######## design 1 ########
### Signal metal coverage by tile, design 1

Drawn at 3 px/um. The die is cut into 22 by 22 equal tiles; dark purple is low, yellow is high, scaled to the fullest tile. Values are wire area over tile area, all layers added.
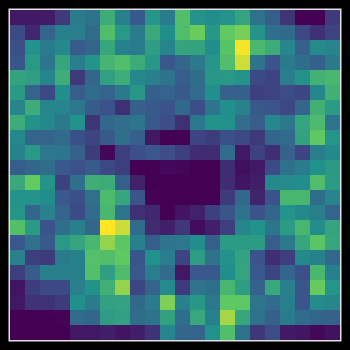

$ cat src/rtl/fib_host.sv
// fib_host: single-outstanding-job host around an iterative Fibonacci core.
// A request latches the arguments, pulses the core's r_enable for one cycle,
// then waits for the core's sticky done flag or a cycle-count timeout.
// The outcome is held on the response port until it is consumed.
module fib_host #(
  parameter int unsigned TIMEOUT = 255
) (
  input  logic        clk,
  input  logic        rst_n,
  input  logic        req_valid,
  output logic        req_ready,
  input  logic [5:0]  req_n,
  input  logic [31:0] req_a,
  input  logic [31:0] req_b,
  output logic        rsp_valid,
  input  logic        rsp_ready,
  output logic [31:0] rsp_result,
  output logic        rsp_timeout,
  output logic [8:0]  rsp_cycles,
  output logic        core_r_enable,
  output logic [5:0]  core_init_n_t_a,
  output logic [31:0] core_init_a_t_a,
  output logic [31:0] core_init_b_t_a,
  input  logic        core_w_enable,
  input  logic [31:0] core_result,
  output logic        busy
);

  // Last counter value allowed in WAIT, and the cycle count reported on timeout.
  localparam logic [8:0] CNT_LAST = 9'(TIMEOUT - 1);
  localparam logic [8:0] CNT_FULL = 9'(TIMEOUT);

  typedef enum logic [1:0] {
    S_IDLE,
    S_LOAD,
    S_WAIT,
    S_RESP
  } state_t;

  state_t      state_q, state_d;
  logic [5:0]  n_q, n_d;
  logic [31:0] a_q, a_d;
  logic [31:0] b_q, b_d;
  logic [8:0]  cnt_q, cnt_d;
  logic [31:0] res_q, res_d;
  logic        to_q, to_d;
  logic [8:0]  cyc_q, cyc_d;

  // State, argument, counter and response registers; reset abandons any job.
  always_ff @(posedge clk or negedge rst_n) begin
    if (!rst_n) begin
      state_q <= S_IDLE;
      n_q     <= '0;
      a_q     <= '0;
      b_q     <= '0;
      cnt_q   <= '0;
      res_q   <= '0;
      to_q    <= 1'b0;
      cyc_q   <= '0;
    end else begin
      state_q <= state_d;
      n_q     <= n_d;
      a_q     <= a_d;
      b_q     <= b_d;
      cnt_q   <= cnt_d;
      res_q   <= res_d;
      to_q    <= to_d;
      cyc_q   <= cyc_d;
    end
  end

  // Next-state and handshake/core-control decode for the job sequencer.
  always_comb begin
    state_d       = state_q;
    n_d           = n_q;
    a_d           = a_q;
    b_d           = b_q;
    cnt_d         = cnt_q;
    res_d         = res_q;
    to_d          = to_q;
    cyc_d         = cyc_q;
    req_ready     = 1'b0;
    rsp_valid     = 1'b0;
    core_r_enable = 1'b0;

    case (state_q)
      S_IDLE: begin
        // Gated by rst_n so no request is accepted while reset is held.
        req_ready = rst_n;
        if (req_valid && rst_n) begin
          n_d     = req_n;
          a_d     = req_a;
          b_d     = req_b;
          state_d = S_LOAD;
        end
      end
      S_LOAD: begin
        // The core clears its done flag here, so WAIT never sees a stale one.
        core_r_enable = 1'b1;
        cnt_d         = '0;
        state_d       = S_WAIT;
      end
      S_WAIT: begin
        // Done is tested before the limit so it wins on the final cycle.
        if (core_w_enable) begin
          res_d   = core_result;
          to_d    = 1'b0;
          cyc_d   = cnt_q;
          state_d = S_RESP;
        end else if (cnt_q == CNT_LAST) begin
          res_d   = '0;
          to_d    = 1'b1;
          cyc_d   = CNT_FULL;
          state_d = S_RESP;
        end else begin
          cnt_d = cnt_q + 9'd1;
        end
      end
      S_RESP: begin
        rsp_valid = 1'b1;
        if (rsp_ready) begin
          state_d = S_IDLE;
        end
      end
      default: begin
        state_d = S_IDLE;
      end
    endcase
  end

  assign busy            = (state_q != S_IDLE);
  assign rsp_result      = res_q;
  assign rsp_timeout     = to_q;
  assign rsp_cycles      = cyc_q;
  assign core_init_n_t_a = n_q;
  assign core_init_a_t_a = a_q;
  assign core_init_b_t_a = b_q;

endmodule
$ cat config.mk
export PLATFORM = sky130hd
export DESIGN_NAME = fib_host
export DESIGN_NICKNAME = d
export VERILOG_FILES = /design/src/rtl/fib_host.sv
export SDC_FILE = /design/constraint.sdc
export NUM_CORES = 1
export LEC_CHECK = 0
export CAP_MARGIN = 0
export CORE_UTILIZATION = 41
export DETAILED_ROUTE_END_ITERATION = 12
export GPL_TIMING_DRIVEN = 1
export PLACE_DENSITY = 0.8
export RECOVER_POWER = 25
export SYNTH_ARGS = -nofsm -noshare
export SYNTH_HDL_FRONTEND = slang
export SYNTH_SLANG_ARGS = --single-unit
$ cat constraint.sdc
create_clock -name clk -period 2 [get_ports clk]
set_input_delay 0.5 -clock clk [delete_from_list [all_inputs] [get_ports clk]]
set_output_delay 0.5 -clock clk [all_outputs]
set_load 0.02 [all_outputs]
######## design 2 ########
File: src/rtl/dll_tx_seq_ctrl_pkg.sv
// Shared sequence-number types and modulo-4096 helpers for the DLL transmit path.
package dll_tx_package;

    localparam int SEQ_WIDTH   = 12;
    localparam int SEQ_MOD     = 4096;
    localparam int HALF_WINDOW = 2048;

    typedef logic [SEQ_WIDTH-1:0] seq_num_t;

    // Forward distance from b to a, modulo the sequence space.
    function automatic seq_num_t seq_diff(input seq_num_t a, input seq_num_t b);
        return seq_num_t'((int'(a) - int'(b) + SEQ_MOD) % SEQ_MOD);
    endfunction

endpackage

File: src/rtl/dll_tx_seq_ctrl_if.sv
// TLP beat stream, LCRC-side stream and Ack/Nak result bundle of the DLL sequencer.
interface dll_tx_seq_ctrl_if
    import dll_tx_package::*;
#(
    parameter int DLL_TLP_WIDTH = 256,
    parameter int VB_WIDTH      = 5
) ();

    logic                     tlp_valid_i;
    logic                     sop_i;
    logic                     eop_i;
    logic [VB_WIDTH-1:0]      valid_bytes_i;
    logic [DLL_TLP_WIDTH-1:0] tlp_i;
    logic                     halt_o;

    logic                     out_ready_i;
    logic                     replay_active_i;
    logic                     tlp_valid_o;
    logic                     sop_o;
    logic                     eop_o;
    logic [VB_WIDTH-1:0]      valid_bytes_o;
    logic [DLL_TLP_WIDTH-1:0] tlp_o;
    seq_num_t                 seq_num_o;

    logic                     ack_valid_i;
    logic                     ack_nak_i;
    seq_num_t                 ack_seq_i;
    seq_num_t                 next_tx_seq_o;
    seq_num_t                 ackd_seq_o;
    seq_num_t                 outstanding_o;
    logic                     replay_req_o;
    seq_num_t                 replay_seq_o;
    logic                     dllp_err_o;

    // Environment side: fragmentation, LCRC stage and DLLP receiver.
    modport master (
        output tlp_valid_i, sop_i, eop_i, valid_bytes_i, tlp_i,
        output out_ready_i, replay_active_i, ack_valid_i, ack_nak_i, ack_seq_i,
        input  halt_o, tlp_valid_o, sop_o, eop_o, valid_bytes_o, tlp_o, seq_num_o,
        input  next_tx_seq_o, ackd_seq_o, outstanding_o, replay_req_o, replay_seq_o, dllp_err_o
    );

    modport slave (
        input  tlp_valid_i, sop_i, eop_i, valid_bytes_i, tlp_i,
        input  out_ready_i, replay_active_i, ack_valid_i, ack_nak_i, ack_seq_i,
        output halt_o, tlp_valid_o, sop_o, eop_o, valid_bytes_o, tlp_o, seq_num_o,
        output next_tx_seq_o, ackd_seq_o, outstanding_o, replay_req_o, replay_seq_o, dllp_err_o
    );

endinterface

File: src/rtl/dll_tx_seq_ctrl_skid_fifo.sv
// Two-entry beat FIFO absorbing the one beat upstream may send after halt rises.
module dll_tx_skid_fifo #(
    parameter int WIDTH = 8
) (
    input  logic             clk,
    input  logic             arst,
    input  logic             wr_en,
    input  logic [WIDTH-1:0] wr_data,
    input  logic             rd_en,
    output logic [WIDTH-1:0] rd_data,
    output logic [1:0]       count,
    output logic [1:0]       count_nxt
);

    logic [WIDTH-1:0] mem [2];
    logic             wr_ptr;
    logic             rd_ptr;
    logic             do_wr;
    logic             do_rd;

    assign do_rd   = rd_en && (count != 2'd0);
    assign do_wr   = wr_en && ((count != 2'd2) || do_rd);
    assign rd_data = mem[rd_ptr];

    always_comb begin
        count_nxt = count;
        case ({do_wr, do_rd})
            2'b10:   count_nxt = count + 2'd1;
            2'b01:   count_nxt = count - 2'd1;
            default: count_nxt = count;
        endcase
    end

    always_ff @(posedge clk or negedge arst) begin
        if (!arst) begin
            wr_ptr <= 1'b0;
            rd_ptr <= 1'b0;
            count  <= 2'd0;
        end else begin
            if (do_wr) wr_ptr <= ~wr_ptr;
            if (do_rd) rd_ptr <= ~rd_ptr;
            count <= count_nxt;
        end
    end

    always_ff @(posedge clk) begin
        if (do_wr) mem[wr_ptr] <= wr_data;
    end

    a_no_overflow: assert property (@(posedge clk) disable iff (!arst)
        !(wr_en && (count == 2'd2) && !rd_en));

endmodule

File: src/rtl/dll_tx_seq_ctrl.sv
// DLL transmit sequencer: numbers TLPs, enforces the replay window, tracks Ack/Nak.
module dll_tx_seq_ctrl
    import dll_tx_package::*;
#(
    parameter int DLL_TLP_WIDTH   = 256,
    parameter int VB_WIDTH        = 5,
    parameter int MAX_OUTSTANDING = 2048
) (
    input  logic               clk,
    input  logic               arst,
    dll_tx_seq_ctrl_if.slave   bus
);

    localparam int       ENTRY_W     = DLL_TLP_WIDTH + VB_WIDTH + 2;
    localparam seq_num_t MAX_OUT_SEQ = seq_num_t'(MAX_OUTSTANDING);
    localparam seq_num_t HALF_SEQ    = seq_num_t'(HALF_WINDOW);

    logic [ENTRY_W-1:0]       wr_data;
    logic [ENTRY_W-1:0]       head;
    logic [1:0]               count;
    logic [1:0]               count_nxt;
    logic                     head_sop;
    logic                     head_eop;
    logic [VB_WIDTH-1:0]      head_vb;
    logic [DLL_TLP_WIDTH-1:0] head_data;
    logic                     not_empty;
    logic                     window_ok;
    logic                     issue;

    seq_num_t nts;
    seq_num_t ackd;
    seq_num_t cur_seq;
    seq_num_t outstanding;
    seq_num_t ack_seq;
    logic     ack_dup;
    logic     ack_in_range;

    logic     halt_p1;
    logic     replay_req_p1;
    logic     dllp_err_p1;
    seq_num_t replay_seq_p1;

    assign wr_data = {bus.sop_i, bus.eop_i, bus.valid_bytes_i, bus.tlp_i};

    dll_tx_skid_fifo #(.WIDTH(ENTRY_W)) u_fifo (
        .clk       (clk),
        .arst      (arst),
        .wr_en     (bus.tlp_valid_i),
        .wr_data   (wr_data),
        .rd_en     (issue),
        .rd_data   (head),
        .count     (count),
        .count_nxt (count_nxt)
    );

    assign {head_sop, head_eop, head_vb, head_data} = head;
    assign not_empty   = (count != 2'd0);
    assign outstanding = seq_diff(nts, ackd) - 12'd1;
    // Window gates only the start of a TLP; continuation beats always flow.
    assign window_ok   = !head_sop || (outstanding < MAX_OUT_SEQ);
    assign issue       = not_empty && bus.out_ready_i && !bus.replay_active_i && window_ok;

    assign ack_seq      = bus.ack_seq_i;
    assign ack_dup      = (ack_seq == ackd);
    assign ack_in_range = (seq_diff(nts - 12'd1, ack_seq) < HALF_SEQ) &&
                          (seq_diff(ack_seq, ackd) < HALF_SEQ);

    // Head beat is gated to zero when empty so stale storage never leaks out.
    assign bus.tlp_valid_o   = issue;
    assign bus.sop_o         = not_empty && head_sop;
    assign bus.eop_o         = not_empty && head_eop;
    assign bus.valid_bytes_o = not_empty ? head_vb : '0;
    assign bus.tlp_o         = not_empty ? head_data : '0;
    assign bus.seq_num_o     = (not_empty && head_sop) ? nts : cur_seq;
    assign bus.halt_o        = halt_p1;
    assign bus.next_tx_seq_o = nts;
    assign bus.ackd_seq_o    = ackd;
    assign bus.outstanding_o = outstanding;
    assign bus.replay_req_o  = replay_req_p1;
    assign bus.replay_seq_o  = replay_seq_p1;
    assign bus.dllp_err_o    = dllp_err_p1;

    always_ff @(posedge clk or negedge arst) begin
        if (!arst) begin
            nts           <= '0;
            ackd          <= '1;
            cur_seq       <= '0;
            halt_p1       <= 1'b0;
            replay_req_p1 <= 1'b0;
            replay_seq_p1 <= '0;
            dllp_err_p1   <= 1'b0;
        end else begin
            halt_p1       <= (count_nxt != 2'd0) && !issue;
            replay_req_p1 <= 1'b0;
            dllp_err_p1   <= 1'b0;
            if (issue && head_sop) begin
                nts     <= nts + 12'd1;
                cur_seq <= nts;
            end
            // A duplicate is always accepted, even when the window is saturated.
            if (bus.ack_valid_i) begin
                if (ack_dup || ack_in_range) begin
                    ackd <= ack_seq;
                    if (bus.ack_nak_i) begin
                        replay_req_p1 <= 1'b1;
                        replay_seq_p1 <= ack_seq + 12'd1;
                    end
                end else begin
                    dllp_err_p1 <= 1'b1;
                end
            end
        end
    end

endmodule

File: src/flat_wrapper.sv
// flat-port wrapper written by rule: the top's interface ports become plain ports
module dll_tx_seq_ctrl_flat import dll_tx_package::*;
#(
    parameter int DLL_TLP_WIDTH   = 256,
    parameter int VB_WIDTH        = 5,
    parameter int MAX_OUTSTANDING = 2048
)
  (clk, arst, bus_tlp_valid_i, bus_sop_i, bus_eop_i, bus_valid_bytes_i, bus_tlp_i, bus_out_ready_i, bus_replay_active_i, bus_ack_valid_i, bus_ack_nak_i, bus_ack_seq_i, bus_halt_o, bus_tlp_valid_o, bus_sop_o, bus_eop_o, bus_valid_bytes_o, bus_tlp_o, bus_seq_num_o, bus_next_tx_seq_o, bus_ackd_seq_o, bus_outstanding_o, bus_replay_req_o, bus_replay_seq_o, bus_dllp_err_o);
  dll_tx_seq_ctrl_if #(.DLL_TLP_WIDTH(DLL_TLP_WIDTH), .VB_WIDTH(VB_WIDTH)) bus_i ();
  input  logic clk;
  input  logic arst;
  input wire logic [$bits(bus_i.tlp_valid_i)-1:0] bus_tlp_valid_i;
  input wire logic [$bits(bus_i.sop_i)-1:0] bus_sop_i;
  input wire logic [$bits(bus_i.eop_i)-1:0] bus_eop_i;
  input wire logic [$bits(bus_i.valid_bytes_i)-1:0] bus_valid_bytes_i;
  input wire logic [$bits(bus_i.tlp_i)-1:0] bus_tlp_i;
  input wire logic [$bits(bus_i.out_ready_i)-1:0] bus_out_ready_i;
  input wire logic [$bits(bus_i.replay_active_i)-1:0] bus_replay_active_i;
  input wire logic [$bits(bus_i.ack_valid_i)-1:0] bus_ack_valid_i;
  input wire logic [$bits(bus_i.ack_nak_i)-1:0] bus_ack_nak_i;
  input wire logic [$bits(bus_i.ack_seq_i)-1:0] bus_ack_seq_i;
  output wire logic [$bits(bus_i.halt_o)-1:0] bus_halt_o;
  output wire logic [$bits(bus_i.tlp_valid_o)-1:0] bus_tlp_valid_o;
  output wire logic [$bits(bus_i.sop_o)-1:0] bus_sop_o;
  output wire logic [$bits(bus_i.eop_o)-1:0] bus_eop_o;
  output wire logic [$bits(bus_i.valid_bytes_o)-1:0] bus_valid_bytes_o;
  output wire logic [$bits(bus_i.tlp_o)-1:0] bus_tlp_o;
  output wire logic [$bits(bus_i.seq_num_o)-1:0] bus_seq_num_o;
  output wire logic [$bits(bus_i.next_tx_seq_o)-1:0] bus_next_tx_seq_o;
  output wire logic [$bits(bus_i.ackd_seq_o)-1:0] bus_ackd_seq_o;
  output wire logic [$bits(bus_i.outstanding_o)-1:0] bus_outstanding_o;
  output wire logic [$bits(bus_i.replay_req_o)-1:0] bus_replay_req_o;
  output wire logic [$bits(bus_i.replay_seq_o)-1:0] bus_replay_seq_o;
  output wire logic [$bits(bus_i.dllp_err_o)-1:0] bus_dllp_err_o;
  assign bus_i.tlp_valid_i = bus_tlp_valid_i;
  assign bus_i.sop_i = bus_sop_i;
  assign bus_i.eop_i = bus_eop_i;
  assign bus_i.valid_bytes_i = bus_valid_bytes_i;
  assign bus_i.tlp_i = bus_tlp_i;
  assign bus_i.out_ready_i = bus_out_ready_i;
  assign bus_i.replay_active_i = bus_replay_active_i;
  assign bus_i.ack_valid_i = bus_ack_valid_i;
  assign bus_i.ack_nak_i = bus_ack_nak_i;
  assign bus_i.ack_seq_i = bus_ack_seq_i;
  assign bus_halt_o = bus_i.halt_o;
  assign bus_tlp_valid_o = bus_i.tlp_valid_o;
  assign bus_sop_o = bus_i.sop_o;
  assign bus_eop_o = bus_i.eop_o;
  assign bus_valid_bytes_o = bus_i.valid_bytes_o;
  assign bus_tlp_o = bus_i.tlp_o;
  assign bus_seq_num_o = bus_i.seq_num_o;
  assign bus_next_tx_seq_o = bus_i.next_tx_seq_o;
  assign bus_ackd_seq_o = bus_i.ackd_seq_o;
  assign bus_outstanding_o = bus_i.outstanding_o;
  assign bus_replay_req_o = bus_i.replay_req_o;
  assign bus_replay_seq_o = bus_i.replay_seq_o;
  assign bus_dllp_err_o = bus_i.dllp_err_o;
  dll_tx_seq_ctrl #(.DLL_TLP_WIDTH(DLL_TLP_WIDTH), .VB_WIDTH(VB_WIDTH), .MAX_OUTSTANDING(MAX_OUTSTANDING)) u_core (.clk(clk), .arst(arst), .bus(bus_i));
endmodule
File: config.mk
export PLATFORM = sky130hd
export DESIGN_NAME = dll_tx_seq_ctrl_flat
export DESIGN_NICKNAME = d
export VERILOG_FILES = /design/src/rtl/dll_tx_seq_ctrl_pkg.sv /design/src/rtl/dll_tx_seq_ctrl_if.sv /design/src/rtl/dll_tx_seq_ctrl_skid_fifo.sv /design/src/rtl/dll_tx_seq_ctrl.sv /design/src/flat_wrapper.sv
export SDC_FILE = /design/constraint.sdc
export NUM_CORES = 1
export LEC_CHECK = 0
export CAP_MARGIN = 10
export CORE_ASPECT_RATIO = 1.5
export CORE_MARGIN = 2
export CORE_UTILIZATION = 42
export CTS_CLUSTER_DIAMETER = 30
export DETAILED_ROUTE_END_ITERATION = 10
export HOLD_SLACK_MARGIN = 0.03
export PLACE_DENSITY = 0.71
export SLEW_MARGIN = 5
export SYNTH_ARGS = -nofsm -noshare
export SYNTH_HDL_FRONTEND = slang
export SYNTH_SLANG_ARGS = --single-unit
File: constraint.sdc
create_clock -name clk -period 14.9 [get_ports clk]
set_clock_uncertainty 0.1 [all_clocks]
set_input_delay 2.235 -clock clk [delete_from_list [all_inputs] [get_ports clk]]
set_output_delay 2.235 -clock clk [all_outputs]
set_load 0.03 [all_outputs]
### Signal metal coverage by tile, design 2

Drawn at 1 px/um. The die is cut into 20 by 29 equal tiles; dark purple is low, yellow is high, scaled to the fullest tile. Values are wire area over tile area, all layers added.
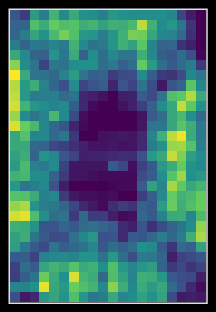
- tiles over half the peak: 32%
- fullest tile: 0.49
- nearly empty tiles: 4.7%
- densest ninth of the die: middle right
- mean over tiles: 0.19

==> deck_impl_summary.md, design 2 <==
Key Metrics from the Run

Layout
  – Non-clk bufs: 618
  – Reg area: 17200 sq um
  – Ant. Diodes: 15
  – Commonest Layout Cell: clkdlybuf4s50_1
  – Top cells excl fill/tap: clkdlybuf4s50_1, edfxtp_1, nor2_1, mux2i_1, clkbuf_16
  – Biggest register: u_core.u_fifo.mem
  – Nets: 2437
  – Comb area share: 0.171
  – Non-clock buffer share of cell area: 0.185

Pwr
  – Int Power: 5130 uW
  – VDD IR max: 193 uV
  – Clock Power Share: 0.265
  – Comb pwr share: 0.442
  – Clk. pwr: 2230 uW

Logic synthesis
  – Top logic family: multiplexers
  – Synth Area in Compound Gates: 0.0172
  – Post-synth net total: 1791
  – FFs w/ async S/R, synth: 0.0947

Drt
  – Vias per inst: 5.04
  – Via count: 14700

GRT
  – Largest net degree at the start of global routing: 222
  – Initial antenna violation count: 19
  – First-pass GRT wire length: 94700 um

Worst hold path
  – Hold depth: 2

Floorplanning
  – Tapcells: 695
  – I/O Pins: 609

STA
  – Max Fclk: 143 MHz
  – Final Setup Violations: 0
  – Relative slew slack: 0.00303
  – Worst Tran Pin Value: 1.50 ns
  – Tmin final: 6.97 ns

Clock tree
  – Root Buffer: clkbuf_16
  – Clk buf depth: 3
  – H-tree Lvls: 3

Run status
  – Status: finished, final reports clean

Setup path
  – Worst Setup SP: u_core.u_fifo.rd_ptr
  – Crit path max fanout: 149
==> design 2: critical path, stage by stage, from the launching register on <==
cell             delay, ns
dfrtp_4               1.08
buf_12                0.56
buf_4                 0.89
mux2i_1               0.23
nor2_1                0.13
clkdlybuf4s50_1       0.71
==> design 2: layer usage <==
metal,track usage,vias to the layer above,share of wire
li1,-,6759,-
met1,0.223,7127,0.33
met2,0.400,607,0.53
met3,0.0735,156,0.081
met4,0.142,6,0.054
met5,0,-,0.00058
### Placed standard cells, design 1

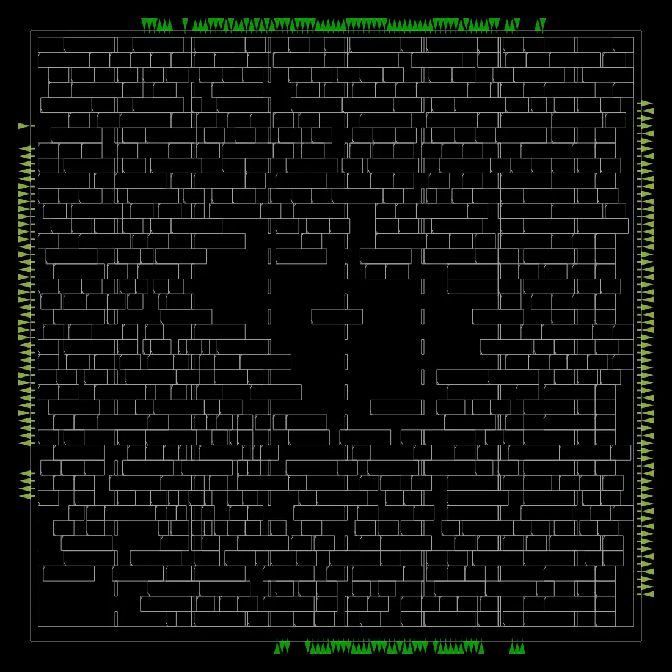
flop share of the area: 0.393
Tapcells: 143
core area: 11400 sq um
filler cell count: 826
standard-cell row count: 39

### Sizing map, design 1

Drawn at 2 px/um.
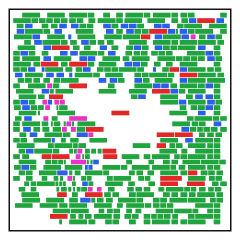
- red: drive 6 and up (cells 27; share 4.8%)
- green: drive 1 or less (cells 435; share 77%)
- magenta: drive 3 to 4 (cells 18; share 3.2%)
- blue: drive 2 (cells 83; share 15%)

Notes on 'Signal metal coverage by tile' of design 1 above:
- tiles over half the peak: 27%
- fullest tile: 0.45
- mean over tiles: 0.17

==> deck_impl_summary.md, design 1 <==
Key Metrics from the Run

STA
  – Fin crit share: 0.965
  – Slew Viols, Final: 124

Run status
  – Status: finished, violations left
  – Failing checks: max-capacitance violations, max-slew violations

Setup path
  – CP endpoint: busy
  – Crit path max fanout: 3

Logic synthesis
  – Top cells by count: dfrtp_1, mux2_2, a22o_1
  – Top logic family: multiplexers
  – FFs w/ async S/R, synth: 1.00
  – Synth Area in Compound Gates: 0.111
  – Syn Inst Count: 311
  – Sequential-to-total area share from yosys stat: 0.644
  – Multiplexer share: 0.170

Pwr
  – Leakage: 0.00343 uW
  – VDD IR max: 1120 uV
  – Comb pwr share: 0.459

Layout
  – Reg area: 3080 sq um
  – Mi-comb count: 164
  – Dominant kind of cell: flip-flops and latches

Floorplanning
  – Initial Util: 0.421
  – Die area: 12100 sq um

GRT
  – GR Util met1: 0.235
  – Grt met2 use: 0.343
  – GR peak layer: met2
  – M3 GR Usage: 0.0682

Drt
  – DRC violations left: 0
  – Vias per inst: 5.07

Clock tree
  – Clk buf depth: 2
  – Root Buffer: clkbuf_16
  – Clock slew seen by the registers of the worst setup and hold paths: 0.05 ns
  – Postcts setup bufs: 0

Worst hold path
  – Hold/Removal Path Class: flip-flop to flip-flop

Run
  – Max-cap violations: 1
design 1: power by group through the flow:
| stage | Combinational [uW] | Sequential, uW | Clock (uW) |
|---|---|---|---|
| after floorplan | 1650 | 5630 | 0 |
| after global placement | 6030 | 4220 | 0 |
| after detailed placement | 6140 | 4310 | 0 |
| after CTS | 6160 | 4280 | 2980 |
| after global routing | 6470 | 4400 | 3090 |
| final | 6110 | 4270 | 2910 |
design 1: worst max-delay path, stage by stage, from the launching register on:
cell,delay (ns)
dfrtp_1,0.37
inv_1,0.14
ha_4,0.16
inv_1,0.03
dlygate4sd2_1,0.31

######## design 3 ########
### Signal metal coverage by tile, design 3

Drawn at 4 px/um. The die is cut into 25 by 13 equal tiles; dark purple is low, yellow is high, scaled to the fullest tile. Values are wire area over tile area, all layers added.
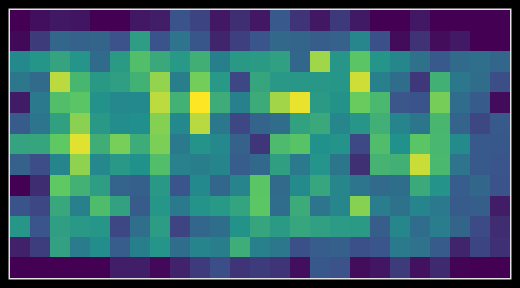

**src/rtl/orb_wr_arbiter_pkg.sv**
```systemverilog
// Shared constants for the orbital packer write arbiter: default widths,
// FSM encoding and channel indices.
package orb_pkg;
  localparam int ORB_AW = 11;
  localparam int ORB_DW = 12;

  typedef enum logic {ST_IDLE = 1'b0, ST_WRITE = 1'b1} state_e;

  localparam logic CH1 = 1'b0;
  localparam logic CH2 = 1'b1;
endpackage

```
**src/rtl/orb_wr_arbiter_if.sv**
```systemverilog
// Packer-side request pairs, page-switch input and ping-pong RAM write port.
interface orb_wr_arbiter_if import orb_pkg::*; #(
  parameter int AW = ORB_AW,
  parameter int DW = ORB_DW
);
  logic          iWE1;
  logic [AW-1:0] iAddr1;
  logic [DW-1:0] iData1;
  logic          iWE2;
  logic [AW-1:0] iAddr2;
  logic [DW-1:0] iData2;
  logic          iSW;
  logic          oWE;
  logic [AW:0]   oAddr;
  logic [DW-1:0] oData;
  logic          oPage;
  logic          oSwap;
  logic [1:0]    oOvf;
  logic          oBusy;

  modport master (
    output iWE1, iAddr1, iData1, iWE2, iAddr2, iData2, iSW,
    input  oWE, oAddr, oData, oPage, oSwap, oOvf, oBusy
  );

  modport slave (
    input  iWE1, iAddr1, iData1, iWE2, iAddr2, iData2, iSW,
    output oWE, oAddr, oData, oPage, oSwap, oOvf, oBusy
  );
endinterface

```
**src/rtl/orb_wr_arbiter_req_capture.sv**
```systemverilog
// One packer channel: WE rising-edge detect, word hold register, pending flag
// and sticky overflow when a second edge arrives before the first is served.
module orb_req_capture import orb_pkg::*; #(
  parameter int AW = ORB_AW,
  parameter int DW = ORB_DW
) (
  input  logic          clk,
  input  logic          rst,
  input  logic          i_we,
  input  logic [AW-1:0] i_addr,
  input  logic [DW-1:0] i_data,
  input  logic          i_clr,
  input  logic          i_ovf_clr,
  output logic          o_pend,
  output logic          o_ovf,
  output logic [AW-1:0] o_addr,
  output logic [DW-1:0] o_data
);
  logic          r_we_d;
  logic          r_pend;
  logic          r_ovf;
  logic [AW-1:0] r_addr;
  logic [DW-1:0] r_data;
  logic          w_edge;
  logic          w_drop;

  assign w_edge = i_we & ~r_we_d;
  // A word still waiting (and not retiring this cycle) wins over the new one.
  assign w_drop = w_edge & r_pend & ~i_clr;

  always_ff @(posedge clk or posedge rst) begin
    if (rst) begin
      r_we_d <= 1'b0;
      r_pend <= 1'b0;
      r_ovf  <= 1'b0;
      r_addr <= '0;
      r_data <= '0;
    end else begin
      r_we_d <= i_we;
      r_pend <= w_edge | (r_pend & ~i_clr);
      r_ovf  <= ~i_ovf_clr & (r_ovf | w_drop);
      if (w_edge && !w_drop) begin
        r_addr <= i_addr;
        r_data <= i_data;
      end
    end
  end

  assign o_pend = r_pend;
  assign o_ovf  = r_ovf;
  assign o_addr = r_addr;
  assign o_data = r_data;
endmodule

```
**src/rtl/orb_wr_arbiter.sv**
```systemverilog
// Round-robin arbiter sharing one ping-pong RAM write port between two packer
// channels, with page swaps deferred until every accepted word has drained.
module orb_wr_arbiter import orb_pkg::*; #(
  parameter int AW     = ORB_AW,
  parameter int DW     = ORB_DW,
  parameter int WR_CYC = 2
) (
  input logic clk,
  input logic rst,
  orb_wr_arbiter_if.slave bus
);
  localparam logic [3:0] LP_CYC = 4'(WR_CYC);

  logic [1:0]    w_iwe;
  logic [AW-1:0] w_iaddr [2];
  logic [DW-1:0] w_idata [2];
  logic [1:0]    w_pend;
  logic [1:0]    w_ovf;
  logic [1:0]    w_clr;
  logic [AW-1:0] w_haddr [2];
  logic [DW-1:0] w_hdata [2];

  state_e        r_state, w_state_nx;
  logic          r_gnt, r_last, w_sel;
  logic [3:0]    r_cnt;
  logic          r_we, r_page, r_swap;
  logic [AW:0]   r_addr;
  logic [DW-1:0] r_data;
  logic          r_sw_s1, r_sw_s2, r_sw_old, r_swap_req;
  logic          w_swap, w_start, w_done;

  assign w_iwe      = {bus.iWE2, bus.iWE1};
  assign w_iaddr[0] = bus.iAddr1;
  assign w_iaddr[1] = bus.iAddr2;
  assign w_idata[0] = bus.iData1;
  assign w_idata[1] = bus.iData2;

  for (genvar g = 0; g < 2; g++) begin : g_ch
    orb_req_capture #(.AW(AW), .DW(DW)) u_cap (
      .clk      (clk),
      .rst      (rst),
      .i_we     (w_iwe[g]),
      .i_addr   (w_iaddr[g]),
      .i_data   (w_idata[g]),
      .i_clr    (w_clr[g]),
      .i_ovf_clr(w_swap),
      .o_pend   (w_pend[g]),
      .o_ovf    (w_ovf[g]),
      .o_addr   (w_haddr[g]),
      .o_data   (w_hdata[g])
    );
  end

  // Swap only once both channels are drained; it therefore never races a grant.
  assign w_swap  = (r_state == ST_IDLE) & ~|w_pend & r_swap_req;
  assign w_start = (r_state == ST_IDLE) & |w_pend & ~w_swap;
  assign w_done  = (r_state == ST_WRITE) & (r_cnt == LP_CYC);
  assign w_sel   = (&w_pend) ? ~r_last : (w_pend[CH1] ? CH1 : CH2);
  assign w_clr   = {2{w_done}} & (r_gnt ? 2'b10 : 2'b01);

  always_ff @(posedge clk or posedge rst) begin
    if (rst) r_state <= ST_IDLE;
    else     r_state <= w_state_nx;
  end

  always_comb begin
    w_state_nx = r_state;
    case (r_state)
      ST_IDLE:  if (w_start) w_state_nx = ST_WRITE;
      ST_WRITE: if (w_done)  w_state_nx = ST_IDLE;
      default:  w_state_nx = ST_IDLE;
    endcase
  end

  always_ff @(posedge clk or posedge rst) begin
    if (rst) begin
      r_we   <= 1'b0;
      r_addr <= '0;
      r_data <= '0;
      r_gnt  <= CH1;
      r_last <= CH2;
      r_cnt  <= '0;
    end else if (w_start) begin
      r_we   <= 1'b1;
      r_addr <= {r_page, w_haddr[w_sel]};
      r_data <= w_hdata[w_sel];
      r_gnt  <= w_sel;
      r_last <= w_sel;
      r_cnt  <= 4'd1;
    end else if (r_state == ST_WRITE) begin
      if (w_done) r_we  <= 1'b0;
      else        r_cnt <= r_cnt + 4'd1;
    end
  end

  // iSW is asynchronous; every synchronized toggle latches one swap request.
  always_ff @(posedge clk or posedge rst) begin
    if (rst) begin
      r_sw_s1    <= 1'b0;
      r_sw_s2    <= 1'b0;
      r_sw_old   <= 1'b0;
      r_swap_req <= 1'b0;
      r_page     <= 1'b0;
      r_swap     <= 1'b0;
    end else begin
      r_sw_s1    <= bus.iSW;
      r_sw_s2    <= r_sw_s1;
      r_sw_old   <= r_sw_s2;
      r_swap_req <= (r_sw_s2 != r_sw_old) | (r_swap_req & ~w_swap);
      r_swap     <= w_swap;
      if (w_swap) r_page <= ~r_page;
    end
  end

  assign bus.oWE   = r_we;
  assign bus.oAddr = r_addr;
  assign bus.oData = r_data;
  assign bus.oPage = r_page;
  assign bus.oSwap = r_swap;
  assign bus.oOvf  = w_ovf;
  assign bus.oBusy = (r_state == ST_WRITE);
endmodule

```
**src/flat_wrapper.sv**
```systemverilog
// flat-port wrapper written by rule: the top's interface ports become plain ports
module orb_wr_arbiter_flat import orb_pkg::*;
#(
  parameter int AW     = ORB_AW,
  parameter int DW     = ORB_DW,
  parameter int WR_CYC = 2
)
  (clk, rst, bus_iWE1, bus_iAddr1, bus_iData1, bus_iWE2, bus_iAddr2, bus_iData2, bus_iSW, bus_oWE, bus_oAddr, bus_oData, bus_oPage, bus_oSwap, bus_oOvf, bus_oBusy);
  orb_wr_arbiter_if #(.AW(AW), .DW(DW)) bus_i ();
  input logic clk;
  input logic rst;
  input wire logic [$bits(bus_i.iWE1)-1:0] bus_iWE1;
  input wire logic [$bits(bus_i.iAddr1)-1:0] bus_iAddr1;
  input wire logic [$bits(bus_i.iData1)-1:0] bus_iData1;
  input wire logic [$bits(bus_i.iWE2)-1:0] bus_iWE2;
  input wire logic [$bits(bus_i.iAddr2)-1:0] bus_iAddr2;
  input wire logic [$bits(bus_i.iData2)-1:0] bus_iData2;
  input wire logic [$bits(bus_i.iSW)-1:0] bus_iSW;
  output wire logic [$bits(bus_i.oWE)-1:0] bus_oWE;
  output wire logic [$bits(bus_i.oAddr)-1:0] bus_oAddr;
  output wire logic [$bits(bus_i.oData)-1:0] bus_oData;
  output wire logic [$bits(bus_i.oPage)-1:0] bus_oPage;
  output wire logic [$bits(bus_i.oSwap)-1:0] bus_oSwap;
  output wire logic [$bits(bus_i.oOvf)-1:0] bus_oOvf;
  output wire logic [$bits(bus_i.oBusy)-1:0] bus_oBusy;
  assign bus_i.iWE1 = bus_iWE1;
  assign bus_i.iAddr1 = bus_iAddr1;
  assign bus_i.iData1 = bus_iData1;
  assign bus_i.iWE2 = bus_iWE2;
  assign bus_i.iAddr2 = bus_iAddr2;
  assign bus_i.iData2 = bus_iData2;
  assign bus_i.iSW = bus_iSW;
  assign bus_oWE = bus_i.oWE;
  assign bus_oAddr = bus_i.oAddr;
  assign bus_oData = bus_i.oData;
  assign bus_oPage = bus_i.oPage;
  assign bus_oSwap = bus_i.oSwap;
  assign bus_oOvf = bus_i.oOvf;
  assign bus_oBusy = bus_i.oBusy;
  orb_wr_arbiter #(.AW(AW), .DW(DW), .WR_CYC(WR_CYC)) u_core (.clk(clk), .rst(rst), .bus(bus_i));
endmodule
```
**config.mk**
```make
export PLATFORM = sky130hd
export DESIGN_NAME = orb_wr_arbiter_flat
export DESIGN_NICKNAME = d
export VERILOG_FILES = /design/src/rtl/orb_wr_arbiter_pkg.sv /design/src/rtl/orb_wr_arbiter_if.sv /design/src/rtl/orb_wr_arbiter_req_capture.sv /design/src/rtl/orb_wr_arbiter.sv /design/src/flat_wrapper.sv
export SDC_FILE = /design/constraint.sdc
export NUM_CORES = 1
export LEC_CHECK = 0
export ABC_AREA = 1
export ABC_CLOCK_PERIOD_IN_PS = 5100
export CORE_AREA = 2 2 123 65
export CTS_CLUSTER_DIAMETER = 40
export DETAILED_ROUTE_END_ITERATION = 10
export DIE_AREA = 0 0 125 67
export GPL_ROUTABILITY_DRIVEN = 0
export MAX_ROUTING_LAYER = met4
export PLACE_DENSITY_LB_ADDON = 0.08
export SETUP_SLACK_MARGIN = 0.3
export SYNTH_ARGS = -nofsm -noshare
export SYNTH_HDL_FRONTEND = slang
export SYNTH_SLANG_ARGS = --single-unit
```
**constraint.sdc**
```tcl
create_clock -name clk -period 5.1 [get_ports clk]
set_clock_uncertainty 0.2 [all_clocks]
set_input_delay 1.02 -clock clk [delete_from_list [all_inputs] [get_ports clk]]
set_output_delay 1.02 -clock clk [all_outputs]
set_load 0.02 [all_outputs]
```
######## design 4 ########
## config.mk

```make
export PLATFORM = sky130hd
export DESIGN_NAME = inj_bank_driver
export DESIGN_NICKNAME = d
export VERILOG_FILES = /design/src/rtl/inj_bank_driver.sv
export SDC_FILE = /design/constraint.sdc
export NUM_CORES = 1
export LEC_CHECK = 0
export CAP_MARGIN = 20
export CORE_MARGIN = 4
export CORE_UTILIZATION = 56
export CTS_BUF_LIST = sky130_fd_sc_hd__clkbuf_4 sky130_fd_sc_hd__clkbuf_8
export CTS_CLUSTER_SIZE = 10
export DETAILED_ROUTE_END_ITERATION = 16
export GPL_TIMING_DRIVEN = 0
export HOLD_SLACK_MARGIN = 0.15
export PLACE_DENSITY = 0.95
export SLEW_MARGIN = 20
export SYNTH_ARGS = -nofsm -noshare
export SYNTH_HDL_FRONTEND = slang
export SYNTH_SLANG_ARGS = --single-unit
```

## constraint.sdc

```tcl
create_clock -name clk -period 6.3 [get_ports clk]
set_clock_uncertainty 0.15 [all_clocks]
set_input_delay 1.89 -clock clk [delete_from_list [all_inputs] [get_ports clk]]
set_output_delay 1.89 -clock clk [all_outputs]
set_load 0.01 [all_outputs]
```

## src/rtl/inj_bank_driver.sv

```systemverilog
// N-channel fuel injector pulse generator: per-channel phase match, batch/sequential firing, exact-width pulses.
// Optional INJ_BANK_DEADTIME_EN adds a saturating opening-time compensation input "deadtime".
module inj_bank_driver #(
  parameter int N_CH  = 4,
  parameter int CNT_W = 32,
  parameter int PH_W  = 16
) (
  input  logic                   clk,
  input  logic                   rst,
  input  logic                   en,
  input  logic                   trigger,
  input  logic [PH_W-1:0]        eng_phase,
  input  logic                   mode,
  input  logic [N_CH-1:0]        ch_en,
  input  logic [N_CH*PH_W-1:0]   ch_phase,
  input  logic [N_CH-1:0]        ch_cycle,
  input  logic [N_CH*CNT_W-1:0]  on_cycles,
`ifdef INJ_BANK_DEADTIME_EN
  input  logic [CNT_W-1:0]       deadtime,
`endif
  input  logic                   overlap_clr,
  output logic [N_CH-1:0]        inj_out,
  output logic [N_CH-1:0]        busy,
  output logic [N_CH-1:0]        overlap
);

  function automatic logic [CNT_W-1:0] sat_add(input logic [CNT_W-1:0] a,
                                               input logic [CNT_W-1:0] b);
    logic [CNT_W:0] s;
    s = {1'b0, a} + {1'b0, b};
    return s[CNT_W] ? {CNT_W{1'b1}} : s[CNT_W-1:0];
  endfunction

  logic                        cyc_p1;
  logic [N_CH-1:0]             active_p1;
  logic [N_CH-1:0][CNT_W-1:0]  rem_p1;
  logic [N_CH-1:0]             overlap_p1;

  logic                        vld_p0;
  logic                        wrap_p0;
  logic                        cyc_eff_p0;
  logic [N_CH-1:0]             fire_p0;
  logic [N_CH-1:0]             reload_p0;
  logic [N_CH-1:0]             ovl_set_p0;
  logic [N_CH-1:0][CNT_W-1:0]  width_p0;

  // Stage p0: phase match and pulse-width selection for this cycle's trigger
  always_comb begin
    vld_p0     = trigger;
    wrap_p0    = trigger && (eng_phase == '0);
    cyc_eff_p0 = wrap_p0 ? ~cyc_p1 : cyc_p1;
    fire_p0    = '0;
    reload_p0  = '0;
    ovl_set_p0 = '0;
    width_p0   = '0;
    for (int i = 0; i < N_CH; i++) begin
      fire_p0[i] = vld_p0 && (eng_phase == ch_phase[i*PH_W +: PH_W]) &&
                   (!mode || (ch_cycle[i] == cyc_eff_p0));
`ifdef INJ_BANK_DEADTIME_EN
      width_p0[i] = (on_cycles[i*CNT_W +: CNT_W] == '0) ? '0 :
                    sat_add(on_cycles[i*CNT_W +: CNT_W], deadtime);
`else
      width_p0[i] = sat_add(on_cycles[i*CNT_W +: CNT_W], '0);
`endif
      reload_p0[i]  = fire_p0[i] && (width_p0[i] != '0);
      ovl_set_p0[i] = reload_p0[i] && active_p1[i];
    end
  end

  // Stage p1: pulse state; a reload on the expiry cycle keeps the pulse running
  always_ff @(posedge clk) begin
    if (rst) begin
      cyc_p1     <= 1'b0;
      active_p1  <= '0;
      rem_p1     <= '0;
      overlap_p1 <= '0;
    end else begin
      if (wrap_p0) cyc_p1 <= ~cyc_p1;
      overlap_p1 <= ovl_set_p0 | (overlap_p1 & ~{N_CH{overlap_clr}});
      for (int i = 0; i < N_CH; i++) begin
        if (reload_p0[i]) begin
          active_p1[i] <= 1'b1;
          rem_p1[i]    <= width_p0[i];
        end else if (active_p1[i]) begin
          if (rem_p1[i] == CNT_W'(1)) begin
            active_p1[i] <= 1'b0;
            rem_p1[i]    <= '0;
          end else begin
            rem_p1[i]    <= rem_p1[i] - CNT_W'(1);
          end
        end
      end
    end
  end

  assign busy    = active_p1;
  assign inj_out = active_p1 & ch_en & {N_CH{en}};
  assign overlap = overlap_p1;

endmodule

```

######## design 5 ########
**src/rtl/soc_mem_loader.sv**
```systemverilog
// Framed byte-stream loader: CMD | ADDR(4 LE) | LEN(4 LE) | payload,
// packed into word writes with byte strobes on one of NUM_MEM RAMs.
// Ports:
//   i_clk, i_reset            clock, sync active-high reset
//   i_load_en                 enable; low aborts the frame and idles
//   i_in_valid/i_in_data      byte stream in; o_in_ready accepts
//   o_mem_wr_en[NUM_MEM]      one-hot write strobe per target RAM
//   o_mem_addr/wdata/wstrb    word address, data, byte-lane enables
//   o_busy, o_done, o_error   frame status; done/error are 1-cycle pulses
module soc_mem_loader #(
  parameter  int DATA_WIDTH = 32,
  parameter  int ADDR_WIDTH = 16,
  parameter  int NUM_MEM    = 2,
  localparam int BYTES      = DATA_WIDTH / 8,
  localparam int LB         = $clog2(BYTES),
  localparam int WA         = ADDR_WIDTH - LB
) (
  input  logic                  i_clk,
  input  logic                  i_reset,
  input  logic                  i_load_en,
  input  logic                  i_in_valid,
  input  logic [7:0]            i_in_data,
  output logic                  o_in_ready,
  output logic [NUM_MEM-1:0]    o_mem_wr_en,
  output logic [WA-1:0]         o_mem_addr,
  output logic [DATA_WIDTH-1:0] o_mem_wdata,
  output logic [BYTES-1:0]      o_mem_wstrb,
  output logic                  o_busy,
  output logic                  o_done,
  output logic                  o_error
);

  typedef enum logic [2:0] {
    S_IDLE, S_CMD, S_ADDR, S_LEN, S_DATA, S_DRAIN
  } state_t;

  state_t                r_state;
  state_t                w_next;
  logic [1:0]            r_cnt;
  logic [6:0]            r_tgt;
  logic [ADDR_WIDTH-1:0] r_addr;
  // Shift register for both the ADDR and LEN fields, then
  // the remaining byte count during DATA/DRAIN.
  logic [31:0]           r_len;
  logic [DATA_WIDTH-1:0] r_pack;
  logic [BYTES-1:0]      r_strb;
  logic [NUM_MEM-1:0]    r_wr_en;
  logic [WA-1:0]         r_waddr;
  logic [DATA_WIDTH-1:0] r_wdata;
  logic [BYTES-1:0]      r_wstrb;
  logic                  r_busy;
  logic                  r_done;
  logic                  r_error;

  logic                  w_acc;
  logic                  w_start;
  logic [31:0]           w_len_nx;
  logic [LB-1:0]         w_lane;
  logic                  w_last;
  logic                  w_top;
  logic                  w_flush;
  logic                  w_fin_ok;
  logic                  w_fin_err;
  logic [DATA_WIDTH-1:0] w_pack;
  logic [BYTES-1:0]      w_strb;
  logic [NUM_MEM-1:0]    w_sel;

  assign o_in_ready  = (r_state != S_IDLE);
  assign o_mem_wr_en = r_wr_en;
  assign o_mem_addr  = r_waddr;
  assign o_mem_wdata = r_wdata;
  assign o_mem_wstrb = r_wstrb;
  assign o_busy      = r_busy;
  assign o_done      = r_done;
  assign o_error     = r_error;

  always_comb begin
    w_acc    = i_in_valid && o_in_ready;
    w_start  = (r_state == S_CMD) && w_acc && i_in_data[7];
    w_len_nx = {i_in_data, r_len[31:8]};
    w_lane   = r_addr[LB-1:0];
    w_last   = (r_len == 32'd1);
    w_top    = &r_addr;
    w_pack   = r_pack;
    w_pack[{w_lane, 3'b000} +: 8] = i_in_data;
    w_strb   = r_strb | (BYTES'(1) << w_lane);
    w_sel    = '0;
    for (int i = 0; i < NUM_MEM; i++)
      w_sel[i] = (r_tgt == 7'(i));
  end

  always_comb begin
    w_next    = r_state;
    w_flush   = 1'b0;
    w_fin_ok  = 1'b0;
    w_fin_err = 1'b0;
    unique case (r_state)
      S_IDLE:
        if (i_load_en) w_next = S_CMD;
      S_CMD:
        if (w_start) w_next = S_ADDR;
      S_ADDR:
        if (w_acc && r_cnt == 2'd3) w_next = S_LEN;
      S_LEN:
        if (w_acc && r_cnt == 2'd3) begin
          if (w_len_nx == 32'd0) begin
            w_next   = S_CMD;
            w_fin_ok = 1'b1;
          end else if (r_tgt >= 7'(NUM_MEM)) begin
            w_next = S_DRAIN;
          end else begin
            w_next = S_DATA;
          end
        end
      S_DATA:
        if (w_acc) begin
          // The top byte address always sits in the last lane,
          // so an overflow flushes through the lane test.
          w_flush = w_last || (w_lane == LB'(BYTES - 1));
          if (w_last) begin
            w_next   = S_CMD;
            w_fin_ok = 1'b1;
          end else if (w_top) begin
            w_next = S_DRAIN;
          end
        end
      S_DRAIN:
        if (w_acc && w_last) begin
          w_next    = S_CMD;
          w_fin_err = 1'b1;
        end
      default: w_next = S_IDLE;
    endcase
    // Abort wins over everything in flight, including a flush.
    if (r_state != S_IDLE && !i_load_en) begin
      w_next    = S_IDLE;
      w_flush   = 1'b0;
      w_fin_ok  = 1'b0;
      w_fin_err = r_busy;
    end
  end

  always_ff @(posedge i_clk) begin
    if (i_reset) begin
      r_state <= S_IDLE;
      r_cnt   <= '0;
      r_tgt   <= '0;
      r_addr  <= '0;
      r_len   <= '0;
      r_pack  <= '0;
      r_strb  <= '0;
      r_wr_en <= '0;
      r_waddr <= '0;
      r_wdata <= '0;
      r_wstrb <= '0;
      r_busy  <= 1'b0;
      r_done  <= 1'b0;
      r_error <= 1'b0;
    end else begin
      r_state <= w_next;
      r_done  <= w_fin_ok;
      r_error <= w_fin_err;
      r_wr_en <= '0;
      r_waddr <= '0;
      r_wdata <= '0;
      r_wstrb <= '0;
      if (w_fin_ok || w_fin_err || w_next == S_IDLE)
        r_busy <= 1'b0;
      else if (w_start)
        r_busy <= 1'b1;
      case (r_state)
        S_CMD:
          if (w_start) begin
            r_tgt <= i_in_data[6:0];
            r_cnt <= 2'd0;
          end
        S_ADDR:
          if (w_acc) begin
            r_len <= w_len_nx;
            r_cnt <= r_cnt + 2'd1;
            if (r_cnt == 2'd3)
              r_addr <= w_len_nx[ADDR_WIDTH-1:0];
          end
        S_LEN:
          if (w_acc) begin
            r_len <= w_len_nx;
            r_cnt <= r_cnt + 2'd1;
          end
        S_DATA:
          if (w_acc) begin
            r_addr <= r_addr + ADDR_WIDTH'(1);
            r_len  <= r_len - 32'd1;
            if (w_flush) begin
              r_wr_en <= w_sel;
              r_waddr <= r_addr[ADDR_WIDTH-1:LB];
              r_wdata <= w_pack;
              r_wstrb <= w_strb;
              r_pack  <= '0;
              r_strb  <= '0;
            end else begin
              r_pack <= w_pack;
              r_strb <= w_strb;
            end
          end
        S_DRAIN:
          if (w_acc) r_len <= r_len - 32'd1;
        default: ;
      endcase
      if (w_next == S_IDLE) begin
        r_pack <= '0;
        r_strb <= '0;
      end
    end
  end

endmodule

```
**config.mk**
```make
export PLATFORM = sky130hd
export DESIGN_NAME = soc_mem_loader
export DESIGN_NICKNAME = d
export VERILOG_FILES = /design/src/rtl/soc_mem_loader.sv
export SDC_FILE = /design/constraint.sdc
export NUM_CORES = 1
export LEC_CHECK = 0
export ABC_AREA = 1
export CORE_MARGIN = 4
export CORE_UTILIZATION = 65
export CTS_CLUSTER_SIZE = 14
export DETAILED_ROUTE_END_ITERATION = 16
export DONT_BUFFER_PORTS = 1
export GPL_ROUTABILITY_DRIVEN = 1
export PLACE_DENSITY = 0.81
export SYNTH_ARGS = -nofsm -noshare
export SYNTH_HDL_FRONTEND = slang
export SYNTH_SLANG_ARGS = --single-unit
```
**constraint.sdc**
```tcl
create_clock -name i_clk -period 3.76 [get_ports i_clk]
set_input_delay 0.564 -clock i_clk [delete_from_list [all_inputs] [get_ports i_clk]]
set_output_delay 0.564 -clock i_clk [all_outputs]
set_load 0.005 [all_outputs]
```
### Placed standard cells, design 5

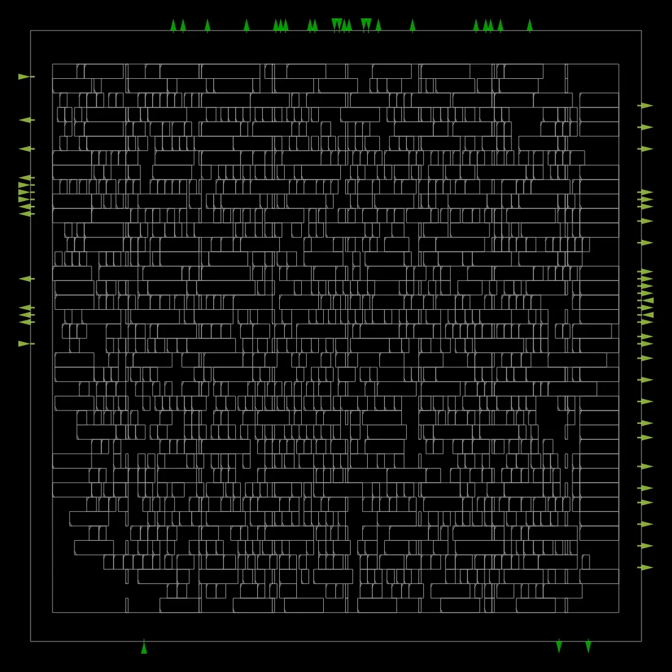
fin util: 0.733
Seq cells: 151
standard-cell row count: 38

### Sizing map, design 5

Drawn at 2 px/um.
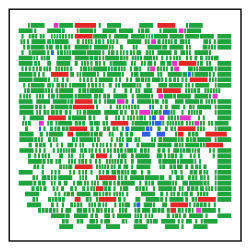
- green: drive 1 or less (cells 1054; share 95%)
- magenta: drive 3 to 4 (cells 15; share 1.3%)
- blue: drive 2 (cells 16; share 1.4%)
- red: drive 6 and up (cells 27; share 2.4%)

==> deck_impl_summary.md, design 5 <==
Key Metrics from the Run

Run status
  – Status: finished, final reports clean

Setup path
  – RR Startpoint: r_addr[0]
  – Crit path DRT: 4.11 ns
  – R2r setup slk: 1.04 ns
  – Worst r2r dst: r_pack[10]
  – Worst setup EP type: flip-flop

Logic synthesis
  – Top cells by area, synth: dfxtp_1, nor2_1, nand2_1
  – Yosys cell count: 1118

STA
  – Slew Viols, Final: 0
  – Hold_ws: 0.209 ns

Floorplanning
  – Die area: 13300 sq um

Pwr
  – Clock Power Share: 0.506
  – Leakage: 0.00355 uW
  – Clk. pwr: 1770 uW

Placement
  – Hpwl dp: 13200 um

Run
  – Max-cap violations: 0

GRT
  – Total GRT Usage: 0.301
  – First-pass GRT wire length: 32000 um

Drt
  – Drt total wl: 19400 um
  – Routed wire per std cell: 15.5 um

Layout
  – Filler cell count: 955
## design 5: layout make-up
type | count | area, sq um | area share
multi-input cells | 748 | 3560 | 0.440
flip-flops and latches | 151 | 3020 | 0.374
inverters | 172 | 646 | 0.0798
clock buffers | 17 | 425 | 0.0526
clock inverters | 15 | 194 | 0.0240
well taps | 140 | 175 | 0.0217
repair buffers | 9 | 67.6 | 0.00835
## design 5: critical path: stages (launching register included)
cell and delay, ns:
dfxtp_1 0.63, inv_1 0.26, ha_1 0.42, inv_1 0.08
nor3_1 0.72, a22oi_1 0.22, nor2_1 0.16, nor2_1 0.05
a21oi_1 0.12
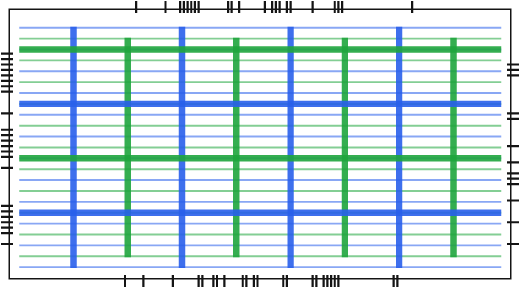
*Supply network, design 3*
Drawn at 4 px/um. Pins as bars on the die edge.
- green: VDD
- blue: VSS
- met1 rails: 23
- met4 straps: 8
- met5 straps: 4

### Sequential cells grouped by signal name, design 3

Drawn at 4 px/um. Other sequential cells in the stronger gray, the rest of the logic in the fainter gray.
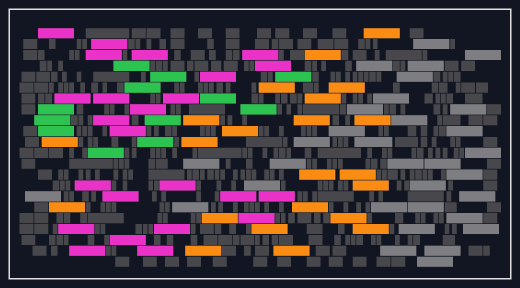
- orange: `u_core.g_ch.u_cap.o_addr` (sequential cells 22)
- green: `u_core.bus.oData` (sequential cells 12)
- magenta: `u_core.g_ch.u_cap.o_data` (sequential cells 24)

## Picture notes: 'Signal metal coverage by tile' of design 3
- densest ninth of the die: middle left
- tiles over half the peak: 35%
- fullest tile: 0.39
- nearly empty tiles: 6.2%
- mean over tiles: 0.15

==> deck_impl_summary.md, design 3 <==
Key Metrics from the Run

Logic synthesis
  – Syn Inst Count: 459
  – FA/HA/MAJ Cells, Area Fraction: 0.00641
  – FFs w/ async S/R, synth: 1.00
  – Multiplexer share: 0

Drt
  – Highest Signal Layer: met4
  – Routed Antenna Nets: 0
  – TritonRoute pass-1 iters: 4
  – Met3 WL: 361 um
  – DRC violations left: 0
  – Met1 WL: 3780 um

Setup path
  – Worst Setup SP: bus_iWE1
  – Critical path arrival: 2.72 ns

Run status
  – Status: finished, final reports clean

STA
  – Setup TNS: 0 ns
  – Relative slew slack: 0.380
  – RSZ-0062 raised after global routing: false

Clock tree
  – PostCTS Resize Cnt: 0

Floorplanning
  – Die height: 67 um
  – Die area: 8380 sq um
  – Initial Util: 0.541

Pwr
  – Int Power: 1970 uW
==> design 3: worst max-delay path: stages <==
cell and delay, ns:
clkdlybuf4s50_1 0.47, nand2_1 0.12, inv_1 0.59, nand2_4 0.31, nand2_1 0.14, nand2_1 0.06
==> design 3: flip-flops by register name, indices dropped and copies added (netlist names), 2 cells and up <==
register,count
u_core.g_ch.u_cap.o_data,24
u_core.g_ch.u_cap.o_addr,22
u_core.bus.oAddr,12
u_core.bus.oData,12
u_core.r_cnt,4
u_core.g_ch.u_cap.o_ovf,2
u_core.g_ch.u_cap.o_pend,2
u_core.g_ch.u_cap.r_we_d,2
### Sizing map, design 4

Drawn at 2 px/um.
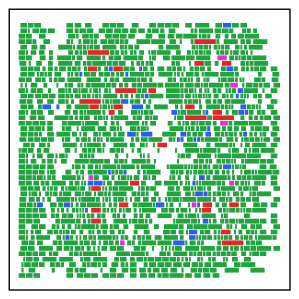
- red: drive 6 and up (cells 27; share 1.8%)
- green: drive 1 or less (cells 1419; share 95%)
- magenta: drive 3 to 4 (cells 7; share 0.47%)
- blue: drive 2 (cells 47; share 3.1%)
Area growth syn-to-layout: 30.6%
worst setup margin: 0.991 ns
Final Cell Area: 12700 sq um
Non-clk bufs: 314

==> deck_impl_summary.md, design 4 <==
Key Metrics from the Run

Drt
  – Routed Antenna Nets: 0
  – Drt initial violations: 2105
  – Routed wire per std cell: 22.5 um

Pwr
  – VDD IR max: 145 uV
  – Sequential power: 865 uW
  – Clk. pwr: 948 uW
  – Sw frac: 0.246
  – Power Density: 166 nW/um^2
  – Leakage: 0.00456 uW

GRT
  – M3 GR Usage: 0.0954
  – Total GRT Usage: 0.371

STA
  – Slew Viols, Final: 0
  – Worst Tran Pin Value: 1.27 ns
  – Fin crit share: 0.843
  – Relative slew slack: 0.148

Placement
  – Worst slack, placed: 0.916 ns

Logic synthesis
  – Count leader, synth: dfxtp_1
  – Flops after synth: 137
  – FA/HA/MAJ Cells, Area Fraction: 0.0103

Layout
  – Filler cell count: 1264
  – Flop share of the area: 0.217
  – Non-clock buffer share of cell area: 0.202

Floorplanning
  – Standard-cell row count: 47
  – Initial Util: 0.578
  – Core area: 16800 sq um

Clock tree
  – H-tree Lvls: 4

Setup path
  – Worst reg2reg path depth: 7
  – Worst r2r dst: rem_p1[52]

Run status
  – Status: finished, final reports clean
-- design 4: worst max-delay path: stages --
cell and delay, ns:
clkdlybuf4s50_1 0.64, and3_1 0.20, clkdlybuf4s50_1 0.54
-- design 4: placed cells by master, fill, tap and decap left out, types with 21 or more instances in the layout --
cell	n
clkbuf_1	78
or4_1	43
nand2_1	102
or3_1	52
o21ai_0	59
o31ai_1	58
a311oi_1	27
dfxtp_1	137
clkdlybuf4s50_1	216
nor2_1	56
xor2_1	54
a21oi_1	49
nor4_1	75
nand3_1	21
nand4_1	58
xnor2_1	23
a211oi_1	21
nor3_1	91

######## design 6 ########
### Sizing map, design 6

Drawn at 3 px/um.
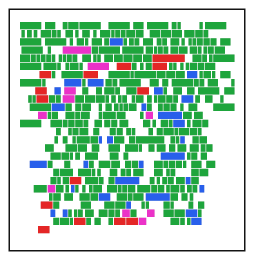

`src/rtl/bpsk_modulator_top.sv`:
```
`default_nettype none

`ifndef FIXDT_64_A_WIDTH
`define FIXDT_64_A_WIDTH 16
`endif

// ============================================================================
//  Module      : bpsk_modulator_top
//  Description : BPSK modulator. A phase accumulator walks a constant sine
//                table one entry per enabled cycle; the data bit selects the
//                table value or its two's complement negation. The output is
//                registered, so it follows the sampled bit and phase by one
//                cycle.
//  Revision    : 1.0 - initial release
// ============================================================================
module bpsk_modulator_top #(
  parameter int WIDTH     = `FIXDT_64_A_WIDTH,
  parameter int LUT_DEPTH = 64
) (
  input  logic                    clk,
  input  logic                    rst,
  input  logic                    en,
  input  logic                    in,
  output logic signed [WIDTH-1:0] out
);

  // Phase index width. Keep at least one bit so a degenerate depth of 1
  // still elaborates.
  localparam int C_PW = (LUT_DEPTH > 1) ? $clog2(LUT_DEPTH) : 1;

  // Elaboration-time sine sample, rounded half away from zero to the
  // symmetric full scale of +/-(2^(WIDTH-1)-1). That full scale is what
  // lets the negation below never overflow.
  function automatic logic signed [WIDTH-1:0] sine_at(input int k);
    real c_pi;
    real amp;
    real x;
    int  sample;
    c_pi = 3.14159265358979323846;
    amp  = (2.0 ** (WIDTH - 1)) - 1.0;
    x    = $sin(2.0 * c_pi * k / LUT_DEPTH) * amp;
    if (x >= 0.0) begin
      sample = $rtoi(x + 0.5);
    end else begin
      sample = $rtoi(x - 0.5);
    end
    return sample[WIDTH-1:0];
  endfunction

  logic signed [WIDTH-1:0] w_lut [LUT_DEPTH];
  logic signed [WIDTH-1:0] w_sine;

  logic [C_PW-1:0]         phase_q;
  logic [C_PW-1:0]         phase_d;
  logic signed [WIDTH-1:0] out_q;
  logic signed [WIDTH-1:0] out_d;

  // Constant sine table, one elaboration-time entry per carrier sample.
  for (genvar k = 0; k < LUT_DEPTH; k++) begin : g_lut
    localparam logic signed [WIDTH-1:0] C_S = sine_at(k);
    assign w_lut[k] = C_S;
  end

  assign w_sine = w_lut[phase_q];

  // Next-state: advance the carrier and choose the polarity only when
  // enabled. The phase is never realigned on a data-bit change, so a bit
  // flip is an abrupt 180-degree jump on a continuous carrier.
  always_comb begin
    phase_d = phase_q;
    out_d   = out_q;
    if (en) begin
      out_d   = in ? -w_sine : w_sine;
      // Power-of-two depth: natural overflow performs the modulo wrap.
      phase_d = phase_q + C_PW'(1);
    end
  end

  // State registers with synchronous active-low reset. Reset has priority
  // over the enable.
  always_ff @(posedge clk) begin
    if (!rst) begin
      phase_q <= '0;
      out_q   <= '0;
    end else begin
      phase_q <= phase_d;
      out_q   <= out_d;
    end
  end

  assign out = out_q;

endmodule

`default_nettype wire

```
`config.mk`:
```
export PLATFORM = sky130hd
export DESIGN_NAME = bpsk_modulator_top
export DESIGN_NICKNAME = d
export VERILOG_FILES = /design/src/rtl/bpsk_modulator_top.sv
export SDC_FILE = /design/constraint.sdc
export NUM_CORES = 1
export LEC_CHECK = 0
export CORE_AREA = 3 3 75 77
export DETAILED_ROUTE_END_ITERATION = 8
export DIE_AREA = 0 0 78 80
export GPL_TIMING_DRIVEN = 0
export HOLD_SLACK_MARGIN = 0.05
export PLACE_DENSITY = 0.9
export SLEW_MARGIN = 10
export SYNTH_ARGS = -nofsm -noshare
export SYNTH_HDL_FRONTEND = slang
export SYNTH_SLANG_ARGS = --single-unit
```
`constraint.sdc`:
```
create_clock -name clk -period 7.8 [get_ports clk]
set_input_delay 0.78 -clock clk [delete_from_list [all_inputs] [get_ports clk]]
set_output_delay 0.78 -clock clk [all_outputs]
set_load 0.02 [all_outputs]
```
######## design 7 ########
[src/rtl/multicycle_control.sv]
// rtl/multicycle_control.sv - multicycle CPU control FSM with retired-instruction counter and illegal-opcode trap
module multicycle_control (
    input  logic        clock,
    input  logic        reset,
    input  logic [5:0]  opcode,
    input  logic        mem_ready,
    output logic        PCWrite,
    output logic        PCWriteCond,
    output logic        IorD,
    output logic        MemRead,
    output logic        MemWrite,
    output logic        IRWrite,
    output logic        MemtoReg,
    output logic        ALUSrcA,
    output logic        RegWrite,
    output logic        RegDst,
    output logic [1:0]  ALUSrcB,
    output logic [1:0]  PCSource,
    output logic [2:0]  ula_operation,
    output logic [1:0]  BranchOp,
    output logic [3:0]  state,
    output logic [31:0] instr_count,
    output logic        trap
);

    typedef enum logic [3:0] {
        FETCH    = 4'd0,
        DECODE   = 4'd1,
        MEM_ADDR = 4'd2,
        MEM_RD   = 4'd3,
        MEM_WB   = 4'd4,
        MEM_WR   = 4'd5,
        EXEC_R   = 4'd6,
        R_WB     = 4'd7,
        BRANCH   = 4'd8,
        JUMP     = 4'd9,
        EXEC_I   = 4'd10,
        I_WB     = 4'd11,
        TRAP     = 4'd15
    } state_t;

    state_t      state_q;
    logic [31:0] count_q;

    assign state       = state_q;
    assign instr_count = count_q;

    // Next-state sequencing; the count bumps only on a retiring return to FETCH
    always_ff @(posedge clock) begin
        if (!reset) begin
            state_q <= FETCH;
            count_q <= '0;
        end else begin
            case (state_q)
                FETCH:    if (mem_ready) state_q <= DECODE;
                DECODE: begin
                    case (opcode)
                        6'h00:        state_q <= EXEC_R;
                        6'h23, 6'h2B: state_q <= MEM_ADDR;
                        6'h04, 6'h05: state_q <= BRANCH;
                        6'h02:        state_q <= JUMP;
                        6'h08, 6'h0A: state_q <= EXEC_I;
                        default:      state_q <= TRAP;
                    endcase
                end
                MEM_ADDR: state_q <= (opcode == 6'h23) ? MEM_RD : MEM_WR;
                MEM_RD:   if (mem_ready) state_q <= MEM_WB;
                MEM_WR: begin
                    if (mem_ready) begin
                        state_q <= FETCH;
                        count_q <= count_q + 32'd1;
                    end
                end
                EXEC_R:   state_q <= R_WB;
                EXEC_I:   state_q <= I_WB;
                MEM_WB, R_WB, BRANCH, JUMP, I_WB: begin
                    state_q <= FETCH;
                    count_q <= count_q + 32'd1;
                end
                TRAP:     state_q <= TRAP;
                default:  state_q <= TRAP;
            endcase
        end
    end

    // Moore decode of datapath controls; only FETCH's write strobes follow mem_ready
    always_comb begin
        PCWrite       = 1'b0;
        PCWriteCond   = 1'b0;
        IorD          = 1'b0;
        MemRead       = 1'b0;
        MemWrite      = 1'b0;
        IRWrite       = 1'b0;
        MemtoReg      = 1'b0;
        ALUSrcA       = 1'b0;
        RegWrite      = 1'b0;
        RegDst        = 1'b0;
        ALUSrcB       = 2'b00;
        PCSource      = 2'b00;
        ula_operation = 3'b000;
        BranchOp      = 2'b00;
        trap          = 1'b0;
        case (state_q)
            FETCH: begin
                MemRead = 1'b1;
                ALUSrcB = 2'b01;
                IRWrite = mem_ready;
                PCWrite = mem_ready;
            end
            DECODE:   ALUSrcB = 2'b11;
            MEM_ADDR: begin
                ALUSrcA = 1'b1;
                ALUSrcB = 2'b10;
            end
            MEM_RD: begin
                MemRead = 1'b1;
                IorD    = 1'b1;
            end
            MEM_WB: begin
                RegWrite = 1'b1;
                MemtoReg = 1'b1;
            end
            MEM_WR: begin
                MemWrite = 1'b1;
                IorD     = 1'b1;
            end
            EXEC_R: begin
                ALUSrcA       = 1'b1;
                ula_operation = 3'b010;
            end
            R_WB: begin
                RegWrite = 1'b1;
                RegDst   = 1'b1;
            end
            BRANCH: begin
                ALUSrcA       = 1'b1;
                ula_operation = 3'b001;
                PCWriteCond   = 1'b1;
                PCSource      = 2'b01;
                if (opcode == 6'h04)      BranchOp = 2'b01;
                else if (opcode == 6'h05) BranchOp = 2'b10;
            end
            JUMP: begin
                PCWrite  = 1'b1;
                PCSource = 2'b10;
            end
            EXEC_I: begin
                ALUSrcA       = 1'b1;
                ALUSrcB       = 2'b10;
                ula_operation = (opcode == 6'h0A) ? 3'b101 : 3'b000;
            end
            I_WB:     RegWrite = 1'b1;
            TRAP:     trap = 1'b1;
            default: begin
            end
        endcase
    end

endmodule

[config.mk]
export PLATFORM = sky130hd
export DESIGN_NAME = multicycle_control
export DESIGN_NICKNAME = d
export VERILOG_FILES = /design/src/rtl/multicycle_control.sv
export SDC_FILE = /design/constraint.sdc
export NUM_CORES = 1
export LEC_CHECK = 0
export ABC_AREA = 1
export CAP_MARGIN = 5
export CORE_ASPECT_RATIO = 0.75
export CORE_UTILIZATION = 55
export CTS_BUF_LIST = sky130_fd_sc_hd__clkbuf_8
export CTS_CLUSTER_DIAMETER = 30
export DETAILED_ROUTE_END_ITERATION = 8
export HOLD_SLACK_MARGIN = 0.06
export PLACE_DENSITY = 0.88
export RECOVER_POWER = 50
export SYNTH_ARGS = -nofsm -noshare
export SYNTH_HDL_FRONTEND = slang
export SYNTH_SLANG_ARGS = --single-unit
[constraint.sdc]
create_clock -name clock -period 3.6 [get_ports clock]
set_input_delay 0.72 -clock clock [delete_from_list [all_inputs] [get_ports clock]]
set_output_delay 0.72 -clock clock [all_outputs]
set_load 0.01 [all_outputs]
######## design 8 ########
File: src/rtl/v_hier_qpipe.sv
// Single-clock FIFO with a one-cycle push-to-head latency and an optional
// running-XOR encoding of stored words (MODE 1).
module v_hier_qpipe #(
  parameter int WIDTH = 4,
  parameter int DEPTH = 4,
  parameter int MODE  = 0
) (
  input  logic                     clk,
  input  logic                     rst,
  input  logic                     clr,
  input  logic                     in_valid,
  output logic                     in_ready,
  input  logic [WIDTH-1:0]         avec,
  output logic                     out_valid,
  input  logic                     out_ready,
  output logic [WIDTH-1:0]         qvec,
  output logic [$clog2(DEPTH):0]   count
);

  localparam int PW = $clog2(DEPTH);
  localparam int CW = PW + 1;

  logic [PW-1:0]    wr_ptr_reg;
  logic [PW-1:0]    wr_ptr_next;
  logic [PW-1:0]    rd_ptr_reg;
  logic [PW-1:0]    rd_ptr_next;
  logic [CW-1:0]    count_reg;
  logic [CW-1:0]    count_next;
  logic [WIDTH-1:0] store_word;
  logic             push;
  logic             pop;

  logic [WIDTH-1:0] mem [DEPTH];

  // Handshake flags come only from the registered count, so in_ready never
  // depends on out_ready and there is no avec->qvec combinational path.
  assign in_ready  = (count_reg != CW'(DEPTH));
  assign out_valid = (count_reg != '0);
  assign count     = count_reg;

  // clr wins over both handshakes in the same cycle.
  assign push = in_valid & in_ready & ~clr;
  assign pop  = out_valid & out_ready & ~clr;

  assign qvec = out_valid ? mem[rd_ptr_reg] : '0;

  generate
    if (MODE == 1) begin : g_xor_acc
      logic [WIDTH-1:0] acc_reg;
      logic [WIDTH-1:0] acc_next;

      assign store_word = avec ^ acc_reg;

      always_comb begin
        acc_next = acc_reg;
        if (clr) begin
          acc_next = '0;
        end else if (push) begin
          acc_next = store_word;
        end
      end

      always_ff @(posedge clk or posedge rst) begin
        if (rst) begin
          acc_reg <= '0;
        end else begin
          acc_reg <= acc_next;
        end
      end
    end else begin : g_pass
      assign store_word = avec;
    end
  endgenerate

  always_comb begin
    wr_ptr_next = wr_ptr_reg;
    rd_ptr_next = rd_ptr_reg;
    count_next  = count_reg;
    if (clr) begin
      wr_ptr_next = '0;
      rd_ptr_next = '0;
      count_next  = '0;
    end else begin
      if (push) begin
        wr_ptr_next = wr_ptr_reg + PW'(1);
      end
      if (pop) begin
        rd_ptr_next = rd_ptr_reg + PW'(1);
      end
      case ({push, pop})
        2'b10:   count_next = count_reg + CW'(1);
        2'b01:   count_next = count_reg - CW'(1);
        default: count_next = count_reg;
      endcase
    end
  end

  always_ff @(posedge clk or posedge rst) begin
    if (rst) begin
      wr_ptr_reg <= '0;
      rd_ptr_reg <= '0;
      count_reg  <= '0;
    end else begin
      wr_ptr_reg <= wr_ptr_next;
      rd_ptr_reg <= rd_ptr_next;
      count_reg  <= count_next;
    end
  end

  // Storage is deliberately outside the reset domain; flush and reset only
  // move the pointers, so stale words are simply unreachable.
  always_ff @(posedge clk) begin
    if (push && !rst) begin
      mem[wr_ptr_reg] <= store_word;
    end
  end

endmodule

File: config.mk
export PLATFORM = sky130hd
export DESIGN_NAME = v_hier_qpipe
export DESIGN_NICKNAME = d
export VERILOG_FILES = /design/src/rtl/v_hier_qpipe.sv
export SDC_FILE = /design/constraint.sdc
export NUM_CORES = 1
export LEC_CHECK = 0
export CAP_MARGIN = 20
export CORE_ASPECT_RATIO = 0.8
export CORE_UTILIZATION = 56
export DETAILED_ROUTE_END_ITERATION = 10
export HOLD_SLACK_MARGIN = 0.1
export PLACE_DENSITY = 0.93
export SLEW_MARGIN = 10
export SYNTH_ARGS = -nofsm -noshare
export SYNTH_HDL_FRONTEND = slang
export SYNTH_SLANG_ARGS = --single-unit
File: constraint.sdc
create_clock -name clk -period 6.21 [get_ports clk]
set_input_delay 1.242 -clock clk [delete_from_list [all_inputs] [get_ports clk]]
set_output_delay 1.242 -clock clk [all_outputs]
set_load 0.02 [all_outputs]
######## design 9 ########
### src/rtl/forth_alu_sequencer.sv
// Forth data-stack owner and stack-ALU sequencer (push / pop / ALU op, one command at a time).
// Optional FORTH_SEQ_OPCOUNT_EN adds o_OPCOUNT, a wrapping count of completed ALU commands.
`timescale 1ns/1ps
module forth_alu_sequencer #(
  parameter int DEPTH = 16,
  parameter int DW    = 16
) (
  input  logic                         c_CLOCK,
  input  logic                         c_RESET,
  input  logic                         i_CMD_VALID,
  output logic                         o_CMD_READY,
  input  logic [1:0]                   i_CMD,
  input  logic [3:0]                   i_ALUOP,
  input  logic [DW-1:0]                i_LITERAL,
  output logic [DW-1:0]                o_TOS,
  output logic [$clog2(DEPTH+1)-1:0]   o_DEPTH,
  output logic                         o_DONE,
  output logic                         o_ERR,
  output logic [1:0]                   o_ERRCODE,
`ifdef FORTH_SEQ_OPCOUNT_EN
  output logic [15:0]                  o_OPCOUNT,
`endif
  output logic [DW-1:0]                o_ALU_OP1,
  output logic [DW-1:0]                o_ALU_OP2,
  output logic [3:0]                   o_ALU_CTRL,
  input  logic [DW-1:0]                i_ALU_RESULT
);
  localparam int DPW = $clog2(DEPTH+1);
  localparam int AW  = (DEPTH > 1) ? $clog2(DEPTH) : 1;
  localparam logic [DPW-1:0] ONE  = DPW'(1);
  localparam logic [DPW-1:0] TWO  = DPW'(2);
  localparam logic [DPW-1:0] FULL = DPW'(DEPTH);
  localparam logic [1:0] C_PUSH = 2'b00, C_POP = 2'b01, C_ALU = 2'b10;
  localparam logic [1:0] E_UNDER = 2'b01, E_OVER = 2'b10;

  typedef enum logic {IDLE, EXEC} state_t;

  state_t                   state, state_n;
  logic [DPW-1:0]           depth, depth_n, dm1, dm2;
  logic [AW-1:0]            ix1, ix2;
  logic [DEPTH-1:0][DW-1:0] stack;
  logic                     done_n, err_n, unary_q, unary_n, is_unary;
  logic [1:0]               errcode_n;
  logic [DW-1:0]            op1_n, op2_n;
  logic [3:0]               ctrl_n;
  logic                     wr_en;
  logic [AW-1:0]            wr_idx;
  logic [DW-1:0]            wr_data;

  assign dm1      = depth - ONE;
  assign dm2      = depth - TWO;
  assign ix1      = dm1[AW-1:0];
  assign ix2      = dm2[AW-1:0];
  assign is_unary = (i_ALUOP[3:2] == 2'b00);

  assign o_CMD_READY = (state == IDLE);
  assign o_DEPTH     = depth;
  assign o_TOS       = (depth == '0) ? '0 : stack[ix1];

  always_comb begin
    state_n   = state;
    depth_n   = depth;
    done_n    = 1'b0;
    err_n     = 1'b0;
    errcode_n = o_ERRCODE;
    op1_n     = o_ALU_OP1;
    op2_n     = o_ALU_OP2;
    ctrl_n    = o_ALU_CTRL;
    unary_n   = unary_q;
    wr_en     = 1'b0;
    wr_idx    = depth[AW-1:0];
    wr_data   = i_LITERAL;
    case (state)
      IDLE: if (i_CMD_VALID) begin
        case (i_CMD)
          C_PUSH: if (depth == FULL) begin
            err_n     = 1'b1;
            errcode_n = E_OVER;
          end else begin
            wr_en   = 1'b1;
            depth_n = depth + ONE;
            done_n  = 1'b1;
          end
          C_POP: if (depth == '0) begin
            err_n     = 1'b1;
            errcode_n = E_UNDER;
          end else begin
            depth_n = dm1;
            done_n  = 1'b1;
          end
          C_ALU: if ((is_unary && depth == '0) || (!is_unary && depth < TWO)) begin
            err_n     = 1'b1;
            errcode_n = E_UNDER;
          end else begin
            op1_n   = stack[ix1];
            op2_n   = is_unary ? '0 : stack[ix2];
            ctrl_n  = i_ALUOP;
            unary_n = is_unary;
            state_n = EXEC;
          end
          default: done_n = 1'b1;
        endcase
      end
      EXEC: begin
        // ALU result settled on the intervening negedge
        wr_en   = 1'b1;
        wr_data = i_ALU_RESULT;
        wr_idx  = unary_q ? ix1 : ix2;
        depth_n = unary_q ? depth : dm1;
        done_n  = 1'b1;
        state_n = IDLE;
      end
      default: state_n = IDLE;
    endcase
  end

  always_ff @(posedge c_CLOCK or posedge c_RESET) begin
    if (c_RESET) begin
      state      <= IDLE;
      depth      <= '0;
      o_DONE     <= 1'b0;
      o_ERR      <= 1'b0;
      o_ERRCODE  <= 2'b00;
      o_ALU_OP1  <= '0;
      o_ALU_OP2  <= '0;
      o_ALU_CTRL <= 4'b0000;
      unary_q    <= 1'b0;
    end else begin
      state      <= state_n;
      depth      <= depth_n;
      o_DONE     <= done_n;
      o_ERR      <= err_n;
      o_ERRCODE  <= errcode_n;
      o_ALU_OP1  <= op1_n;
      o_ALU_OP2  <= op2_n;
      o_ALU_CTRL <= ctrl_n;
      unary_q    <= unary_n;
    end
  end

  // Contents are meaningless above depth, so the RAM needs no reset
  always_ff @(posedge c_CLOCK) begin
    if (wr_en) stack[wr_idx] <= wr_data;
  end

`ifdef FORTH_SEQ_OPCOUNT_EN
  always_ff @(posedge c_CLOCK or posedge c_RESET) begin
    if (c_RESET)             o_OPCOUNT <= '0;
    else if (state == EXEC)  o_OPCOUNT <= o_OPCOUNT + 16'd1;
  end
`endif

endmodule

### config.mk
export PLATFORM = sky130hd
export DESIGN_NAME = forth_alu_sequencer
export DESIGN_NICKNAME = d
export VERILOG_FILES = /design/src/rtl/forth_alu_sequencer.sv
export SDC_FILE = /design/constraint.sdc
export NUM_CORES = 1
export LEC_CHECK = 0
export CAP_MARGIN = 40
export CORE_ASPECT_RATIO = 0.9
export CORE_UTILIZATION = 25
export CTS_BUF_LIST = sky130_fd_sc_hd__clkbuf_8
export CTS_CLUSTER_DIAMETER = 100
export CTS_CLUSTER_SIZE = 12
export DETAILED_ROUTE_END_ITERATION = 8
export GPL_TIMING_DRIVEN = 0
export SLEW_MARGIN = 20
export SYNTH_ARGS = -nofsm -noshare
export SYNTH_HDL_FRONTEND = slang
export SYNTH_SLANG_ARGS = --single-unit
export TNS_END_PERCENT = 10
### constraint.sdc
create_clock -name c_CLOCK -period 3.5 [get_ports c_CLOCK]
set_input_delay 0.7 -clock c_CLOCK [delete_from_list [all_inputs] [get_ports c_CLOCK]]
set_output_delay 0.7 -clock c_CLOCK [all_outputs]
set_load 0.01 [all_outputs]
### Sequential cells grouped by signal name, design 7

Drawn at 4 px/um. Other cells in gray.
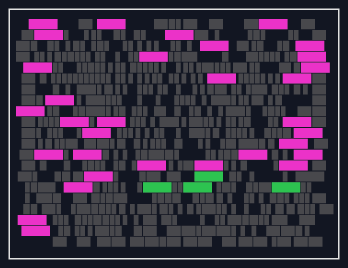
- green: `state` (sequential cells 4)
- magenta: `instr_count` (sequential cells 32)
flop share of the area: 0.216
fin util: 0.734

==> deck_impl_summary.md, design 7 <==
Key Metrics from the Run

Run status
  – Status: finished, final reports clean

Logic synthesis
  – Top cells by count: nand2_1, nor2_1, inv_1
  – Multiplexer share: 0
  – Yosys cell types: 36
  – Sequential-to-total area share from yosys stat: 0.273
  – Synth Flop Type: dfxtp_1
  – FA/HA/MAJ Cells, Area Fraction: 0.00474

Placement
  – Worst slack, placed: 0.370 ns
  – GPL Wtd Cong: 0.970

Setup path
  – CP dominant cell by count: clkdlybuf4s50_1

Clock tree
  – CTS tree: done

STA
  – Skew final: 0.00695 ns
  – Relative slew slack: 0.289
  – Final Setup Violations: 0

Worst hold path
  – Hold depth: 1

Pwr
  – Int Power: 876 uW
  – Comb pwr share: 0.473

Layout
  – Final Cell Area: 3330 sq um
  – Nets: 521
  – Filler cell count: 410

Floorplanning
  – Initial Util: 0.581

GRT
  – Initial antenna violation count: 0
## design 7: routing by layer
metal	vias up	part of all wire	GRT usage
li1	1517	-	-
met1	1411	0.48	0.470
met2	147	0.42	0.458
met3	15	0.084	0.0628
met4	0	0.016	0.0777
met5	-	0	0
## design 7: cell type report
class | count | share of cell area
timing repair buffer | 65 | 0.194
clock buffer | 7 | 0.0289
sequential | 36 | 0.216
tap | 57 | 0.0214
inverter | 50 | 0.0593
multi-input combinational | 353 | 0.480
## design 7: sequential cells by signal (all words and copies together), names as in the netlist
signal / count
instr_count: 32
state: 4
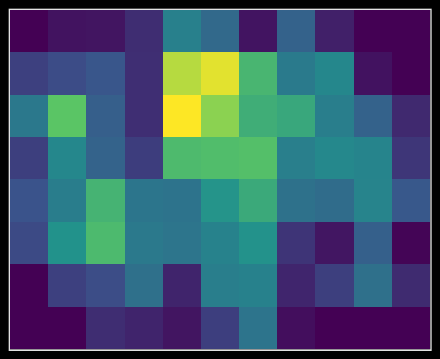
*Signal metal coverage by tile, design 8*
Drawn at 8 px/um. The die is cut into 11 by 8 equal tiles; dark purple is low, yellow is high, scaled to the fullest tile. Values are wire area over tile area, all layers added.
- fullest tile: 0.44
- emptiest ninth of the die: lower right
- mean over tiles: 0.14
- tiles over half the peak: 19%
Total GRT Usage: 0.206
drt total wl: 1980 um
via count: 733
Routed wire per std cell: 15.3 um

### Sizing map, design 8

Drawn at 6 px/um.
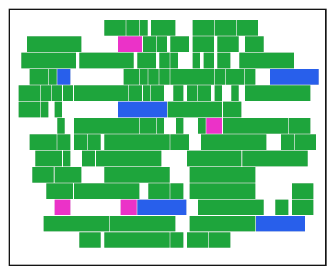
- green: drive 1 or less (cells 96; share 91%)
- magenta: drive 3 to 4 (cells 4; share 3.8%)
- blue: drive 2 (cells 5; share 4.8%)
Area growth syn-to-layout: 17.8%
Non-clk bufs: 17

==> deck_impl_summary.md, design 8 <==
Key Metrics from the Run

Setup path
  – CP Buf/Inv Count: 1
  – Largest stage delay, worst path: 0.58 ns
  – R2r setup slk: 3.98 ns

STA
  – Skew final: 0.00630 ns
  – Final hold violation count: 0
  – Fin crit share: 0.545

Clock tree
  – CTS Sinks: 23
  – PostCTS Resize Cnt: 0
  – H-tree Lvls: 1

Logic synthesis
  – Sequential-to-total area share from yosys stat: 0.573
  – Xor/xnor share: 0.0306
  – Flops after synth: 23
  – Synth Area in Compound Gates: 0.0449
  – Area leader share: 0.420
  – Synth Flop Type: edfxtp_1

Placement
  – Hpwl dp: 1520 um

Drt
  – Vias per inst: 5.68

Layout
  – CLK BUF: 4

Run status
  – Status: finished, final reports clean

GRT
  – Largest net degree at the start of global routing: 14
==> design 8: final timing paths <==
path | to | from | cells after the start
worst min-delay path | wr_ptr_reg[1] | wr_ptr_reg[1] | 2
max in group asynchronous | rd_ptr_reg[0] | rst | 2
min in group asynchronous | count[2] | rst | 2
worst max-delay path | qvec[0] | rd_ptr_reg[0] | 3
worst max register to register | count[2] | count[0] | 7
worst min register to register | wr_ptr_reg[1] | wr_ptr_reg[1] | 2
==> design 8: layer usage <==
metal  vias up  track usage
met5         -            0
met4         0       0.0632
met3         4       0.0543
met2        22        0.334
met1       356        0.270
li1        351            -
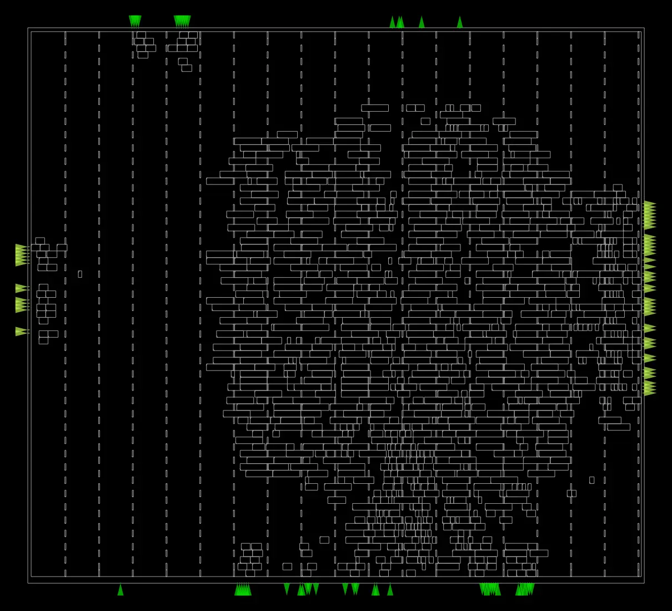
*Placed standard cells, design 9*
filler cell count: 5395
Tapcells: 756

==> deck_impl_summary.md, design 9 <==
Key Metrics from the Run

Logic synthesis
  – Count leader, synth: edfxtp_1
  – Number of enable flip-flop cells: 256
  – Flops after synth: 303

Pwr
  – Flop pwr share: 0.264
  – Comb pwr share: 0.626
  – VDD IR max: 545 uV

Run status
  – Failing checks: negative setup slack
  – Status: finished, violations left

Setup path
  – CP startpoint kind: flip-flop
  – Critical path arrival: 3.19 ns
  – Worst reg2reg path depth: 7

Placement
  – Worst slack, placed: -1.53 ns
  – Buffers on Ports: 102

STA
  – Worst setup margin: -0.391 ns
  – Final Setup Violations: 16
  – Skew final: 0.0263 ns

Layout
  – Mi-comb count: 431
  – ClkCell Share: 0.0284
  – Top cells excl fill/tap: edfxtp_1, mux4_2, clkdlybuf4s50_1, nand2_1, dfrtp_1
  – Seq cells: 303

Floorplanning
  – Standard-cell row count: 82

GRT
  – First-pass GRT wire length: 58400 um

Clock tree
  – Worst-Skew Late Latency: 0.60 ns
  – Cts hold-fix bufs: 0
==> design 9: per-layer routing <==
metal / vias up / GRT usage / wire length [um]
li1: 3620 / - / -
met1: 4506 / 0.195 / 17400
met2: 351 / 0.230 / 18900
met3: 40 / 0.0214 / 2970
met4: 0 / 0.0295 / 630
met5: - / 0 / 0
==> design 9: sequential cells by signal, summed over array words and instances (netlist names) <==
signal and count:
stack 256, o_ALU_OP1 16, o_ALU_OP2 16, o_DEPTH 5, o_ALU_CTRL 4, o_ERRCODE 2
o_DONE 1, o_ERR 1, state 1, unary_q 1
### Signal metal coverage by tile, design 6

Drawn at 4 px/um. The die is cut into 16 by 16 equal tiles; dark purple is low, yellow is high, scaled to the fullest tile. Values are wire area over tile area, all layers added.
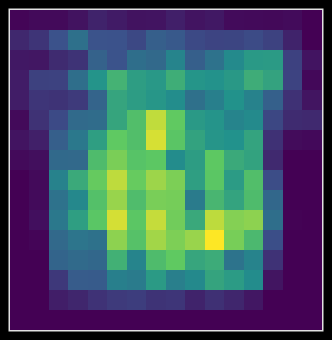
- fullest tile: 1.0
- emptiest ninth of the die: lower left
- tiles over half the peak: 32%
- densest ninth of the die: center
- mean over tiles: 0.34
- nearly empty tiles: 18%
Total GRT Usage: 0.379
via count: 3606
Routed wire per std cell: 24.0 um

Notes on 'Sizing map' of design 6 above:
- blue: drive 2 (cells 29; share 7.0%)
- red: drive 6 and up (cells 14; share 3.4%)
- green: drive 1 or less (cells 362; share 87%)
- magenta: drive 3 to 4 (cells 10; share 2.4%)
worst setup margin: 3.57 ns
Non-clk bufs: 58
Final Cell Area: 3350 sq um
Area growth syn-to-layout: 10.9%

==> deck_impl_summary.md, design 6 <==
Key Metrics from the Run

Run status
  – Status: finished, final reports clean

Pwr
  – Int Power: 269 uW
  – Flop pwr share: 0.297
  – Clk. pwr: 109 uW
  – Sequential power: 131 uW
  – Largest power group: combinational logic
  – Sw Pwr: 172 uW

Worst hold path
  – Min-delay src: out[4]

Logic synthesis
  – Yosys simple share: 0.253
  – Yosys Warn Count: 0
  – Area reported by Yosys stat: 3020 sq um
  – Synth Area in Compound Gates: 0.326
  – Syn Inst Count: 394

STA
  – Slew Viols, Final: 0
  – Skew final: 0.00486 ns
  – Relative slew slack: 0.222
  – Max Fclk: 236 MHz
  – Worst Tran Pin Value: 1.15 ns

Layout
  – Commonest Layout Cell: nand2_1
  – Fin util: 0.659
  – Largest register FFs: 16
  – Filler cell count: 441

Setup path
  – Largest stage delay, worst path: 0.67 ns
  – Crit path DRT: 7.99 ns
  – CP Buf/Inv Count: 6
  – Critical Path Stages: 14
  – Crit path kind: flip-flop to flip-flop
  – Critical path arrival: 4.42 ns
  – CP endpoint: out[12]
  – Worst r2r dst: out[12]

GRT
  – Largest net degree at the start of global routing: 14
  – GR Util met1: 0.492
  – Vias in the first global route: 3387

Placement
  – Worst slack, placed: 3.85 ns

Clock tree
  – H-tree Lvls: 1
  – PostCTS Resize Cnt: 0
  – Clock slew seen by the registers of the worst setup and hold paths: 0.09 ns
  – Clk buf depth: 2

Drt
  – TritonRoute pass-1 iters: 6
  – Met1 WL: 4360 um

Floorplanning
  – Die area: 6240 sq um
## design 6: final cells by class
class                           instances  area, sq um  area share
Timing Repair Buffer                   17          170      0.0509
Buffer                                 41          259      0.0774
Clock inverter                          1         30.0     0.00898
Inverter                               16         60.1      0.0180
Sequential cell                        22          440       0.132
Clock buffer                            3         41.3      0.0123
Multi-Input combinational cell        315         2260       0.675
Tap cell                               70         87.6      0.0262

==> gallery <==
Supply network.
image #1
Drawn at 6 px/um. Pins as bars on the die edge.
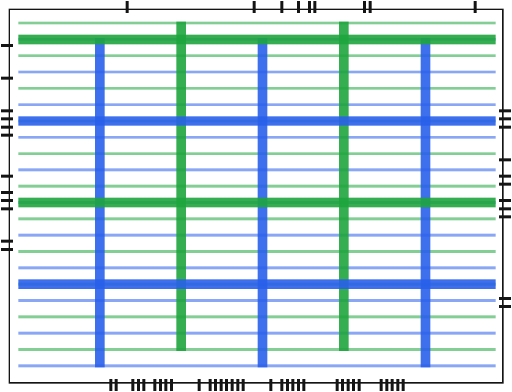
image #2
Drawn at 2 px/um. Pins as bars on the die edge.
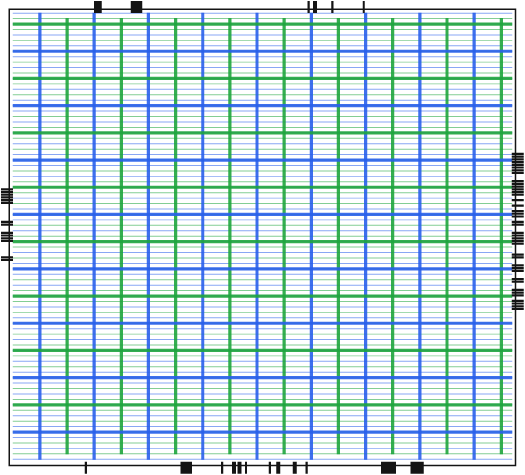
image #3
Drawn at 6 px/um. Pins as bars on the die edge.
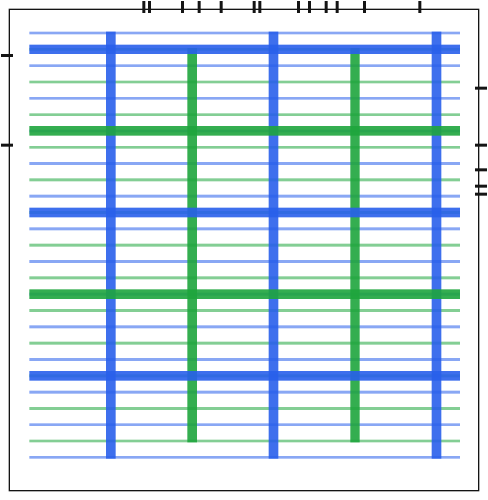
image #4
Drawn at 10 px/um. Pins as bars on the die edge.
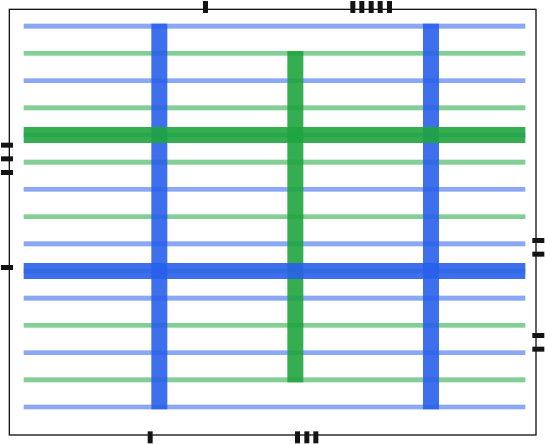
| picture | from |
|---|---|
| image #4 | design 8 |
| image #2 | design 9 |
| image #1 | design 7 |
| image #3 | design 6 |
Of these, largest die: image #2

Key to image #1:
- blue: VSS
- green: VDD
- met4 straps: 5
- rows: 21
- met1 rails: 22
- met5 straps: 4


######## design 10 ########
### Placed standard cells, design 10

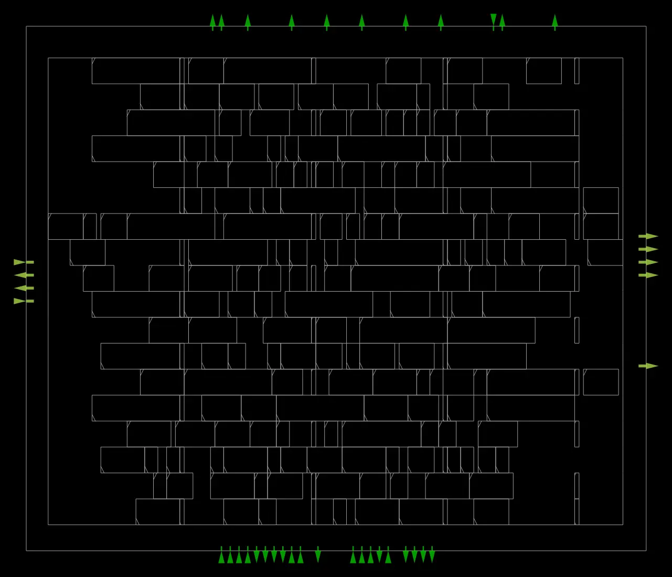

### src/rtl/logic_unit.sv
// Four-function bitwise logic unit: combinational result plus a registered,
// valid-qualified stage with zero/parity flags and a saturating op counter.
module logic_unit #(
  parameter int unsigned WIDTH = 4,
  parameter int unsigned CNT_W = 16
) (
  input  logic [WIDTH-1:0] a,
  input  logic [WIDTH-1:0] b,
  input  logic [1:0]       op,
  output logic [WIDTH-1:0] result,
  input  logic             clk,
  input  logic             rst,
  input  logic             in_valid,
  output logic [WIDTH-1:0] result_q,
  output logic             zero_q,
  output logic             parity_q,
  output logic             out_valid,
  output logic [CNT_W-1:0] op_cnt
);

  // Every op code is defined, so the result never goes X for 2-state inputs.
  always_comb begin
    result = '0;
    unique case (op)
      2'b00: result = a & b;
      2'b01: result = a | b;
      2'b10: result = a ^ b;
      2'b11: result = ~a;
      default: result = '0;
    endcase
  end

  logic cnt_sat;
  assign cnt_sat = &op_cnt;

  always_ff @(posedge clk or posedge rst) begin
    if (rst) begin
      result_q  <= '0;
      zero_q    <= 1'b0;
      parity_q  <= 1'b0;
      out_valid <= 1'b0;
      op_cnt    <= '0;
    end else if (in_valid) begin
      result_q  <= result;
      zero_q    <= (result == '0);
      parity_q  <= ^result;
      out_valid <= 1'b1;
      if (!cnt_sat) begin
        op_cnt <= op_cnt + CNT_W'(1);
      end
    end else begin
      out_valid <= 1'b0;
    end
  end

endmodule

### config.mk
export PLATFORM = sky130hd
export DESIGN_NAME = logic_unit
export DESIGN_NICKNAME = d
export VERILOG_FILES = /design/src/rtl/logic_unit.sv
export SDC_FILE = /design/constraint.sdc
export NUM_CORES = 1
export LEC_CHECK = 0
export CAP_MARGIN = 25
export CORE_AREA = 2 2 63 53
export DETAILED_ROUTE_END_ITERATION = 10
export DIE_AREA = 0 0 65 55
export GPL_ROUTABILITY_DRIVEN = 0
export PLACE_DENSITY = 0.79
export SYNTH_ARGS = -nofsm -noshare
export SYNTH_HDL_FRONTEND = slang
export SYNTH_SLANG_ARGS = --single-unit
### constraint.sdc
create_clock -name clk -period 2.2 [get_ports clk]
set_input_delay 0.33 -clock clk [delete_from_list [all_inputs] [get_ports clk]]
set_output_delay 0.33 -clock clk [all_outputs]
set_load 0.005 [all_outputs]
######## design 11 ########
===== src/rtl/serial_add_ctrl_if.sv =====
// Requester-side bundle for serial_add_ctrl: start/operand request and the
// busy/done/result response.
interface serial_add_ctrl_if #(
  parameter int unsigned W = 8
);
  logic         start;
  logic [W-1:0] a;
  logic [W-1:0] b;
  logic         cin;
  logic         busy;
  logic         done;
  logic [W-1:0] sum;
  logic         cout;

  modport master (
    output start, a, b, cin,
    input  busy, done, sum, cout
  );

  modport slave (
    input  start, a, b, cin,
    output busy, done, sum, cout
  );
endinterface


===== src/rtl/serial_add_ctrl.sv =====
// Multi-cycle adder controller: one 2-bit ripple slice reused over W/2 cycles,
// LSB pair first, with the inter-slice carry held in a register.
module serial_add_ctrl #(
  parameter int unsigned W = 8
) (
  input  logic              clk,
  input  logic              rst_b,
  serial_add_ctrl_if.slave  bus
);
  localparam int unsigned Slices = W / 2;
  localparam int unsigned CntW   = (Slices > 1) ? $clog2(Slices) : 1;
  localparam logic [CntW-1:0] LastCnt = CntW'(Slices - 1);

  if ((W < 2) || ((W % 2) != 0)) begin : gen_w_check
    $error("serial_add_ctrl: W must be even and >= 2");
  end

  typedef enum logic [1:0] {StIdle, StRun, StDone} state_e;

  state_e        state;
  logic [W-1:0]  sa;
  logic [W-1:0]  sb;
  logic [W-1:0]  acc;
  logic          c;
  logic [CntW-1:0] cnt;

  logic [2:0]    slice;
  logic [W-1:0]  acc_nxt;

  always_comb begin
    slice = {1'b0, sa[1:0]} + {1'b0, sb[1:0]} + {2'b00, c};
  end

  // Slice results enter at the top and shift down, so after W/2 steps the LSB pair is at bit 0.
  if (W == 2) begin : gen_acc_w2
    assign acc_nxt = slice[1:0];
  end else begin : gen_acc_wide
    assign acc_nxt = {slice[1:0], acc[W-1:2]};
  end

  always_ff @(posedge clk or negedge rst_b) begin
    if (!rst_b) begin
      state    <= StIdle;
      sa       <= '0;
      sb       <= '0;
      acc      <= '0;
      c        <= 1'b0;
      cnt      <= '0;
      bus.busy <= 1'b0;
      bus.done <= 1'b0;
      bus.sum  <= '0;
      bus.cout <= 1'b0;
    end else begin
      unique case (state)
        StIdle: begin
          if (bus.start) begin
            sa       <= bus.a;
            sb       <= bus.b;
            c        <= bus.cin;
            cnt      <= '0;
            acc      <= '0;
            bus.busy <= 1'b1;
            state    <= StRun;
          end
        end
        StRun: begin
          acc <= acc_nxt;
          sa  <= sa >> 2;
          sb  <= sb >> 2;
          c   <= slice[2];
          cnt <= cnt + 1'b1;
          if (cnt == LastCnt) begin
            bus.sum  <= acc_nxt;
            bus.cout <= slice[2];
            bus.busy <= 1'b0;
            bus.done <= 1'b1;
            state    <= StDone;
          end
        end
        StDone: begin
          bus.done <= 1'b0;
          state    <= StIdle;
        end
        default: begin
          bus.busy <= 1'b0;
          bus.done <= 1'b0;
          state    <= StIdle;
        end
      endcase
    end
  end
endmodule


===== src/flat_wrapper.sv =====
// flat-port wrapper written by rule: the top's interface ports become plain ports
module serial_add_ctrl_flat 
#(
  parameter int unsigned W = 8
)
  (clk, rst_b, bus_start, bus_a, bus_b, bus_cin, bus_busy, bus_done, bus_sum, bus_cout);
  serial_add_ctrl_if #(.W(W)) bus_i ();
  input  logic clk;
  input  logic rst_b;
  input wire logic [$bits(bus_i.start)-1:0] bus_start;
  input wire logic [$bits(bus_i.a)-1:0] bus_a;
  input wire logic [$bits(bus_i.b)-1:0] bus_b;
  input wire logic [$bits(bus_i.cin)-1:0] bus_cin;
  output wire logic [$bits(bus_i.busy)-1:0] bus_busy;
  output wire logic [$bits(bus_i.done)-1:0] bus_done;
  output wire logic [$bits(bus_i.sum)-1:0] bus_sum;
  output wire logic [$bits(bus_i.cout)-1:0] bus_cout;
  assign bus_i.start = bus_start;
  assign bus_i.a = bus_a;
  assign bus_i.b = bus_b;
  assign bus_i.cin = bus_cin;
  assign bus_busy = bus_i.busy;
  assign bus_done = bus_i.done;
  assign bus_sum = bus_i.sum;
  assign bus_cout = bus_i.cout;
  serial_add_ctrl #(.W(W)) u_core (.clk(clk), .rst_b(rst_b), .bus(bus_i));
endmodule

===== config.mk =====
export PLATFORM = sky130hd
export DESIGN_NAME = serial_add_ctrl_flat
export DESIGN_NICKNAME = d
export VERILOG_FILES = /design/src/rtl/serial_add_ctrl_if.sv /design/src/rtl/serial_add_ctrl.sv /design/src/flat_wrapper.sv
export SDC_FILE = /design/constraint.sdc
export NUM_CORES = 1
export LEC_CHECK = 0
export CAP_MARGIN = 30
export CORE_ASPECT_RATIO = 0.8
export CORE_MARGIN = 3
export CORE_UTILIZATION = 46
export DETAILED_ROUTE_END_ITERATION = 10
export PLACE_DENSITY = 0.71
export SYNTH_ARGS = -nofsm -noshare
export SYNTH_HDL_FRONTEND = slang
export SYNTH_SLANG_ARGS = --single-unit

===== constraint.sdc =====
create_clock -name clk -period 1.9 [get_ports clk]
set_input_delay 0.475 -clock clk [delete_from_list [all_inputs] [get_ports clk]]
set_output_delay 0.475 -clock clk [all_outputs]
set_load 0.05 [all_outputs]

######## design 12 ########
<file path="src/rtl/mcu_bank_sequencer.sv">
// rtl/mcu_bank_sequencer.sv - load/run/read sequencer for the MCU bank and convolver routing array
module mcu_bank_sequencer #(
    parameter int N         = 2,
    parameter int BITS_ADDR = 10,
    parameter int CONV_LAT  = 4,
    localparam int SUB_W    = $clog2(N / 2 + 1),
    localparam int SEL_W    = $clog2(N + 2)
) (
    input  logic                 i_clock,
    input  logic                 i_reset,
    input  logic                 i_start,
    input  logic                 i_restart,
    input  logic [BITS_ADDR-1:0] i_width,
    input  logic                 i_valid,
    input  logic                 i_rd_ready,
    output logic [1:0]           o_state,
    output logic [SUB_W-1:0]     o_substate,
    output logic [SEL_W-1:0]     o_memSelect,
    output logic [N+1:0]         o_wr_en,
    output logic [BITS_ADDR-1:0] o_wr_addr,
    output logic [BITS_ADDR-1:0] o_rd_addr,
    output logic                 o_conv_valid,
    output logic                 o_ready,
    output logic                 o_data_valid,
    output logic                 o_busy,
    output logic                 o_done
);
    localparam int RUN_W = $clog2((1 << BITS_ADDR) + CONV_LAT);

    typedef enum logic [2:0] {S_IDLE, S_LOAD, S_RUN, S_READ, S_DRAIN} state_t;

    state_t               state;
    logic [SUB_W-1:0]     substate;
    logic                 full;
    logic                 load_full;
    logic [SEL_W-1:0]     idx;
    logic [BITS_ADDR-1:0] col;
    logic [BITS_ADDR-1:0] width_r;
    logic [RUN_W-1:0]     run_cnt;
    logic [SEL_W-1:0]     sel_q;
    logic                 data_valid_q;
    logic                 done_q;

    // Incremental loads refill only the N banks that rotate into the window for the new substate.
    function automatic logic [SEL_W-1:0] load_bank(input logic [SEL_W-1:0] k,
                                                   input logic [SUB_W-1:0] z,
                                                   input logic full_m);
        int b;
        if (full_m) begin
            b = int'(k);
        end else begin
            b = 2 - 2 * int'(z) + int'(k) + N + 2;
            if (b >= N + 2) b = b - (N + 2);
        end
        return SEL_W'(b);
    endfunction

    function automatic logic [SEL_W-1:0] result_bank(input logic [SEL_W-1:0] i,
                                                     input logic [SUB_W-1:0] z);
        int b;
        b = int'(i) - 2 * int'(z) + N + 2;
        if (b >= N + 2) b = b - (N + 2);
        return SEL_W'(b);
    endfunction

    function automatic logic [N+1:0] wb_mask(input logic [SUB_W-1:0] z);
        logic [N+1:0] m;
        m = '0;
        for (int i = 0; i < N; i++) m[result_bank(SEL_W'(i), z)] = 1'b1;
        return m;
    endfunction

    logic [SEL_W-1:0] cur_bank;
    logic             col_last;
    logic             load_last;
    logic             run_wb;

    assign cur_bank  = load_bank(idx, substate, load_full);
    assign col_last  = (col == width_r - 1'b1);
    assign load_last = (idx == SEL_W'(load_full ? N + 1 : N - 1));
    assign run_wb    = (state == S_RUN) && (run_cnt >= RUN_W'(CONV_LAT + 1));

    always_ff @(posedge i_clock or posedge i_reset) begin
        if (i_reset) begin
            state        <= S_IDLE;
            substate     <= '0;
            full         <= 1'b1;
            load_full    <= 1'b0;
            idx          <= '0;
            col          <= '0;
            width_r      <= '0;
            run_cnt      <= '0;
            sel_q        <= '0;
            data_valid_q <= 1'b0;
            done_q       <= 1'b0;
        end else begin
            data_valid_q <= 1'b0;
            done_q       <= 1'b0;
            case (state)
                S_IDLE: begin
                    if (i_start) begin
                        state   <= S_LOAD;
                        width_r <= i_width;
                        col     <= '0;
                        idx     <= '0;
                        if (full || i_restart) begin
                            substate  <= '0;
                            load_full <= 1'b1;
                        end else begin
                            substate  <= (substate == SUB_W'(N / 2)) ? '0 : substate + 1'b1;
                            load_full <= 1'b0;
                        end
                    end
                end
                S_LOAD: begin
                    if (i_valid) begin
                        if (col_last) begin
                            col <= '0;
                            if (load_last) begin
                                state   <= S_RUN;
                                full    <= 1'b0;
                                run_cnt <= '0;
                            end else begin
                                idx <= idx + 1'b1;
                            end
                        end else begin
                            col <= col + 1'b1;
                        end
                    end
                end
                S_RUN: begin
                    if (run_cnt == RUN_W'(width_r) + RUN_W'(CONV_LAT)) begin
                        state <= S_READ;
                        col   <= '0;
                        idx   <= '0;
                        sel_q <= result_bank('0, substate);
                    end else begin
                        run_cnt <= run_cnt + 1'b1;
                    end
                end
                S_READ: begin
                    if (i_rd_ready) begin
                        data_valid_q <= 1'b1;
                        sel_q        <= result_bank(idx, substate);
                        if (col_last) begin
                            col <= '0;
                            idx <= idx + 1'b1;
                            if (idx == SEL_W'(N - 1)) begin
                                state  <= S_DRAIN;
                                done_q <= 1'b1;
                            end
                        end else begin
                            col <= col + 1'b1;
                        end
                    end
                end
                S_DRAIN: state <= S_IDLE;
                default: state <= S_IDLE;
            endcase
        end
    end

    // The load write path is gated directly by i_valid so the pixel lands in the bank the cycle it is presented.
    always_comb begin
        o_state      = 2'b00;
        o_memSelect  = '0;
        o_wr_en      = '0;
        o_wr_addr    = '0;
        o_rd_addr    = '0;
        o_conv_valid = 1'b0;
        case (state)
            S_LOAD: begin
                o_memSelect = cur_bank;
                o_wr_addr   = col;
                if (i_valid) o_wr_en = {{(N + 1){1'b0}}, 1'b1} << cur_bank;
            end
            S_RUN: begin
                o_state = 2'b01;
                if (run_cnt < RUN_W'(width_r)) o_rd_addr = BITS_ADDR'(run_cnt);
                o_conv_valid = (run_cnt != '0) && (run_cnt <= RUN_W'(width_r));
                if (run_wb) begin
                    o_wr_en   = wb_mask(substate);
                    o_wr_addr = BITS_ADDR'(run_cnt - RUN_W'(CONV_LAT + 1));
                end
            end
            S_READ, S_DRAIN: begin
                o_state     = 2'b10;
                o_memSelect = sel_q;
                o_rd_addr   = col;
            end
            default: ;
        endcase
    end

    assign o_substate   = substate;
    assign o_ready      = (state == S_LOAD);
    assign o_data_valid = data_valid_q;
    assign o_busy       = (state != S_IDLE);
    assign o_done       = done_q;
endmodule

</file>
<file path="config.mk">
export PLATFORM = sky130hd
export DESIGN_NAME = mcu_bank_sequencer
export DESIGN_NICKNAME = d
export VERILOG_FILES = /design/src/rtl/mcu_bank_sequencer.sv
export SDC_FILE = /design/constraint.sdc
export NUM_CORES = 1
export LEC_CHECK = 0
export ABC_CLOCK_PERIOD_IN_PS = 3000
export CORE_MARGIN = 5
export CORE_UTILIZATION = 50
export CTS_CLUSTER_DIAMETER = 40
export DETAILED_ROUTE_END_ITERATION = 8
export GPL_TIMING_DRIVEN = 0
export HOLD_SLACK_MARGIN = 0.12
export PLACE_DENSITY = 0.75
export SLEW_MARGIN = 20
export SYNTH_ARGS = -nofsm -noshare
export SYNTH_HDL_FRONTEND = slang
export SYNTH_SLANG_ARGS = --single-unit
</file>
<file path="constraint.sdc">
create_clock -name i_clock -period 3 [get_ports i_clock]
set_clock_uncertainty 0.1 [all_clocks]
set_input_delay 0.6 -clock i_clock [delete_from_list [all_inputs] [get_ports i_clock]]
set_output_delay 0.6 -clock i_clock [all_outputs]
set_load 0.01 [all_outputs]
</file>
######## design 13 ########
File: src/rtl/ss_mult_accum_frame.sv
// Stochastic-symbol multiply-accumulate over a frame of FRAME_LEN samples, with start/busy/done framing.
// Optional macro SS_ACC_SAT_EN: the accumulator saturates instead of wrapping.
module ss_mult_accum_frame #(
    parameter int IN_W      = 13,
    parameter int SS_W      = 5,
    parameter int FRAME_LEN = 256,
    parameter int ACC_W     = 18,
    localparam int RAND_W   = IN_W - SS_W
) (
    input  logic              clk,
    input  logic              rst,
    input  logic              start,
    input  logic              in_valid,
    output logic              in_ready,
    input  logic [IN_W-1:0]   x_input,
    input  logic [IN_W-1:0]   y_input,
    input  logic [RAND_W-1:0] x_randnum,
    input  logic [RAND_W-1:0] y_randnum,
    output logic              busy,
    output logic              done,
    output logic [ACC_W-1:0]  z_output,
    output logic              overflow
);

    localparam int PROD_W = 2 * SS_W;
    localparam int CNT_W  = (FRAME_LEN > 1) ? $clog2(FRAME_LEN) : 1;

    typedef enum logic [1:0] {IDLE, RUN, DRAIN, DONE} state_t;

    state_t             state, next_state;
    logic [SS_W-1:0]    x_sym, y_sym;
    logic               v1, v2;
    logic [PROD_W-1:0]  prod;
    logic [ACC_W-1:0]   acc;
    logic [ACC_W:0]     sum;
    logic [CNT_W-1:0]   count;
    logic [1:0]         drain_cnt;
    logic               accept, last_sample;

    // The integer part is rounded up when the fraction beats the random number; the all-ones symbol cannot grow.
    function automatic logic [SS_W-1:0] to_sym(input logic [IN_W-1:0] v, input logic [RAND_W-1:0] r);
        logic [SS_W-1:0] hi;
        hi = v[IN_W-1:RAND_W];
        if ((v[RAND_W-1:0] > r) && (hi != '1))
            return hi + SS_W'(1);
        return hi;
    endfunction

    assign in_ready    = (state == RUN);
    assign busy        = (state != IDLE);
    assign accept      = in_valid && in_ready;
    assign last_sample = accept && (count == CNT_W'(FRAME_LEN - 1));

    always_comb begin
        sum = {1'b0, acc} + {1'b0, ACC_W'(prod)};
    end

    always_ff @(posedge clk) begin
        if (rst)
            state <= IDLE;
        else
            state <= next_state;
    end

    // Three drain cycles let the last accepted sample clear the pipeline before the result is captured.
    always_comb begin
        next_state = state;
        case (state)
            IDLE:    if (start) next_state = RUN;
            RUN:     if (last_sample) next_state = DRAIN;
            DRAIN:   if (drain_cnt == 2'd2) next_state = DONE;
            DONE:    next_state = IDLE;
            default: next_state = IDLE;
        endcase
    end

    always_ff @(posedge clk) begin
        if (rst) begin
            x_sym     <= '0;
            y_sym     <= '0;
            v1        <= 1'b0;
            v2        <= 1'b0;
            prod      <= '0;
            acc       <= '0;
            count     <= '0;
            drain_cnt <= '0;
            overflow  <= 1'b0;
            z_output  <= '0;
            done      <= 1'b0;
        end else begin
            v1 <= accept;
            if (accept) begin
                x_sym <= to_sym(x_input, x_randnum);
                y_sym <= to_sym(y_input, y_randnum);
            end
            v2 <= v1;
            if (v1)
                prod <= PROD_W'(x_sym) * PROD_W'(y_sym);

            done      <= 1'b0;
            drain_cnt <= (state == DRAIN) ? drain_cnt + 2'd1 : 2'd0;

            if (state == IDLE && start) begin
                acc      <= '0;
                count    <= '0;
                overflow <= 1'b0;
            end else begin
                if (accept)
                    count <= count + CNT_W'(1);
                if (v2) begin
`ifdef SS_ACC_SAT_EN
                    if (sum[ACC_W]) begin
                        acc      <= '1;
                        overflow <= 1'b1;
                    end else begin
                        acc <= sum[ACC_W-1:0];
                    end
`else
                    acc <= sum[ACC_W-1:0];
                    if (sum[ACC_W])
                        overflow <= 1'b1;
`endif
                end
            end

            if (state == DRAIN && next_state == DONE) begin
                z_output <= acc;
                done     <= 1'b1;
            end
        end
    end

endmodule

File: config.mk
export PLATFORM = sky130hd
export DESIGN_NAME = ss_mult_accum_frame
export DESIGN_NICKNAME = d
export VERILOG_FILES = /design/src/rtl/ss_mult_accum_frame.sv
export SDC_FILE = /design/constraint.sdc
export NUM_CORES = 1
export LEC_CHECK = 0
export ABC_CLOCK_PERIOD_IN_PS = 3100
export CORE_MARGIN = 1
export CORE_UTILIZATION = 35
export CTS_BUF_LIST = sky130_fd_sc_hd__clkbuf_2 sky130_fd_sc_hd__clkbuf_4 sky130_fd_sc_hd__clkbuf_8
export DETAILED_ROUTE_END_ITERATION = 10
export GPL_TIMING_DRIVEN = 0
export PLACE_DENSITY_LB_ADDON = 0.1
export SLEW_MARGIN = 20
export SYNTH_ARGS = -nofsm -noshare
export SYNTH_HDL_FRONTEND = slang
export SYNTH_SLANG_ARGS = --single-unit
File: constraint.sdc
create_clock -name clk -period 3.1 [get_ports clk]
set_clock_uncertainty 0.2 [all_clocks]
set_input_delay 0.465 -clock clk [delete_from_list [all_inputs] [get_ports clk]]
set_output_delay 0.465 -clock clk [all_outputs]
set_load 0.005 [all_outputs]
######## design 14 ########
File: src/rtl/sec28_pkg.sv
// Shared constants and FSM encoding for the 28-bit SEC encoder/decoder pair.
// Keeping the generator and widths here makes both ends agree by construction.
package sec28_pkg;

    localparam int DATA_BITS = 28;
    localparam int CHK_BITS  = 8;
    localparam int W_BITS    = 36;

    // g(x) = x^8 + x^4 + x^3 + x^2 + 1, leading x^8 term implicit
    localparam logic [7:0] GEN_POLY = 8'h1D;

    typedef enum logic [1:0] {
        ST_IDLE  = 2'd0,
        ST_SHIFT = 2'd1,
        ST_DONE  = 2'd2
    } sec_state_t;

endpackage

File: src/rtl/sec_encoder_28bits_clk_if.sv
// Message-in / codeword-out handshake bundle of the bit-serial SEC encoder.
interface sec_encoder_28bits_clk_if
    import sec28_pkg::*;
#(
    parameter int DBITS = DATA_BITS,
    parameter int WBITS = W_BITS
) ();

    logic             in_valid;
    logic             in_ready;
    logic [DBITS-1:0] D;
    logic             err_en;
    logic [5:0]       err_pos;
    logic [WBITS-1:0] W;
    logic             out_valid;
    logic             out_ready;

    // Producer of messages and consumer of codewords
    modport master (
        output in_valid, D, err_en, err_pos, out_ready,
        input  in_ready, W, out_valid
    );

    // The encoder itself
    modport slave (
        input  in_valid, D, err_en, err_pos, out_ready,
        output in_ready, W, out_valid
    );

endinterface

File: src/rtl/sec_lfsr8_step.sv
// One step of an 8-bit Galois LFSR dividing by a degree-8 generator.
// Shared with the decoder's syndrome computation.
module sec_lfsr8_step (
    input  logic [7:0] r,
    input  logic       din,
    input  logic [7:0] poly,
    output logic [7:0] r_next
);

    logic fb;

    // Feedback is the incoming bit xor the bit about to leave x^7
    always_comb begin
        fb     = din ^ r[7];
        r_next = {r[6:0], 1'b0} ^ (fb ? poly : 8'h00);
    end

endmodule

File: src/rtl/sec_encoder_28bits_clk.sv
// Bit-serial systematic encoder: W = {D, D*x^8 mod g}, MSB of D first,
// one data bit per clock, with optional single-bit error injection.
//
// state    | meaning
// ST_IDLE  | ready for a new message
// ST_SHIFT | feeding D[cnt] into the LFSR, cnt 27 down to 0
// ST_DONE  | codeword presented, waiting for out_ready
module sec_encoder_28bits_clk
    import sec28_pkg::*;
#(
    parameter int         DATA_BITS = sec28_pkg::DATA_BITS,
    parameter int         CHK_BITS  = sec28_pkg::CHK_BITS,
    parameter int         W_BITS    = sec28_pkg::W_BITS,
    parameter logic [7:0] GEN_POLY  = sec28_pkg::GEN_POLY
) (
    input  logic                    clk,
    input  logic                    rst_n,
    sec_encoder_28bits_clk_if.slave bus
);

    sec_state_t            state;
    logic                  in_ready_q;
    logic                  out_valid_q;
    logic [W_BITS-1:0]     w_q;
    logic [CHK_BITS-1:0]   r;
    logic [CHK_BITS-1:0]   r_next;
    logic [4:0]            cnt;
    logic [DATA_BITS-1:0]  d_lat;
    logic                  err_en_lat;
    logic [5:0]            err_pos_lat;
    logic [W_BITS-1:0]     flip;

    sec_lfsr8_step u_step (
        .r      (r),
        .din    (d_lat[cnt]),
        .poly   (GEN_POLY),
        .r_next (r_next)
    );

    // Injection mask; out-of-range positions leave the codeword untouched
    always_comb begin
        flip = '0;
        if (err_en_lat && (err_pos_lat < 6'(W_BITS)))
            flip[err_pos_lat] = 1'b1;
    end

    // Sequencer: accept, shift 28 data bits, hold codeword until handoff
    always_ff @(posedge clk or negedge rst_n) begin
        if (!rst_n) begin
            state       <= ST_IDLE;
            in_ready_q  <= 1'b1;
            out_valid_q <= 1'b0;
            w_q         <= '0;
            r           <= '0;
            cnt         <= '0;
            d_lat       <= '0;
            err_en_lat  <= 1'b0;
            err_pos_lat <= '0;
        end else begin
            case (state)
                ST_IDLE: begin
                    if (bus.in_valid && in_ready_q) begin
                        d_lat       <= bus.D;
                        err_en_lat  <= bus.err_en;
                        err_pos_lat <= bus.err_pos;
                        r           <= '0;
                        cnt         <= 5'(DATA_BITS - 1);
                        in_ready_q  <= 1'b0;
                        state       <= ST_SHIFT;
                    end
                end
                ST_SHIFT: begin
                    r <= r_next;
                    if (cnt == 5'd0) begin
                        // Final remainder goes straight into W on the same edge
                        w_q         <= {d_lat, r_next} ^ flip;
                        out_valid_q <= 1'b1;
                        state       <= ST_DONE;
                    end else begin
                        cnt <= cnt - 5'd1;
                    end
                end
                ST_DONE: begin
                    if (bus.out_ready) begin
                        out_valid_q <= 1'b0;
                        in_ready_q  <= 1'b1;
                        state       <= ST_IDLE;
                    end
                end
                default: begin
                    out_valid_q <= 1'b0;
                    in_ready_q  <= 1'b1;
                    state       <= ST_IDLE;
                end
            endcase
        end
    end

    assign bus.in_ready  = in_ready_q;
    assign bus.out_valid = out_valid_q;
    assign bus.W         = w_q;

endmodule

File: src/flat_wrapper.sv
// flat-port wrapper written by rule: the top's interface ports become plain ports
module sec_encoder_28bits_clk_flat import sec28_pkg::*;
#(
    parameter int         DATA_BITS = sec28_pkg::DATA_BITS,
    parameter int         CHK_BITS  = sec28_pkg::CHK_BITS,
    parameter int         W_BITS    = sec28_pkg::W_BITS,
    parameter logic [7:0] GEN_POLY  = sec28_pkg::GEN_POLY
)
  (clk, rst_n, bus_in_valid, bus_D, bus_err_en, bus_err_pos, bus_out_ready, bus_in_ready, bus_W, bus_out_valid);
  sec_encoder_28bits_clk_if bus_i ();
  input  logic clk;
  input  logic rst_n;
  input wire logic [$bits(bus_i.in_valid)-1:0] bus_in_valid;
  input wire logic [$bits(bus_i.D)-1:0] bus_D;
  input wire logic [$bits(bus_i.err_en)-1:0] bus_err_en;
  input wire logic [$bits(bus_i.err_pos)-1:0] bus_err_pos;
  input wire logic [$bits(bus_i.out_ready)-1:0] bus_out_ready;
  output wire logic [$bits(bus_i.in_ready)-1:0] bus_in_ready;
  output wire logic [$bits(bus_i.W)-1:0] bus_W;
  output wire logic [$bits(bus_i.out_valid)-1:0] bus_out_valid;
  assign bus_i.in_valid = bus_in_valid;
  assign bus_i.D = bus_D;
  assign bus_i.err_en = bus_err_en;
  assign bus_i.err_pos = bus_err_pos;
  assign bus_i.out_ready = bus_out_ready;
  assign bus_in_ready = bus_i.in_ready;
  assign bus_W = bus_i.W;
  assign bus_out_valid = bus_i.out_valid;
  sec_encoder_28bits_clk #(.DATA_BITS(DATA_BITS), .CHK_BITS(CHK_BITS), .W_BITS(W_BITS), .GEN_POLY(GEN_POLY)) u_core (.clk(clk), .rst_n(rst_n), .bus(bus_i));
endmodule
File: config.mk
export PLATFORM = sky130hd
export DESIGN_NAME = sec_encoder_28bits_clk_flat
export DESIGN_NICKNAME = d
export VERILOG_FILES = /design/src/rtl/sec28_pkg.sv /design/src/rtl/sec_encoder_28bits_clk_if.sv /design/src/rtl/sec_lfsr8_step.sv /design/src/rtl/sec_encoder_28bits_clk.sv /design/src/flat_wrapper.sv
export SDC_FILE = /design/constraint.sdc
export NUM_CORES = 1
export LEC_CHECK = 0
export CAP_MARGIN = 20
export CELL_PAD_IN_SITES_DETAIL_PLACEMENT = 1
export CELL_PAD_IN_SITES_GLOBAL_PLACEMENT = 2
export CORE_UTILIZATION = 30
export DETAILED_ROUTE_END_ITERATION = 16
export HOLD_SLACK_MARGIN = 0.1
export PLACE_DENSITY_LB_ADDON = 0.1
export SLEW_MARGIN = 5
export SYNTH_ARGS = -nofsm -noshare
export SYNTH_HDL_FRONTEND = slang
export SYNTH_SLANG_ARGS = --single-unit
File: constraint.sdc
create_clock -name clk -period 2.9 [get_ports clk]
set_input_delay 0.435 -clock clk [delete_from_list [all_inputs] [get_ports clk]]
set_output_delay 0.435 -clock clk [all_outputs]
set_load 0.01 [all_outputs]
### Sequential cells grouped by signal name, design 10

Drawn at 6 px/um. Other sequential cells in the stronger gray, the rest of the logic in the fainter gray.
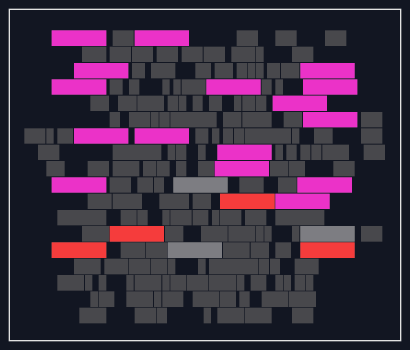
- red: `result_q` (sequential cells 4)
- magenta: `op_cnt` (sequential cells 16)
- not colored: 3

### Signal metal coverage by tile, design 10

Drawn at 6 px/um. The die is cut into 13 by 11 equal tiles; dark purple is low, yellow is high, scaled to the fullest tile. Values are wire area over tile area, all layers added.
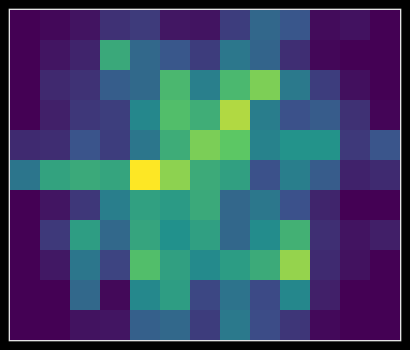
- mean over tiles: 0.13
- nearly empty tiles: 17%
- fullest tile: 0.46
- tiles over half the peak: 22%
- densest ninth of the die: center
Routed wire per std cell: 13.6 um
Total GRT Usage: 0.188
via count: 1059
drt total wl: 2950 um

About 'Placed standard cells' of design 10:
Finished Layout Cells: 217
flop share of the area: 0.301
filler cell count: 223
Tapcells: 40

==> deck_impl_summary.md, design 10 <==
Key Metrics from the Run

Run status
  – Status: finished, final reports clean

Logic synthesis
  – Number of enable flip-flop cells: 0
  – Post-synth net total: 147
  – Yosys cell count: 123
  – Flops after synth: 23
  – Multiplexer share: 0.134
  – FFs w/ async S/R, synth: 1.00
  – FA/HA/MAJ Cells, Area Fraction: 0.102

Run
  – Max-cap violations: 0

Pwr
  – Power Density: 701 nW/um^2
  – Leakage: 0.000941 uW

GRT
  – Largest net degree at the start of global routing: 24
  – First-pass GRT wire length: 4940 um

Layout
  – CLK BUF: 3
  – Largest register FFs: 16
  – Final Cell Area: 1910 sq um
  – Commonest Layout Cell: clkdlybuf4s50_1

Floorplanning
  – Die height: 55 um

STA
  – Hold_ws: 0.393 ns

Clock tree
  – Cts bufs inserted: 3
  – CTS tree: done
  – Clock slew seen by the registers of the worst setup and hold paths: 0.08 ns

Drt
  – Met3 WL: 135 um
  – Vias per inst: 4.88

Worst hold path
  – Hold/Removal Path Class: input port to async pin

Setup path
  – CP endpoint: parity_q
## design 10: tightest hold or removal path: stages
cell and delay [ns]:
clkdlybuf4s50_1 0.39, inv_1 0.05, buf_4 0.28
## design 10: per-layer routing
layer / global-route usage / vias to the layer above
met2: 0.326 / 23
met1: 0.228 / 508
met3: 0.0567 / 6
met4: 0.0638 / 0
met5: 0 / -
li1: - / 522
## design 10: where the power goes
part	leakage (uW)	switching [uW]	internal [uW]
sequential	0.000278	102	510
clock	0.0000255	132	126
combinational	0.000637	173	296
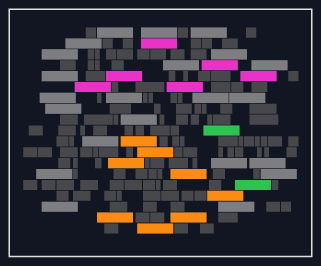
*Sequential cells grouped by signal name, design 11*
Drawn at 4 px/um. Other sequential cells in the stronger gray, the rest of the logic in the fainter gray.
- magenta: `u_core.acc` (sequential cells 6)
- green: `u_core.state` (sequential cells 2)
- orange: `u_core.sa` (sequential cells 8)

==> deck_impl_summary.md, design 11 <==
Key Metrics from the Run

Run status
  – Status: finished, final reports clean

Pwr
  – VDD IR max: 906 uV
  – Sequential power: 1470 uW
  – Power Density: 1840 nW/um^2
  – Sw frac: 0.422
  – Int Power: 2240 uW
  – Flop pwr share: 0.379

Layout
  – Fin util: 0.589
  – Ant. Diodes: 0
  – Flop share of the area: 0.453
  – Final Cell Area: 2100 sq um
  – Mi-comb count: 83
  – Non-clock buffer share of cell area: 0.137
  – ClkCell Share: 0.0435

GRT
  – Grt met2 use: 0.246
  – M3 GR Usage: 0.0538
  – Initial antenna violation count: 0
  – GR Util met1: 0.236
  – GR peak layer: met2
  – First-pass GRT wire length: 5550 um

Clock tree
  – H-tree Lvls: 2
  – Worst-Skew Late Latency: 0.29 ns
  – Clock slew seen by the registers of the worst setup and hold paths: 0.08 ns
  – Postcts setup bufs: 0

STA
  – Setup TNS: 0 ns
  – Final hold violation count: 0
  – Tmin final: 1.60 ns

Placement
  – Hpwl dp: 2390 um
  – GPL Wtd Cong: 0.764

Logic synthesis
  – Synth Area in Compound Gates: 0.238
  – Area reported by Yosys stat: 1770 sq um

Worst hold path
  – Min-delay src: u_core.bus.sum[6]

Drt
  – TritonRoute pass-1 iters: 5
  – Drt initial violations: 92
  – Met1 WL: 1590 um
  – Via count: 1160

Setup path
  – Worst Setup SP: u_core.sa[0]
  – CP cell instances: inv_1 -> fa_1 -> fa_1 -> a221oi_2
  – Worst r2r dst: u_core.c

Floorplanning
  – Die area: 4620 sq um
## design 11: cell usage in the layout, fill, tap and decap left out, drive strengths merged, types with 8 or more instances in the layout
master,count
dfrtp,38
clkdlybuf4s50,19
a22o,9
nor2,12
inv,8
a21oi,14
buf,13
o22ai,15
## design 11: synthesized netlist by cell type, drive strengths merged
master	number
dfrtp	38
o22ai	15
a21oi	14
nor2	12
a22o	9
buf	9
inv	8
nand2	7
o21ai	7
mux2	6
nand2b	4
fa	2
a221oi	1
a22oi	1
ha	1
nand3b	1
nor4b	1
o21ba	1
o21bai	1
### Placed standard cells, design 14

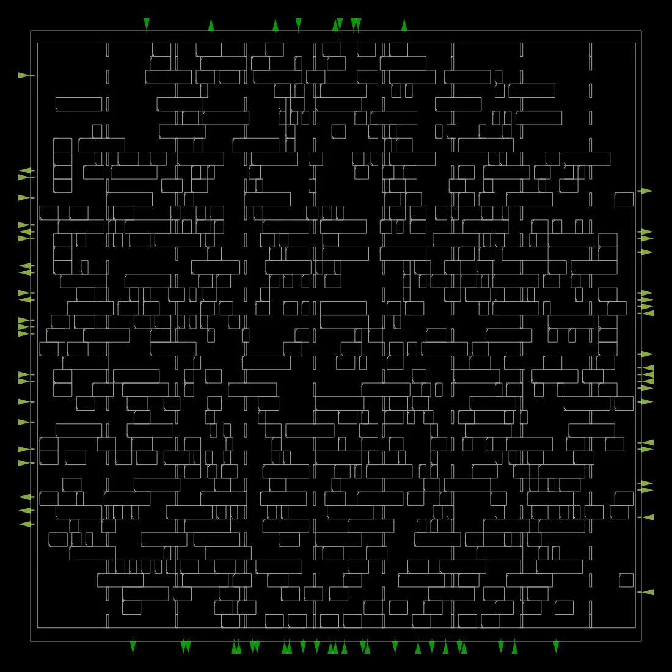
Seq cells: 88
fin util: 0.402
filler cell count: 1550
flop share of the area: 0.392
Tapcells: 180

==> deck_impl_summary.md, design 14 <==
Key Metrics from the Run

Drt
  – Detail Route met2 WL: 5460 um

Setup path
  – Slowest cell on the critical path: mux4_1
  – CP Buf/Inv Count: 1
  – Crit path max fanout: 9
  – Crit path DRT: 3.11 ns

GRT
  – GR peak layer: met2

Logic synthesis
  – Count leader, synth: dfrtp_1
  – Top cells by area, synth: dfrtp_1, mux2_2, xnor2_1
  – Area leader share: 0.502
  – FFs w/ async S/R, synth: 1.00

Run status
  – Status: finished, final reports clean

Pwr
  – Comb pwr share: 0.288
  – Clk. pwr: 1240 uW
  – Combinational power: 1230 uW

Floorplanning
  – Initial Util: 0.310

STA
  – Worst setup margin: 0.549 ns

Layout
  – Logic area: 2010 sq um
  – Top cells excl fill/tap: dfrtp_1, clkdlybuf4s50_1, nand2_1, o21ai_0, mux2_2

Clock tree
  – CTS tree: done
## design 14: sequential cells by signal, summed over array words and instances (netlist names)
| signal | count |
|---|---|
| u_core.state | 2 |
| u_core.err_pos_lat | 6 |
| u_core.cnt | 5 |
| u_core.bus.out_valid | 1 |
| u_core.d_lat | 28 |
| u_core.bus.W | 36 |
| u_core.r | 8 |
| u_core.err_en_lat | 1 |
| u_core.bus.in_ready | 1 |
### Sizing map, design 13

Drawn at 2 px/um.
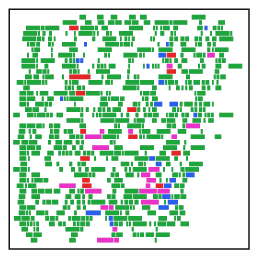
- green: drive 1 or less (cells 623; share 91%)
- red: drive 6 and up (cells 13; share 1.9%)
- magenta: drive 3 to 4 (cells 22; share 3.2%)
- blue: drive 2 (cells 23; share 3.4%)

==> deck_impl_summary.md, design 13 <==
Key Metrics from the Run

Placement
  – Worst slack, placed: -0.255 ns
  – Buffers on Ports: 66

Logic synthesis
  – Synth Area in Compound Gates: 0.182
  – Syn Inst Count: 593
  – FA/HA/MAJ Cells, Area Fraction: 0.172
  – Top logic family: simple AND/OR/NAND/NOR gates
  – Flops after synth: 72
  – Yosys cell types: 54

Floorplanning
  – Standard-cell row count: 42
  – Initial Util: 0.361

Layout
  – Share of layout cells above drive strength 1: 0.0852
  – ClkCell Share: 0.0336
  – Ant. Diodes: 0
  – Commonest Layout Cell: nand2_1
  – Mi-comb count: 450

Pwr
  – VDD IR max: 188 uV
  – Flop pwr share: 0.479
  – Largest power group: sequential cells
  – Sequential power: 955 uW
  – Comb pwr share: 0.130

Run status
  – Status: finished, violations left
  – Failing checks: negative setup slack

STA
  – Final Setup Violations: 5
  – Worst setup margin: -0.173 ns
  – RSZ-0062 raised after global routing: true
  – Final hold violation count: 0

GRT
  – M3 GR Usage: 0.0474
  – Largest net degree at the start of global routing: 15
  – First-pass GRT wire length: 20900 um
  – Grt met2 use: 0.290

Drt
  – Routed Antenna Nets: 0
  – Highest Signal Layer: met4
  – Drt total wl: 12600 um
  – Via count: 4535
  – TritonRoute pass-1 iters: 5

Clock tree
  – Worst-Skew Late Latency: 0.37 ns
  – CTS Sinks: 72

Setup path
  – Top Family by Delay on Critical Path: adder cells
  – Crit path DRT: 3.16 ns
  – R2r setup slk: -0.17 ns
design 13: sequential cells by signal (all words and copies together) (netlist names):
signal	count
acc	18
prod	10
y_sym	5
count	8
v2	1
v1	1
x_sym	5
overflow	1
drain_cnt	2
z_output	18
done	1
state	2
design 13: synthesized netlist by cell type, types with 9 or more instances:
cell,instances
ha_1,50
fa_1,10
a31oi_1,18
and2_1,17
a21oi_1,44
nor2b_1,10
dfxtp_1,72
a21o_1,9
nor3_1,14
mux2i_1,10
o21ai_0,25
nor2_1,31
inv_1,45
nand4_1,13
clkbuf_1,16
nand3_1,30
nand2_1,70
### Signal metal coverage by tile, design 12

Drawn at 4 px/um. The die is cut into 19 by 19 equal tiles; dark purple is low, yellow is high, scaled to the fullest tile. Values are wire area over tile area, all layers added.
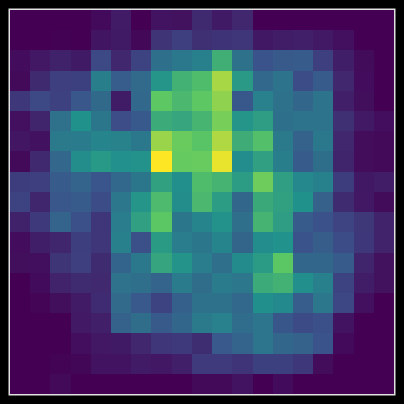
- emptiest ninth of the die: lower left
- densest ninth of the die: center
- tiles over half the peak: 15%
- fullest tile: 1.0
- nearly empty tiles: 16%
via count: 4101
Routed wire per std cell: 21.1 um
Total GRT Usage: 0.273

==> deck_impl_summary.md, design 12 <==
Key Metrics from the Run

Run status
  – Status: finished, violations left
  – Failing checks: negative setup slack

STA
  – Fin crit share: 1.06
  – Worst setup margin: -0.179 ns
  – Final Setup Violations: 40

Setup path
  – Top Family by Delay on Critical Path: AND-OR/OR-AND gates
  – Worst Setup SP: width_r[2]

GRT
  – Vias in the first global route: 3973

Layout
  – Reg area: 1080 sq um
  – Share of layout cells above drive strength 1: 0.371
  – Logic area: 2810 sq um
  – Area growth syn-to-layout: 43.1%

Floorplanning
  – Initial Util: 0.513

Pwr
  – Power Density: 1050 nW/um^2

Drt
  – Met3 WL: 1090 um
[design 12: where the power goes]
part,internal (uW),leakage (uW),switching (uW),total [uW]
clock,172,0.0000491,254,426
sequential,755,0.000530,204,958
combinational,1920,0.00165,2230,4150
[design 12: sequential cells by signal (all words and copies together) (netlist names)]
| signal | count |
|---|---|
| state | 3 |
| col | 10 |
| o_done | 1 |
| load_full | 1 |
| width_r | 10 |
| sel_q | 2 |
| o_substate | 1 |
| full | 1 |
| idx | 2 |
| o_data_valid | 1 |
| run_cnt | 11 |

######## design 15 ########
**src/rtl/trap_ctrl_if.sv**
```systemverilog
// CSR access bus between the trap controller (master) and the CSR file (slave).
interface trap_ctrl_if #(
    parameter int MXLEN = 32
);
    logic [11:0]      csr_addr;
    logic             csr_rd_en;
    logic [MXLEN-1:0] csr_r_data;
    logic             csr_wr_en;
    logic [MXLEN-1:0] csr_w_data;

    modport master (
        output csr_addr, csr_rd_en, csr_wr_en, csr_w_data,
        input  csr_r_data
    );
    modport slave (
        input  csr_addr, csr_rd_en, csr_wr_en, csr_w_data,
        output csr_r_data
    );
endinterface

```
**src/rtl/trap_ctrl.sv**
```systemverilog
// Machine-mode trap entry / MRET sequencer: writes mepc/mcause/mtval, reads mtvec/mepc, redirects the PC.
// Optional macro VECTORED_TRAP_EN enables vectored interrupt targets (base + 4*cause).
module trap_ctrl #(
    parameter int          MXLEN      = 32,
    parameter logic [11:0] CSR_MTVEC  = 12'h305,
    parameter logic [11:0] CSR_MEPC   = 12'h341,
    parameter logic [11:0] CSR_MCAUSE = 12'h342,
    parameter logic [11:0] CSR_MTVAL  = 12'h343
) (
    input  logic             CLK,
    input  logic             RST,
    input  logic             trap_req,
    input  logic             trap_is_irq,
    input  logic [4:0]       trap_cause,
    input  logic [MXLEN-1:0] trap_pc,
    input  logic [MXLEN-1:0] trap_tval,
    input  logic             mret_req,
    trap_ctrl_if.master      csr,
    output logic             exception,
    output logic             mret,
    output logic [MXLEN-1:0] mtvec_or_mepc,
    output logic             stall
);
    typedef enum logic [2:0] {
        IDLE, W_EPC, W_CAUSE, W_TVAL, R_VEC, REDIR, R_EPC, RET
    } state_t;

    state_t           state, nxt;
    logic             lat_irq;
    logic [4:0]       lat_cause;
    logic [MXLEN-1:0] lat_pc;
    logic [MXLEN-1:0] lat_tval;
    logic [MXLEN-1:0] vec_base;
    logic [MXLEN-1:0] trap_tgt;

    always_ff @(posedge CLK) begin
        if (RST) begin
            state     <= IDLE;
            lat_irq   <= 1'b0;
            lat_cause <= '0;
            lat_pc    <= '0;
            lat_tval  <= '0;
        end else begin
            state <= nxt;
            // Trap context is frozen as IDLE is left so the writes see stable values.
            if (state == IDLE && trap_req) begin
                lat_irq   <= trap_is_irq;
                lat_cause <= trap_cause;
                lat_pc    <= trap_pc;
                lat_tval  <= trap_tval;
            end
        end
    end

    assign vec_base = {csr.csr_r_data[MXLEN-1:2], 2'b00};

`ifdef VECTORED_TRAP_EN
    always_comb begin
        trap_tgt = vec_base;
        if (csr.csr_r_data[1:0] == 2'b01 && lat_irq)
            trap_tgt = vec_base + {{(MXLEN-7){1'b0}}, lat_cause, 2'b00};
    end
`else
    assign trap_tgt = vec_base;
`endif

    always_comb begin
        nxt            = state;
        csr.csr_addr   = '0;
        csr.csr_rd_en  = 1'b0;
        csr.csr_wr_en  = 1'b0;
        csr.csr_w_data = '0;
        exception      = 1'b0;
        mret           = 1'b0;
        mtvec_or_mepc  = '0;
        unique case (state)
            IDLE: begin
                if (trap_req)      nxt = W_EPC;
                else if (mret_req) nxt = R_EPC;
            end
            W_EPC: begin
                csr.csr_wr_en  = 1'b1;
                csr.csr_addr   = CSR_MEPC;
                csr.csr_w_data = {lat_pc[MXLEN-1:2], 2'b00};
                nxt            = W_CAUSE;
            end
            W_CAUSE: begin
                csr.csr_wr_en  = 1'b1;
                csr.csr_addr   = CSR_MCAUSE;
                csr.csr_w_data = {lat_irq, {(MXLEN-6){1'b0}}, lat_cause};
                nxt            = W_TVAL;
            end
            W_TVAL: begin
                csr.csr_wr_en  = 1'b1;
                csr.csr_addr   = CSR_MTVAL;
                csr.csr_w_data = lat_tval;
                nxt            = R_VEC;
            end
            R_VEC: begin
                csr.csr_rd_en = 1'b1;
                csr.csr_addr  = CSR_MTVEC;
                nxt           = REDIR;
            end
            REDIR: begin
                exception     = 1'b1;
                mtvec_or_mepc = trap_tgt;
                nxt           = IDLE;
            end
            R_EPC: begin
                csr.csr_rd_en = 1'b1;
                csr.csr_addr  = CSR_MEPC;
                nxt           = RET;
            end
            RET: begin
                // PC unit adds 4 itself, so mepc is passed through untouched.
                mret          = 1'b1;
                mtvec_or_mepc = csr.csr_r_data;
                nxt           = IDLE;
            end
            default: nxt = IDLE;
        endcase
    end

    assign stall = (state != IDLE) | trap_req | mret_req;
endmodule

```
**src/flat_wrapper.sv**
```systemverilog
// flat-port wrapper written by rule: the top's interface ports become plain ports
module trap_ctrl_flat 
#(
    parameter int          MXLEN      = 32,
    parameter logic [11:0] CSR_MTVEC  = 12'h305,
    parameter logic [11:0] CSR_MEPC   = 12'h341,
    parameter logic [11:0] CSR_MCAUSE = 12'h342,
    parameter logic [11:0] CSR_MTVAL  = 12'h343
)
  (CLK, RST, trap_req, trap_is_irq, trap_cause, trap_pc, trap_tval, mret_req, exception, mret, mtvec_or_mepc, stall, csr_csr_addr, csr_csr_rd_en, csr_csr_wr_en, csr_csr_w_data, csr_csr_r_data);
  trap_ctrl_if #(.MXLEN(MXLEN)) csr_i ();
  input  logic CLK;
  input  logic RST;
  input  logic trap_req;
  input  logic trap_is_irq;
  input  logic [4:0] trap_cause;
  input  logic [MXLEN-1:0] trap_pc;
  input  logic [MXLEN-1:0] trap_tval;
  input  logic mret_req;
  output logic exception;
  output logic mret;
  output logic [MXLEN-1:0] mtvec_or_mepc;
  output logic stall;
  output wire logic [$bits(csr_i.csr_addr)-1:0] csr_csr_addr;
  output wire logic [$bits(csr_i.csr_rd_en)-1:0] csr_csr_rd_en;
  output wire logic [$bits(csr_i.csr_wr_en)-1:0] csr_csr_wr_en;
  output wire logic [$bits(csr_i.csr_w_data)-1:0] csr_csr_w_data;
  input wire logic [$bits(csr_i.csr_r_data)-1:0] csr_csr_r_data;
  assign csr_csr_addr = csr_i.csr_addr;
  assign csr_csr_rd_en = csr_i.csr_rd_en;
  assign csr_csr_wr_en = csr_i.csr_wr_en;
  assign csr_csr_w_data = csr_i.csr_w_data;
  assign csr_i.csr_r_data = csr_csr_r_data;
  trap_ctrl #(.MXLEN(MXLEN), .CSR_MTVEC(CSR_MTVEC), .CSR_MEPC(CSR_MEPC), .CSR_MCAUSE(CSR_MCAUSE), .CSR_MTVAL(CSR_MTVAL)) u_core (.CLK(CLK), .RST(RST), .trap_req(trap_req), .trap_is_irq(trap_is_irq), .trap_cause(trap_cause), .trap_pc(trap_pc), .trap_tval(trap_tval), .mret_req(mret_req), .csr(csr_i), .exception(exception), .mret(mret), .mtvec_or_mepc(mtvec_or_mepc), .stall(stall));
endmodule
```
**config.mk**
```make
export PLATFORM = sky130hd
export DESIGN_NAME = trap_ctrl_flat
export DESIGN_NICKNAME = d
export VERILOG_FILES = /design/src/rtl/trap_ctrl_if.sv /design/src/rtl/trap_ctrl.sv /design/src/flat_wrapper.sv
export SDC_FILE = /design/constraint.sdc
export NUM_CORES = 1
export LEC_CHECK = 0
export ABC_AREA = 1
export CORE_UTILIZATION = 35
export DETAILED_ROUTE_END_ITERATION = 6
export PLACE_DENSITY = 0.68
export SKIP_CTS_REPAIR_TIMING = 1
export SLEW_MARGIN = 20
export SYNTH_ARGS = -nofsm -noshare
export SYNTH_HDL_FRONTEND = slang
export SYNTH_SLANG_ARGS = --single-unit
```
**constraint.sdc**
```tcl
create_clock -name CLK -period 4.12 [get_ports CLK]
set_input_delay 1.03 -clock CLK [delete_from_list [all_inputs] [get_ports CLK]]
set_output_delay 1.03 -clock CLK [all_outputs]
set_load 0.02 [all_outputs]
```
######## design 16 ########
$ cat src/rtl/serial_adder_pkg.sv
// Shared types and sizing helpers for the bit-serial two's-complement adder.
package serial_adder_pkg;

    typedef enum logic {C0, C1} carry_state_t;

    localparam int unsigned DEFAULT_WIDTH = 8;

    // Bit-counter width; a 2-bit word still needs a 1-bit counter.
    function automatic int unsigned cnt_width(input int unsigned w);
        return (w <= 2) ? 1 : $clog2(w);
    endfunction

endpackage

$ cat src/rtl/full_adder_cell.sv
// Single-bit full adder used as the arithmetic slice of the serial adder.
module full_adder_cell (
    input  logic a,
    input  logic b,
    input  logic cin,
    output logic s,
    output logic cout
);

    assign s    = a ^ b ^ cin;
    assign cout = (a & b) | (a & cin) | (b & cin);

endmodule

$ cat src/rtl/serial_twos_adder.sv
// Bit-serial two's-complement adder: LSB-first Mealy FSM whose state is the carry.
// Optional subtract mode is enabled by defining SERIAL_ADDER_SUB_EN.
module serial_twos_adder
    import serial_adder_pkg::*;
#(
    parameter int unsigned WIDTH = DEFAULT_WIDTH
) (
    input  logic clk,
    input  logic reset,
    input  logic en,
    input  logic a,
    input  logic b,
`ifdef SERIAL_ADDER_SUB_EN
    input  logic sub,
`endif
    output logic s,
    output logic cout,
    output logic last,
    output logic ovf,
    output logic word_done
);

    localparam int unsigned CW = cnt_width(WIDTH);
    localparam logic [CW-1:0] LAST_CNT = CW'(WIDTH - 1);

    carry_state_t   state;
    carry_state_t   state_next;
    logic [CW-1:0]  cnt;
    logic [CW-1:0]  cnt_next;
    logic           word_done_next;
    logic           b_eff;
    logic           carry_in;
    logic           fa_cout;
    logic           lsb;

    assign lsb  = (cnt == '0);
    assign last = (cnt == LAST_CNT);

`ifdef SERIAL_ADDER_SUB_EN
    logic sub_q;
    logic sub_eff;

    // The LSB cycle uses sub directly so the inverted operand and the +1 carry-in
    // take effect from the first bit; later bits use the latched value.
    assign sub_eff  = lsb ? sub : sub_q;
    assign b_eff    = b ^ sub_eff;
    assign carry_in = lsb ? sub_eff : (state == C1);

    always_ff @(posedge clk or posedge reset) begin
        if (reset) begin
            sub_q <= 1'b0;
        end else if (en && lsb) begin
            sub_q <= sub;
        end
    end
`else
    assign b_eff    = b;
    assign carry_in = (state == C1);
`endif

    full_adder_cell u_fa (
        .a    (a),
        .b    (b_eff),
        .cin  (carry_in),
        .s    (s),
        .cout (fa_cout)
    );

    assign cout = fa_cout;
    assign ovf  = last & (carry_in ^ fa_cout);

    always_ff @(posedge clk or posedge reset) begin
        if (reset) begin
            state     <= C0;
            cnt       <= '0;
            word_done <= 1'b0;
        end else begin
            state     <= state_next;
            cnt       <= cnt_next;
            word_done <= word_done_next;
        end
    end

    // Carry/counter advance; the MSB forces carry back to C0 for the next word.
    always_comb begin
        state_next     = state;
        cnt_next       = cnt;
        word_done_next = 1'b0;
        if (en) begin
            if (last) begin
                state_next     = C0;
                cnt_next       = '0;
                word_done_next = 1'b1;
            end else begin
                state_next = fa_cout ? C1 : C0;
                cnt_next   = cnt + CW'(1);
            end
        end
    end

endmodule

$ cat config.mk
export PLATFORM = sky130hd
export DESIGN_NAME = serial_twos_adder
export DESIGN_NICKNAME = d
export VERILOG_FILES = /design/src/rtl/serial_adder_pkg.sv /design/src/rtl/full_adder_cell.sv /design/src/rtl/serial_twos_adder.sv
export SDC_FILE = /design/constraint.sdc
export NUM_CORES = 1
export LEC_CHECK = 0
export CAP_MARGIN = 15
export CORE_AREA = 2 2 39 41
export CTS_BUF_LIST = sky130_fd_sc_hd__clkbuf_8
export CTS_CLUSTER_SIZE = 16
export DETAILED_ROUTE_END_ITERATION = 6
export DIE_AREA = 0 0 41 43
export PLACE_DENSITY = 0.5
export SLEW_MARGIN = 20
export SYNTH_ARGS = -nofsm -noshare
export SYNTH_HDL_FRONTEND = slang
export SYNTH_HIERARCHICAL = 1
export SYNTH_SLANG_ARGS = --single-unit
$ cat constraint.sdc
create_clock -name clk -period 1.6 [get_ports clk]
set_input_delay 0.32 -clock clk [delete_from_list [all_inputs] [get_ports clk]]
set_output_delay 0.32 -clock clk [all_outputs]
set_load 0.005 [all_outputs]
### Sizing map, design 15

Drawn at 2 px/um.
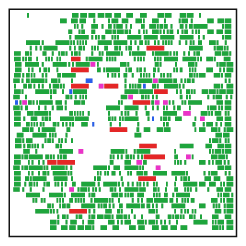
- red: drive 6 and up (cells 14; share 1.5%)
- magenta: drive 3 to 4 (cells 14; share 1.5%)
- green: drive 1 or less (cells 873; share 96%)
- blue: drive 2 (cells 6; share 0.66%)

==> deck_impl_summary.md, design 15 <==
Key Metrics from the Run

Run status
  – Status: finished, final reports clean

Pwr
  – Leakage: 0.00345 uW
  – Clock Power Share: 0.308
  – Largest power group: combinational logic
  – Comb pwr share: 0.365
  – Sequential power: 847 uW
  – Int Power: 1690 uW
  – Combinational power: 947 uW
  – Power Density: 402 nW/um^2

Logic synthesis
  – Top cells by area, synth: dfxtp_1, inv_1, nand2_1
  – Area reported by Yosys stat: 4300 sq um
  – Avg Cell Area, Syn: 5.74 sq um
  – Sequential-to-total area share from yosys stat: 0.330
  – Yosys cell types: 19

Layout
  – Share of layout cells above drive strength 1: 0.0375
  – Mi-comb count: 384
  – Non-clock buffer share of cell area: 0.294
  – Nets: 1008
  – Seq cells: 71
  – Non-clk bufs: 191
  – Top cells excl fill/tap: inv_1, clkdlybuf4s50_1, nand2_1, nor2_1, nand4_1
  – Logic area: 1720 sq um
  – Comb area share: 0.267
  – ClkCell Share: 0.0479
  – Filler cell count: 1239
  – Finished Layout Cells: 1054

STA
  – Final Setup Violations: 0
  – Hold_ws: 0.507 ns
  – Worst Tran Pin Value: 0.831 ns
  – Slew Viols, Final: 0

Clock tree
  – CTS tree: done

Setup path
  – CP endpoint: csr_csr_w_data[21]
  – Worst reg2reg path depth: 8
  – CP Buf/Inv Count: 3
  – Worst r2r dst: u_core.lat_tval[26]

Drt
  – Met3 WL: 874 um
  – Drt initial violations: 159

Placement
  – Hpwl dp: 8240 um
  – Worst slack, placed: 0.781 ns
  – Placed Instances: 1038

GRT
  – GR Util met1: 0.233
  – Initial antenna violation count: 0

Floorplanning
  – Tapcells: 147
[design 15: state kept, by name (all words and copies together), names as in the netlist]
signal / cells
u_core.lat_cause: 5
u_core.lat_tval: 32
u_core.lat_irq: 1
u_core.lat_pc: 30
u_core.state: 3
[design 15: cell families after synthesis]
group                  synth area share
AOI/OAI and AO/OA                0.0430
buffers and inverters             0.274
DFF                               0.330
other                          0.000872
and+or+nand+nor                   0.352
[design 15: Yosys cell counts (7+ instances only)]
master	count
buf_1	10
buf_2	8
buf_4	7
clkbuf_1	28
dfxtp_1	71
inv_1	243
nand2_1	154
nand3_1	10
nand4_1	72
nor2_1	108
o22ai_1	28
### Supply network, design 16

Drawn at 12 px/um. Pins as bars on the die edge.
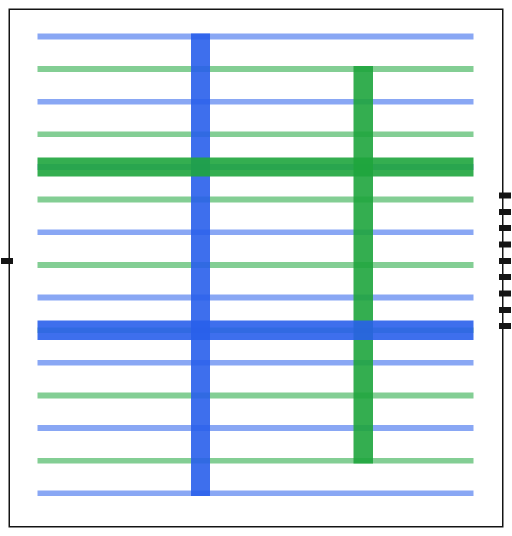
- blue: VSS
- green: VDD
- rows: 14
- signal pins: 10
- met1 rails: 15
core area: 1380 sq um
Die Wd: 41 um
VDD IR max: 886 uV
die height: 43 um

==> deck_impl_summary.md, design 16 <==
Key Metrics from the Run

Run status
  – Status: finished, violations left
  – Failing checks: negative setup slack

Placement
  – DP Area: 400 sq um
  – GPL Wtd Cong: 0.565

Layout
  – Non-clock buffer share of cell area: 0.230
  – Share of layout cells above drive strength 1: 0.432
  – ClkCell Share: 0.0984
  – Non-clk bufs: 13
  – Seq cells: 5

STA
  – Relative slew slack: 0.842
  – Final Setup Violations: 2
  – Worst setup margin: -0.0899 ns
  – Worst Tran Pin Value: 0.236 ns
  – Final hold violation count: 0

Setup path
  – Worst r2r dst: cnt[2]

Clock tree
  – Cts bufs inserted: 3
  – Clk buf depth: 2
  – Root Buffer: clkbuf_8

Drt
  – Detail Route met2 WL: 233 um
  – Vias per inst: 3.83

Worst hold path
  – Hold/Removal Path Class: input port to async pin

Logic synthesis
  – Number of enable flip-flop cells: 0
  – Yosys simple share: 0.0817

Pwr
  – Clk. pwr: 224 uW

GRT
  – Remaining Overflow, GRT: 0
design 16: worst max path at each step:
stage | cells after the start | to | slack [ns]
final | 5 | ovf | -0.09
after CTS | 3 | cout | -0.14
after detailed placement | 5 | ovf | -0.73
after global routing | 4 | ovf | -0.15
after floorplan | 3 | ovf | 0.14
after global placement | 5 | ovf | -0.70
design 16: registers in the layout, indices dropped and copies added, names as in the netlist:
register and cells:
carry_in 1, word_done 1, cnt 3
design 16: repair_timing:
item	CTS	global route
hold buffers	0	0
pin swaps	4	2
gates resized	17	0
endpoints found under the setup margin	4	3

######## design 17 ########
<file path="src/rtl/tcam_match_walker.sv">
// tcam_match_walker: captures a TCAM hit vector and hands out the index of
// every matching entry, lowest address first, over a ready/valid interface.
// Also reports the hit count, flags the final hit and pulses miss on an
// all-zero vector.
module tcam_match_walker #(
  parameter int unsigned ENTRIES = 20,
  parameter int unsigned ADDR_W  = 5
) (
  input  logic               clk,
  input  logic               reset,
  input  logic [ENTRIES-1:0] matched,
  input  logic               match_valid,
  output logic               busy,
  output logic               hit_valid,
  input  logic               hit_ready,
  output logic [ADDR_W-1:0]  hit_addr,
  output logic               hit_last,
  output logic [ADDR_W-1:0]  hit_count,
  output logic               miss
);

  typedef enum logic [0:0] {StIdle, StWalk} state_e;

  state_e             state_q;
  logic [ENTRIES-1:0] pending_q;
  logic [ADDR_W-1:0]  hit_count_q;
  logic               miss_q;

  logic [ENTRIES-1:0] pending_clr;
  logic [ADDR_W-1:0]  low_idx;
  logic               one_left;
  logic [ADDR_W-1:0]  capture_count;
  logic               handshake;

  // Index of the lowest set bit; scanning downward lets the lowest win.
  function automatic logic [ADDR_W-1:0] lowest_idx(input logic [ENTRIES-1:0] v);
    logic [ADDR_W-1:0] idx;
    idx = '0;
    for (int i = int'(ENTRIES) - 1; i >= 0; i--) begin
      if (v[i]) idx = ADDR_W'(i);
    end
    return idx;
  endfunction

  // Number of set bits in the hit vector.
  function automatic logic [ADDR_W-1:0] popcount(input logic [ENTRIES-1:0] v);
    logic [ADDR_W-1:0] cnt;
    cnt = '0;
    for (int i = 0; i < int'(ENTRIES); i++) begin
      cnt = cnt + ADDR_W'(v[i]);
    end
    return cnt;
  endfunction

  // Lookup decode of the pending vector: next hit, last-hit flag, cleared vector.
  always_comb begin
    low_idx       = lowest_idx(pending_q);
    // Exactly one bit set: non-zero and clearing the lowest bit leaves nothing.
    pending_clr   = pending_q & (pending_q - ENTRIES'(1));
    one_left      = (pending_q != '0) && (pending_clr == '0);
    capture_count = popcount(matched);
    handshake     = (state_q == StWalk) && hit_ready;
  end

  // Walker FSM: capture in idle, drain one hit per accepted handshake.
  always_ff @(posedge clk or posedge reset) begin
    if (reset) begin
      state_q     <= StIdle;
      pending_q   <= '0;
      hit_count_q <= '0;
      miss_q      <= 1'b0;
    end else begin
      miss_q <= 1'b0;
      unique case (state_q)
        StIdle: begin
          if (match_valid) begin
            pending_q   <= matched;
            hit_count_q <= capture_count;
            if (matched == '0) begin
              miss_q <= 1'b1;
            end else begin
              state_q <= StWalk;
            end
          end
        end
        StWalk: begin
          // match_valid is deliberately ignored here, including on the final handshake.
          if (handshake) begin
            pending_q <= pending_clr;
            if (one_left) state_q <= StIdle;
          end
        end
        default: state_q <= StIdle;
      endcase
    end
  end

  // Outputs derive from registered state only; idle keeps pending at zero so
  // hit_addr and hit_last read zero outside a walk.
  always_comb begin
    busy      = (state_q == StWalk);
    hit_valid = (state_q == StWalk);
    hit_addr  = (state_q == StWalk) ? low_idx : '0;
    hit_last  = (state_q == StWalk) && one_left;
    hit_count = hit_count_q;
    miss      = miss_q;
  end

endmodule

</file>
<file path="config.mk">
export PLATFORM = sky130hd
export DESIGN_NAME = tcam_match_walker
export DESIGN_NICKNAME = d
export VERILOG_FILES = /design/src/rtl/tcam_match_walker.sv
export SDC_FILE = /design/constraint.sdc
export NUM_CORES = 1
export LEC_CHECK = 0
export CORE_MARGIN = 2
export CORE_UTILIZATION = 58
export CTS_CLUSTER_DIAMETER = 50
export DETAILED_ROUTE_END_ITERATION = 8
export PLACE_DENSITY = 0.84
export SYNTH_ARGS = -nofsm -noshare
export SYNTH_HDL_FRONTEND = slang
export SYNTH_SLANG_ARGS = --single-unit
export TNS_END_PERCENT = 20
</file>
<file path="constraint.sdc">
create_clock -name clk -period 4.3 [get_ports clk]
set_input_delay 0.86 -clock clk [delete_from_list [all_inputs] [get_ports clk]]
set_output_delay 0.86 -clock clk [all_outputs]
set_load 0.01 [all_outputs]
</file>
######## design 18 ########
**src/rtl/mc_pkg.sv**
```systemverilog
// Shared encodings for the multicycle RV32 controller: FSM states,
// opcodes, ALU operations and the datapath mux select values.
package mc_pkg;

  // Controller states. Four bits leaves five unencoded values, which the
  // controller treats as illegal and steers back to FETCH.
  typedef enum logic [3:0] {
    FETCH    = 4'd0,
    DECODE   = 4'd1,
    MEMADR   = 4'd2,
    MEMREAD  = 4'd3,
    MEMWB    = 4'd4,
    MEMWRITE = 4'd5,
    EXECUTER = 4'd6,
    EXECUTEI = 4'd7,
    ALUWB    = 4'd8,
    JAL      = 4'd9,
    BEQ      = 4'd10
  } state_t;

  // Opcodes (instr[6:0]) of the supported instruction classes
  localparam logic [6:0] OP_LW    = 7'b0000011;
  localparam logic [6:0] OP_SW    = 7'b0100011;
  localparam logic [6:0] OP_RTYPE = 7'b0110011;
  localparam logic [6:0] OP_ITYPE = 7'b0010011;
  localparam logic [6:0] OP_JAL   = 7'b1101111;
  localparam logic [6:0] OP_BEQ   = 7'b1100011;

  // ALUControl encodings seen by the ALU
  localparam logic [2:0] ALU_ADD = 3'b000;
  localparam logic [2:0] ALU_SUB = 3'b001;
  localparam logic [2:0] ALU_AND = 3'b010;
  localparam logic [2:0] ALU_OR  = 3'b011;
  localparam logic [2:0] ALU_SLT = 3'b101;

  // Internal ALUOp values passed from the FSM to the ALU decoder
  localparam logic [1:0] ALUOP_ADD   = 2'b00;
  localparam logic [1:0] ALUOP_SUB   = 2'b01;
  localparam logic [1:0] ALUOP_FUNCT = 2'b10;

  // funct3 values the ALU decoder recognises under ALUOP_FUNCT
  localparam logic [2:0] F3_ADDSUB = 3'b000;
  localparam logic [2:0] F3_SLT    = 3'b010;
  localparam logic [2:0] F3_OR     = 3'b110;
  localparam logic [2:0] F3_AND    = 3'b111;

  // Immediate format selects for the immediate extender
  localparam logic [1:0] IMM_I = 2'b00;
  localparam logic [1:0] IMM_S = 2'b01;
  localparam logic [1:0] IMM_B = 2'b10;
  localparam logic [1:0] IMM_J = 2'b11;

  // Result mux selects
  localparam logic [1:0] RES_ALUOUT    = 2'b00;
  localparam logic [1:0] RES_DATA      = 2'b01;
  localparam logic [1:0] RES_ALURESULT = 2'b10;

  // ALU source A selects
  localparam logic [1:0] SRCA_PC    = 2'b00;
  localparam logic [1:0] SRCA_OLDPC = 2'b01;
  localparam logic [1:0] SRCA_REG   = 2'b10;

  // ALU source B selects
  localparam logic [1:0] SRCB_REG  = 2'b00;
  localparam logic [1:0] SRCB_IMM  = 2'b01;
  localparam logic [1:0] SRCB_FOUR = 2'b10;

endpackage

```
**src/rtl/alu_decoder.sv**
```systemverilog
// Combinational ALU decoder: turns the FSM's ALUOp plus the instruction's
// funct fields into the ALUControl code for the ALU.
module alu_decoder
  import mc_pkg::*;
(
  input  logic [1:0] aluop,
  input  logic [2:0] funct3,
  input  logic       op5,
  input  logic       funct7b5,
  output logic [2:0] alucontrol
);

  // sub only applies to R-type (op5=1) with funct7b5 set; addi is always add
  logic rtypesub;

  assign rtypesub = op5 & funct7b5;

  // Select the ALU operation from ALUOp, falling back to add for anything unlisted
  always_comb begin
    alucontrol = ALU_ADD;
    case (aluop)
      ALUOP_ADD: alucontrol = ALU_ADD;
      ALUOP_SUB: alucontrol = ALU_SUB;
      ALUOP_FUNCT: begin
        case (funct3)
          F3_ADDSUB: alucontrol = rtypesub ? ALU_SUB : ALU_ADD;
          F3_SLT:    alucontrol = ALU_SLT;
          F3_OR:     alucontrol = ALU_OR;
          F3_AND:    alucontrol = ALU_AND;
          default:   alucontrol = ALU_ADD;
        endcase
      end
      default: alucontrol = ALU_ADD;
    endcase
  end

endmodule

```
**src/rtl/multicycle_controller.sv**
```systemverilog
// Multicycle RV32 control unit (lw/sw/R-type/I-ALU/beq/jal). Moore FSM that
// sequences the datapath muxes and write enables, plus the immediate-format
// decode and an ALU decoder sub-block.
module multicycle_controller
  import mc_pkg::*;
(
  input  logic       clk,
  input  logic       rst,
  input  logic [6:0] op,
  input  logic [2:0] funct3,
  input  logic       funct7b5,
  input  logic       Zero,
  output logic       PCWrite,
  output logic       AdrSrc,
  output logic       MemWrite,
  output logic       IRWrite,
  output logic [1:0] ResultSrc,
  output logic [1:0] ALUSrcA,
  output logic [1:0] ALUSrcB,
  output logic [2:0] ALUControl,
  output logic [1:0] ImmSrc,
  output logic       RegWrite
);

  state_t     state;
  state_t     nextstate;

  // Raw per-state strobes before the reset gating is applied
  logic       pcupdate;
  logic       branch;
  logic       irwrites;
  logic       memwrites;
  logic       regwrites;
  logic [1:0] aluop;

  // State register; a low rst parks the FSM in FETCH
  always_ff @(posedge clk) begin
    if (!rst) state <= FETCH;
    else      state <= nextstate;
  end

  // Next-state logic; DECODE dispatches on opcode, unknown states recover to FETCH
  always_comb begin
    nextstate = FETCH;
    case (state)
      FETCH: nextstate = DECODE;
      DECODE: begin
        case (op)
          OP_LW, OP_SW: nextstate = MEMADR;
          OP_RTYPE:     nextstate = EXECUTER;
          OP_ITYPE:     nextstate = EXECUTEI;
          OP_JAL:       nextstate = JAL;
          OP_BEQ:       nextstate = BEQ;
          default:      nextstate = FETCH;
        endcase
      end
      MEMADR:   nextstate = (op == OP_LW) ? MEMREAD : MEMWRITE;
      MEMREAD:  nextstate = MEMWB;
      MEMWB:    nextstate = FETCH;
      MEMWRITE: nextstate = FETCH;
      EXECUTER: nextstate = ALUWB;
      EXECUTEI: nextstate = ALUWB;
      ALUWB:    nextstate = FETCH;
      JAL:      nextstate = ALUWB;
      BEQ:      nextstate = FETCH;
      default:  nextstate = FETCH;
    endcase
  end

  // Moore output decode; every control defaults to 0 and each state sets only what it uses
  always_comb begin
    pcupdate  = 1'b0;
    branch    = 1'b0;
    irwrites  = 1'b0;
    memwrites = 1'b0;
    regwrites = 1'b0;
    aluop     = ALUOP_ADD;
    AdrSrc    = 1'b0;
    ResultSrc = RES_ALUOUT;
    ALUSrcA   = SRCA_PC;
    ALUSrcB   = SRCB_REG;
    case (state)
      FETCH: begin
        irwrites  = 1'b1;
        AdrSrc    = 1'b0;
        ALUSrcA   = SRCA_PC;
        ALUSrcB   = SRCB_FOUR;
        ResultSrc = RES_ALURESULT;
        pcupdate  = 1'b1;
      end
      DECODE: begin
        ALUSrcA = SRCA_OLDPC;
        ALUSrcB = SRCB_IMM;
      end
      MEMADR: begin
        ALUSrcA = SRCA_REG;
        ALUSrcB = SRCB_IMM;
      end
      MEMREAD: begin
        AdrSrc    = 1'b1;
        ResultSrc = RES_ALUOUT;
      end
      MEMWB: begin
        ResultSrc = RES_DATA;
        regwrites = 1'b1;
      end
      MEMWRITE: begin
        AdrSrc    = 1'b1;
        ResultSrc = RES_ALUOUT;
        memwrites = 1'b1;
      end
      EXECUTER: begin
        ALUSrcA = SRCA_REG;
        ALUSrcB = SRCB_REG;
        aluop   = ALUOP_FUNCT;
      end
      EXECUTEI: begin
        ALUSrcA = SRCA_REG;
        ALUSrcB = SRCB_IMM;
        aluop   = ALUOP_FUNCT;
      end
      ALUWB: begin
        ResultSrc = RES_ALUOUT;
        regwrites = 1'b1;
      end
      JAL: begin
        ALUSrcA   = SRCA_OLDPC;
        ALUSrcB   = SRCB_FOUR;
        ResultSrc = RES_ALUOUT;
        pcupdate  = 1'b1;
      end
      BEQ: begin
        ALUSrcA   = SRCA_REG;
        ALUSrcB   = SRCB_REG;
        aluop     = ALUOP_SUB;
        ResultSrc = RES_ALUOUT;
        branch    = 1'b1;
      end
      default: begin
        pcupdate = 1'b0;
      end
    endcase
  end

  // Immediate format depends only on the opcode, so it is valid in every state
  always_comb begin
    ImmSrc = IMM_I;
    case (op)
      OP_SW:   ImmSrc = IMM_S;
      OP_BEQ:  ImmSrc = IMM_B;
      OP_JAL:  ImmSrc = IMM_J;
      default: ImmSrc = IMM_I;
    endcase
  end

  // Write strobes are held off combinationally while rst is low; Zero only
  // matters when branch is raised, which happens in BEQ alone
  assign PCWrite  = rst & (pcupdate | (branch & Zero));
  assign IRWrite  = rst & irwrites;
  assign MemWrite = rst & memwrites;
  assign RegWrite = rst & regwrites;

  alu_decoder u_alu_decoder (
    .aluop      (aluop),
    .funct3     (funct3),
    .op5        (op[5]),
    .funct7b5   (funct7b5),
    .alucontrol (ALUControl)
  );

endmodule

```
**config.mk**
```make
export PLATFORM = sky130hd
export DESIGN_NAME = multicycle_controller
export DESIGN_NICKNAME = d
export VERILOG_FILES = /design/src/rtl/mc_pkg.sv /design/src/rtl/alu_decoder.sv /design/src/rtl/multicycle_controller.sv
export SDC_FILE = /design/constraint.sdc
export NUM_CORES = 1
export LEC_CHECK = 0
export ABC_CLOCK_PERIOD_IN_PS = 2000
export CORE_UTILIZATION = 34
export DETAILED_ROUTE_END_ITERATION = 6
export PLACE_DENSITY = 0.74
export SLEW_MARGIN = 30
export SYNTH_ARGS = -nofsm -noshare
export SYNTH_HDL_FRONTEND = slang
export SYNTH_HIERARCHICAL = 1
export SYNTH_SLANG_ARGS = --single-unit
```
**constraint.sdc**
```tcl
create_clock -name clk -period 2 [get_ports clk]
set_input_delay 0.4 -clock clk [delete_from_list [all_inputs] [get_ports clk]]
set_output_delay 0.4 -clock clk [all_outputs]
set_load 0.02 [all_outputs]
```
######## design 19 ########
## src/rtl/cnt1_feeder.sv

```systemverilog
// Serialises one full fingerprint vector into SUB_VECTOR_NO bus words for the CNT1 stage.
// Words leave least-significant first; bits above VECTOR_WIDTH in the last word are zero.
module cnt1_feeder #(
  parameter int unsigned VECTOR_WIDTH   = 920,
  parameter int unsigned BUS_WIDTH      = 512,
  parameter int unsigned SUB_VECTOR_NO  = 2,
  parameter int unsigned WORD_IDX_WIDTH = (SUB_VECTOR_NO > 1) ? $clog2(SUB_VECTOR_NO) : 1
) (
  input  logic                      clk,
  input  logic                      rst,
  input  logic [VECTOR_WIDTH-1:0]   i_Vector,
  input  logic                      i_Valid,
  output logic                      o_Ready,
  input  logic                      i_Stall,
  output logic [BUS_WIDTH-1:0]      o_SubVector,
  output logic                      o_Valid,
  output logic                      o_LastWord,
  output logic [WORD_IDX_WIDTH-1:0] o_WordIdx
);

  localparam int unsigned TotalWidth = SUB_VECTOR_NO * BUS_WIDTH;
  localparam logic [WORD_IDX_WIDTH-1:0] LastIdx = WORD_IDX_WIDTH'(SUB_VECTOR_NO - 1);

  if (!((SUB_VECTOR_NO - 1) * BUS_WIDTH < VECTOR_WIDTH && VECTOR_WIDTH <= TotalWidth))
  begin : g_bad_geometry
    $error("cnt1_feeder: VECTOR_WIDTH does not fit SUB_VECTOR_NO words of BUS_WIDTH");
  end

  typedef enum logic [0:0] {StIdle, StSend} state_e;

  state_e                    state_q;
  logic [WORD_IDX_WIDTH-1:0] idx_q;
  logic [BUS_WIDTH-1:0]      words_q [SUB_VECTOR_NO];

  logic                  is_last;
  logic                  accept;
  logic [TotalWidth-1:0] vec_ext;
  logic [BUS_WIDTH-1:0]  cur_word;

  // Zero-extend so the padding bits of the last word can never carry ones.
  always_comb begin
    vec_ext                     = '0;
    vec_ext[VECTOR_WIDTH-1:0] = i_Vector;
  end

  always_comb begin
    cur_word = '0;
    for (int unsigned i = 0; i < SUB_VECTOR_NO; i++) begin
      if (idx_q == WORD_IDX_WIDTH'(i)) begin
        cur_word = words_q[i];
      end
    end
  end

  assign is_last     = (idx_q == LastIdx);
  assign o_Ready     = (state_q == StIdle) || ((state_q == StSend) && is_last && !i_Stall);
  assign o_Valid     = (state_q == StSend) && !i_Stall;
  assign o_LastWord  = o_Valid && is_last;
  assign o_WordIdx   = idx_q;
  assign o_SubVector = o_Valid ? cur_word : '0;
  assign accept      = i_Valid && o_Ready;

  always_ff @(posedge clk or posedge rst) begin
    if (rst) begin
      state_q <= StIdle;
      idx_q   <= '0;
      for (int unsigned i = 0; i < SUB_VECTOR_NO; i++) begin
        words_q[i] <= '0;
      end
    end else begin
      unique case (state_q)
        StIdle: begin
          if (accept) begin
            state_q <= StSend;
            idx_q   <= '0;
            for (int unsigned i = 0; i < SUB_VECTOR_NO; i++) begin
              words_q[i] <= vec_ext[i*BUS_WIDTH +: BUS_WIDTH];
            end
          end
        end
        StSend: begin
          if (!i_Stall) begin
            if (!is_last) begin
              idx_q <= idx_q + 1'b1;
            end else if (accept) begin
              // Back-to-back: next vector's word 0 follows this last word directly.
              idx_q <= '0;
              for (int unsigned i = 0; i < SUB_VECTOR_NO; i++) begin
                words_q[i] <= vec_ext[i*BUS_WIDTH +: BUS_WIDTH];
              end
            end else begin
              state_q <= StIdle;
              idx_q   <= '0;
            end
          end
        end
        default: begin
          state_q <= StIdle;
          idx_q   <= '0;
        end
      endcase
    end
  end

endmodule

```

## config.mk

```make
export PLATFORM = sky130hd
export DESIGN_NAME = cnt1_feeder
export DESIGN_NICKNAME = d
export VERILOG_FILES = /design/src/rtl/cnt1_feeder.sv
export SDC_FILE = /design/constraint.sdc
export NUM_CORES = 2
export LEC_CHECK = 0
export CORE_AREA = 4 4 553 555
export CTS_CLUSTER_DIAMETER = 30
export DETAILED_ROUTE_END_ITERATION = 10
export DIE_AREA = 0 0 557 559
export SLEW_MARGIN = 5
export SYNTH_ARGS = -nofsm -noshare
export SYNTH_HDL_FRONTEND = slang
export SYNTH_SLANG_ARGS = --single-unit
```

## constraint.sdc

```tcl
create_clock -name clk -period 96 [get_ports clk]
set_input_delay 14.4 -clock clk [delete_from_list [all_inputs] [get_ports clk]]
set_output_delay 14.4 -clock clk [all_outputs]
set_load 0.005 [all_outputs]
```

### Sizing map, design 17

Drawn at 4 px/um.
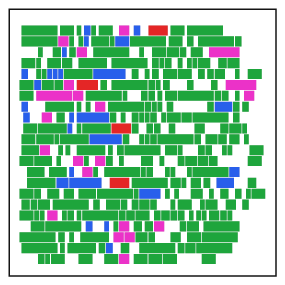
- blue: drive 2 (cells 27; share 8.8%)
- red: drive 6 and up (cells 4; share 1.3%)
- magenta: drive 3 to 4 (cells 21; share 6.9%)
- green: drive 1 or less (cells 254; share 83%)

==> deck_impl_summary.md, design 17 <==
Key Metrics from the Run

Logic synthesis
  – Post-synth net total: 309
  – Top cells by count: o21ai_0, inv_1, dfrtp_1, nand2_1, nor2_1
  – Number of enable flip-flop cells: 0
  – Multiplexer share: 0.0133

Placement
  – Placed Instances: 348

Layout
  – Non-clock buffer share of cell area: 0.170
  – Filler cell count: 286
  – Dominant kind of cell: logic gates
  – Reg area: 676 sq um
  – CLK BUF: 4
  – Mi-comb count: 188

Clock tree
  – Clock slew seen by the registers of the worst setup and hold paths: 0.09 ns

Drt
  – Highest Signal Layer: met4
  – Met1 WL: 2550 um

STA
  – Tmin final: 4.23 ns
  – RSZ-0062 raised after global routing: true

Worst hold path
  – Hold depth: 2

Run status
  – Status: finished, final reports clean

GRT
  – Grt met2 use: 0.504

Floorplanning
  – Standard-cell row count: 22
  – Tapcells: 48

Pwr
  – Leakage: 0.00127 uW
  – Sw frac: 0.455
  – Largest power group: combinational logic
  – VDD IR max: 561 uV

Setup path
  – Worst setup EP type: flip-flop
  – Crit path kind: input port to flip-flop
  – Worst r2r dst: busy
  – Crit path max fanout: 2

Run
  – Max-cap violations: 0
## design 17: registers in the layout, summed over array words and instances, names as in the netlist
signal / cells
pending_q: 20
miss: 1
hit_count: 5
busy: 1
## design 17: critical path, cell delays in order
cell	delay [ns]
buf_8	0.10
fa_1	0.55
inv_2	0.05
fa_2	0.54
fa_2	0.45
fa_2	0.56
fa_1	0.43
inv_2	0.08
ha_4	0.13
inv_2	0.04
fa_2	0.35
nor2b_1	0.12
o21ai_1	0.07
a21oi_1	0.12
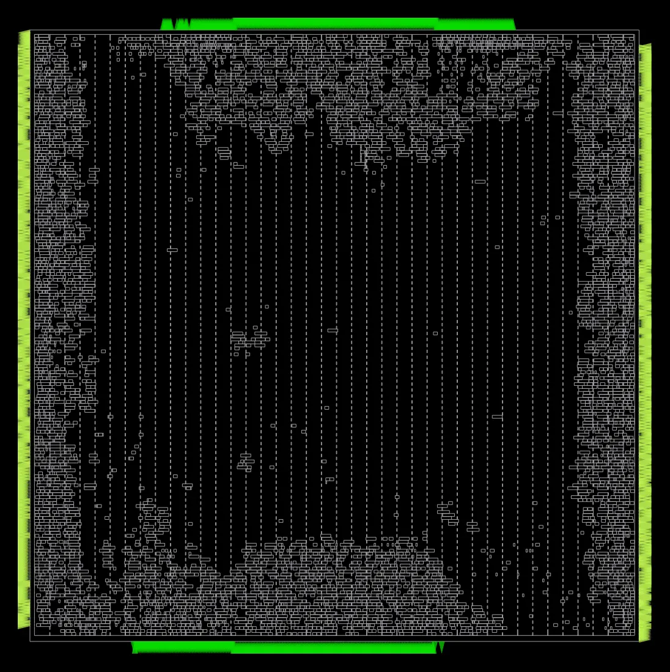
*Placed standard cells, design 19*
Seq cells: 922
Finished Layout Cells: 8754

==> deck_impl_summary.md, design 19 <==
Key Metrics from the Run

Run status
  – Status: finished, final reports clean

Logic synthesis
  – Multiplexer share: 0.349
  – Area leader share: 0.557
  – Yosys simple share: 0.0539
  – Syn Inst Count: 2980
  – Synth area leader: dfrtp_1
  – Top logic family: multiplexers
  – Avg Cell Area, Syn: 13.9 sq um

Setup path
  – Worst Setup SP: i_Stall
  – CP endpoint: o_SubVector[317]
  – RR Startpoint: o_WordIdx
  – Top Family by Delay on Critical Path: buffers and inverters
  – Critical path arrival: 18.98 ns
  – Worst reg2reg path depth: 9
  – Largest stage delay, worst path: 0.73 ns

GRT
  – Vias in the first global route: 34300
  – GR peak layer: met2
  – Remaining Overflow, GRT: 0
  – M3 GR Usage: 0.0621

Clock tree
  – Cts hold-fix bufs: 0
  – CTS tree: done
  – Clock slew seen by the registers of the worst setup and hold paths: 0.04 ns

STA
  – Relative slew slack: 0.169
  – Skew final: 0.0627 ns
  – Tmin final: 33.38 ns
  – Fin crit share: 0.348
  – Hold_ws: 0.471 ns
  – Worst Tran Pin Value: 1.21 ns

Drt
  – Drt initial violations: 1563
  – Detail Route met2 WL: 102000 um
  – Routed wire per std cell: 25.3 um
  – Vias per inst: 3.57

Layout
  – Commonest Layout Cell: clkdlybuf4s50_1
  – Area growth syn-to-layout: 67.0%
  – Final Cell Area: 69100 sq um

Pwr
  – Flop pwr share: 0.300
  – Pwr Total: 2310 uW
  – Sw frac: 0.333
  – Power Density: 33.4 nW/um^2

Floorplanning
  – Die Wd: 557 um
  – Die height: 559 um

Worst hold path
  – Hold Path Sink: words_q[968]
  – Min-delay src: words_q[968]

Placement
  – Buffers on Ports: 1439
design 19: layout make-up:
class | instances | area, sq um
Timing Repair Buffer | 1497 | 14900
Inverter | 2 | 15.0
Clock inverter | 111 | 1760
Multi-Input combinational cell | 1851 | 16800
Sequential cell | 922 | 23100
Antenna cell | 36 | 90.1
Tap cell | 3978 | 4980
Clock buffer | 357 | 7510
Fill cell | 31800 | 232000
design 19: state kept, by name, indices dropped and copies added (netlist names):
name,flops
state_q,1
o_WordIdx,1
words_q,920
### Placed standard cells, design 18

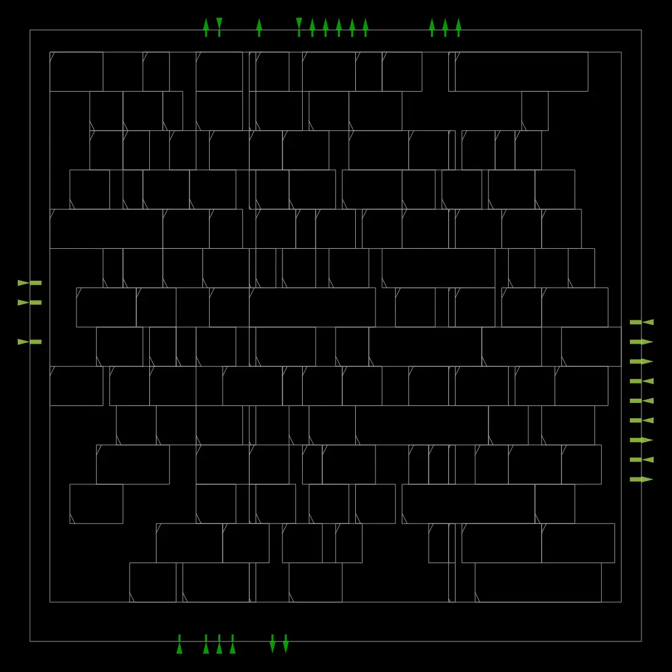
flop share of the area: 0.0799
filler cell count: 122
core area: 1510 sq um
Finished Layout Cells: 139
Seq cells: 4

### Sizing map, design 18

Drawn at 6 px/um.
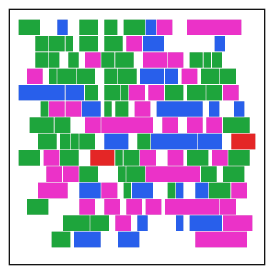
- green: drive 1 or less (cells 59; share 48%)
- magenta: drive 3 to 4 (cells 38; share 31%)
- red: drive 6 and up (cells 2; share 1.6%)
- blue: drive 2 (cells 24; share 20%)

==> deck_impl_summary.md, design 18 <==
Key Metrics from the Run

Setup path
  – Worst Setup SP: state[2]
  – CP startpoint kind: flip-flop
  – R2r setup slk: 0.54 ns
  – Crit path max fanout: 3

Run status
  – Failing checks: negative setup slack
  – Status: finished, violations left

Layout
  – Commonest Layout Cell: buf_4
  – Mi-comb count: 59

STA
  – Final Setup Violations: 3
  – Worst setup margin: -0.102 ns

Clock tree
  – Root Buffer: clkbuf_4
  – H-tree Lvls: 1

Logic synthesis
  – FA/HA/MAJ Cells, Area Fraction: 0.0452
  – Yosys Warn Count: 6

Floorplanning
  – Initial Util: 0.367
design 18: power by group:
part	switching (uW)	internal (uW)
registers	2.14	81.1
logic	54.8	68.2
clock network	39.1	67.5
design 18: per-stage QoR:
step	total power (uW)	std cells	cell area, sq um	setup TNS [ns]
after floorplan	135	70	602	0
after global routing	327	139	1100	-0.455
after CTS	313	138	1090	-0.270
after detailed placement	217	135	1070	-2.93
final	313	139	1100	-0.237
after global placement	215	135	1070	-2.77
design 18: critical path: stages, from the launching register on:
cell	delay [ns]
dfxtp_4	0.35
nor4bb_4	0.33
inv_2	0.08
ha_4	0.27
nor4b_4	0.25
buf_4	0.18

==> screenshots <==
Signal metal coverage by tile.
panel A
Drawn at 0.5 px/um. The die is cut into 28 by 28 equal tiles; dark purple is low, yellow is high, scaled to the fullest tile. Values are wire area over tile area, all layers added.
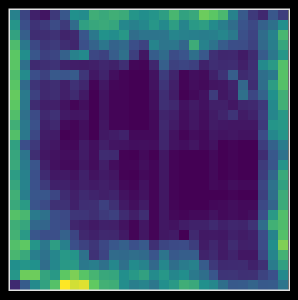
panel B
Drawn at 10 px/um. The die is cut into 8 by 8 equal tiles; dark purple is low, yellow is high, scaled to the fullest tile. Values are wire area over tile area, all layers added.
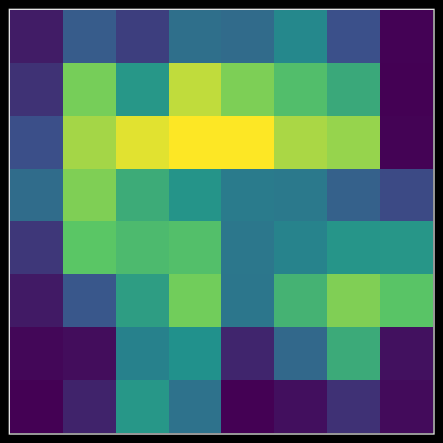
panel C
Drawn at 6 px/um. The die is cut into 13 by 13 equal tiles; dark purple is low, yellow is high, scaled to the fullest tile. Values are wire area over tile area, all layers added.
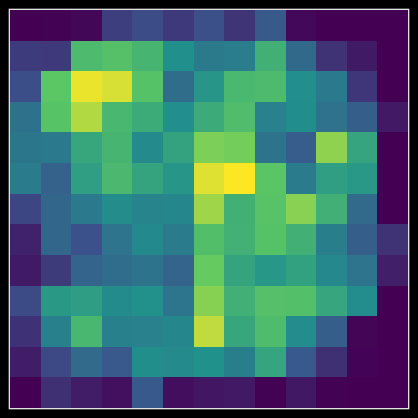
The one with the largest die is panel A.
The one with the smallest die is panel B.
| from | picture |
|---|---|
| design 18 | panel B |
| design 17 | panel C |
| design 19 | panel A |


######## design 20 ########
### Signal metal coverage by tile, design 20

Drawn at 6 px/um. The die is cut into 13 by 13 equal tiles; dark purple is low, yellow is high, scaled to the fullest tile. Values are wire area over tile area, all layers added.
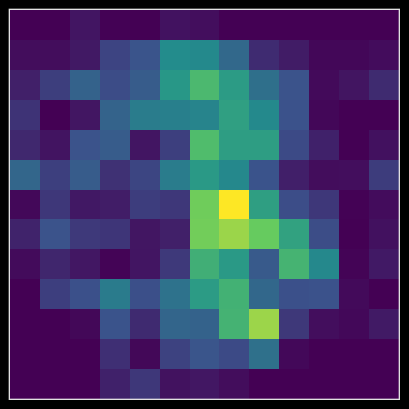

`config.mk`:
```
export PLATFORM = sky130hd
export DESIGN_NAME = coin_step_sequencer_flat
export DESIGN_NICKNAME = d
export VERILOG_FILES = /design/src/rtl/coin_step_sequencer_if.sv /design/src/rtl/coin_step_sequencer.sv /design/src/flat_wrapper.sv
export SDC_FILE = /design/constraint.sdc
export NUM_CORES = 1
export LEC_CHECK = 0
export CAP_MARGIN = 0
export CORE_UTILIZATION = 37
export CTS_BUF_LIST = sky130_fd_sc_hd__clkbuf_4 sky130_fd_sc_hd__clkbuf_8
export CTS_CLUSTER_DIAMETER = 120
export DETAILED_ROUTE_END_ITERATION = 7
export GPL_ROUTABILITY_DRIVEN = 1
export PLACE_DENSITY_LB_ADDON = 0.08
export SLEW_MARGIN = 0
export SYNTH_ARGS = -nofsm -noshare
export SYNTH_HDL_FRONTEND = slang
export SYNTH_SLANG_ARGS = --single-unit
```
`constraint.sdc`:
```
create_clock -name clk -period 3 [get_ports clk]
set_input_delay 0.3 -clock clk [delete_from_list [all_inputs] [get_ports clk]]
set_output_delay 0.3 -clock clk [all_outputs]
set_load 0.05 [all_outputs]
```
`src/rtl/coin_step_sequencer_if.sv`:
```
// Raw coin/vend inputs and the step-command / status outputs of the coin step sequencer.
interface coin_step_sequencer_if #(
  parameter int W = 4
);
  logic         coin1_in;
  logic         coin2_in;
  logic         vend_req;
  logic         step_valid;
  logic         step_down;
  logic         step_two;
  logic [W-1:0] credit;
  logic         dispense;
  logic         change_out;
  logic         coin_reject;
  logic         vend_denied;
  logic         busy;

  modport master (
    output coin1_in, coin2_in, vend_req,
    input  step_valid, step_down, step_two, credit,
    input  dispense, change_out, coin_reject, vend_denied, busy
  );

  modport slave (
    input  coin1_in, coin2_in, vend_req,
    output step_valid, step_down, step_two, credit,
    output dispense, change_out, coin_reject, vend_denied, busy
  );
endinterface

```
`src/rtl/coin_step_sequencer.sv`:
```
// Conditions coin/vend inputs, mirrors credit and issues one up/down-by-1-or-2 step per cycle
// to the downstream credit counter while sequencing debit, dispense and change return.
//
// state    | meaning
// IDLE     | accept coins, evaluate vend requests
// DEBIT    | step credit down by PRICE, two units at a time where possible
// DISPENSE | one-cycle product release, no step
// CHANGE   | return remaining credit one unit per cycle
module coin_step_sequencer #(
  parameter int W     = 4,
  parameter int PRICE = 3
) (
  input logic                 clk,
  input logic                 rst,
  coin_step_sequencer_if.slave bus
);

  typedef enum logic [1:0] {IDLE, DEBIT, DISPENSE, CHANGE} state_t;

  localparam logic [W:0]   CMAX    = {1'b0, {W{1'b1}}};
  localparam logic [W:0]   ONE_X   = (W+1)'(1);
  localparam logic [W:0]   TWO_X   = (W+1)'(2);
  localparam logic [W-1:0] ONE     = W'(1);
  localparam logic [W-1:0] TWO     = W'(2);
  localparam logic [W-1:0] PRICE_W = W'(PRICE);

  // bit 0 = coin1, bit 1 = coin2, bit 2 = vend
  logic [2:0] sync1_q, sync1_d;
  logic [2:0] sync2_q, sync2_d;
  logic [2:0] hist_q,  hist_d;
  logic [2:0] ev_q,    ev_d;

  state_t       state_q, state_d;
  logic [W-1:0] credit_q, credit_d;
  logic [W-1:0] debit_q, debit_d;

  logic step_valid_q, step_valid_d;
  logic step_down_q,  step_down_d;
  logic step_two_q,   step_two_d;
  logic dispense_q,   dispense_d;
  logic change_out_q, change_out_d;
  logic coin_reject_q, coin_reject_d;
  logic vend_denied_q, vend_denied_d;
  logic busy_q, busy_d;

  logic ev_c1, ev_c2, ev_v;
  logic [W-1:0] step_amt;

  assign ev_c1 = ev_q[0];
  assign ev_c2 = ev_q[1];
  assign ev_v  = ev_q[2];

  // Edge detect is registered so the event lands two edges after the raw level is sampled.
  always_comb begin
    sync1_d = {bus.vend_req, bus.coin2_in, bus.coin1_in};
    sync2_d = sync1_q;
    hist_d  = sync2_q;
    ev_d    = sync2_q & ~hist_q;
  end

  always_ff @(posedge clk or posedge rst) begin
    if (rst) begin
      sync1_q       <= '0;
      sync2_q       <= '0;
      hist_q        <= '0;
      ev_q          <= '0;
      state_q       <= IDLE;
      credit_q      <= '0;
      debit_q       <= '0;
      step_valid_q  <= 1'b0;
      step_down_q   <= 1'b0;
      step_two_q    <= 1'b0;
      dispense_q    <= 1'b0;
      change_out_q  <= 1'b0;
      coin_reject_q <= 1'b0;
      vend_denied_q <= 1'b0;
      busy_q        <= 1'b0;
    end else begin
      sync1_q       <= sync1_d;
      sync2_q       <= sync2_d;
      hist_q        <= hist_d;
      ev_q          <= ev_d;
      state_q       <= state_d;
      credit_q      <= credit_d;
      debit_q       <= debit_d;
      step_valid_q  <= step_valid_d;
      step_down_q   <= step_down_d;
      step_two_q    <= step_two_d;
      dispense_q    <= dispense_d;
      change_out_q  <= change_out_d;
      coin_reject_q <= coin_reject_d;
      vend_denied_q <= vend_denied_d;
      busy_q        <= busy_d;
    end
  end

  always_comb begin
    state_d = state_q;
    debit_d = debit_q;
    case (state_q)
      IDLE: begin
        if (!ev_c1 && !ev_c2 && ev_v && (credit_q >= PRICE_W)) begin
          debit_d = PRICE_W;
          state_d = DEBIT;
        end
      end
      DEBIT: begin
        debit_d = (debit_q >= TWO) ? (debit_q - TWO) : '0;
        if (debit_d == '0) state_d = DISPENSE;
      end
      DISPENSE: state_d = (credit_q != '0) ? CHANGE : IDLE;
      CHANGE:   if (credit_q == ONE) state_d = IDLE;
      default:  state_d = IDLE;
    endcase
  end

  always_comb begin
    step_valid_d  = 1'b0;
    step_down_d   = 1'b0;
    step_two_d    = 1'b0;
    dispense_d    = 1'b0;
    change_out_d  = 1'b0;
    coin_reject_d = 1'b0;
    vend_denied_d = 1'b0;
    case (state_q)
      IDLE: begin
        if (ev_c2) begin
          if (({1'b0, credit_q} + TWO_X) <= CMAX) begin
            step_valid_d = 1'b1;
            step_two_d   = 1'b1;
          end else begin
            coin_reject_d = 1'b1;
          end
          if (ev_c1) coin_reject_d = 1'b1;
        end else if (ev_c1) begin
          if (({1'b0, credit_q} + ONE_X) <= CMAX) step_valid_d = 1'b1;
          else coin_reject_d = 1'b1;
        end else if (ev_v && (credit_q < PRICE_W)) begin
          vend_denied_d = 1'b1;
        end
      end
      DEBIT: begin
        step_valid_d = 1'b1;
        step_down_d  = 1'b1;
        step_two_d   = (debit_q >= TWO);
      end
      DISPENSE: dispense_d = 1'b1;
      CHANGE: begin
        step_valid_d = 1'b1;
        step_down_d  = 1'b1;
        change_out_d = 1'b1;
      end
      default: ;
    endcase
    if ((state_q != IDLE) && (ev_c1 || ev_c2)) coin_reject_d = 1'b1;
  end

  // Mirror follows the issued command on the same edge the counter sees it.
  always_comb begin
    step_amt = step_two_d ? TWO : ONE;
    credit_d = credit_q;
    if (step_valid_d) credit_d = step_down_d ? (credit_q - step_amt) : (credit_q + step_amt);
    busy_d = (state_d != IDLE);
  end

  assign bus.step_valid  = step_valid_q;
  assign bus.step_down   = step_down_q;
  assign bus.step_two    = step_two_q;
  assign bus.credit      = credit_q;
  assign bus.dispense    = dispense_q;
  assign bus.change_out  = change_out_q;
  assign bus.coin_reject = coin_reject_q;
  assign bus.vend_denied = vend_denied_q;
  assign bus.busy        = busy_q;

endmodule
```
`src/flat_wrapper.sv`:
```
// flat-port wrapper written by rule: the top's interface ports become plain ports
module coin_step_sequencer_flat 
#(
  parameter int W     = 4,
  parameter int PRICE = 3
)
  (clk, rst, bus_coin1_in, bus_coin2_in, bus_vend_req, bus_step_valid, bus_step_down, bus_step_two, bus_credit, bus_dispense, bus_change_out, bus_coin_reject, bus_vend_denied, bus_busy);
  coin_step_sequencer_if #(.W(W)) bus_i ();
  input logic clk;
  input logic rst;
  input wire logic [$bits(bus_i.coin1_in)-1:0] bus_coin1_in;
  input wire logic [$bits(bus_i.coin2_in)-1:0] bus_coin2_in;
  input wire logic [$bits(bus_i.vend_req)-1:0] bus_vend_req;
  output wire logic [$bits(bus_i.step_valid)-1:0] bus_step_valid;
  output wire logic [$bits(bus_i.step_down)-1:0] bus_step_down;
  output wire logic [$bits(bus_i.step_two)-1:0] bus_step_two;
  output wire logic [$bits(bus_i.credit)-1:0] bus_credit;
  output wire logic [$bits(bus_i.dispense)-1:0] bus_dispense;
  output wire logic [$bits(bus_i.change_out)-1:0] bus_change_out;
  output wire logic [$bits(bus_i.coin_reject)-1:0] bus_coin_reject;
  output wire logic [$bits(bus_i.vend_denied)-1:0] bus_vend_denied;
  output wire logic [$bits(bus_i.busy)-1:0] bus_busy;
  assign bus_i.coin1_in = bus_coin1_in;
  assign bus_i.coin2_in = bus_coin2_in;
  assign bus_i.vend_req = bus_vend_req;
  assign bus_step_valid = bus_i.step_valid;
  assign bus_step_down = bus_i.step_down;
  assign bus_step_two = bus_i.step_two;
  assign bus_credit = bus_i.credit;
  assign bus_dispense = bus_i.dispense;
  assign bus_change_out = bus_i.change_out;
  assign bus_coin_reject = bus_i.coin_reject;
  assign bus_vend_denied = bus_i.vend_denied;
  assign bus_busy = bus_i.busy;
  coin_step_sequencer #(.W(W), .PRICE(PRICE)) u_core (.clk(clk), .rst(rst), .bus(bus_i));
endmodule
```
######## design 21 ########
**src/rtl/rsa_modexp_engine.sv**
```systemverilog
// Modular exponentiation Result = Data^Key mod N, right-to-left square-and-multiply.
// Optional macro RSA_EARLY_EXIT_EN stops once the remaining key bits are all zero.
module rsa_modexp_engine #(
    parameter int WIDTH = 6
) (
    input  logic             clk,
    input  logic             rst,
    input  logic             Start,
    input  logic [WIDTH-1:0] Data,
    input  logic [WIDTH-1:0] N,
    input  logic [WIDTH-1:0] Key,
    output logic [WIDTH-1:0] Result,
    output logic             Done,
    output logic             Busy,
    output logic             Error
);

    localparam int PW = WIDTH + 2;
    localparam int CW = $clog2(WIDTH + 1) + 1;
    localparam logic [WIDTH-1:0] ONE = WIDTH'(1);

    typedef enum logic [2:0] {
        S_IDLE,
        S_LOAD,
        S_REDUCE,
        S_EXP,
        S_FINISH
    } state_t;

    state_t state, state_next;

    logic [WIDTH-1:0] data_r, n_r, key_r;
    logic [WIDTH-1:0] acc, base, a_sh;
    logic [PW-1:0]    p_mul, p_sq;
    logic [PW-1:0]    mul_next, sq_next;
    logic [CW-1:0]    cnt, iter;
    logic             accept;
    logic             step_last;
    logic             iter_last;
    logic             key_rest_zero;

    // One interleaved step: P < N on entry keeps 2P + B below 3N.
    function automatic logic [PW-1:0] mm_step(
        input logic [PW-1:0]    p,
        input logic             a_bit,
        input logic [WIDTH-1:0] b,
        input logic [WIDTH-1:0] n
    );
        logic [PW-1:0] t;
        logic [PW-1:0] nn;
        nn = {2'b00, n};
        t  = (p << 1) + (a_bit ? {2'b00, b} : '0);
        if (t >= nn) t = t - nn;
        if (t >= nn) t = t - nn;
        return t;
    endfunction

    assign accept        = (state == S_IDLE) && Start && !Busy;
    assign step_last     = (cnt == CW'(WIDTH - 1));
    assign iter_last     = (iter == CW'(WIDTH - 1));
    assign key_rest_zero = (key_r[WIDTH-1:1] == '0);

    // The reduce pass reuses the squaring multiplier with B = 1.
    assign sq_next  = mm_step(p_sq, a_sh[WIDTH-1],
                              (state == S_REDUCE) ? ONE : base, n_r);
    assign mul_next = mm_step(p_mul, a_sh[WIDTH-1], acc, n_r);

    always_ff @(posedge clk) begin
        if (rst) state <= S_IDLE;
        else     state <= state_next;
    end

    always_comb begin
        state_next = state;
        unique case (state)
            S_IDLE: begin
                if (accept) state_next = S_LOAD;
            end
            S_LOAD: begin
                if (n_r < WIDTH'(2)) state_next = S_FINISH;
                else                 state_next = S_REDUCE;
            end
            S_REDUCE: begin
                if (step_last) begin
`ifdef RSA_EARLY_EXIT_EN
                    if (key_r == '0) state_next = S_FINISH;
                    else             state_next = S_EXP;
`else
                    state_next = S_EXP;
`endif
                end
            end
            S_EXP: begin
                if (cnt == CW'(WIDTH)) begin
                    if (iter_last) state_next = S_FINISH;
`ifdef RSA_EARLY_EXIT_EN
                    if (key_rest_zero) state_next = S_FINISH;
`endif
                end
            end
            S_FINISH: state_next = S_IDLE;
            default:  state_next = S_IDLE;
        endcase
    end

    always_ff @(posedge clk) begin
        if (rst) begin
            data_r <= '0;
            n_r    <= '0;
            key_r  <= '0;
            acc    <= '0;
            base   <= '0;
            a_sh   <= '0;
            p_mul  <= '0;
            p_sq   <= '0;
            cnt    <= '0;
            iter   <= '0;
            Result <= '0;
            Done   <= 1'b0;
            Busy   <= 1'b0;
            Error  <= 1'b0;
        end else begin
            Done <= 1'b0;
            if (accept)    Busy <= 1'b1;
            else if (Done) Busy <= 1'b0;

            unique case (state)
                S_IDLE: begin
                    if (accept) begin
                        data_r <= Data;
                        n_r    <= N;
                        key_r  <= Key;
                        Error  <= 1'b0;
                    end
                end
                S_LOAD: begin
                    cnt  <= '0;
                    iter <= '0;
                    p_sq <= '0;
                    a_sh <= data_r;
                    if (n_r < WIDTH'(2)) begin
                        acc   <= '0;
                        Error <= (n_r == '0);
                    end else begin
                        acc <= ONE;
                    end
                end
                S_REDUCE: begin
                    if (step_last) begin
                        base  <= sq_next[WIDTH-1:0];
                        a_sh  <= sq_next[WIDTH-1:0];
                        p_sq  <= '0;
                        p_mul <= '0;
                        cnt   <= '0;
                    end else begin
                        p_sq <= sq_next;
                        a_sh <= a_sh << 1;
                        cnt  <= cnt + CW'(1);
                    end
                end
                S_EXP: begin
                    if (cnt == CW'(WIDTH)) begin
                        if (key_r[0]) acc <= p_mul[WIDTH-1:0];
                        base  <= p_sq[WIDTH-1:0];
                        a_sh  <= p_sq[WIDTH-1:0];
                        key_r <= key_r >> 1;
                        p_sq  <= '0;
                        p_mul <= '0;
                        cnt   <= '0;
                        iter  <= iter + CW'(1);
                    end else begin
                        p_sq  <= sq_next;
                        p_mul <= mul_next;
                        a_sh  <= a_sh << 1;
                        cnt   <= cnt + CW'(1);
                    end
                end
                S_FINISH: begin
                    Result <= acc;
                    Done   <= 1'b1;
                end
                default: ;
            endcase
        end
    end

endmodule
```
**config.mk**
```make
export PLATFORM = sky130hd
export DESIGN_NAME = rsa_modexp_engine
export DESIGN_NICKNAME = d
export VERILOG_FILES = /design/src/rtl/rsa_modexp_engine.sv
export SDC_FILE = /design/constraint.sdc
export NUM_CORES = 1
export LEC_CHECK = 0
export CORE_MARGIN = 2
export CORE_UTILIZATION = 30
export DETAILED_ROUTE_END_ITERATION = 10
export SKIP_CTS_REPAIR_TIMING = 1
export SLEW_MARGIN = 25
export SYNTH_ARGS = -nofsm -noshare
export SYNTH_HDL_FRONTEND = slang
export SYNTH_SLANG_ARGS = --single-unit
```
**constraint.sdc**
```tcl
create_clock -name clk -period 7.3 [get_ports clk]
set_clock_uncertainty 0.05 [all_clocks]
set_input_delay 1.095 -clock clk [delete_from_list [all_inputs] [get_ports clk]]
set_output_delay 1.095 -clock clk [all_outputs]
set_load 0.005 [all_outputs]
```

## Gallery

Supply network.
picture 1
Drawn at 4 px/um. Pins as bars on the die edge.
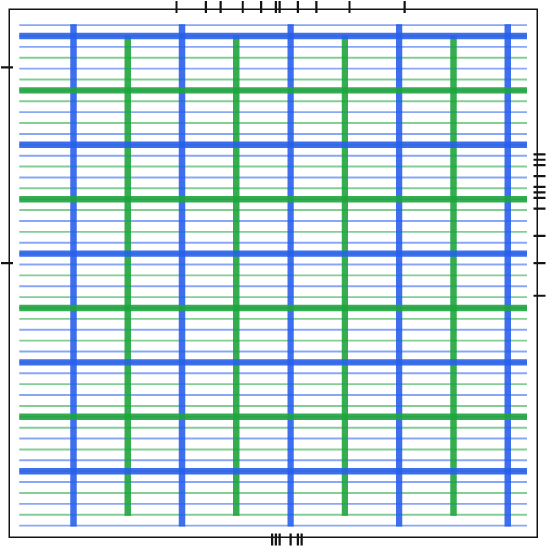
picture 2
Drawn at 8 px/um. Pins as bars on the die edge.
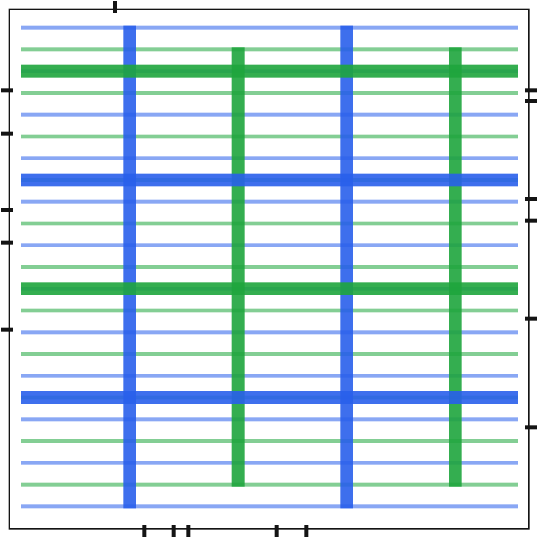
- most pins: picture 1
- largest die: picture 1
picture 1 -> design 21
picture 2 -> design 20

Key to picture 2:
- green: VDD
- blue: VSS
- met1 rails: 23
- met5 straps: 4

### Layout detail, design 21

Window x 41 to 91, y 67 to 117 um. Cells in gray, sequential cells in the stronger gray; small squares are vias.
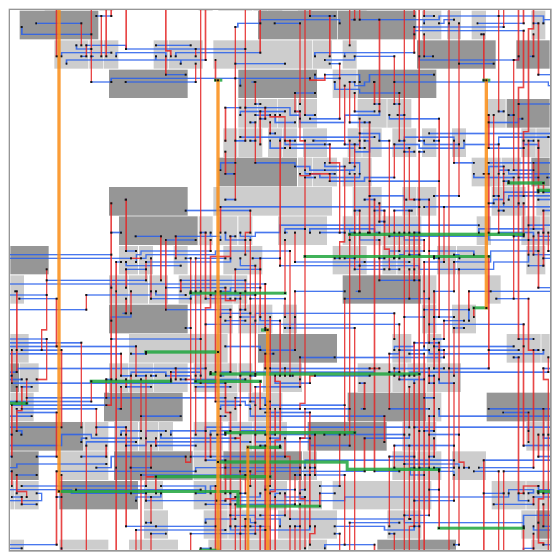
- red: met2
- green: met3
- blue: met1
- orange: met4
- most frequent: nor2_1 (23), dfxtp_1 (22), nand2_1 (19)
- sequential cells in the window: 22
- netlist names of flops here include: `a_sh` (5), `base` (4), `cnt` (4)
- cells with their middle in the window: 153

==> deck_impl_summary.md, design 21 <==
Key Metrics from the Run

Run status
  – Status: finished, final reports clean

STA
  – Slew Viols, Final: 0
  – Setup TNS: 0 ns
  – Worst setup margin: 0.802 ns
  – Hold_ws: 0.404 ns

Run
  – Log Warnings: 27

Floorplanning
  – Initial Util: 0.308
  – Core area: 15900 sq um
  – I/O Pins: 30
  – Tapcells: 216

Layout
  – Flop share of the area: 0.248
  – Comb area share: 0.583
  – Logic inverters: 24
  – Logic area: 3300 sq um

Setup path
  – CP Buf/Inv Count: 1
  – CP startpoint kind: flip-flop
  – Crit path max fanout: 17

Pwr
  – Combinational power: 1820 uW
  – Comb pwr share: 0.652
  – Sw frac: 0.477
  – Flop pwr share: 0.187

Placement
  – Hpwl dp: 9590 um

Logic synthesis
  – FA/HA/MAJ Cells, Area Fraction: 0.117
  – Yosys simple share: 0.254
  – Multiplexer share: 0.0387
  – Synth area leader: dfxtp_1
  – Avg Cell Area, Syn: 7.82 sq um
  – Area reported by Yosys stat: 4890 sq um

Clock tree
  – Cts bufs inserted: 9

GRT
  – Vias in the first global route: 4231
  – Remaining Overflow, GRT: 0
  – Grt met2 use: 0.244

Drt
  – Met3 WL: 347 um
design 21: through the flow:
step / instance area, sq um / power [uW]
4_1_cts: 5650 / 2770
3_3_place_gp: 5350 / 2310
5_1_grt: 5660 / 3030
3_5_place_dp: 5350 / 2310
2_1_floorplan: 4890 / 1960
6_report: 5660 / 2780
design 21: worst register-to-register path: cells and delay by family, from the launching register on:
family,cells,cell delay (ns)
flip-flops,1,0.65
AND/OR/NAND/NOR,9,2.24
adder cells (fa/ha/maj),4,1.29
XOR/XNOR,1,0.17
AND-OR/OR-AND,9,1.62
multiplexers,1,0.29
buffers and inverters,1,0.11
### Sizing map, design 20

Drawn at 4 px/um.
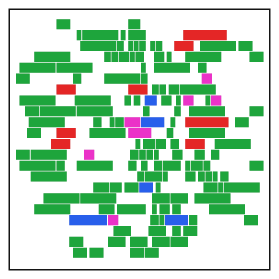
- blue: drive 2 (cells 5; share 3.3%)
- green: drive 1 or less (cells 132; share 87%)
- magenta: drive 3 to 4 (cells 7; share 4.6%)
- red: drive 6 and up (cells 8; share 5.3%)
worst setup margin: 0.275 ns
Area growth syn-to-layout: 25.1%
Final Cell Area: 1820 sq um
Non-clk bufs: 21

## Picture notes: 'Signal metal coverage by tile' of design 20
- mean over tiles: 0.094
- tiles over half the peak: 13%
- fullest tile: 0.46
- emptiest ninth of the die: upper right
- densest ninth of the die: center
- nearly empty tiles: 23%
via count: 983
Total GRT Usage: 0.146
drt total wl: 2490 um
Routed wire per std cell: 12.4 um

==> deck_impl_summary.md, design 20 <==
Key Metrics from the Run

Run status
  – Status: finished, final reports clean

Layout
  – Commonest Layout Cell: dfrtp_1
  – Finished Layout Cells: 200
  – Fin util: 0.491
  – Nets: 167

Logic synthesis
  – Multiplexer share: 0.0292
  – Sequential-to-total area share from yosys stat: 0.515
  – Yosys cell types: 42
  – Flops after synth: 30
  – Top cells by count: dfrtp_1, ha_1, inv_1, nand2_1
  – Yosys cell count: 128

Worst hold path
  – Hold Path Sink: u_core.hist_d[0]

Clock tree
  – CTS tree: done
  – CTS Sinks: 30
  – Clock slew seen by the registers of the worst setup and hold paths: 0.06 ns

Floorplanning
  – Core area: 3720 sq um
  – Die area: 4190 sq um

Drt
  – Detail Route met2 WL: 1120 um
  – Vias per inst: 4.92
  – Drt initial violations: 40

GRT
  – GR peak layer: met2

STA
  – Final Setup Violations: 0

Setup path
  – CP cell instances: ha_1 -> nand2b_1 -> a41oi_2 -> nand3_2 -> o21ai_1 -> nand2_1 -> ha_1 -> inv_1 -> fa_1 -> mux2_1
  – R2r setup slk: 0.27 ns
  – Largest stage delay, worst path: 0.51 ns
  – CP Buf/Inv Count: 1
## design 20: report_power, final
| part | switching, uW | internal (uW) |
|---|---|---|
| clock | 146 | 354 |
| sequential | 105 | 525 |
| combinational | 705 | 471 |
| total | 956 | 1350 |
## design 20: cell type report
class,instances,area (sq um),area share
inverter,9,33.8,0.0185
sequential,30,752,0.412
tap,48,60.1,0.0329
multi-input combinational,84,637,0.349
timing repair buffer,21,198,0.108
clock inverter,2,60.1,0.0329
clock buffer,6,82.6,0.0453
## design 20: what timing repair did
item	in CTS	in global routing
buffers inserted	0	1
endpoints found under the setup margin	0	2
resized	0	1
hold endpoints to repair	0	0

######## design 22 ########
### Sizing map, design 22

Drawn at 2 px/um.
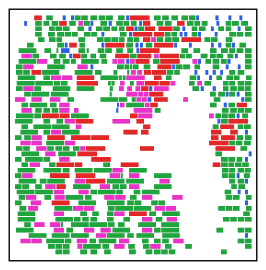

===== config.mk =====
export PLATFORM = sky130hd
export DESIGN_NAME = lsu_port_arbiter
export DESIGN_NICKNAME = d
export VERILOG_FILES = /design/src/rtl/lsu_port_arbiter.sv
export SDC_FILE = /design/constraint.sdc
export NUM_CORES = 1
export LEC_CHECK = 0
export CORE_AREA = 2 2 121 123
export DETAILED_ROUTE_END_ITERATION = 16
export DIE_AREA = 0 0 123 125
export HOLD_SLACK_MARGIN = 0.06
export PLACE_DENSITY = 0.68
export SLEW_MARGIN = 5
export SYNTH_ARGS = -nofsm -noshare
export SYNTH_HDL_FRONTEND = slang
export SYNTH_SLANG_ARGS = --single-unit

===== constraint.sdc =====
create_clock -name i_clk -period 2 [get_ports i_clk]
set_clock_uncertainty 0.2 [all_clocks]
set_input_delay 0.4 -clock i_clk [delete_from_list [all_inputs] [get_ports i_clk]]
set_output_delay 0.4 -clock i_clk [all_outputs]
set_load 0.005 [all_outputs]

===== src/rtl/lsu_port_arbiter.sv =====
// lsu_port_arbiter: shares the single LSU data port between the core pipeline
// (requester 0) and the interrupt context save/restore engine (requester 1).
// One transfer per cycle; load data is registered back to the winning requester.
module lsu_port_arbiter #(
    parameter int unsigned STARVE_MAX = 4,
    parameter logic [2:0]  LD_IDLE    = 3'b010
) (
    input  logic        i_clk,
    input  logic        i_rst,

    input  logic        i_m0_req,
    input  logic        i_m0_wren,
    input  logic [31:0] i_m0_addr,
    input  logic [31:0] i_m0_wdata,
    input  logic [2:0]  i_m0_ld_en,
    output logic        o_m0_gnt,
    output logic        o_m0_rvalid,
    output logic [31:0] o_m0_rdata,

    input  logic        i_m1_req,
    input  logic        i_m1_wren,
    input  logic [31:0] i_m1_addr,
    input  logic [31:0] i_m1_wdata,
    input  logic [2:0]  i_m1_ld_en,
    input  logic        i_m1_lock,
    output logic        o_m1_gnt,
    output logic        o_m1_rvalid,
    output logic [31:0] o_m1_rdata,

    output logic        o_lsu_wren,
    output logic [31:0] o_lsu_addr,
    output logic [31:0] o_st_data,
    output logic [2:0]  o_ld_en,
    input  logic [31:0] i_ld_data,
    output logic        o_locked
);

    localparam int unsigned CNT_W = 3;

    typedef enum logic {
        ST_ARB  = 1'b0,
        ST_LOCK = 1'b1
    } state_t;

    state_t             state_q;
    state_t             state_d;
    logic [CNT_W-1:0]   cnt_q;
    logic [CNT_W-1:0]   cnt_d;
    logic               gnt0;
    logic               gnt1;
    logic               starve_hit;

    assign starve_hit = (cnt_q == CNT_W'(STARVE_MAX));

    // State and starvation counter register
    always_ff @(posedge i_clk or negedge i_rst) begin
        if (!i_rst) begin
            state_q <= ST_ARB;
            cnt_q   <= '0;
        end else begin
            state_q <= state_d;
            cnt_q   <= cnt_d;
        end
    end

    // Next state: lock entry/exit and starvation counting (frozen in LOCK)
    always_comb begin
        state_d = state_q;
        cnt_d   = cnt_q;
        case (state_q)
            ST_ARB: begin
                if (gnt0 || !i_m0_req) begin
                    cnt_d = '0;
                end else if (gnt1 && !starve_hit) begin
                    cnt_d = cnt_q + CNT_W'(1);
                end
                if (gnt1 && i_m1_lock) begin
                    state_d = ST_LOCK;
                end
            end
            ST_LOCK: begin
                if (!i_m1_lock) begin
                    state_d = ST_ARB;
                end
            end
            default: begin
                state_d = ST_ARB;
            end
        endcase
    end

    // Grant decision and LSU request mux; nothing granted while reset is held
    always_comb begin
        gnt0       = 1'b0;
        gnt1       = 1'b0;
        o_lsu_wren = 1'b0;
        o_lsu_addr = '0;
        o_st_data  = '0;
        o_ld_en    = LD_IDLE;
        if (i_rst) begin
            case (state_q)
                ST_ARB: begin
                    if (i_m0_req && i_m1_req) begin
                        gnt0 = starve_hit;
                        gnt1 = !starve_hit;
                    end else begin
                        gnt0 = i_m0_req;
                        gnt1 = i_m1_req;
                    end
                end
                ST_LOCK: begin
                    gnt1 = i_m1_req;
                end
                default: begin
                    gnt0 = 1'b0;
                    gnt1 = 1'b0;
                end
            endcase
        end
        if (gnt0) begin
            o_lsu_wren = i_m0_wren;
            o_lsu_addr = i_m0_addr;
            o_st_data  = i_m0_wdata;
            o_ld_en    = i_m0_ld_en;
        end else if (gnt1) begin
            o_lsu_wren = i_m1_wren;
            o_lsu_addr = i_m1_addr;
            o_st_data  = i_m1_wdata;
            o_ld_en    = i_m1_ld_en;
        end
    end

    assign o_m0_gnt = gnt0;
    assign o_m1_gnt = gnt1;
    assign o_locked = (state_q == ST_LOCK);

    // Requester 0 load return: capture LSU data at the end of a load grant
    always_ff @(posedge i_clk or negedge i_rst) begin
        if (!i_rst) begin
            o_m0_rvalid <= 1'b0;
            o_m0_rdata  <= '0;
        end else begin
            o_m0_rvalid <= gnt0 && !i_m0_wren;
            if (gnt0 && !i_m0_wren) begin
                o_m0_rdata <= i_ld_data;
            end
        end
    end

    // Requester 1 load return: capture LSU data at the end of a load grant
    always_ff @(posedge i_clk or negedge i_rst) begin
        if (!i_rst) begin
            o_m1_rvalid <= 1'b0;
            o_m1_rdata  <= '0;
        end else begin
            o_m1_rvalid <= gnt1 && !i_m1_wren;
            if (gnt1 && !i_m1_wren) begin
                o_m1_rdata <= i_ld_data;
            end
        end
    end

endmodule


######## design 23 ########
**config.mk**
```make
export PLATFORM = sky130hd
export DESIGN_NAME = lcg_gen_flat
export DESIGN_NICKNAME = d
export VERILOG_FILES = /design/src/rtl/lcg_gen_pkg.sv /design/src/rtl/lcg_gen_if.sv /design/src/rtl/lcg_mod_seq.sv /design/src/rtl/lcg_gen.sv /design/src/flat_wrapper.sv
export SDC_FILE = /design/constraint.sdc
export NUM_CORES = 2
export LEC_CHECK = 0
export ABC_AREA = 0
export CORE_MARGIN = 10
export CORE_UTILIZATION = 43
export CTS_BUF_LIST = sky130_fd_sc_hd__clkbuf_8
export DETAILED_ROUTE_END_ITERATION = 10
export PLACE_DENSITY = 0.6
export SYNTH_ARGS = -nofsm -noshare
export SYNTH_HDL_FRONTEND = slang
export SYNTH_SLANG_ARGS = --single-unit
```
**constraint.sdc**
```tcl
create_clock -name CLK -period 23.2 [get_ports CLK]
set_input_delay 2.32 -clock CLK [delete_from_list [all_inputs] [get_ports CLK]]
set_output_delay 2.32 -clock CLK [all_outputs]
set_load 0.01 [all_outputs]
```
**src/rtl/lcg_gen_pkg.sv**
```systemverilog
// Shared types and constants for the LCG generator: FSM encoding, default width,
// and a known-good reference sequence.
package lcg_pkg;

    localparam int LCG_W = 32;

    typedef enum logic [1:0] {
        ST_IDLE,
        ST_MUL,
        ST_MOD,
        ST_VALID
    } lcg_state_t;

    localparam logic [31:0] TV_M    = 32'd993441;
    localparam logic [31:0] TV_A    = 32'd4001;
    localparam logic [31:0] TV_C    = 32'd60211;
    localparam logic [31:0] TV_SEED = 32'd96;
    localparam logic [31:0] TV_V0   = 32'd444307;
    localparam logic [31:0] TV_V1   = 32'd466569;
    localparam logic [31:0] TV_V2   = 32'd127141;

endpackage

```
**src/rtl/lcg_gen_if.sv**
```systemverilog
// Output stream of the LCG generator: valid/ready value channel plus accepted-value count.
interface lcg_gen_if #(parameter int WIDTH = 32);
    logic             out_valid;
    logic             out_ready;
    logic [WIDTH-1:0] out_value;
    logic [WIDTH-1:0] out_count;

    modport master (output out_valid, output out_value, output out_count, input out_ready);
    modport slave  (input out_valid, input out_value, input out_count, output out_ready);
endinterface

```
**src/rtl/lcg_mod_seq.sv**
```systemverilog
// Sequential restoring remainder: (2W+1)-bit dividend mod W-bit divisor, one bit per cycle.
// done and remainder are combinational on the final step so the caller can latch them that edge.
module lcg_mod_seq #(
    parameter int W = 32
) (
    input  logic         CLK,
    input  logic         RST,
    input  logic         start,
    input  logic [2*W:0] dividend,
    input  logic [W-1:0] divisor,
    output logic         done,
    output logic [W-1:0] remainder
);
    localparam int CW = $clog2(2*W+1);

    logic [2*W:0]  div_q;
    logic [W-1:0]  m_q;
    logic [W-1:0]  r_q;
    logic [CW-1:0] cnt_q;
    logic          running_q;
    logic [W:0]    r_sh;
    logic [W:0]    r_nxt;

    // r_q < m always holds, so the shifted partial remainder fits in W+1 bits
    always_comb begin
        r_sh  = {r_q, div_q[cnt_q]};
        r_nxt = (r_sh >= {1'b0, m_q}) ? (r_sh - {1'b0, m_q}) : r_sh;
    end

    assign done      = running_q && (cnt_q == '0);
    assign remainder = r_nxt[W-1:0];

    always_ff @(posedge CLK) begin
        if (RST) begin
            div_q     <= '0;
            m_q       <= '0;
            r_q       <= '0;
            cnt_q     <= '0;
            running_q <= 1'b0;
        end else if (start) begin
            div_q     <= dividend;
            m_q       <= divisor;
            r_q       <= '0;
            cnt_q     <= CW'(2*W);
            running_q <= 1'b1;
        end else if (running_q) begin
            r_q   <= r_nxt[W-1:0];
            cnt_q <= cnt_q - CW'(1);
            if (cnt_q == '0)
                running_q <= 1'b0;
        end
    end
endmodule

```
**src/rtl/lcg_gen.sv**
```systemverilog
// Linear congruential generator x(n+1) = (a*x(n) + c) mod m, one value per stream handshake.
// state    | meaning
// ST_IDLE  | no operands loaded, or last load had modulus 0
// ST_MUL   | form a*x+c and start the remainder unit
// ST_MOD   | remainder unit stepping; result lands in x on its last step
// ST_VALID | out_value offered, waiting for out_ready
module lcg_gen
    import lcg_pkg::*;
#(
    parameter int WIDTH = LCG_W
) (
    input  logic             CLK,
    input  logic             RST,
    input  logic             load,
    input  logic [WIDTH-1:0] seed,
    input  logic [WIDTH-1:0] modulus,
    input  logic [WIDTH-1:0] multiplier,
    input  logic [WIDTH-1:0] increment,
    lcg_gen_if.master        bus,
    output logic             busy,
    output logic             err
);
    localparam int SW = 2*WIDTH + 1;

    lcg_state_t       state_q;
    logic [WIDTH-1:0] m_q;
    logic [WIDTH-1:0] a_q;
    logic [WIDTH-1:0] c_q;
    logic [WIDTH-1:0] x_q;
    logic [SW-1:0]    sum;
    logic             mod_done;
    logic [WIDTH-1:0] mod_rem;

    assign sum  = SW'(x_q) * SW'(a_q) + SW'(c_q);
    assign busy = (state_q != ST_IDLE);

    lcg_mod_seq #(.W(WIDTH)) u_mod (
        .CLK       (CLK),
        .RST       (RST),
        .start     (state_q == ST_MUL),
        .dividend  (sum),
        .divisor   (m_q),
        .done      (mod_done),
        .remainder (mod_rem)
    );

    always_ff @(posedge CLK) begin
        if (RST) begin
            state_q       <= ST_IDLE;
            m_q           <= '0;
            a_q           <= '0;
            c_q           <= '0;
            x_q           <= '0;
            err           <= 1'b0;
            bus.out_valid <= 1'b0;
            bus.out_value <= '0;
            bus.out_count <= '0;
        end else if (load) begin
            // a load always drops pending output and restarts the count
            bus.out_valid <= 1'b0;
            bus.out_count <= '0;
            if (modulus == '0) begin
                err     <= 1'b1;
                state_q <= ST_IDLE;
            end else begin
                err     <= 1'b0;
                m_q     <= modulus;
                a_q     <= multiplier;
                c_q     <= increment;
                x_q     <= seed;
                state_q <= ST_MUL;
            end
        end else begin
            case (state_q)
                ST_MUL: state_q <= ST_MOD;
                ST_MOD: begin
                    if (mod_done) begin
                        x_q           <= mod_rem;
                        bus.out_value <= mod_rem;
                        bus.out_valid <= 1'b1;
                        state_q       <= ST_VALID;
                    end
                end
                ST_VALID: begin
                    if (bus.out_ready) begin
                        bus.out_valid <= 1'b0;
                        bus.out_count <= bus.out_count + WIDTH'(1);
                        state_q       <= ST_MUL;
                    end
                end
                default: state_q <= ST_IDLE;
            endcase
        end
    end
endmodule

```
**src/flat_wrapper.sv**
```systemverilog
// flat-port wrapper written by rule: the top's interface ports become plain ports
module lcg_gen_flat import lcg_pkg::*;
#(
    parameter int WIDTH = LCG_W
)
  (CLK, RST, load, seed, modulus, multiplier, increment, busy, err, bus_out_valid, bus_out_value, bus_out_count, bus_out_ready);
  lcg_gen_if #(.WIDTH(WIDTH)) bus_i ();
  input  logic CLK;
  input  logic RST;
  input  logic load;
  input  logic [WIDTH-1:0] seed;
  input  logic [WIDTH-1:0] modulus;
  input  logic [WIDTH-1:0] multiplier;
  input  logic [WIDTH-1:0] increment;
  output logic busy;
  output logic err;
  output wire logic [$bits(bus_i.out_valid)-1:0] bus_out_valid;
  output wire logic [$bits(bus_i.out_value)-1:0] bus_out_value;
  output wire logic [$bits(bus_i.out_count)-1:0] bus_out_count;
  input wire logic [$bits(bus_i.out_ready)-1:0] bus_out_ready;
  assign bus_out_valid = bus_i.out_valid;
  assign bus_out_value = bus_i.out_value;
  assign bus_out_count = bus_i.out_count;
  assign bus_i.out_ready = bus_out_ready;
  lcg_gen #(.WIDTH(WIDTH)) u_core (.CLK(CLK), .RST(RST), .load(load), .seed(seed), .modulus(modulus), .multiplier(multiplier), .increment(increment), .bus(bus_i), .busy(busy), .err(err));
endmodule
```
######## design 24 ########
[src/rtl/bus_pkg.sv]
// Shared serial-bus definitions: FSM states, default widths and mode encoding.
// Used by both the master port and the slave port.
package bus_pkg;

    localparam int ADDR_WIDTH_DEF = 12;
    localparam int DATA_WIDTH_DEF = 8;
    localparam int TIMEOUT_DEF    = 64;

    localparam logic MODE_READ  = 1'b0;
    localparam logic MODE_WRITE = 1'b1;

    typedef enum logic [2:0] {
        ST_IDLE,
        ST_REQ,
        ST_ADDR,
        ST_WDATA,
        ST_RWAIT,
        ST_DONE
    } state_t;

    function automatic int max3(input int a, input int b, input int c);
        int m;
        m = (a > b) ? a : b;
        return (m > c) ? m : c;
    endfunction

endpackage

[src/rtl/master_port_if.sv]
// Device-side request signals and serial-bus signals of the master port.
// 'master' is the port's own view, 'slave' is the view of the device/arbiter/slave side.
interface master_port_if #(
    parameter int ADDR_WIDTH = bus_pkg::ADDR_WIDTH_DEF,
    parameter int DATA_WIDTH = bus_pkg::DATA_WIDTH_DEF
) ();

    logic                  dvalid;
    logic                  dwen;
    logic [ADDR_WIDTH-1:0] daddr;
    logic [DATA_WIDTH-1:0] dwdata;
    logic                  dready;
    logic [DATA_WIDTH-1:0] drdata;
    logic                  drvalid;
    logic                  dwdone;
    logic                  derr;

    logic                  mbreq;
    logic                  mbgrant;
    logic                  mwdata;
    logic                  mmode;
    logic                  mvalid;
    logic                  srdata;
    logic                  svalid;
    logic                  sready;

    modport master (
        input  dvalid, dwen, daddr, dwdata, mbgrant, srdata, svalid, sready,
        output dready, drdata, drvalid, dwdone, derr, mbreq, mwdata, mmode, mvalid
    );

    modport slave (
        output dvalid, dwen, daddr, dwdata, mbgrant, srdata, svalid, sready,
        input  dready, drdata, drvalid, dwdone, derr, mbreq, mwdata, mmode, mvalid
    );

endinterface

[src/rtl/ser_shift.sv]
// LSB-first shift register: parallel load, right shift with serial input at the MSB.
// Works as PISO (take sout) or SIPO (take nxt after WIDTH shifts).
module ser_shift #(
    parameter int WIDTH = 8
) (
    input  logic             clk,
    input  logic             rstn,
    input  logic             load,
    input  logic [WIDTH-1:0] load_data,
    input  logic             shift,
    input  logic             sin,
    output logic             sout,
    output logic [WIDTH-1:0] nxt
);

    logic [WIDTH-1:0] q;

    // NOTE: every always_comb output gets a default first, so no path leaves it unassigned (no latch).
    always_comb begin
        nxt = q;
        if (load) begin
            nxt = load_data;
        end else if (shift) begin
            nxt = {sin, q[WIDTH-1:1]};
        end
    end

    // NOTE: state registers use non-blocking assignments so all flops update together at the edge.
    always_ff @(posedge clk or negedge rstn) begin
        if (!rstn) begin
            q <= '0;
        end else begin
            q <= nxt;
        end
    end

    assign sout = q[0];

endmodule

[src/rtl/master_port.sv]
// Serial-bus master port: takes one device request, wins the bus, shifts out mode/address/
// write data LSB first and, for reads, collects the returned bits or gives up after TIMEOUT.
module master_port
    import bus_pkg::*;
#(
    parameter int ADDR_WIDTH = ADDR_WIDTH_DEF,
    parameter int DATA_WIDTH = DATA_WIDTH_DEF,
    parameter int TIMEOUT    = TIMEOUT_DEF
) (
    input logic           clk,
    input logic           rstn,
    master_port_if.master bus
);

    localparam int CW = $clog2(max3(ADDR_WIDTH, DATA_WIDTH, TIMEOUT) + 1);
    localparam logic [CW-1:0] ADDR_LAST = CW'(ADDR_WIDTH);
    localparam logic [CW-1:0] DATA_LAST = CW'(DATA_WIDTH);
    localparam logic [CW-1:0] RD_LAST   = CW'(DATA_WIDTH - 1);
    localparam logic [CW-1:0] TO_LAST   = CW'(TIMEOUT - 1);

    state_t          state_q, state_d;
    logic [CW-1:0]   cnt_q, cnt_d, tcnt_q, tcnt_d;
    logic            wen_q;
    logic            accept, emit, rd_shift, timeout;

    logic                  dready_q, drvalid_q, dwdone_q, derr_q;
    logic                  mbreq_q, mwdata_q, mmode_q, mvalid_q;
    logic [DATA_WIDTH-1:0] drdata_q;

    logic                             piso_sout;
    logic [ADDR_WIDTH+DATA_WIDTH-1:0] piso_nxt_unused;
    logic                             sipo_sout_unused;
    logic [DATA_WIDTH-1:0]            sipo_nxt;

    assign accept = (state_q == ST_IDLE) && bus.dvalid && dready_q;

    always_comb begin
        state_d  = state_q;
        cnt_d    = cnt_q;
        tcnt_d   = tcnt_q;
        rd_shift = 1'b0;
        timeout  = 1'b0;
        unique case (state_q)
            ST_IDLE: if (accept) state_d = ST_REQ;
            ST_REQ: begin
                if (bus.mbgrant && bus.sready) begin
                    state_d = ST_ADDR;
                    cnt_d   = CW'(1);
                end
            end
            ST_ADDR: begin
                if (cnt_q == ADDR_LAST) begin
                    if (wen_q) begin
                        state_d = ST_WDATA;
                        cnt_d   = CW'(1);
                    end else begin
                        state_d = ST_RWAIT;
                        cnt_d   = '0;
                        tcnt_d  = '0;
                    end
                end else begin
                    cnt_d = cnt_q + CW'(1);
                end
            end
            ST_WDATA: begin
                if (cnt_q == DATA_LAST) state_d = ST_DONE;
                else                    cnt_d   = cnt_q + CW'(1);
            end
            ST_RWAIT: begin
                if (bus.svalid) begin
                    rd_shift = 1'b1;
                    tcnt_d   = '0;
                    cnt_d    = cnt_q + CW'(1);
                    if (cnt_q == RD_LAST) state_d = ST_DONE;
                end else begin
                    tcnt_d = tcnt_q + CW'(1);
                    if (tcnt_q == TO_LAST) begin
                        state_d = ST_DONE;
                        timeout = 1'b1;
                    end
                end
            end
            ST_DONE: begin
                state_d = ST_IDLE;
                cnt_d   = '0;
                tcnt_d  = '0;
            end
            default: state_d = ST_IDLE;
        endcase
    end

    // A bit is driven on every cycle the next state is a send phase, so ADDR flows into WDATA gap-free.
    assign emit = (state_d == ST_ADDR) || (state_d == ST_WDATA);

    always_ff @(posedge clk or negedge rstn) begin
        if (!rstn) begin
            state_q   <= ST_IDLE;
            cnt_q     <= '0;
            tcnt_q    <= '0;
            wen_q     <= MODE_READ;
            dready_q  <= 1'b1;
            drdata_q  <= '0;
            drvalid_q <= 1'b0;
            dwdone_q  <= 1'b0;
            derr_q    <= 1'b0;
            mbreq_q   <= 1'b0;
            mwdata_q  <= 1'b0;
            mmode_q   <= MODE_READ;
            mvalid_q  <= 1'b0;
        end else begin
            state_q   <= state_d;
            cnt_q     <= cnt_d;
            tcnt_q    <= tcnt_d;
            if (accept) wen_q <= bus.dwen;
            dready_q  <= (state_d == ST_IDLE);
            mbreq_q   <= (state_d == ST_REQ) || (state_d == ST_ADDR) ||
                         (state_d == ST_WDATA) || (state_d == ST_RWAIT);
            mvalid_q  <= emit;
            mwdata_q  <= emit ? piso_sout : 1'b0;
            if (state_d == ST_ADDR)      mmode_q <= wen_q;
            else if (state_d == ST_IDLE) mmode_q <= MODE_READ;
            dwdone_q  <= (state_d == ST_DONE) && wen_q;
            drvalid_q <= (state_d == ST_DONE) && !wen_q && !timeout;
            derr_q    <= timeout;
            // The final bit lands in the same edge as DONE, so take the shifter's next value.
            if ((state_d == ST_DONE) && !wen_q && !timeout) drdata_q <= sipo_nxt;
        end
    end

    ser_shift #(.WIDTH(ADDR_WIDTH + DATA_WIDTH)) u_piso (
        .clk       (clk),
        .rstn      (rstn),
        .load      (accept),
        .load_data ({bus.dwdata, bus.daddr}),
        .shift     (emit),
        .sin       (1'b0),
        .sout      (piso_sout),
        .nxt       (piso_nxt_unused)
    );

    ser_shift #(.WIDTH(DATA_WIDTH)) u_sipo (
        .clk       (clk),
        .rstn      (rstn),
        .load      (1'b0),
        .load_data ('0),
        .shift     (rd_shift),
        .sin       (bus.srdata),
        .sout      (sipo_sout_unused),
        .nxt       (sipo_nxt)
    );

    assign bus.dready  = dready_q;
    assign bus.drdata  = drdata_q;
    assign bus.drvalid = drvalid_q;
    assign bus.dwdone  = dwdone_q;
    assign bus.derr    = derr_q;
    assign bus.mbreq   = mbreq_q;
    assign bus.mwdata  = mwdata_q;
    assign bus.mmode   = mmode_q;
    assign bus.mvalid  = mvalid_q;

endmodule

[src/flat_wrapper.sv]
// flat-port wrapper written by rule: the top's interface ports become plain ports
module master_port_flat import bus_pkg::*;
#(
    parameter int ADDR_WIDTH = ADDR_WIDTH_DEF,
    parameter int DATA_WIDTH = DATA_WIDTH_DEF,
    parameter int TIMEOUT    = TIMEOUT_DEF
)
  (clk, rstn, bus_dvalid, bus_dwen, bus_daddr, bus_dwdata, bus_mbgrant, bus_srdata, bus_svalid, bus_sready, bus_dready, bus_drdata, bus_drvalid, bus_dwdone, bus_derr, bus_mbreq, bus_mwdata, bus_mmode, bus_mvalid);
  master_port_if #(.ADDR_WIDTH(ADDR_WIDTH), .DATA_WIDTH(DATA_WIDTH)) bus_i ();
  input logic clk;
  input logic rstn;
  input wire logic [$bits(bus_i.dvalid)-1:0] bus_dvalid;
  input wire logic [$bits(bus_i.dwen)-1:0] bus_dwen;
  input wire logic [$bits(bus_i.daddr)-1:0] bus_daddr;
  input wire logic [$bits(bus_i.dwdata)-1:0] bus_dwdata;
  input wire logic [$bits(bus_i.mbgrant)-1:0] bus_mbgrant;
  input wire logic [$bits(bus_i.srdata)-1:0] bus_srdata;
  input wire logic [$bits(bus_i.svalid)-1:0] bus_svalid;
  input wire logic [$bits(bus_i.sready)-1:0] bus_sready;
  output wire logic [$bits(bus_i.dready)-1:0] bus_dready;
  output wire logic [$bits(bus_i.drdata)-1:0] bus_drdata;
  output wire logic [$bits(bus_i.drvalid)-1:0] bus_drvalid;
  output wire logic [$bits(bus_i.dwdone)-1:0] bus_dwdone;
  output wire logic [$bits(bus_i.derr)-1:0] bus_derr;
  output wire logic [$bits(bus_i.mbreq)-1:0] bus_mbreq;
  output wire logic [$bits(bus_i.mwdata)-1:0] bus_mwdata;
  output wire logic [$bits(bus_i.mmode)-1:0] bus_mmode;
  output wire logic [$bits(bus_i.mvalid)-1:0] bus_mvalid;
  assign bus_i.dvalid = bus_dvalid;
  assign bus_i.dwen = bus_dwen;
  assign bus_i.daddr = bus_daddr;
  assign bus_i.dwdata = bus_dwdata;
  assign bus_i.mbgrant = bus_mbgrant;
  assign bus_i.srdata = bus_srdata;
  assign bus_i.svalid = bus_svalid;
  assign bus_i.sready = bus_sready;
  assign bus_dready = bus_i.dready;
  assign bus_drdata = bus_i.drdata;
  assign bus_drvalid = bus_i.drvalid;
  assign bus_dwdone = bus_i.dwdone;
  assign bus_derr = bus_i.derr;
  assign bus_mbreq = bus_i.mbreq;
  assign bus_mwdata = bus_i.mwdata;
  assign bus_mmode = bus_i.mmode;
  assign bus_mvalid = bus_i.mvalid;
  master_port #(.ADDR_WIDTH(ADDR_WIDTH), .DATA_WIDTH(DATA_WIDTH), .TIMEOUT(TIMEOUT)) u_core (.clk(clk), .rstn(rstn), .bus(bus_i));
endmodule
[config.mk]
export PLATFORM = sky130hd
export DESIGN_NAME = master_port_flat
export DESIGN_NICKNAME = d
export VERILOG_FILES = /design/src/rtl/bus_pkg.sv /design/src/rtl/master_port_if.sv /design/src/rtl/ser_shift.sv /design/src/rtl/master_port.sv /design/src/flat_wrapper.sv
export SDC_FILE = /design/constraint.sdc
export NUM_CORES = 1
export LEC_CHECK = 0
export CAP_MARGIN = 20
export CORE_MARGIN = 2
export CORE_UTILIZATION = 54
export DETAILED_ROUTE_END_ITERATION = 10
export PLACE_DENSITY_LB_ADDON = 0.15
export SYNTH_ARGS = -nofsm -noshare
export SYNTH_HDL_FRONTEND = slang
export SYNTH_HIERARCHICAL = 1
export SYNTH_SLANG_ARGS = --single-unit
[constraint.sdc]
create_clock -name clk -period 3.3 [get_ports clk]
set_clock_uncertainty 0.15 [all_clocks]
set_input_delay 0.825 -clock clk [delete_from_list [all_inputs] [get_ports clk]]
set_output_delay 0.825 -clock clk [all_outputs]
set_load 0.01 [all_outputs]
### Signal metal coverage by tile, design 24

Drawn at 4 px/um. The die is cut into 16 by 16 equal tiles; dark purple is low, yellow is high, scaled to the fullest tile. Values are wire area over tile area, all layers added.
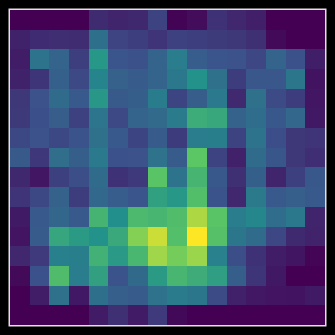
- densest ninth of the die: bottom center
- tiles over half the peak: 15%
- mean over tiles: 0.16
- emptiest ninth of the die: lower right

### Sizing map, design 24

Drawn at 4 px/um.
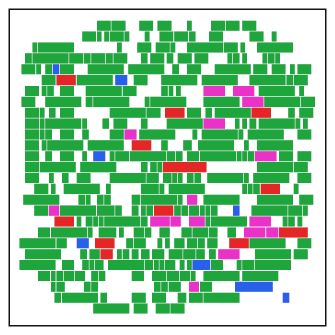
- green: drive 1 or less (cells 311; share 90%)
- blue: drive 2 (cells 8; share 2.3%)
- red: drive 6 and up (cells 12; share 3.5%)
- magenta: drive 3 to 4 (cells 16; share 4.6%)

==> deck_impl_summary.md, design 24 <==
Key Metrics from the Run

Pwr
  – Power Density: 732 nW/um^2
  – Sequential power: 1210 uW
  – Sw frac: 0.338
  – Flop pwr share: 0.446
  – Clk. pwr: 663 uW

Layout
  – Finished Layout Cells: 419
  – Area growth syn-to-layout: 23.4%
  – ClkCell Share: 0.0531
  – Fin util: 0.684
  – Reg area: 1550 sq um

Logic synthesis
  – Yosys cell count: 282
  – Number of enable flip-flop cells: 0
  – Count leader, synth: dfrtp_1
  – Top logic family: AND-OR/OR-AND gates
  – Synth area leader: dfrtp_1
  – Syn Inst Count: 282
  – Synth Flop Type: dfrtp_1
  – Xor/xnor share: 0.00581

Setup path
  – Crit path kind: input port to flip-flop
  – Worst Setup SP: bus_dvalid

Floorplanning
  – Initial Util: 0.554
  – Tapcells: 72

Drt
  – Vias per inst: 5.34

Clock tree
  – Cts bufs inserted: 9
  – Cts hold-fix bufs: 0

GRT
  – Largest net degree at the start of global routing: 43
  – Total GRT Usage: 0.222

Placement
  – DP Area: 3520 sq um
  – GPL Wtd Cong: 0.838
  – Buffers on Ports: 43

STA
  – Relative slew slack: 0.571
  – Slew Viols, Final: 0
  – Tmin final: 2.79 ns
  – RSZ-0062 raised after global routing: false

Run status
  – Status: finished, final reports clean
[design 24: layer usage]
layer / routed length (um) / vias up / GRT usage
met1: 2810 / 1065 / 0.285
li1: - / 1106 / -
met3: 299 / 11 / 0.0818
met4: 108 / 0 / 0.0825
met5: 0 / - / 0
met2: 2920 / 57 / 0.345
[design 24: sequential cells by signal, summed over array words and instances (netlist names), 3 cells and up]
register / count
u_core/bus.drdata: 8
u_core/u_sipo/q: 8
u_core/u_piso/q: 20
u_core/cnt_q: 7
u_core/state_q: 3
u_core/tcnt_q: 7
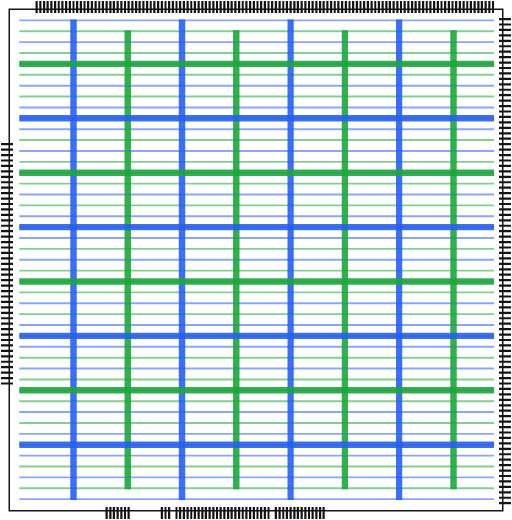
*Supply network, design 22*
Drawn at 4 px/um. Pins as bars on the die edge.
- blue: VSS
- green: VDD
- met1 rails: 45
- met5 straps: 8
- signal pins: 310
- met4 straps: 8

Notes on 'Sizing map' of design 22 above:
- blue: drive 2 (cells 70; share 11%)
- magenta: drive 3 to 4 (cells 98; share 16%)
- green: drive 1 or less (cells 395; share 63%)
- red: drive 6 and up (cells 69; share 11%)
Area growth syn-to-layout: 137%
Non-clk bufs: 386
Final Cell Area: 8090 sq um
worst setup margin: -0.518 ns

==> deck_impl_summary.md, design 22 <==
Key Metrics from the Run

Setup path
  – CP endpoint: o_lsu_addr[19]
  – CP dominant cell by count: buf_12
  – Worst Setup SP: cnt_q[0]
  – Worst reg2reg path depth: 9
  – Slowest cell on the critical path: dfrtp_1
  – CP startpoint kind: flip-flop

STA
  – Worst setup margin: -0.518 ns
  – Tmin final: 2.52 ns
  – Final hold violation count: 0
  – Final Setup Violations: 135
  – Hold_ws: 0.182 ns
  – Worst Tran Pin Value: 0.858 ns

Logic synthesis
  – Synth area leader: dfrtp_1
  – FA/HA/MAJ Cells, Area Fraction: 0.00734
  – Top cells by count: dfrtp_1, a22o_1, mux2_2
  – Synth Flop Type: dfrtp_1
  – Yosys cell count: 250
  – Yosys simple share: 0.0147
  – Sequential-to-total area share from yosys stat: 0.514
  – Post-synth net total: 425

Placement
  – Buffers on Ports: 309
  – Placed Instances: 745

Layout
  – CLK BUF: 14
  – Filler cell count: 1157
  – Top cells excl fill/tap: clkdlybuf4s50_1, dfrtp_1, a22o_1, buf_2, mux2_4
  – ClkCell Share: 0.0387
  – Comb area share: 0.223
  – Reg area: 1750 sq um
  – Logic inverters: 6

Drt
  – Drt initial violations: 139
  – Via count: 3920
  – Routed Antenna Nets: 0

Run status
  – Failing checks: negative setup slack
  – Status: finished, violations left

GRT
  – GR Util met1: 0.277
  – Vias in the first global route: 4470
  – Grt met2 use: 0.418

Floorplanning
  – Die Wd: 123 um
  – Core area: 14200 sq um

Clock tree
  – Cts hold-fix bufs: 1
  – Cts bufs inserted: 9
  – CTS Sinks: 70
  – Worst-Skew Late Latency: 0.32 ns
-- design 22: registers in the layout, summed over array words and instances, names as in the netlist --
name         count
cnt_q            3
o_locked         1
o_m0_rdata      32
o_m0_rvalid      1
o_m1_rdata      32
o_m1_rvalid      1
-- design 22: power by group --
part           total [uW]  leakage (uW)  internal [uW]  switching [uW]
Clock                1650      0.000153           1070             575
Combinational        2050       0.00265           1440             615
Sequential           1870      0.000846           1710             168
### Signal metal coverage by tile, design 23

Drawn at 1 px/um. The die is cut into 36 by 36 equal tiles; dark purple is low, yellow is high, scaled to the fullest tile. Values are wire area over tile area, all layers added.
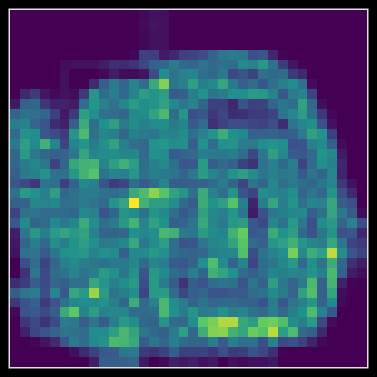
- mean over tiles: 0.17
- densest ninth of the die: center
- fullest tile: 0.59
- tiles over half the peak: 16%

### Placed standard cells, design 23

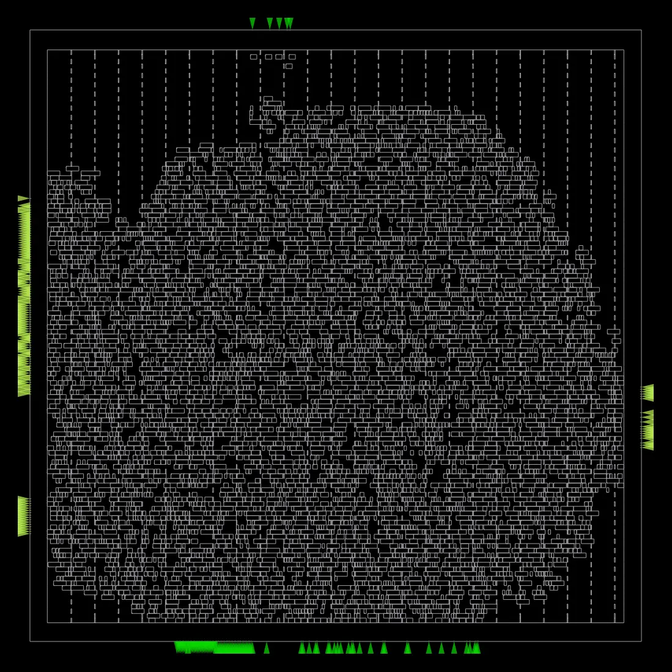
standard-cell row count: 123
core area: 113000 sq um
flop share of the area: 0.125
filler cell count: 11000
Finished Layout Cells: 7052

==> deck_impl_summary.md, design 23 <==
Key Metrics from the Run

Run status
  – Status: finished, final reports clean

Drt
  – Highest Signal Layer: met5

Setup path
  – Largest stage delay, worst path: 0.94 ns
  – Worst Setup SP: u_core.a_q[9]
  – Top Family by Delay on Critical Path: adder cells
  – Crit path DRT: 23.82 ns
  – CP Buf/Inv Count: 5
  – CP endpoint: u_core.u_mod.div_q[63]
  – Worst reg2reg path depth: 26

Layout
  – Non-clk bufs: 269

Floorplanning
  – I/O Pins: 199
  – Die Wd: 357 um

STA
  – Final hold violation count: 0
  – Relative slew slack: 0.203
  – Worst Tran Pin Value: 1.19 ns

Placement
  – DP Area: 52100 sq um

Clock tree
  – Root Buffer: clkbuf_8
  – CTS tree: done
  – H-tree Lvls: 2

Pwr
  – Pwr Total: 2870 uW
  – Power Density: 53.5 nW/um^2

Logic synthesis
  – Top cells by count: inv_1, fa_1, nand2_1
  – Yosys Warn Count: 0
  – Flops after synth: 333

Worst hold path
  – Hold/Removal Path Class: flip-flop to flip-flop
-- design 23: cells by family after synthesis --
family	after synthesis	share of synthesized area
flip-flops	333	0.136
AND-OR/OR-AND	605	0.0785
multiplexers	102	0.0261
XOR/XNOR	115	0.0206
buffers and inverters	1333	0.103
adder cells (fa/ha/maj)	1238	0.460
AND/OR/NAND/NOR	1762	0.175
-- design 23: power breakdown --
group | internal (uW) | switching (uW)
clock | 382 | 293
sequential | 616 | 56.9
combinational | 568 | 950

==> notes/layouts.md <==
Pictures saved along the way, in no particular order.

Layout detail.
shot_01.png
Window x 154 to 204, y 225 to 275 um. Cells in gray, sequential cells in the stronger gray; small squares are vias.
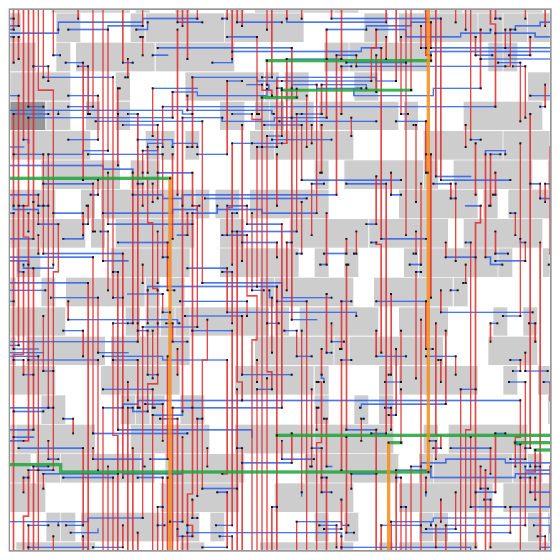
shot_02.png
Window x 14 to 64, y 29 to 79 um. Cells in gray, sequential cells in the stronger gray; small squares are vias.
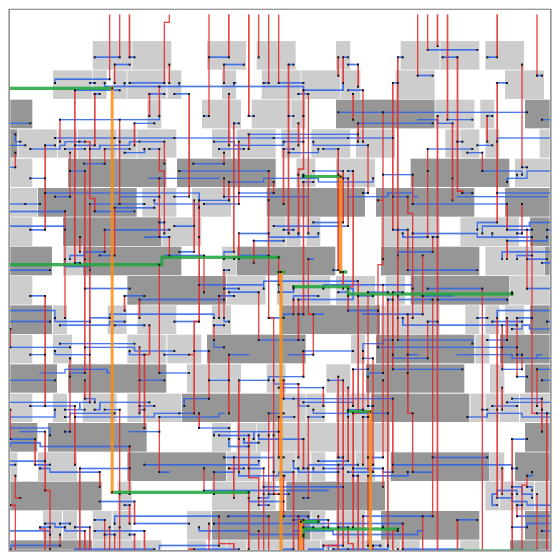
shot_03.png
Window x 36 to 86, y 62 to 112 um. Cells in gray, sequential cells in the stronger gray; small squares are vias.
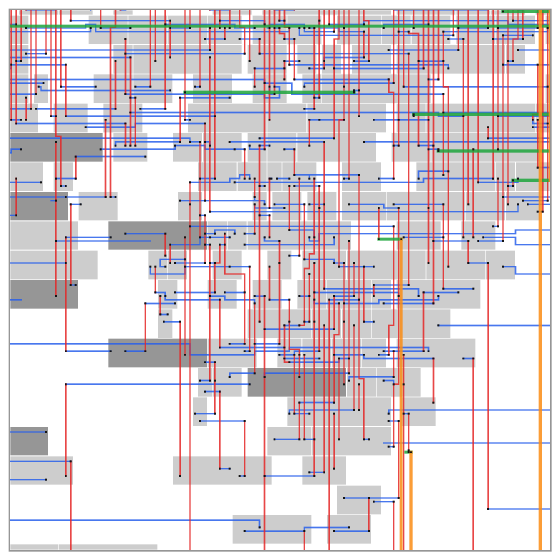
shot_03.png comes from design 22.
shot_02.png comes from design 24.
shot_01.png comes from design 23.

Key to shot_03.png:
- blue: met1
- red: met2
- green: met3
- orange: met4
- most frequent: clkdlybuf4s50_1 (19), buf_4 (17)
- sequential cells in the window: 6
- netlist names of flops here include: `cnt_q` (3)
- cells with their middle in the window: 116


######## design 25 ########
### Sequential cells grouped by signal name, design 25

Drawn at 1 px/um. Other sequential cells in the stronger gray, the rest of the logic in the fainter gray.
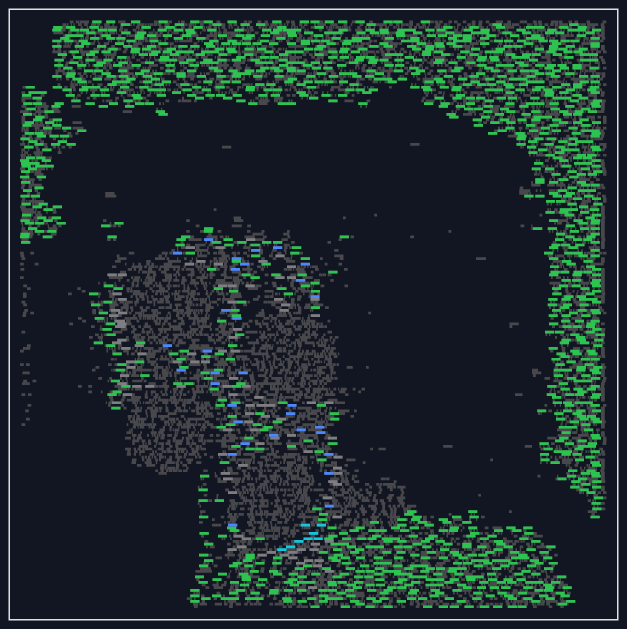

File: config.mk
export PLATFORM = sky130hd
export DESIGN_NAME = aes_key_expander
export DESIGN_NICKNAME = d
export VERILOG_FILES = /design/src/rtl/aes_key_expander.sv
export SDC_FILE = /design/constraint.sdc
export NUM_CORES = 2
export LEC_CHECK = 0
export CORE_AREA = 10 10 597 599
export DETAILED_ROUTE_END_ITERATION = 10
export DIE_AREA = 0 0 607 609
export GPL_ROUTABILITY_DRIVEN = 0
export SYNTH_ARGS = -nofsm -noshare
export SYNTH_HDL_FRONTEND = slang
export SYNTH_SLANG_ARGS = --single-unit
File: constraint.sdc
create_clock -name clk -period 119.1 [get_ports clk]
set_clock_uncertainty 0.05 [all_clocks]
set_input_delay 23.82 -clock clk [delete_from_list [all_inputs] [get_ports clk]]
set_output_delay 23.82 -clock clk [all_outputs]
set_load 0.005 [all_outputs]
File: src/rtl/aes_key_expander.sv
// AES-128 key schedule: one round key per clock, all 11 round keys on one packed bus.
// Latency: 10 cycles from the accepting key_load edge to keys_valid; all outputs registered.
// Backpressure: key_load is ignored while busy; no queuing, and the expansion in flight completes.

// Forward AES S-box, one byte lookup.
module aes_key_sbox (
  input  logic [7:0] a,
  output logic [7:0] y
);

  // Entry 0 sits in the MSBs, so entry a lives at bits [8*(255-a)+7 -: 8].
  localparam logic [2047:0] SBOX = {
    128'h637c777bf26b6fc53001672bfed7ab76,
    128'hca82c97dfa5947f0add4a2af9ca472c0,
    128'hb7fd9326363ff7cc34a5e5f171d83115,
    128'h04c723c31896059a071280e2eb27b275,
    128'h09832c1a1b6e5aa0523bd6b329e32f84,
    128'h53d100ed20fcb15b6acbbe394a4c58cf,
    128'hd0efaafb434d338545f9027f503c9fa8,
    128'h51a3408f929d38f5bcb6da2110fff3d2,
    128'hcd0c13ec5f974417c4a77e3d645d1973,
    128'h60814fdc222a908846eeb814de5e0bdb,
    128'he0323a0a4906245cc2d3ac629195e479,
    128'he7c8376d8dd54ea96c56f4ea657aae08,
    128'hba78252e1ca6b4c6e8dd741f4bbd8b8a,
    128'h703eb5664803f60e613557b986c11d9e,
    128'he1f8981169d98e949b1e87e9ce5528df,
    128'h8ca1890dbfe6426841992d0fb054bb16
  };

  assign y = SBOX[{~a, 3'b111} -: 8];

endmodule

module aes_key_expander #(
  parameter int Nk = 4,
  parameter int Nr = 10
) (
  input  logic                  clk,
  input  logic                  reset,
  input  logic [32*Nk-1:0]      key_in,
  input  logic                  key_load,
  output logic                  busy,
  output logic                  keys_valid,
  output logic [(Nr+1)*128-1:0] all_keys
);

  // Only AES-128 is implemented; refuse to elaborate anything else.
  generate
    if (Nk != 4 || Nr != 10) begin : g_bad_param
      $error("aes_key_expander supports only Nk=4, Nr=10");
    end
  endgenerate

  typedef enum logic [1:0] {IDLE, EXPAND, DONE} state_t;

  state_t      state_q, state_d;
  logic [31:0] w0, w1, w2, w3;
  logic [3:0]  round_q;
  logic [7:0]  rcon_q;
  logic        load_accept, step, last_step;

  logic [31:0] rot_w, sub_w, t_w, n0, n1, n2, n3;

  // RotWord: bytes rotate left by one.
  assign rot_w = {w3[23:0], w3[31:24]};

  // SubWord: four parallel S-box lookups.
  generate
    for (genvar g = 0; g < 4; g++) begin : g_sub
      aes_key_sbox u_sbox (
        .a (rot_w[8*g +: 8]),
        .y (sub_w[8*g +: 8])
      );
    end
  endgenerate

  assign t_w = sub_w ^ {rcon_q, 24'h0};
  assign n0  = w0 ^ t_w;
  assign n1  = w1 ^ n0;
  assign n2  = w2 ^ n1;
  assign n3  = w3 ^ n2;

  // State register.
  always_ff @(posedge clk or posedge reset) begin
    if (reset) state_q <= IDLE;
    else       state_q <= state_d;
  end

  // Next state and datapath control; key_load only matters outside EXPAND.
  always_comb begin
    state_d     = state_q;
    load_accept = 1'b0;
    step        = 1'b0;
    last_step   = 1'b0;
    case (state_q)
      IDLE, DONE: begin
        if (key_load) begin
          load_accept = 1'b1;
          state_d     = EXPAND;
        end
      end
      EXPAND: begin
        step = 1'b1;
        if (round_q == 4'(Nr)) begin
          last_step = 1'b1;
          state_d   = DONE;
        end
      end
      default: state_d = IDLE;
    endcase
  end

  // Key words, round counter, rcon, slot writes and status flags.
  always_ff @(posedge clk or posedge reset) begin
    if (reset) begin
      w0         <= '0;
      w1         <= '0;
      w2         <= '0;
      w3         <= '0;
      round_q    <= '0;
      rcon_q     <= '0;
      all_keys   <= '0;
      busy       <= 1'b0;
      keys_valid <= 1'b0;
    end else if (load_accept) begin
      w0                      <= key_in[127:96];
      w1                      <= key_in[95:64];
      w2                      <= key_in[63:32];
      w3                      <= key_in[31:0];
      all_keys[128*Nr +: 128] <= key_in;
      round_q                 <= 4'd1;
      rcon_q                  <= 8'h01;
      busy                    <= 1'b1;
      keys_valid              <= 1'b0;
    end else if (step) begin
      w0 <= n0;
      w1 <= n1;
      w2 <= n2;
      w3 <= n3;
      for (int s = 1; s <= Nr; s++) begin
        if (round_q == 4'(s)) all_keys[128*(Nr-s) +: 128] <= {n0, n1, n2, n3};
      end
      round_q <= round_q + 4'd1;
      rcon_q  <= {rcon_q[6:0], 1'b0} ^ (rcon_q[7] ? 8'h1B : 8'h00);
      if (last_step) begin
        busy       <= 1'b0;
        keys_valid <= 1'b1;
      end
    end
  end

endmodule

######## design 26 ########
File: src/rtl/press_classifier_pkg.sv
// Shared definitions for the press classifier: FSM state encoding
// and default timing/counter limits used by the top-level parameters.
package press_classifier_pkg;

    typedef enum logic [1:0] {
        ST_IDLE    = 2'd0,
        ST_PRESSED = 2'd1,
        ST_LONG    = 2'd2
    } press_state_e;

    // 1 s hold at a 25 MHz system clock
    localparam int unsigned LONG_LIMIT_DEF = 25000000;
    localparam int unsigned COUNT_MAX_DEF  = 9;

    // Timer width able to hold LONG_LIMIT-1, never narrower than 1 bit
    function automatic int unsigned timer_width(input int unsigned limit);
        return (limit > 1) ? $clog2(limit) : 1;
    endfunction

endpackage

File: src/rtl/press_classifier.sv
// Classifies a debounced switch press as short or long.
// Ports:
//   i_clk     system clock, rising edge
//   i_rst_n   asynchronous active-low reset
//   i_switch  debounced switch level, 1 = pressed
//   o_short   one-cycle pulse when a short press completes (on release)
//   o_long    one-cycle pulse when a press has been held LONG_LIMIT cycles
//   o_count   short-press counter 0..COUNT_MAX, cleared by a long press
//   o_toggle  level inverted on every short press
module press_classifier
    import press_classifier_pkg::*;
#(
    parameter int unsigned LONG_LIMIT = LONG_LIMIT_DEF,
    parameter int unsigned COUNT_MAX  = COUNT_MAX_DEF
) (
    input  logic       i_clk,
    input  logic       i_rst_n,
    input  logic       i_switch,
    output logic       o_short,
    output logic       o_long,
    output logic [3:0] o_count,
    output logic       o_toggle
);

    localparam int unsigned TW = timer_width(LONG_LIMIT);
    localparam logic [TW-1:0] TIMER_LAST = TW'(LONG_LIMIT - 1);
    localparam logic [3:0]    COUNT_TOP  = 4'(COUNT_MAX);

    press_state_e  state_q;
    logic [TW-1:0] timer_q;
    logic          r_switch_q;
    logic          short_q;
    logic          long_q;
    logic [3:0]    count_q;
    logic          toggle_q;

    logic          press;
    logic [3:0]    count_d;

    // Rising edge of the switch; r_switch_q resets high so a switch
    // held through reset must be released before it can register.
    assign press = i_switch & ~r_switch_q;

    assign count_d = (count_q >= COUNT_TOP) ? 4'd0 : count_q + 4'd1;

    always_ff @(posedge i_clk or negedge i_rst_n) begin
        if (!i_rst_n) begin
            state_q    <= ST_IDLE;
            timer_q    <= '0;
            r_switch_q <= 1'b1;
            short_q    <= 1'b0;
            long_q     <= 1'b0;
            count_q    <= 4'd0;
            toggle_q   <= 1'b0;
        end else begin
            r_switch_q <= i_switch;
            short_q    <= 1'b0;
            long_q     <= 1'b0;
            unique case (state_q)
                ST_IDLE: begin
                    if (press) begin
                        state_q <= ST_PRESSED;
                        timer_q <= '0;
                    end
                end
                ST_PRESSED: begin
                    // Release wins over reaching the threshold
                    if (!i_switch) begin
                        state_q  <= ST_IDLE;
                        short_q  <= 1'b1;
                        count_q  <= count_d;
                        toggle_q <= ~toggle_q;
                    end else if (timer_q == TIMER_LAST) begin
                        state_q <= ST_LONG;
                        long_q  <= 1'b1;
                        count_q <= 4'd0;
                    end else begin
                        timer_q <= timer_q + 1'b1;
                    end
                end
                ST_LONG: begin
                    if (!i_switch) begin
                        state_q <= ST_IDLE;
                    end
                end
                default: begin
                    state_q <= ST_IDLE;
                end
            endcase
        end
    end

    assign o_short  = short_q;
    assign o_long   = long_q;
    assign o_count  = count_q;
    assign o_toggle = toggle_q;

endmodule

File: config.mk
export PLATFORM = sky130hd
export DESIGN_NAME = press_classifier
export DESIGN_NICKNAME = d
export VERILOG_FILES = /design/src/rtl/press_classifier_pkg.sv /design/src/rtl/press_classifier.sv
export SDC_FILE = /design/constraint.sdc
export NUM_CORES = 1
export LEC_CHECK = 0
export ABC_AREA = 1
export CAP_MARGIN = 20
export CELL_PAD_IN_SITES_DETAIL_PLACEMENT = 1
export CELL_PAD_IN_SITES_GLOBAL_PLACEMENT = 2
export CORE_ASPECT_RATIO = 0.6
export CORE_MARGIN = 3
export CORE_UTILIZATION = 38
export DETAILED_ROUTE_END_ITERATION = 10
export PLACE_DENSITY_LB_ADDON = 0.1
export SYNTH_ARGS = -nofsm -noshare
export SYNTH_HDL_FRONTEND = slang
export SYNTH_SLANG_ARGS = --single-unit
File: constraint.sdc
create_clock -name i_clk -period 2.6 [get_ports i_clk]
set_input_delay 0.78 -clock i_clk [delete_from_list [all_inputs] [get_ports i_clk]]
set_output_delay 0.78 -clock i_clk [all_outputs]
set_load 0.005 [all_outputs]

==> layout pictures side by side <==
Supply network.
(a)
Drawn at 6 px/um. Pins as bars on the die edge.
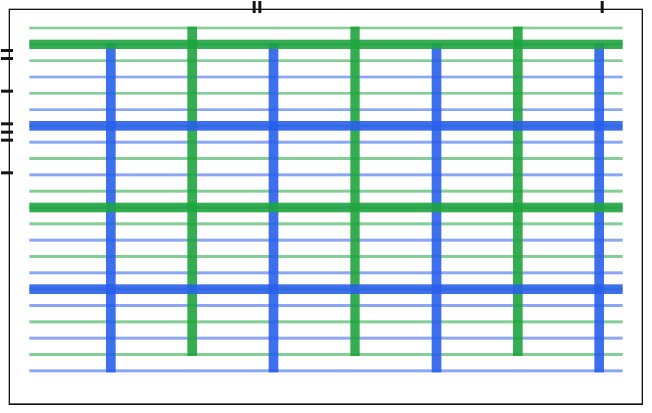
(b)
Pins as bars on the die edge.
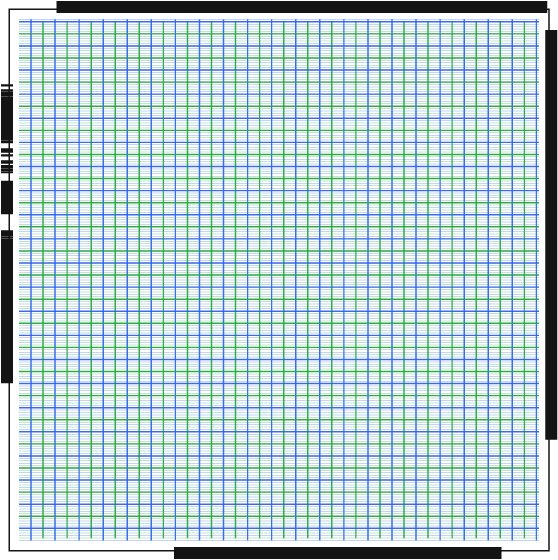
The one with the largest die is (b).
(a): design 26
(b): design 25

Key to (a):
- blue: VSS
- green: VDD
- met1 rails: 22
- met4 straps: 7
- met5 straps: 4
- rows: 21
- signal pins: 10

### Sequential cells grouped by signal name, design 26

Drawn at 4 px/um. Other sequential cells in the stronger gray, the rest of the logic in the fainter gray.
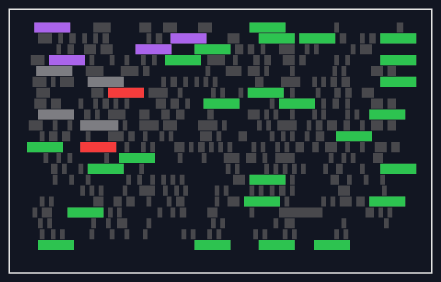
- red: `state_q` (sequential cells 2)
- purple: `o_count` (sequential cells 4; where upper left)
- green: `timer_q` (sequential cells 25; where all over the die)
flop share of the area: 0.349
Reg area: 877 sq um
fin util: 0.445

==> deck_impl_summary.md, design 26 <==
Key Metrics from the Run

Clock tree
  – H-tree Lvls: 2
  – CTS Sinks: 35
  – PostCTS Resize Cnt: 0

GRT
  – Grt met2 use: 0.280
  – GR peak layer: met1

Layout
  – Share of layout cells above drive strength 1: 0.159
  – Filler cell count: 734
  – ClkCell Share: 0.0468
  – Final Cell Area: 2510 sq um

Logic synthesis
  – Count leader, synth: nand2_1
  – Synth Area in Compound Gates: 0.0724
  – FA/HA/MAJ Cells, Area Fraction: 0.0223
  – Top cells by count: nand2_1, dfrtp_1, nor2_1
  – Area reported by Yosys stat: 2250 sq um
  – Syn Inst Count: 306

Setup path
  – Worst r2r dst: timer_q[3]
  – R2r setup slk: 0.84 ns

STA
  – Skew final: 0.00634 ns
  – Worst setup margin: 0.563 ns

Drt
  – TritonRoute pass-1 iters: 4
  – Routed wire per std cell: 14.5 um

Placement
  – Worst slack, placed: 0.261 ns
  – DP Area: 2400 sq um
  – Hpwl dp: 4330 um
  – Buffers on Ports: 9

Run status
  – Status: finished, final reports clean
[design 26: registers in the layout (all words and copies together) (netlist names)]
| register | count |
|---|---|
| o_count | 4 |
| o_long | 1 |
| o_short | 1 |
| o_toggle | 1 |
| r_switch_q | 1 |
| state_q | 2 |
| timer_q | 25 |
### Signal metal coverage by tile, design 25

Drawn at 0.5 px/um. The die is cut into 30 by 30 equal tiles; dark purple is low, yellow is high, scaled to the fullest tile. Values are wire area over tile area, all layers added.
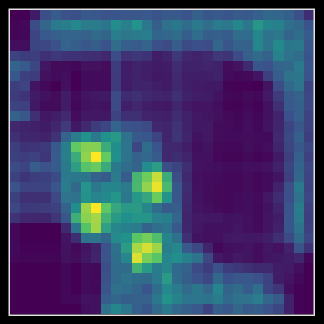
- densest ninth of the die: bottom center
- tiles over half the peak: 6.8%
- fullest tile: 0.95
drt total wl: 427000 um
via count: 69300
Routed wire per std cell: 30.7 um

Notes on 'Sequential cells grouped by signal name' of design 25 above:
- green: `all_keys` (sequential cells 1408; where all over the die)
- cyan: `rcon_q` (sequential cells 8; where bottom center)
- blue: `w1` (sequential cells 32)
- not colored: 104

==> deck_impl_summary.md, design 25 <==
Key Metrics from the Run

Drt
  – DRC violations left: 0
  – Drt initial violations: 9706
  – Highest Signal Layer: met5
  – Met1 WL: 157000 um

Placement
  – Worst slack, placed: 88.98 ns

Setup path
  – Largest stage delay, worst path: 0.84 ns
  – CP startpoint kind: input port
  – Slowest cell on the critical path: buf_4
  – Worst Setup SP: reset
  – Top Family by Delay on Critical Path: buffers and inverters
  – CP Buf/Inv Count: 8
  – Worst reg2reg path depth: 14

GRT
  – First-pass GRT wire length: 570000 um
  – Largest net degree at the start of global routing: 158
  – M3 GR Usage: 0.0860
  – Total GRT Usage: 0.219

Worst hold path
  – Min-delay src: all_keys[1407]
  – Hold depth: 2

Layout
  – Fin util: 0.293
  – Filler cell count: 36300

STA
  – Tmin final: 29.01 ns
  – Max Fclk: 34.5 MHz
  – Slew Viols, Final: 0
  – Worst setup margin: 90.09 ns

Clock tree
  – Cts bufs inserted: 183

Logic synthesis
  – Flops after synth: 1552

Run status
  – Status: finished, final reports clean
[design 25: flip-flops by register name, indices dropped and copies added, names as in the netlist]
| signal | cells |
|---|---|
| w3 | 32 |
| rcon_q | 8 |
| busy | 1 |
| all_keys | 1408 |
| keys_valid | 1 |
| w1 | 32 |
| w0 | 32 |
| round_q | 4 |
| w2 | 32 |
| state_q | 2 |
[design 25: final cells by class]
cell class,instances,area share
flip-flops and latches,1552,0.385
clock buffers,246,0.0522
repair buffers,1751,0.169
clock inverters,74,0.00871
diodes,59,0.00146
well taps,4578,0.0567
inverters,86,0.00327
multi-input cells,5569,0.323


==> gallery <==
Supply network.
Plate I
Drawn at 4 px/um. Pins as bars on the die edge.
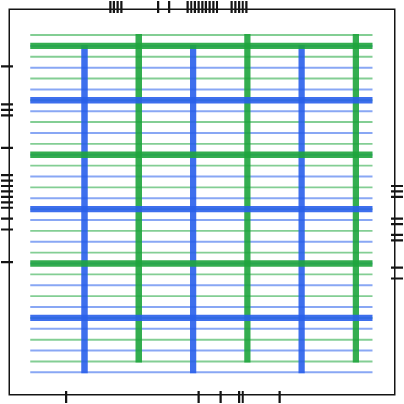
Plate II
Pins as bars on the die edge.
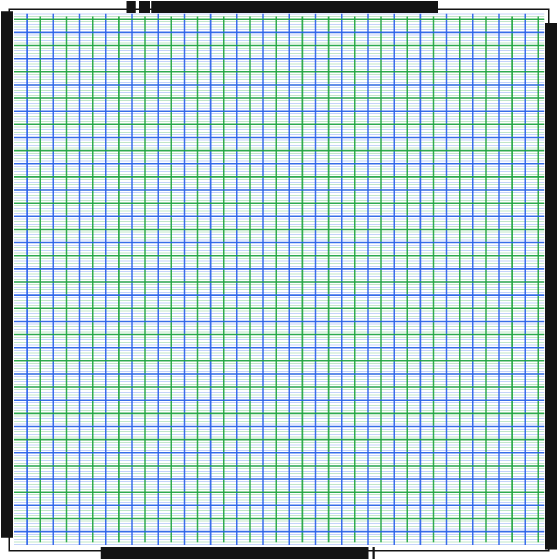
Plate III
Drawn at 1.5 px/um. Pins as bars on the die edge.
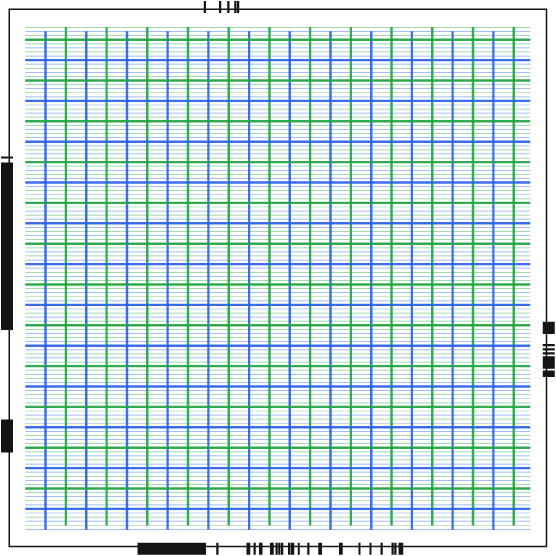
Plate IV
Drawn at 4 px/um. Pins as bars on the die edge.
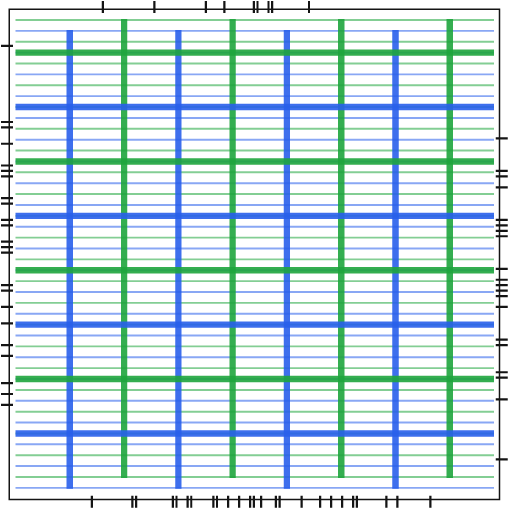
Plate V
Drawn at 3 px/um. Pins as bars on the die edge.
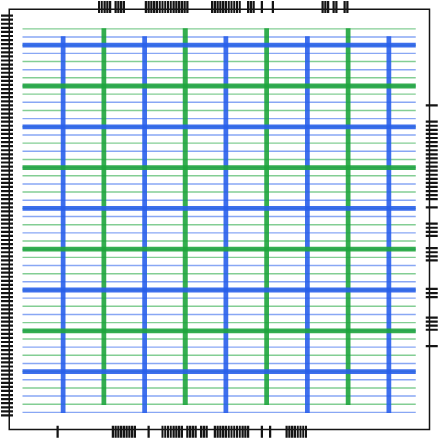
Plate VI
Drawn at 8 px/um. Pins as bars on the die edge.
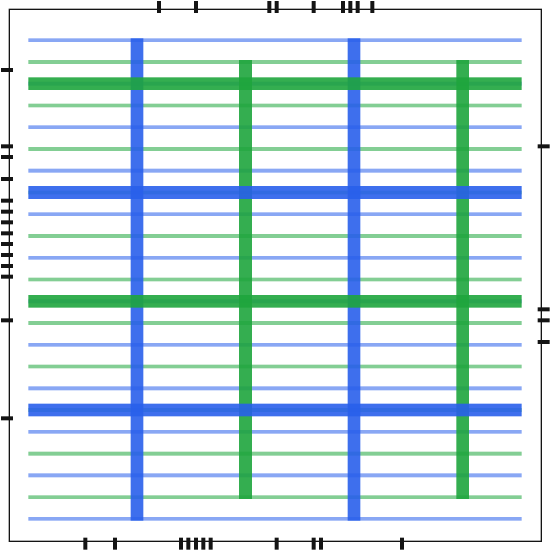
Plate II -> design 19
Plate VI -> design 17
Plate V -> design 4
Plate IV -> design 14
Plate I -> design 12
Plate III -> design 23
- largest die: Plate II

Key to Plate I:
- green: VDD
- blue: VSS
- met4 straps: 6
- met5 straps: 6
- signal pins: 50


==> screenshots <==
Sequential cells grouped by signal name.
picture 1
Drawn at 6 px/um. Other sequential cells in the stronger gray, the rest of the logic in the fainter gray.
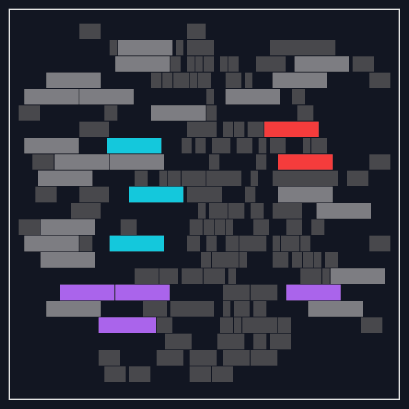
picture 2
Drawn at 8 px/um. Other sequential cells in the stronger gray, the rest of the logic in the fainter gray.
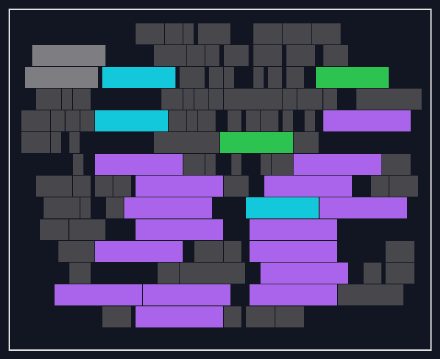
picture 3
Drawn at 6 px/um. Other sequential cells in the stronger gray, the rest of the logic in the fainter gray.
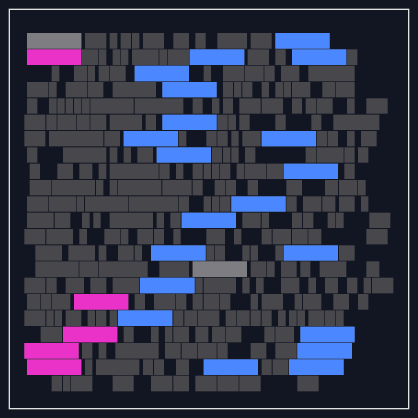
- design 17 = picture 3
- design 8 = picture 2
- design 20 = picture 1

Key to picture 2:
- purple: `mem` (sequential cells 16)
- green: `rd_ptr_reg` (sequential cells 2)
- cyan: `count` (sequential cells 3)
- not colored: 2

Power and IR drop assume default switching activity.
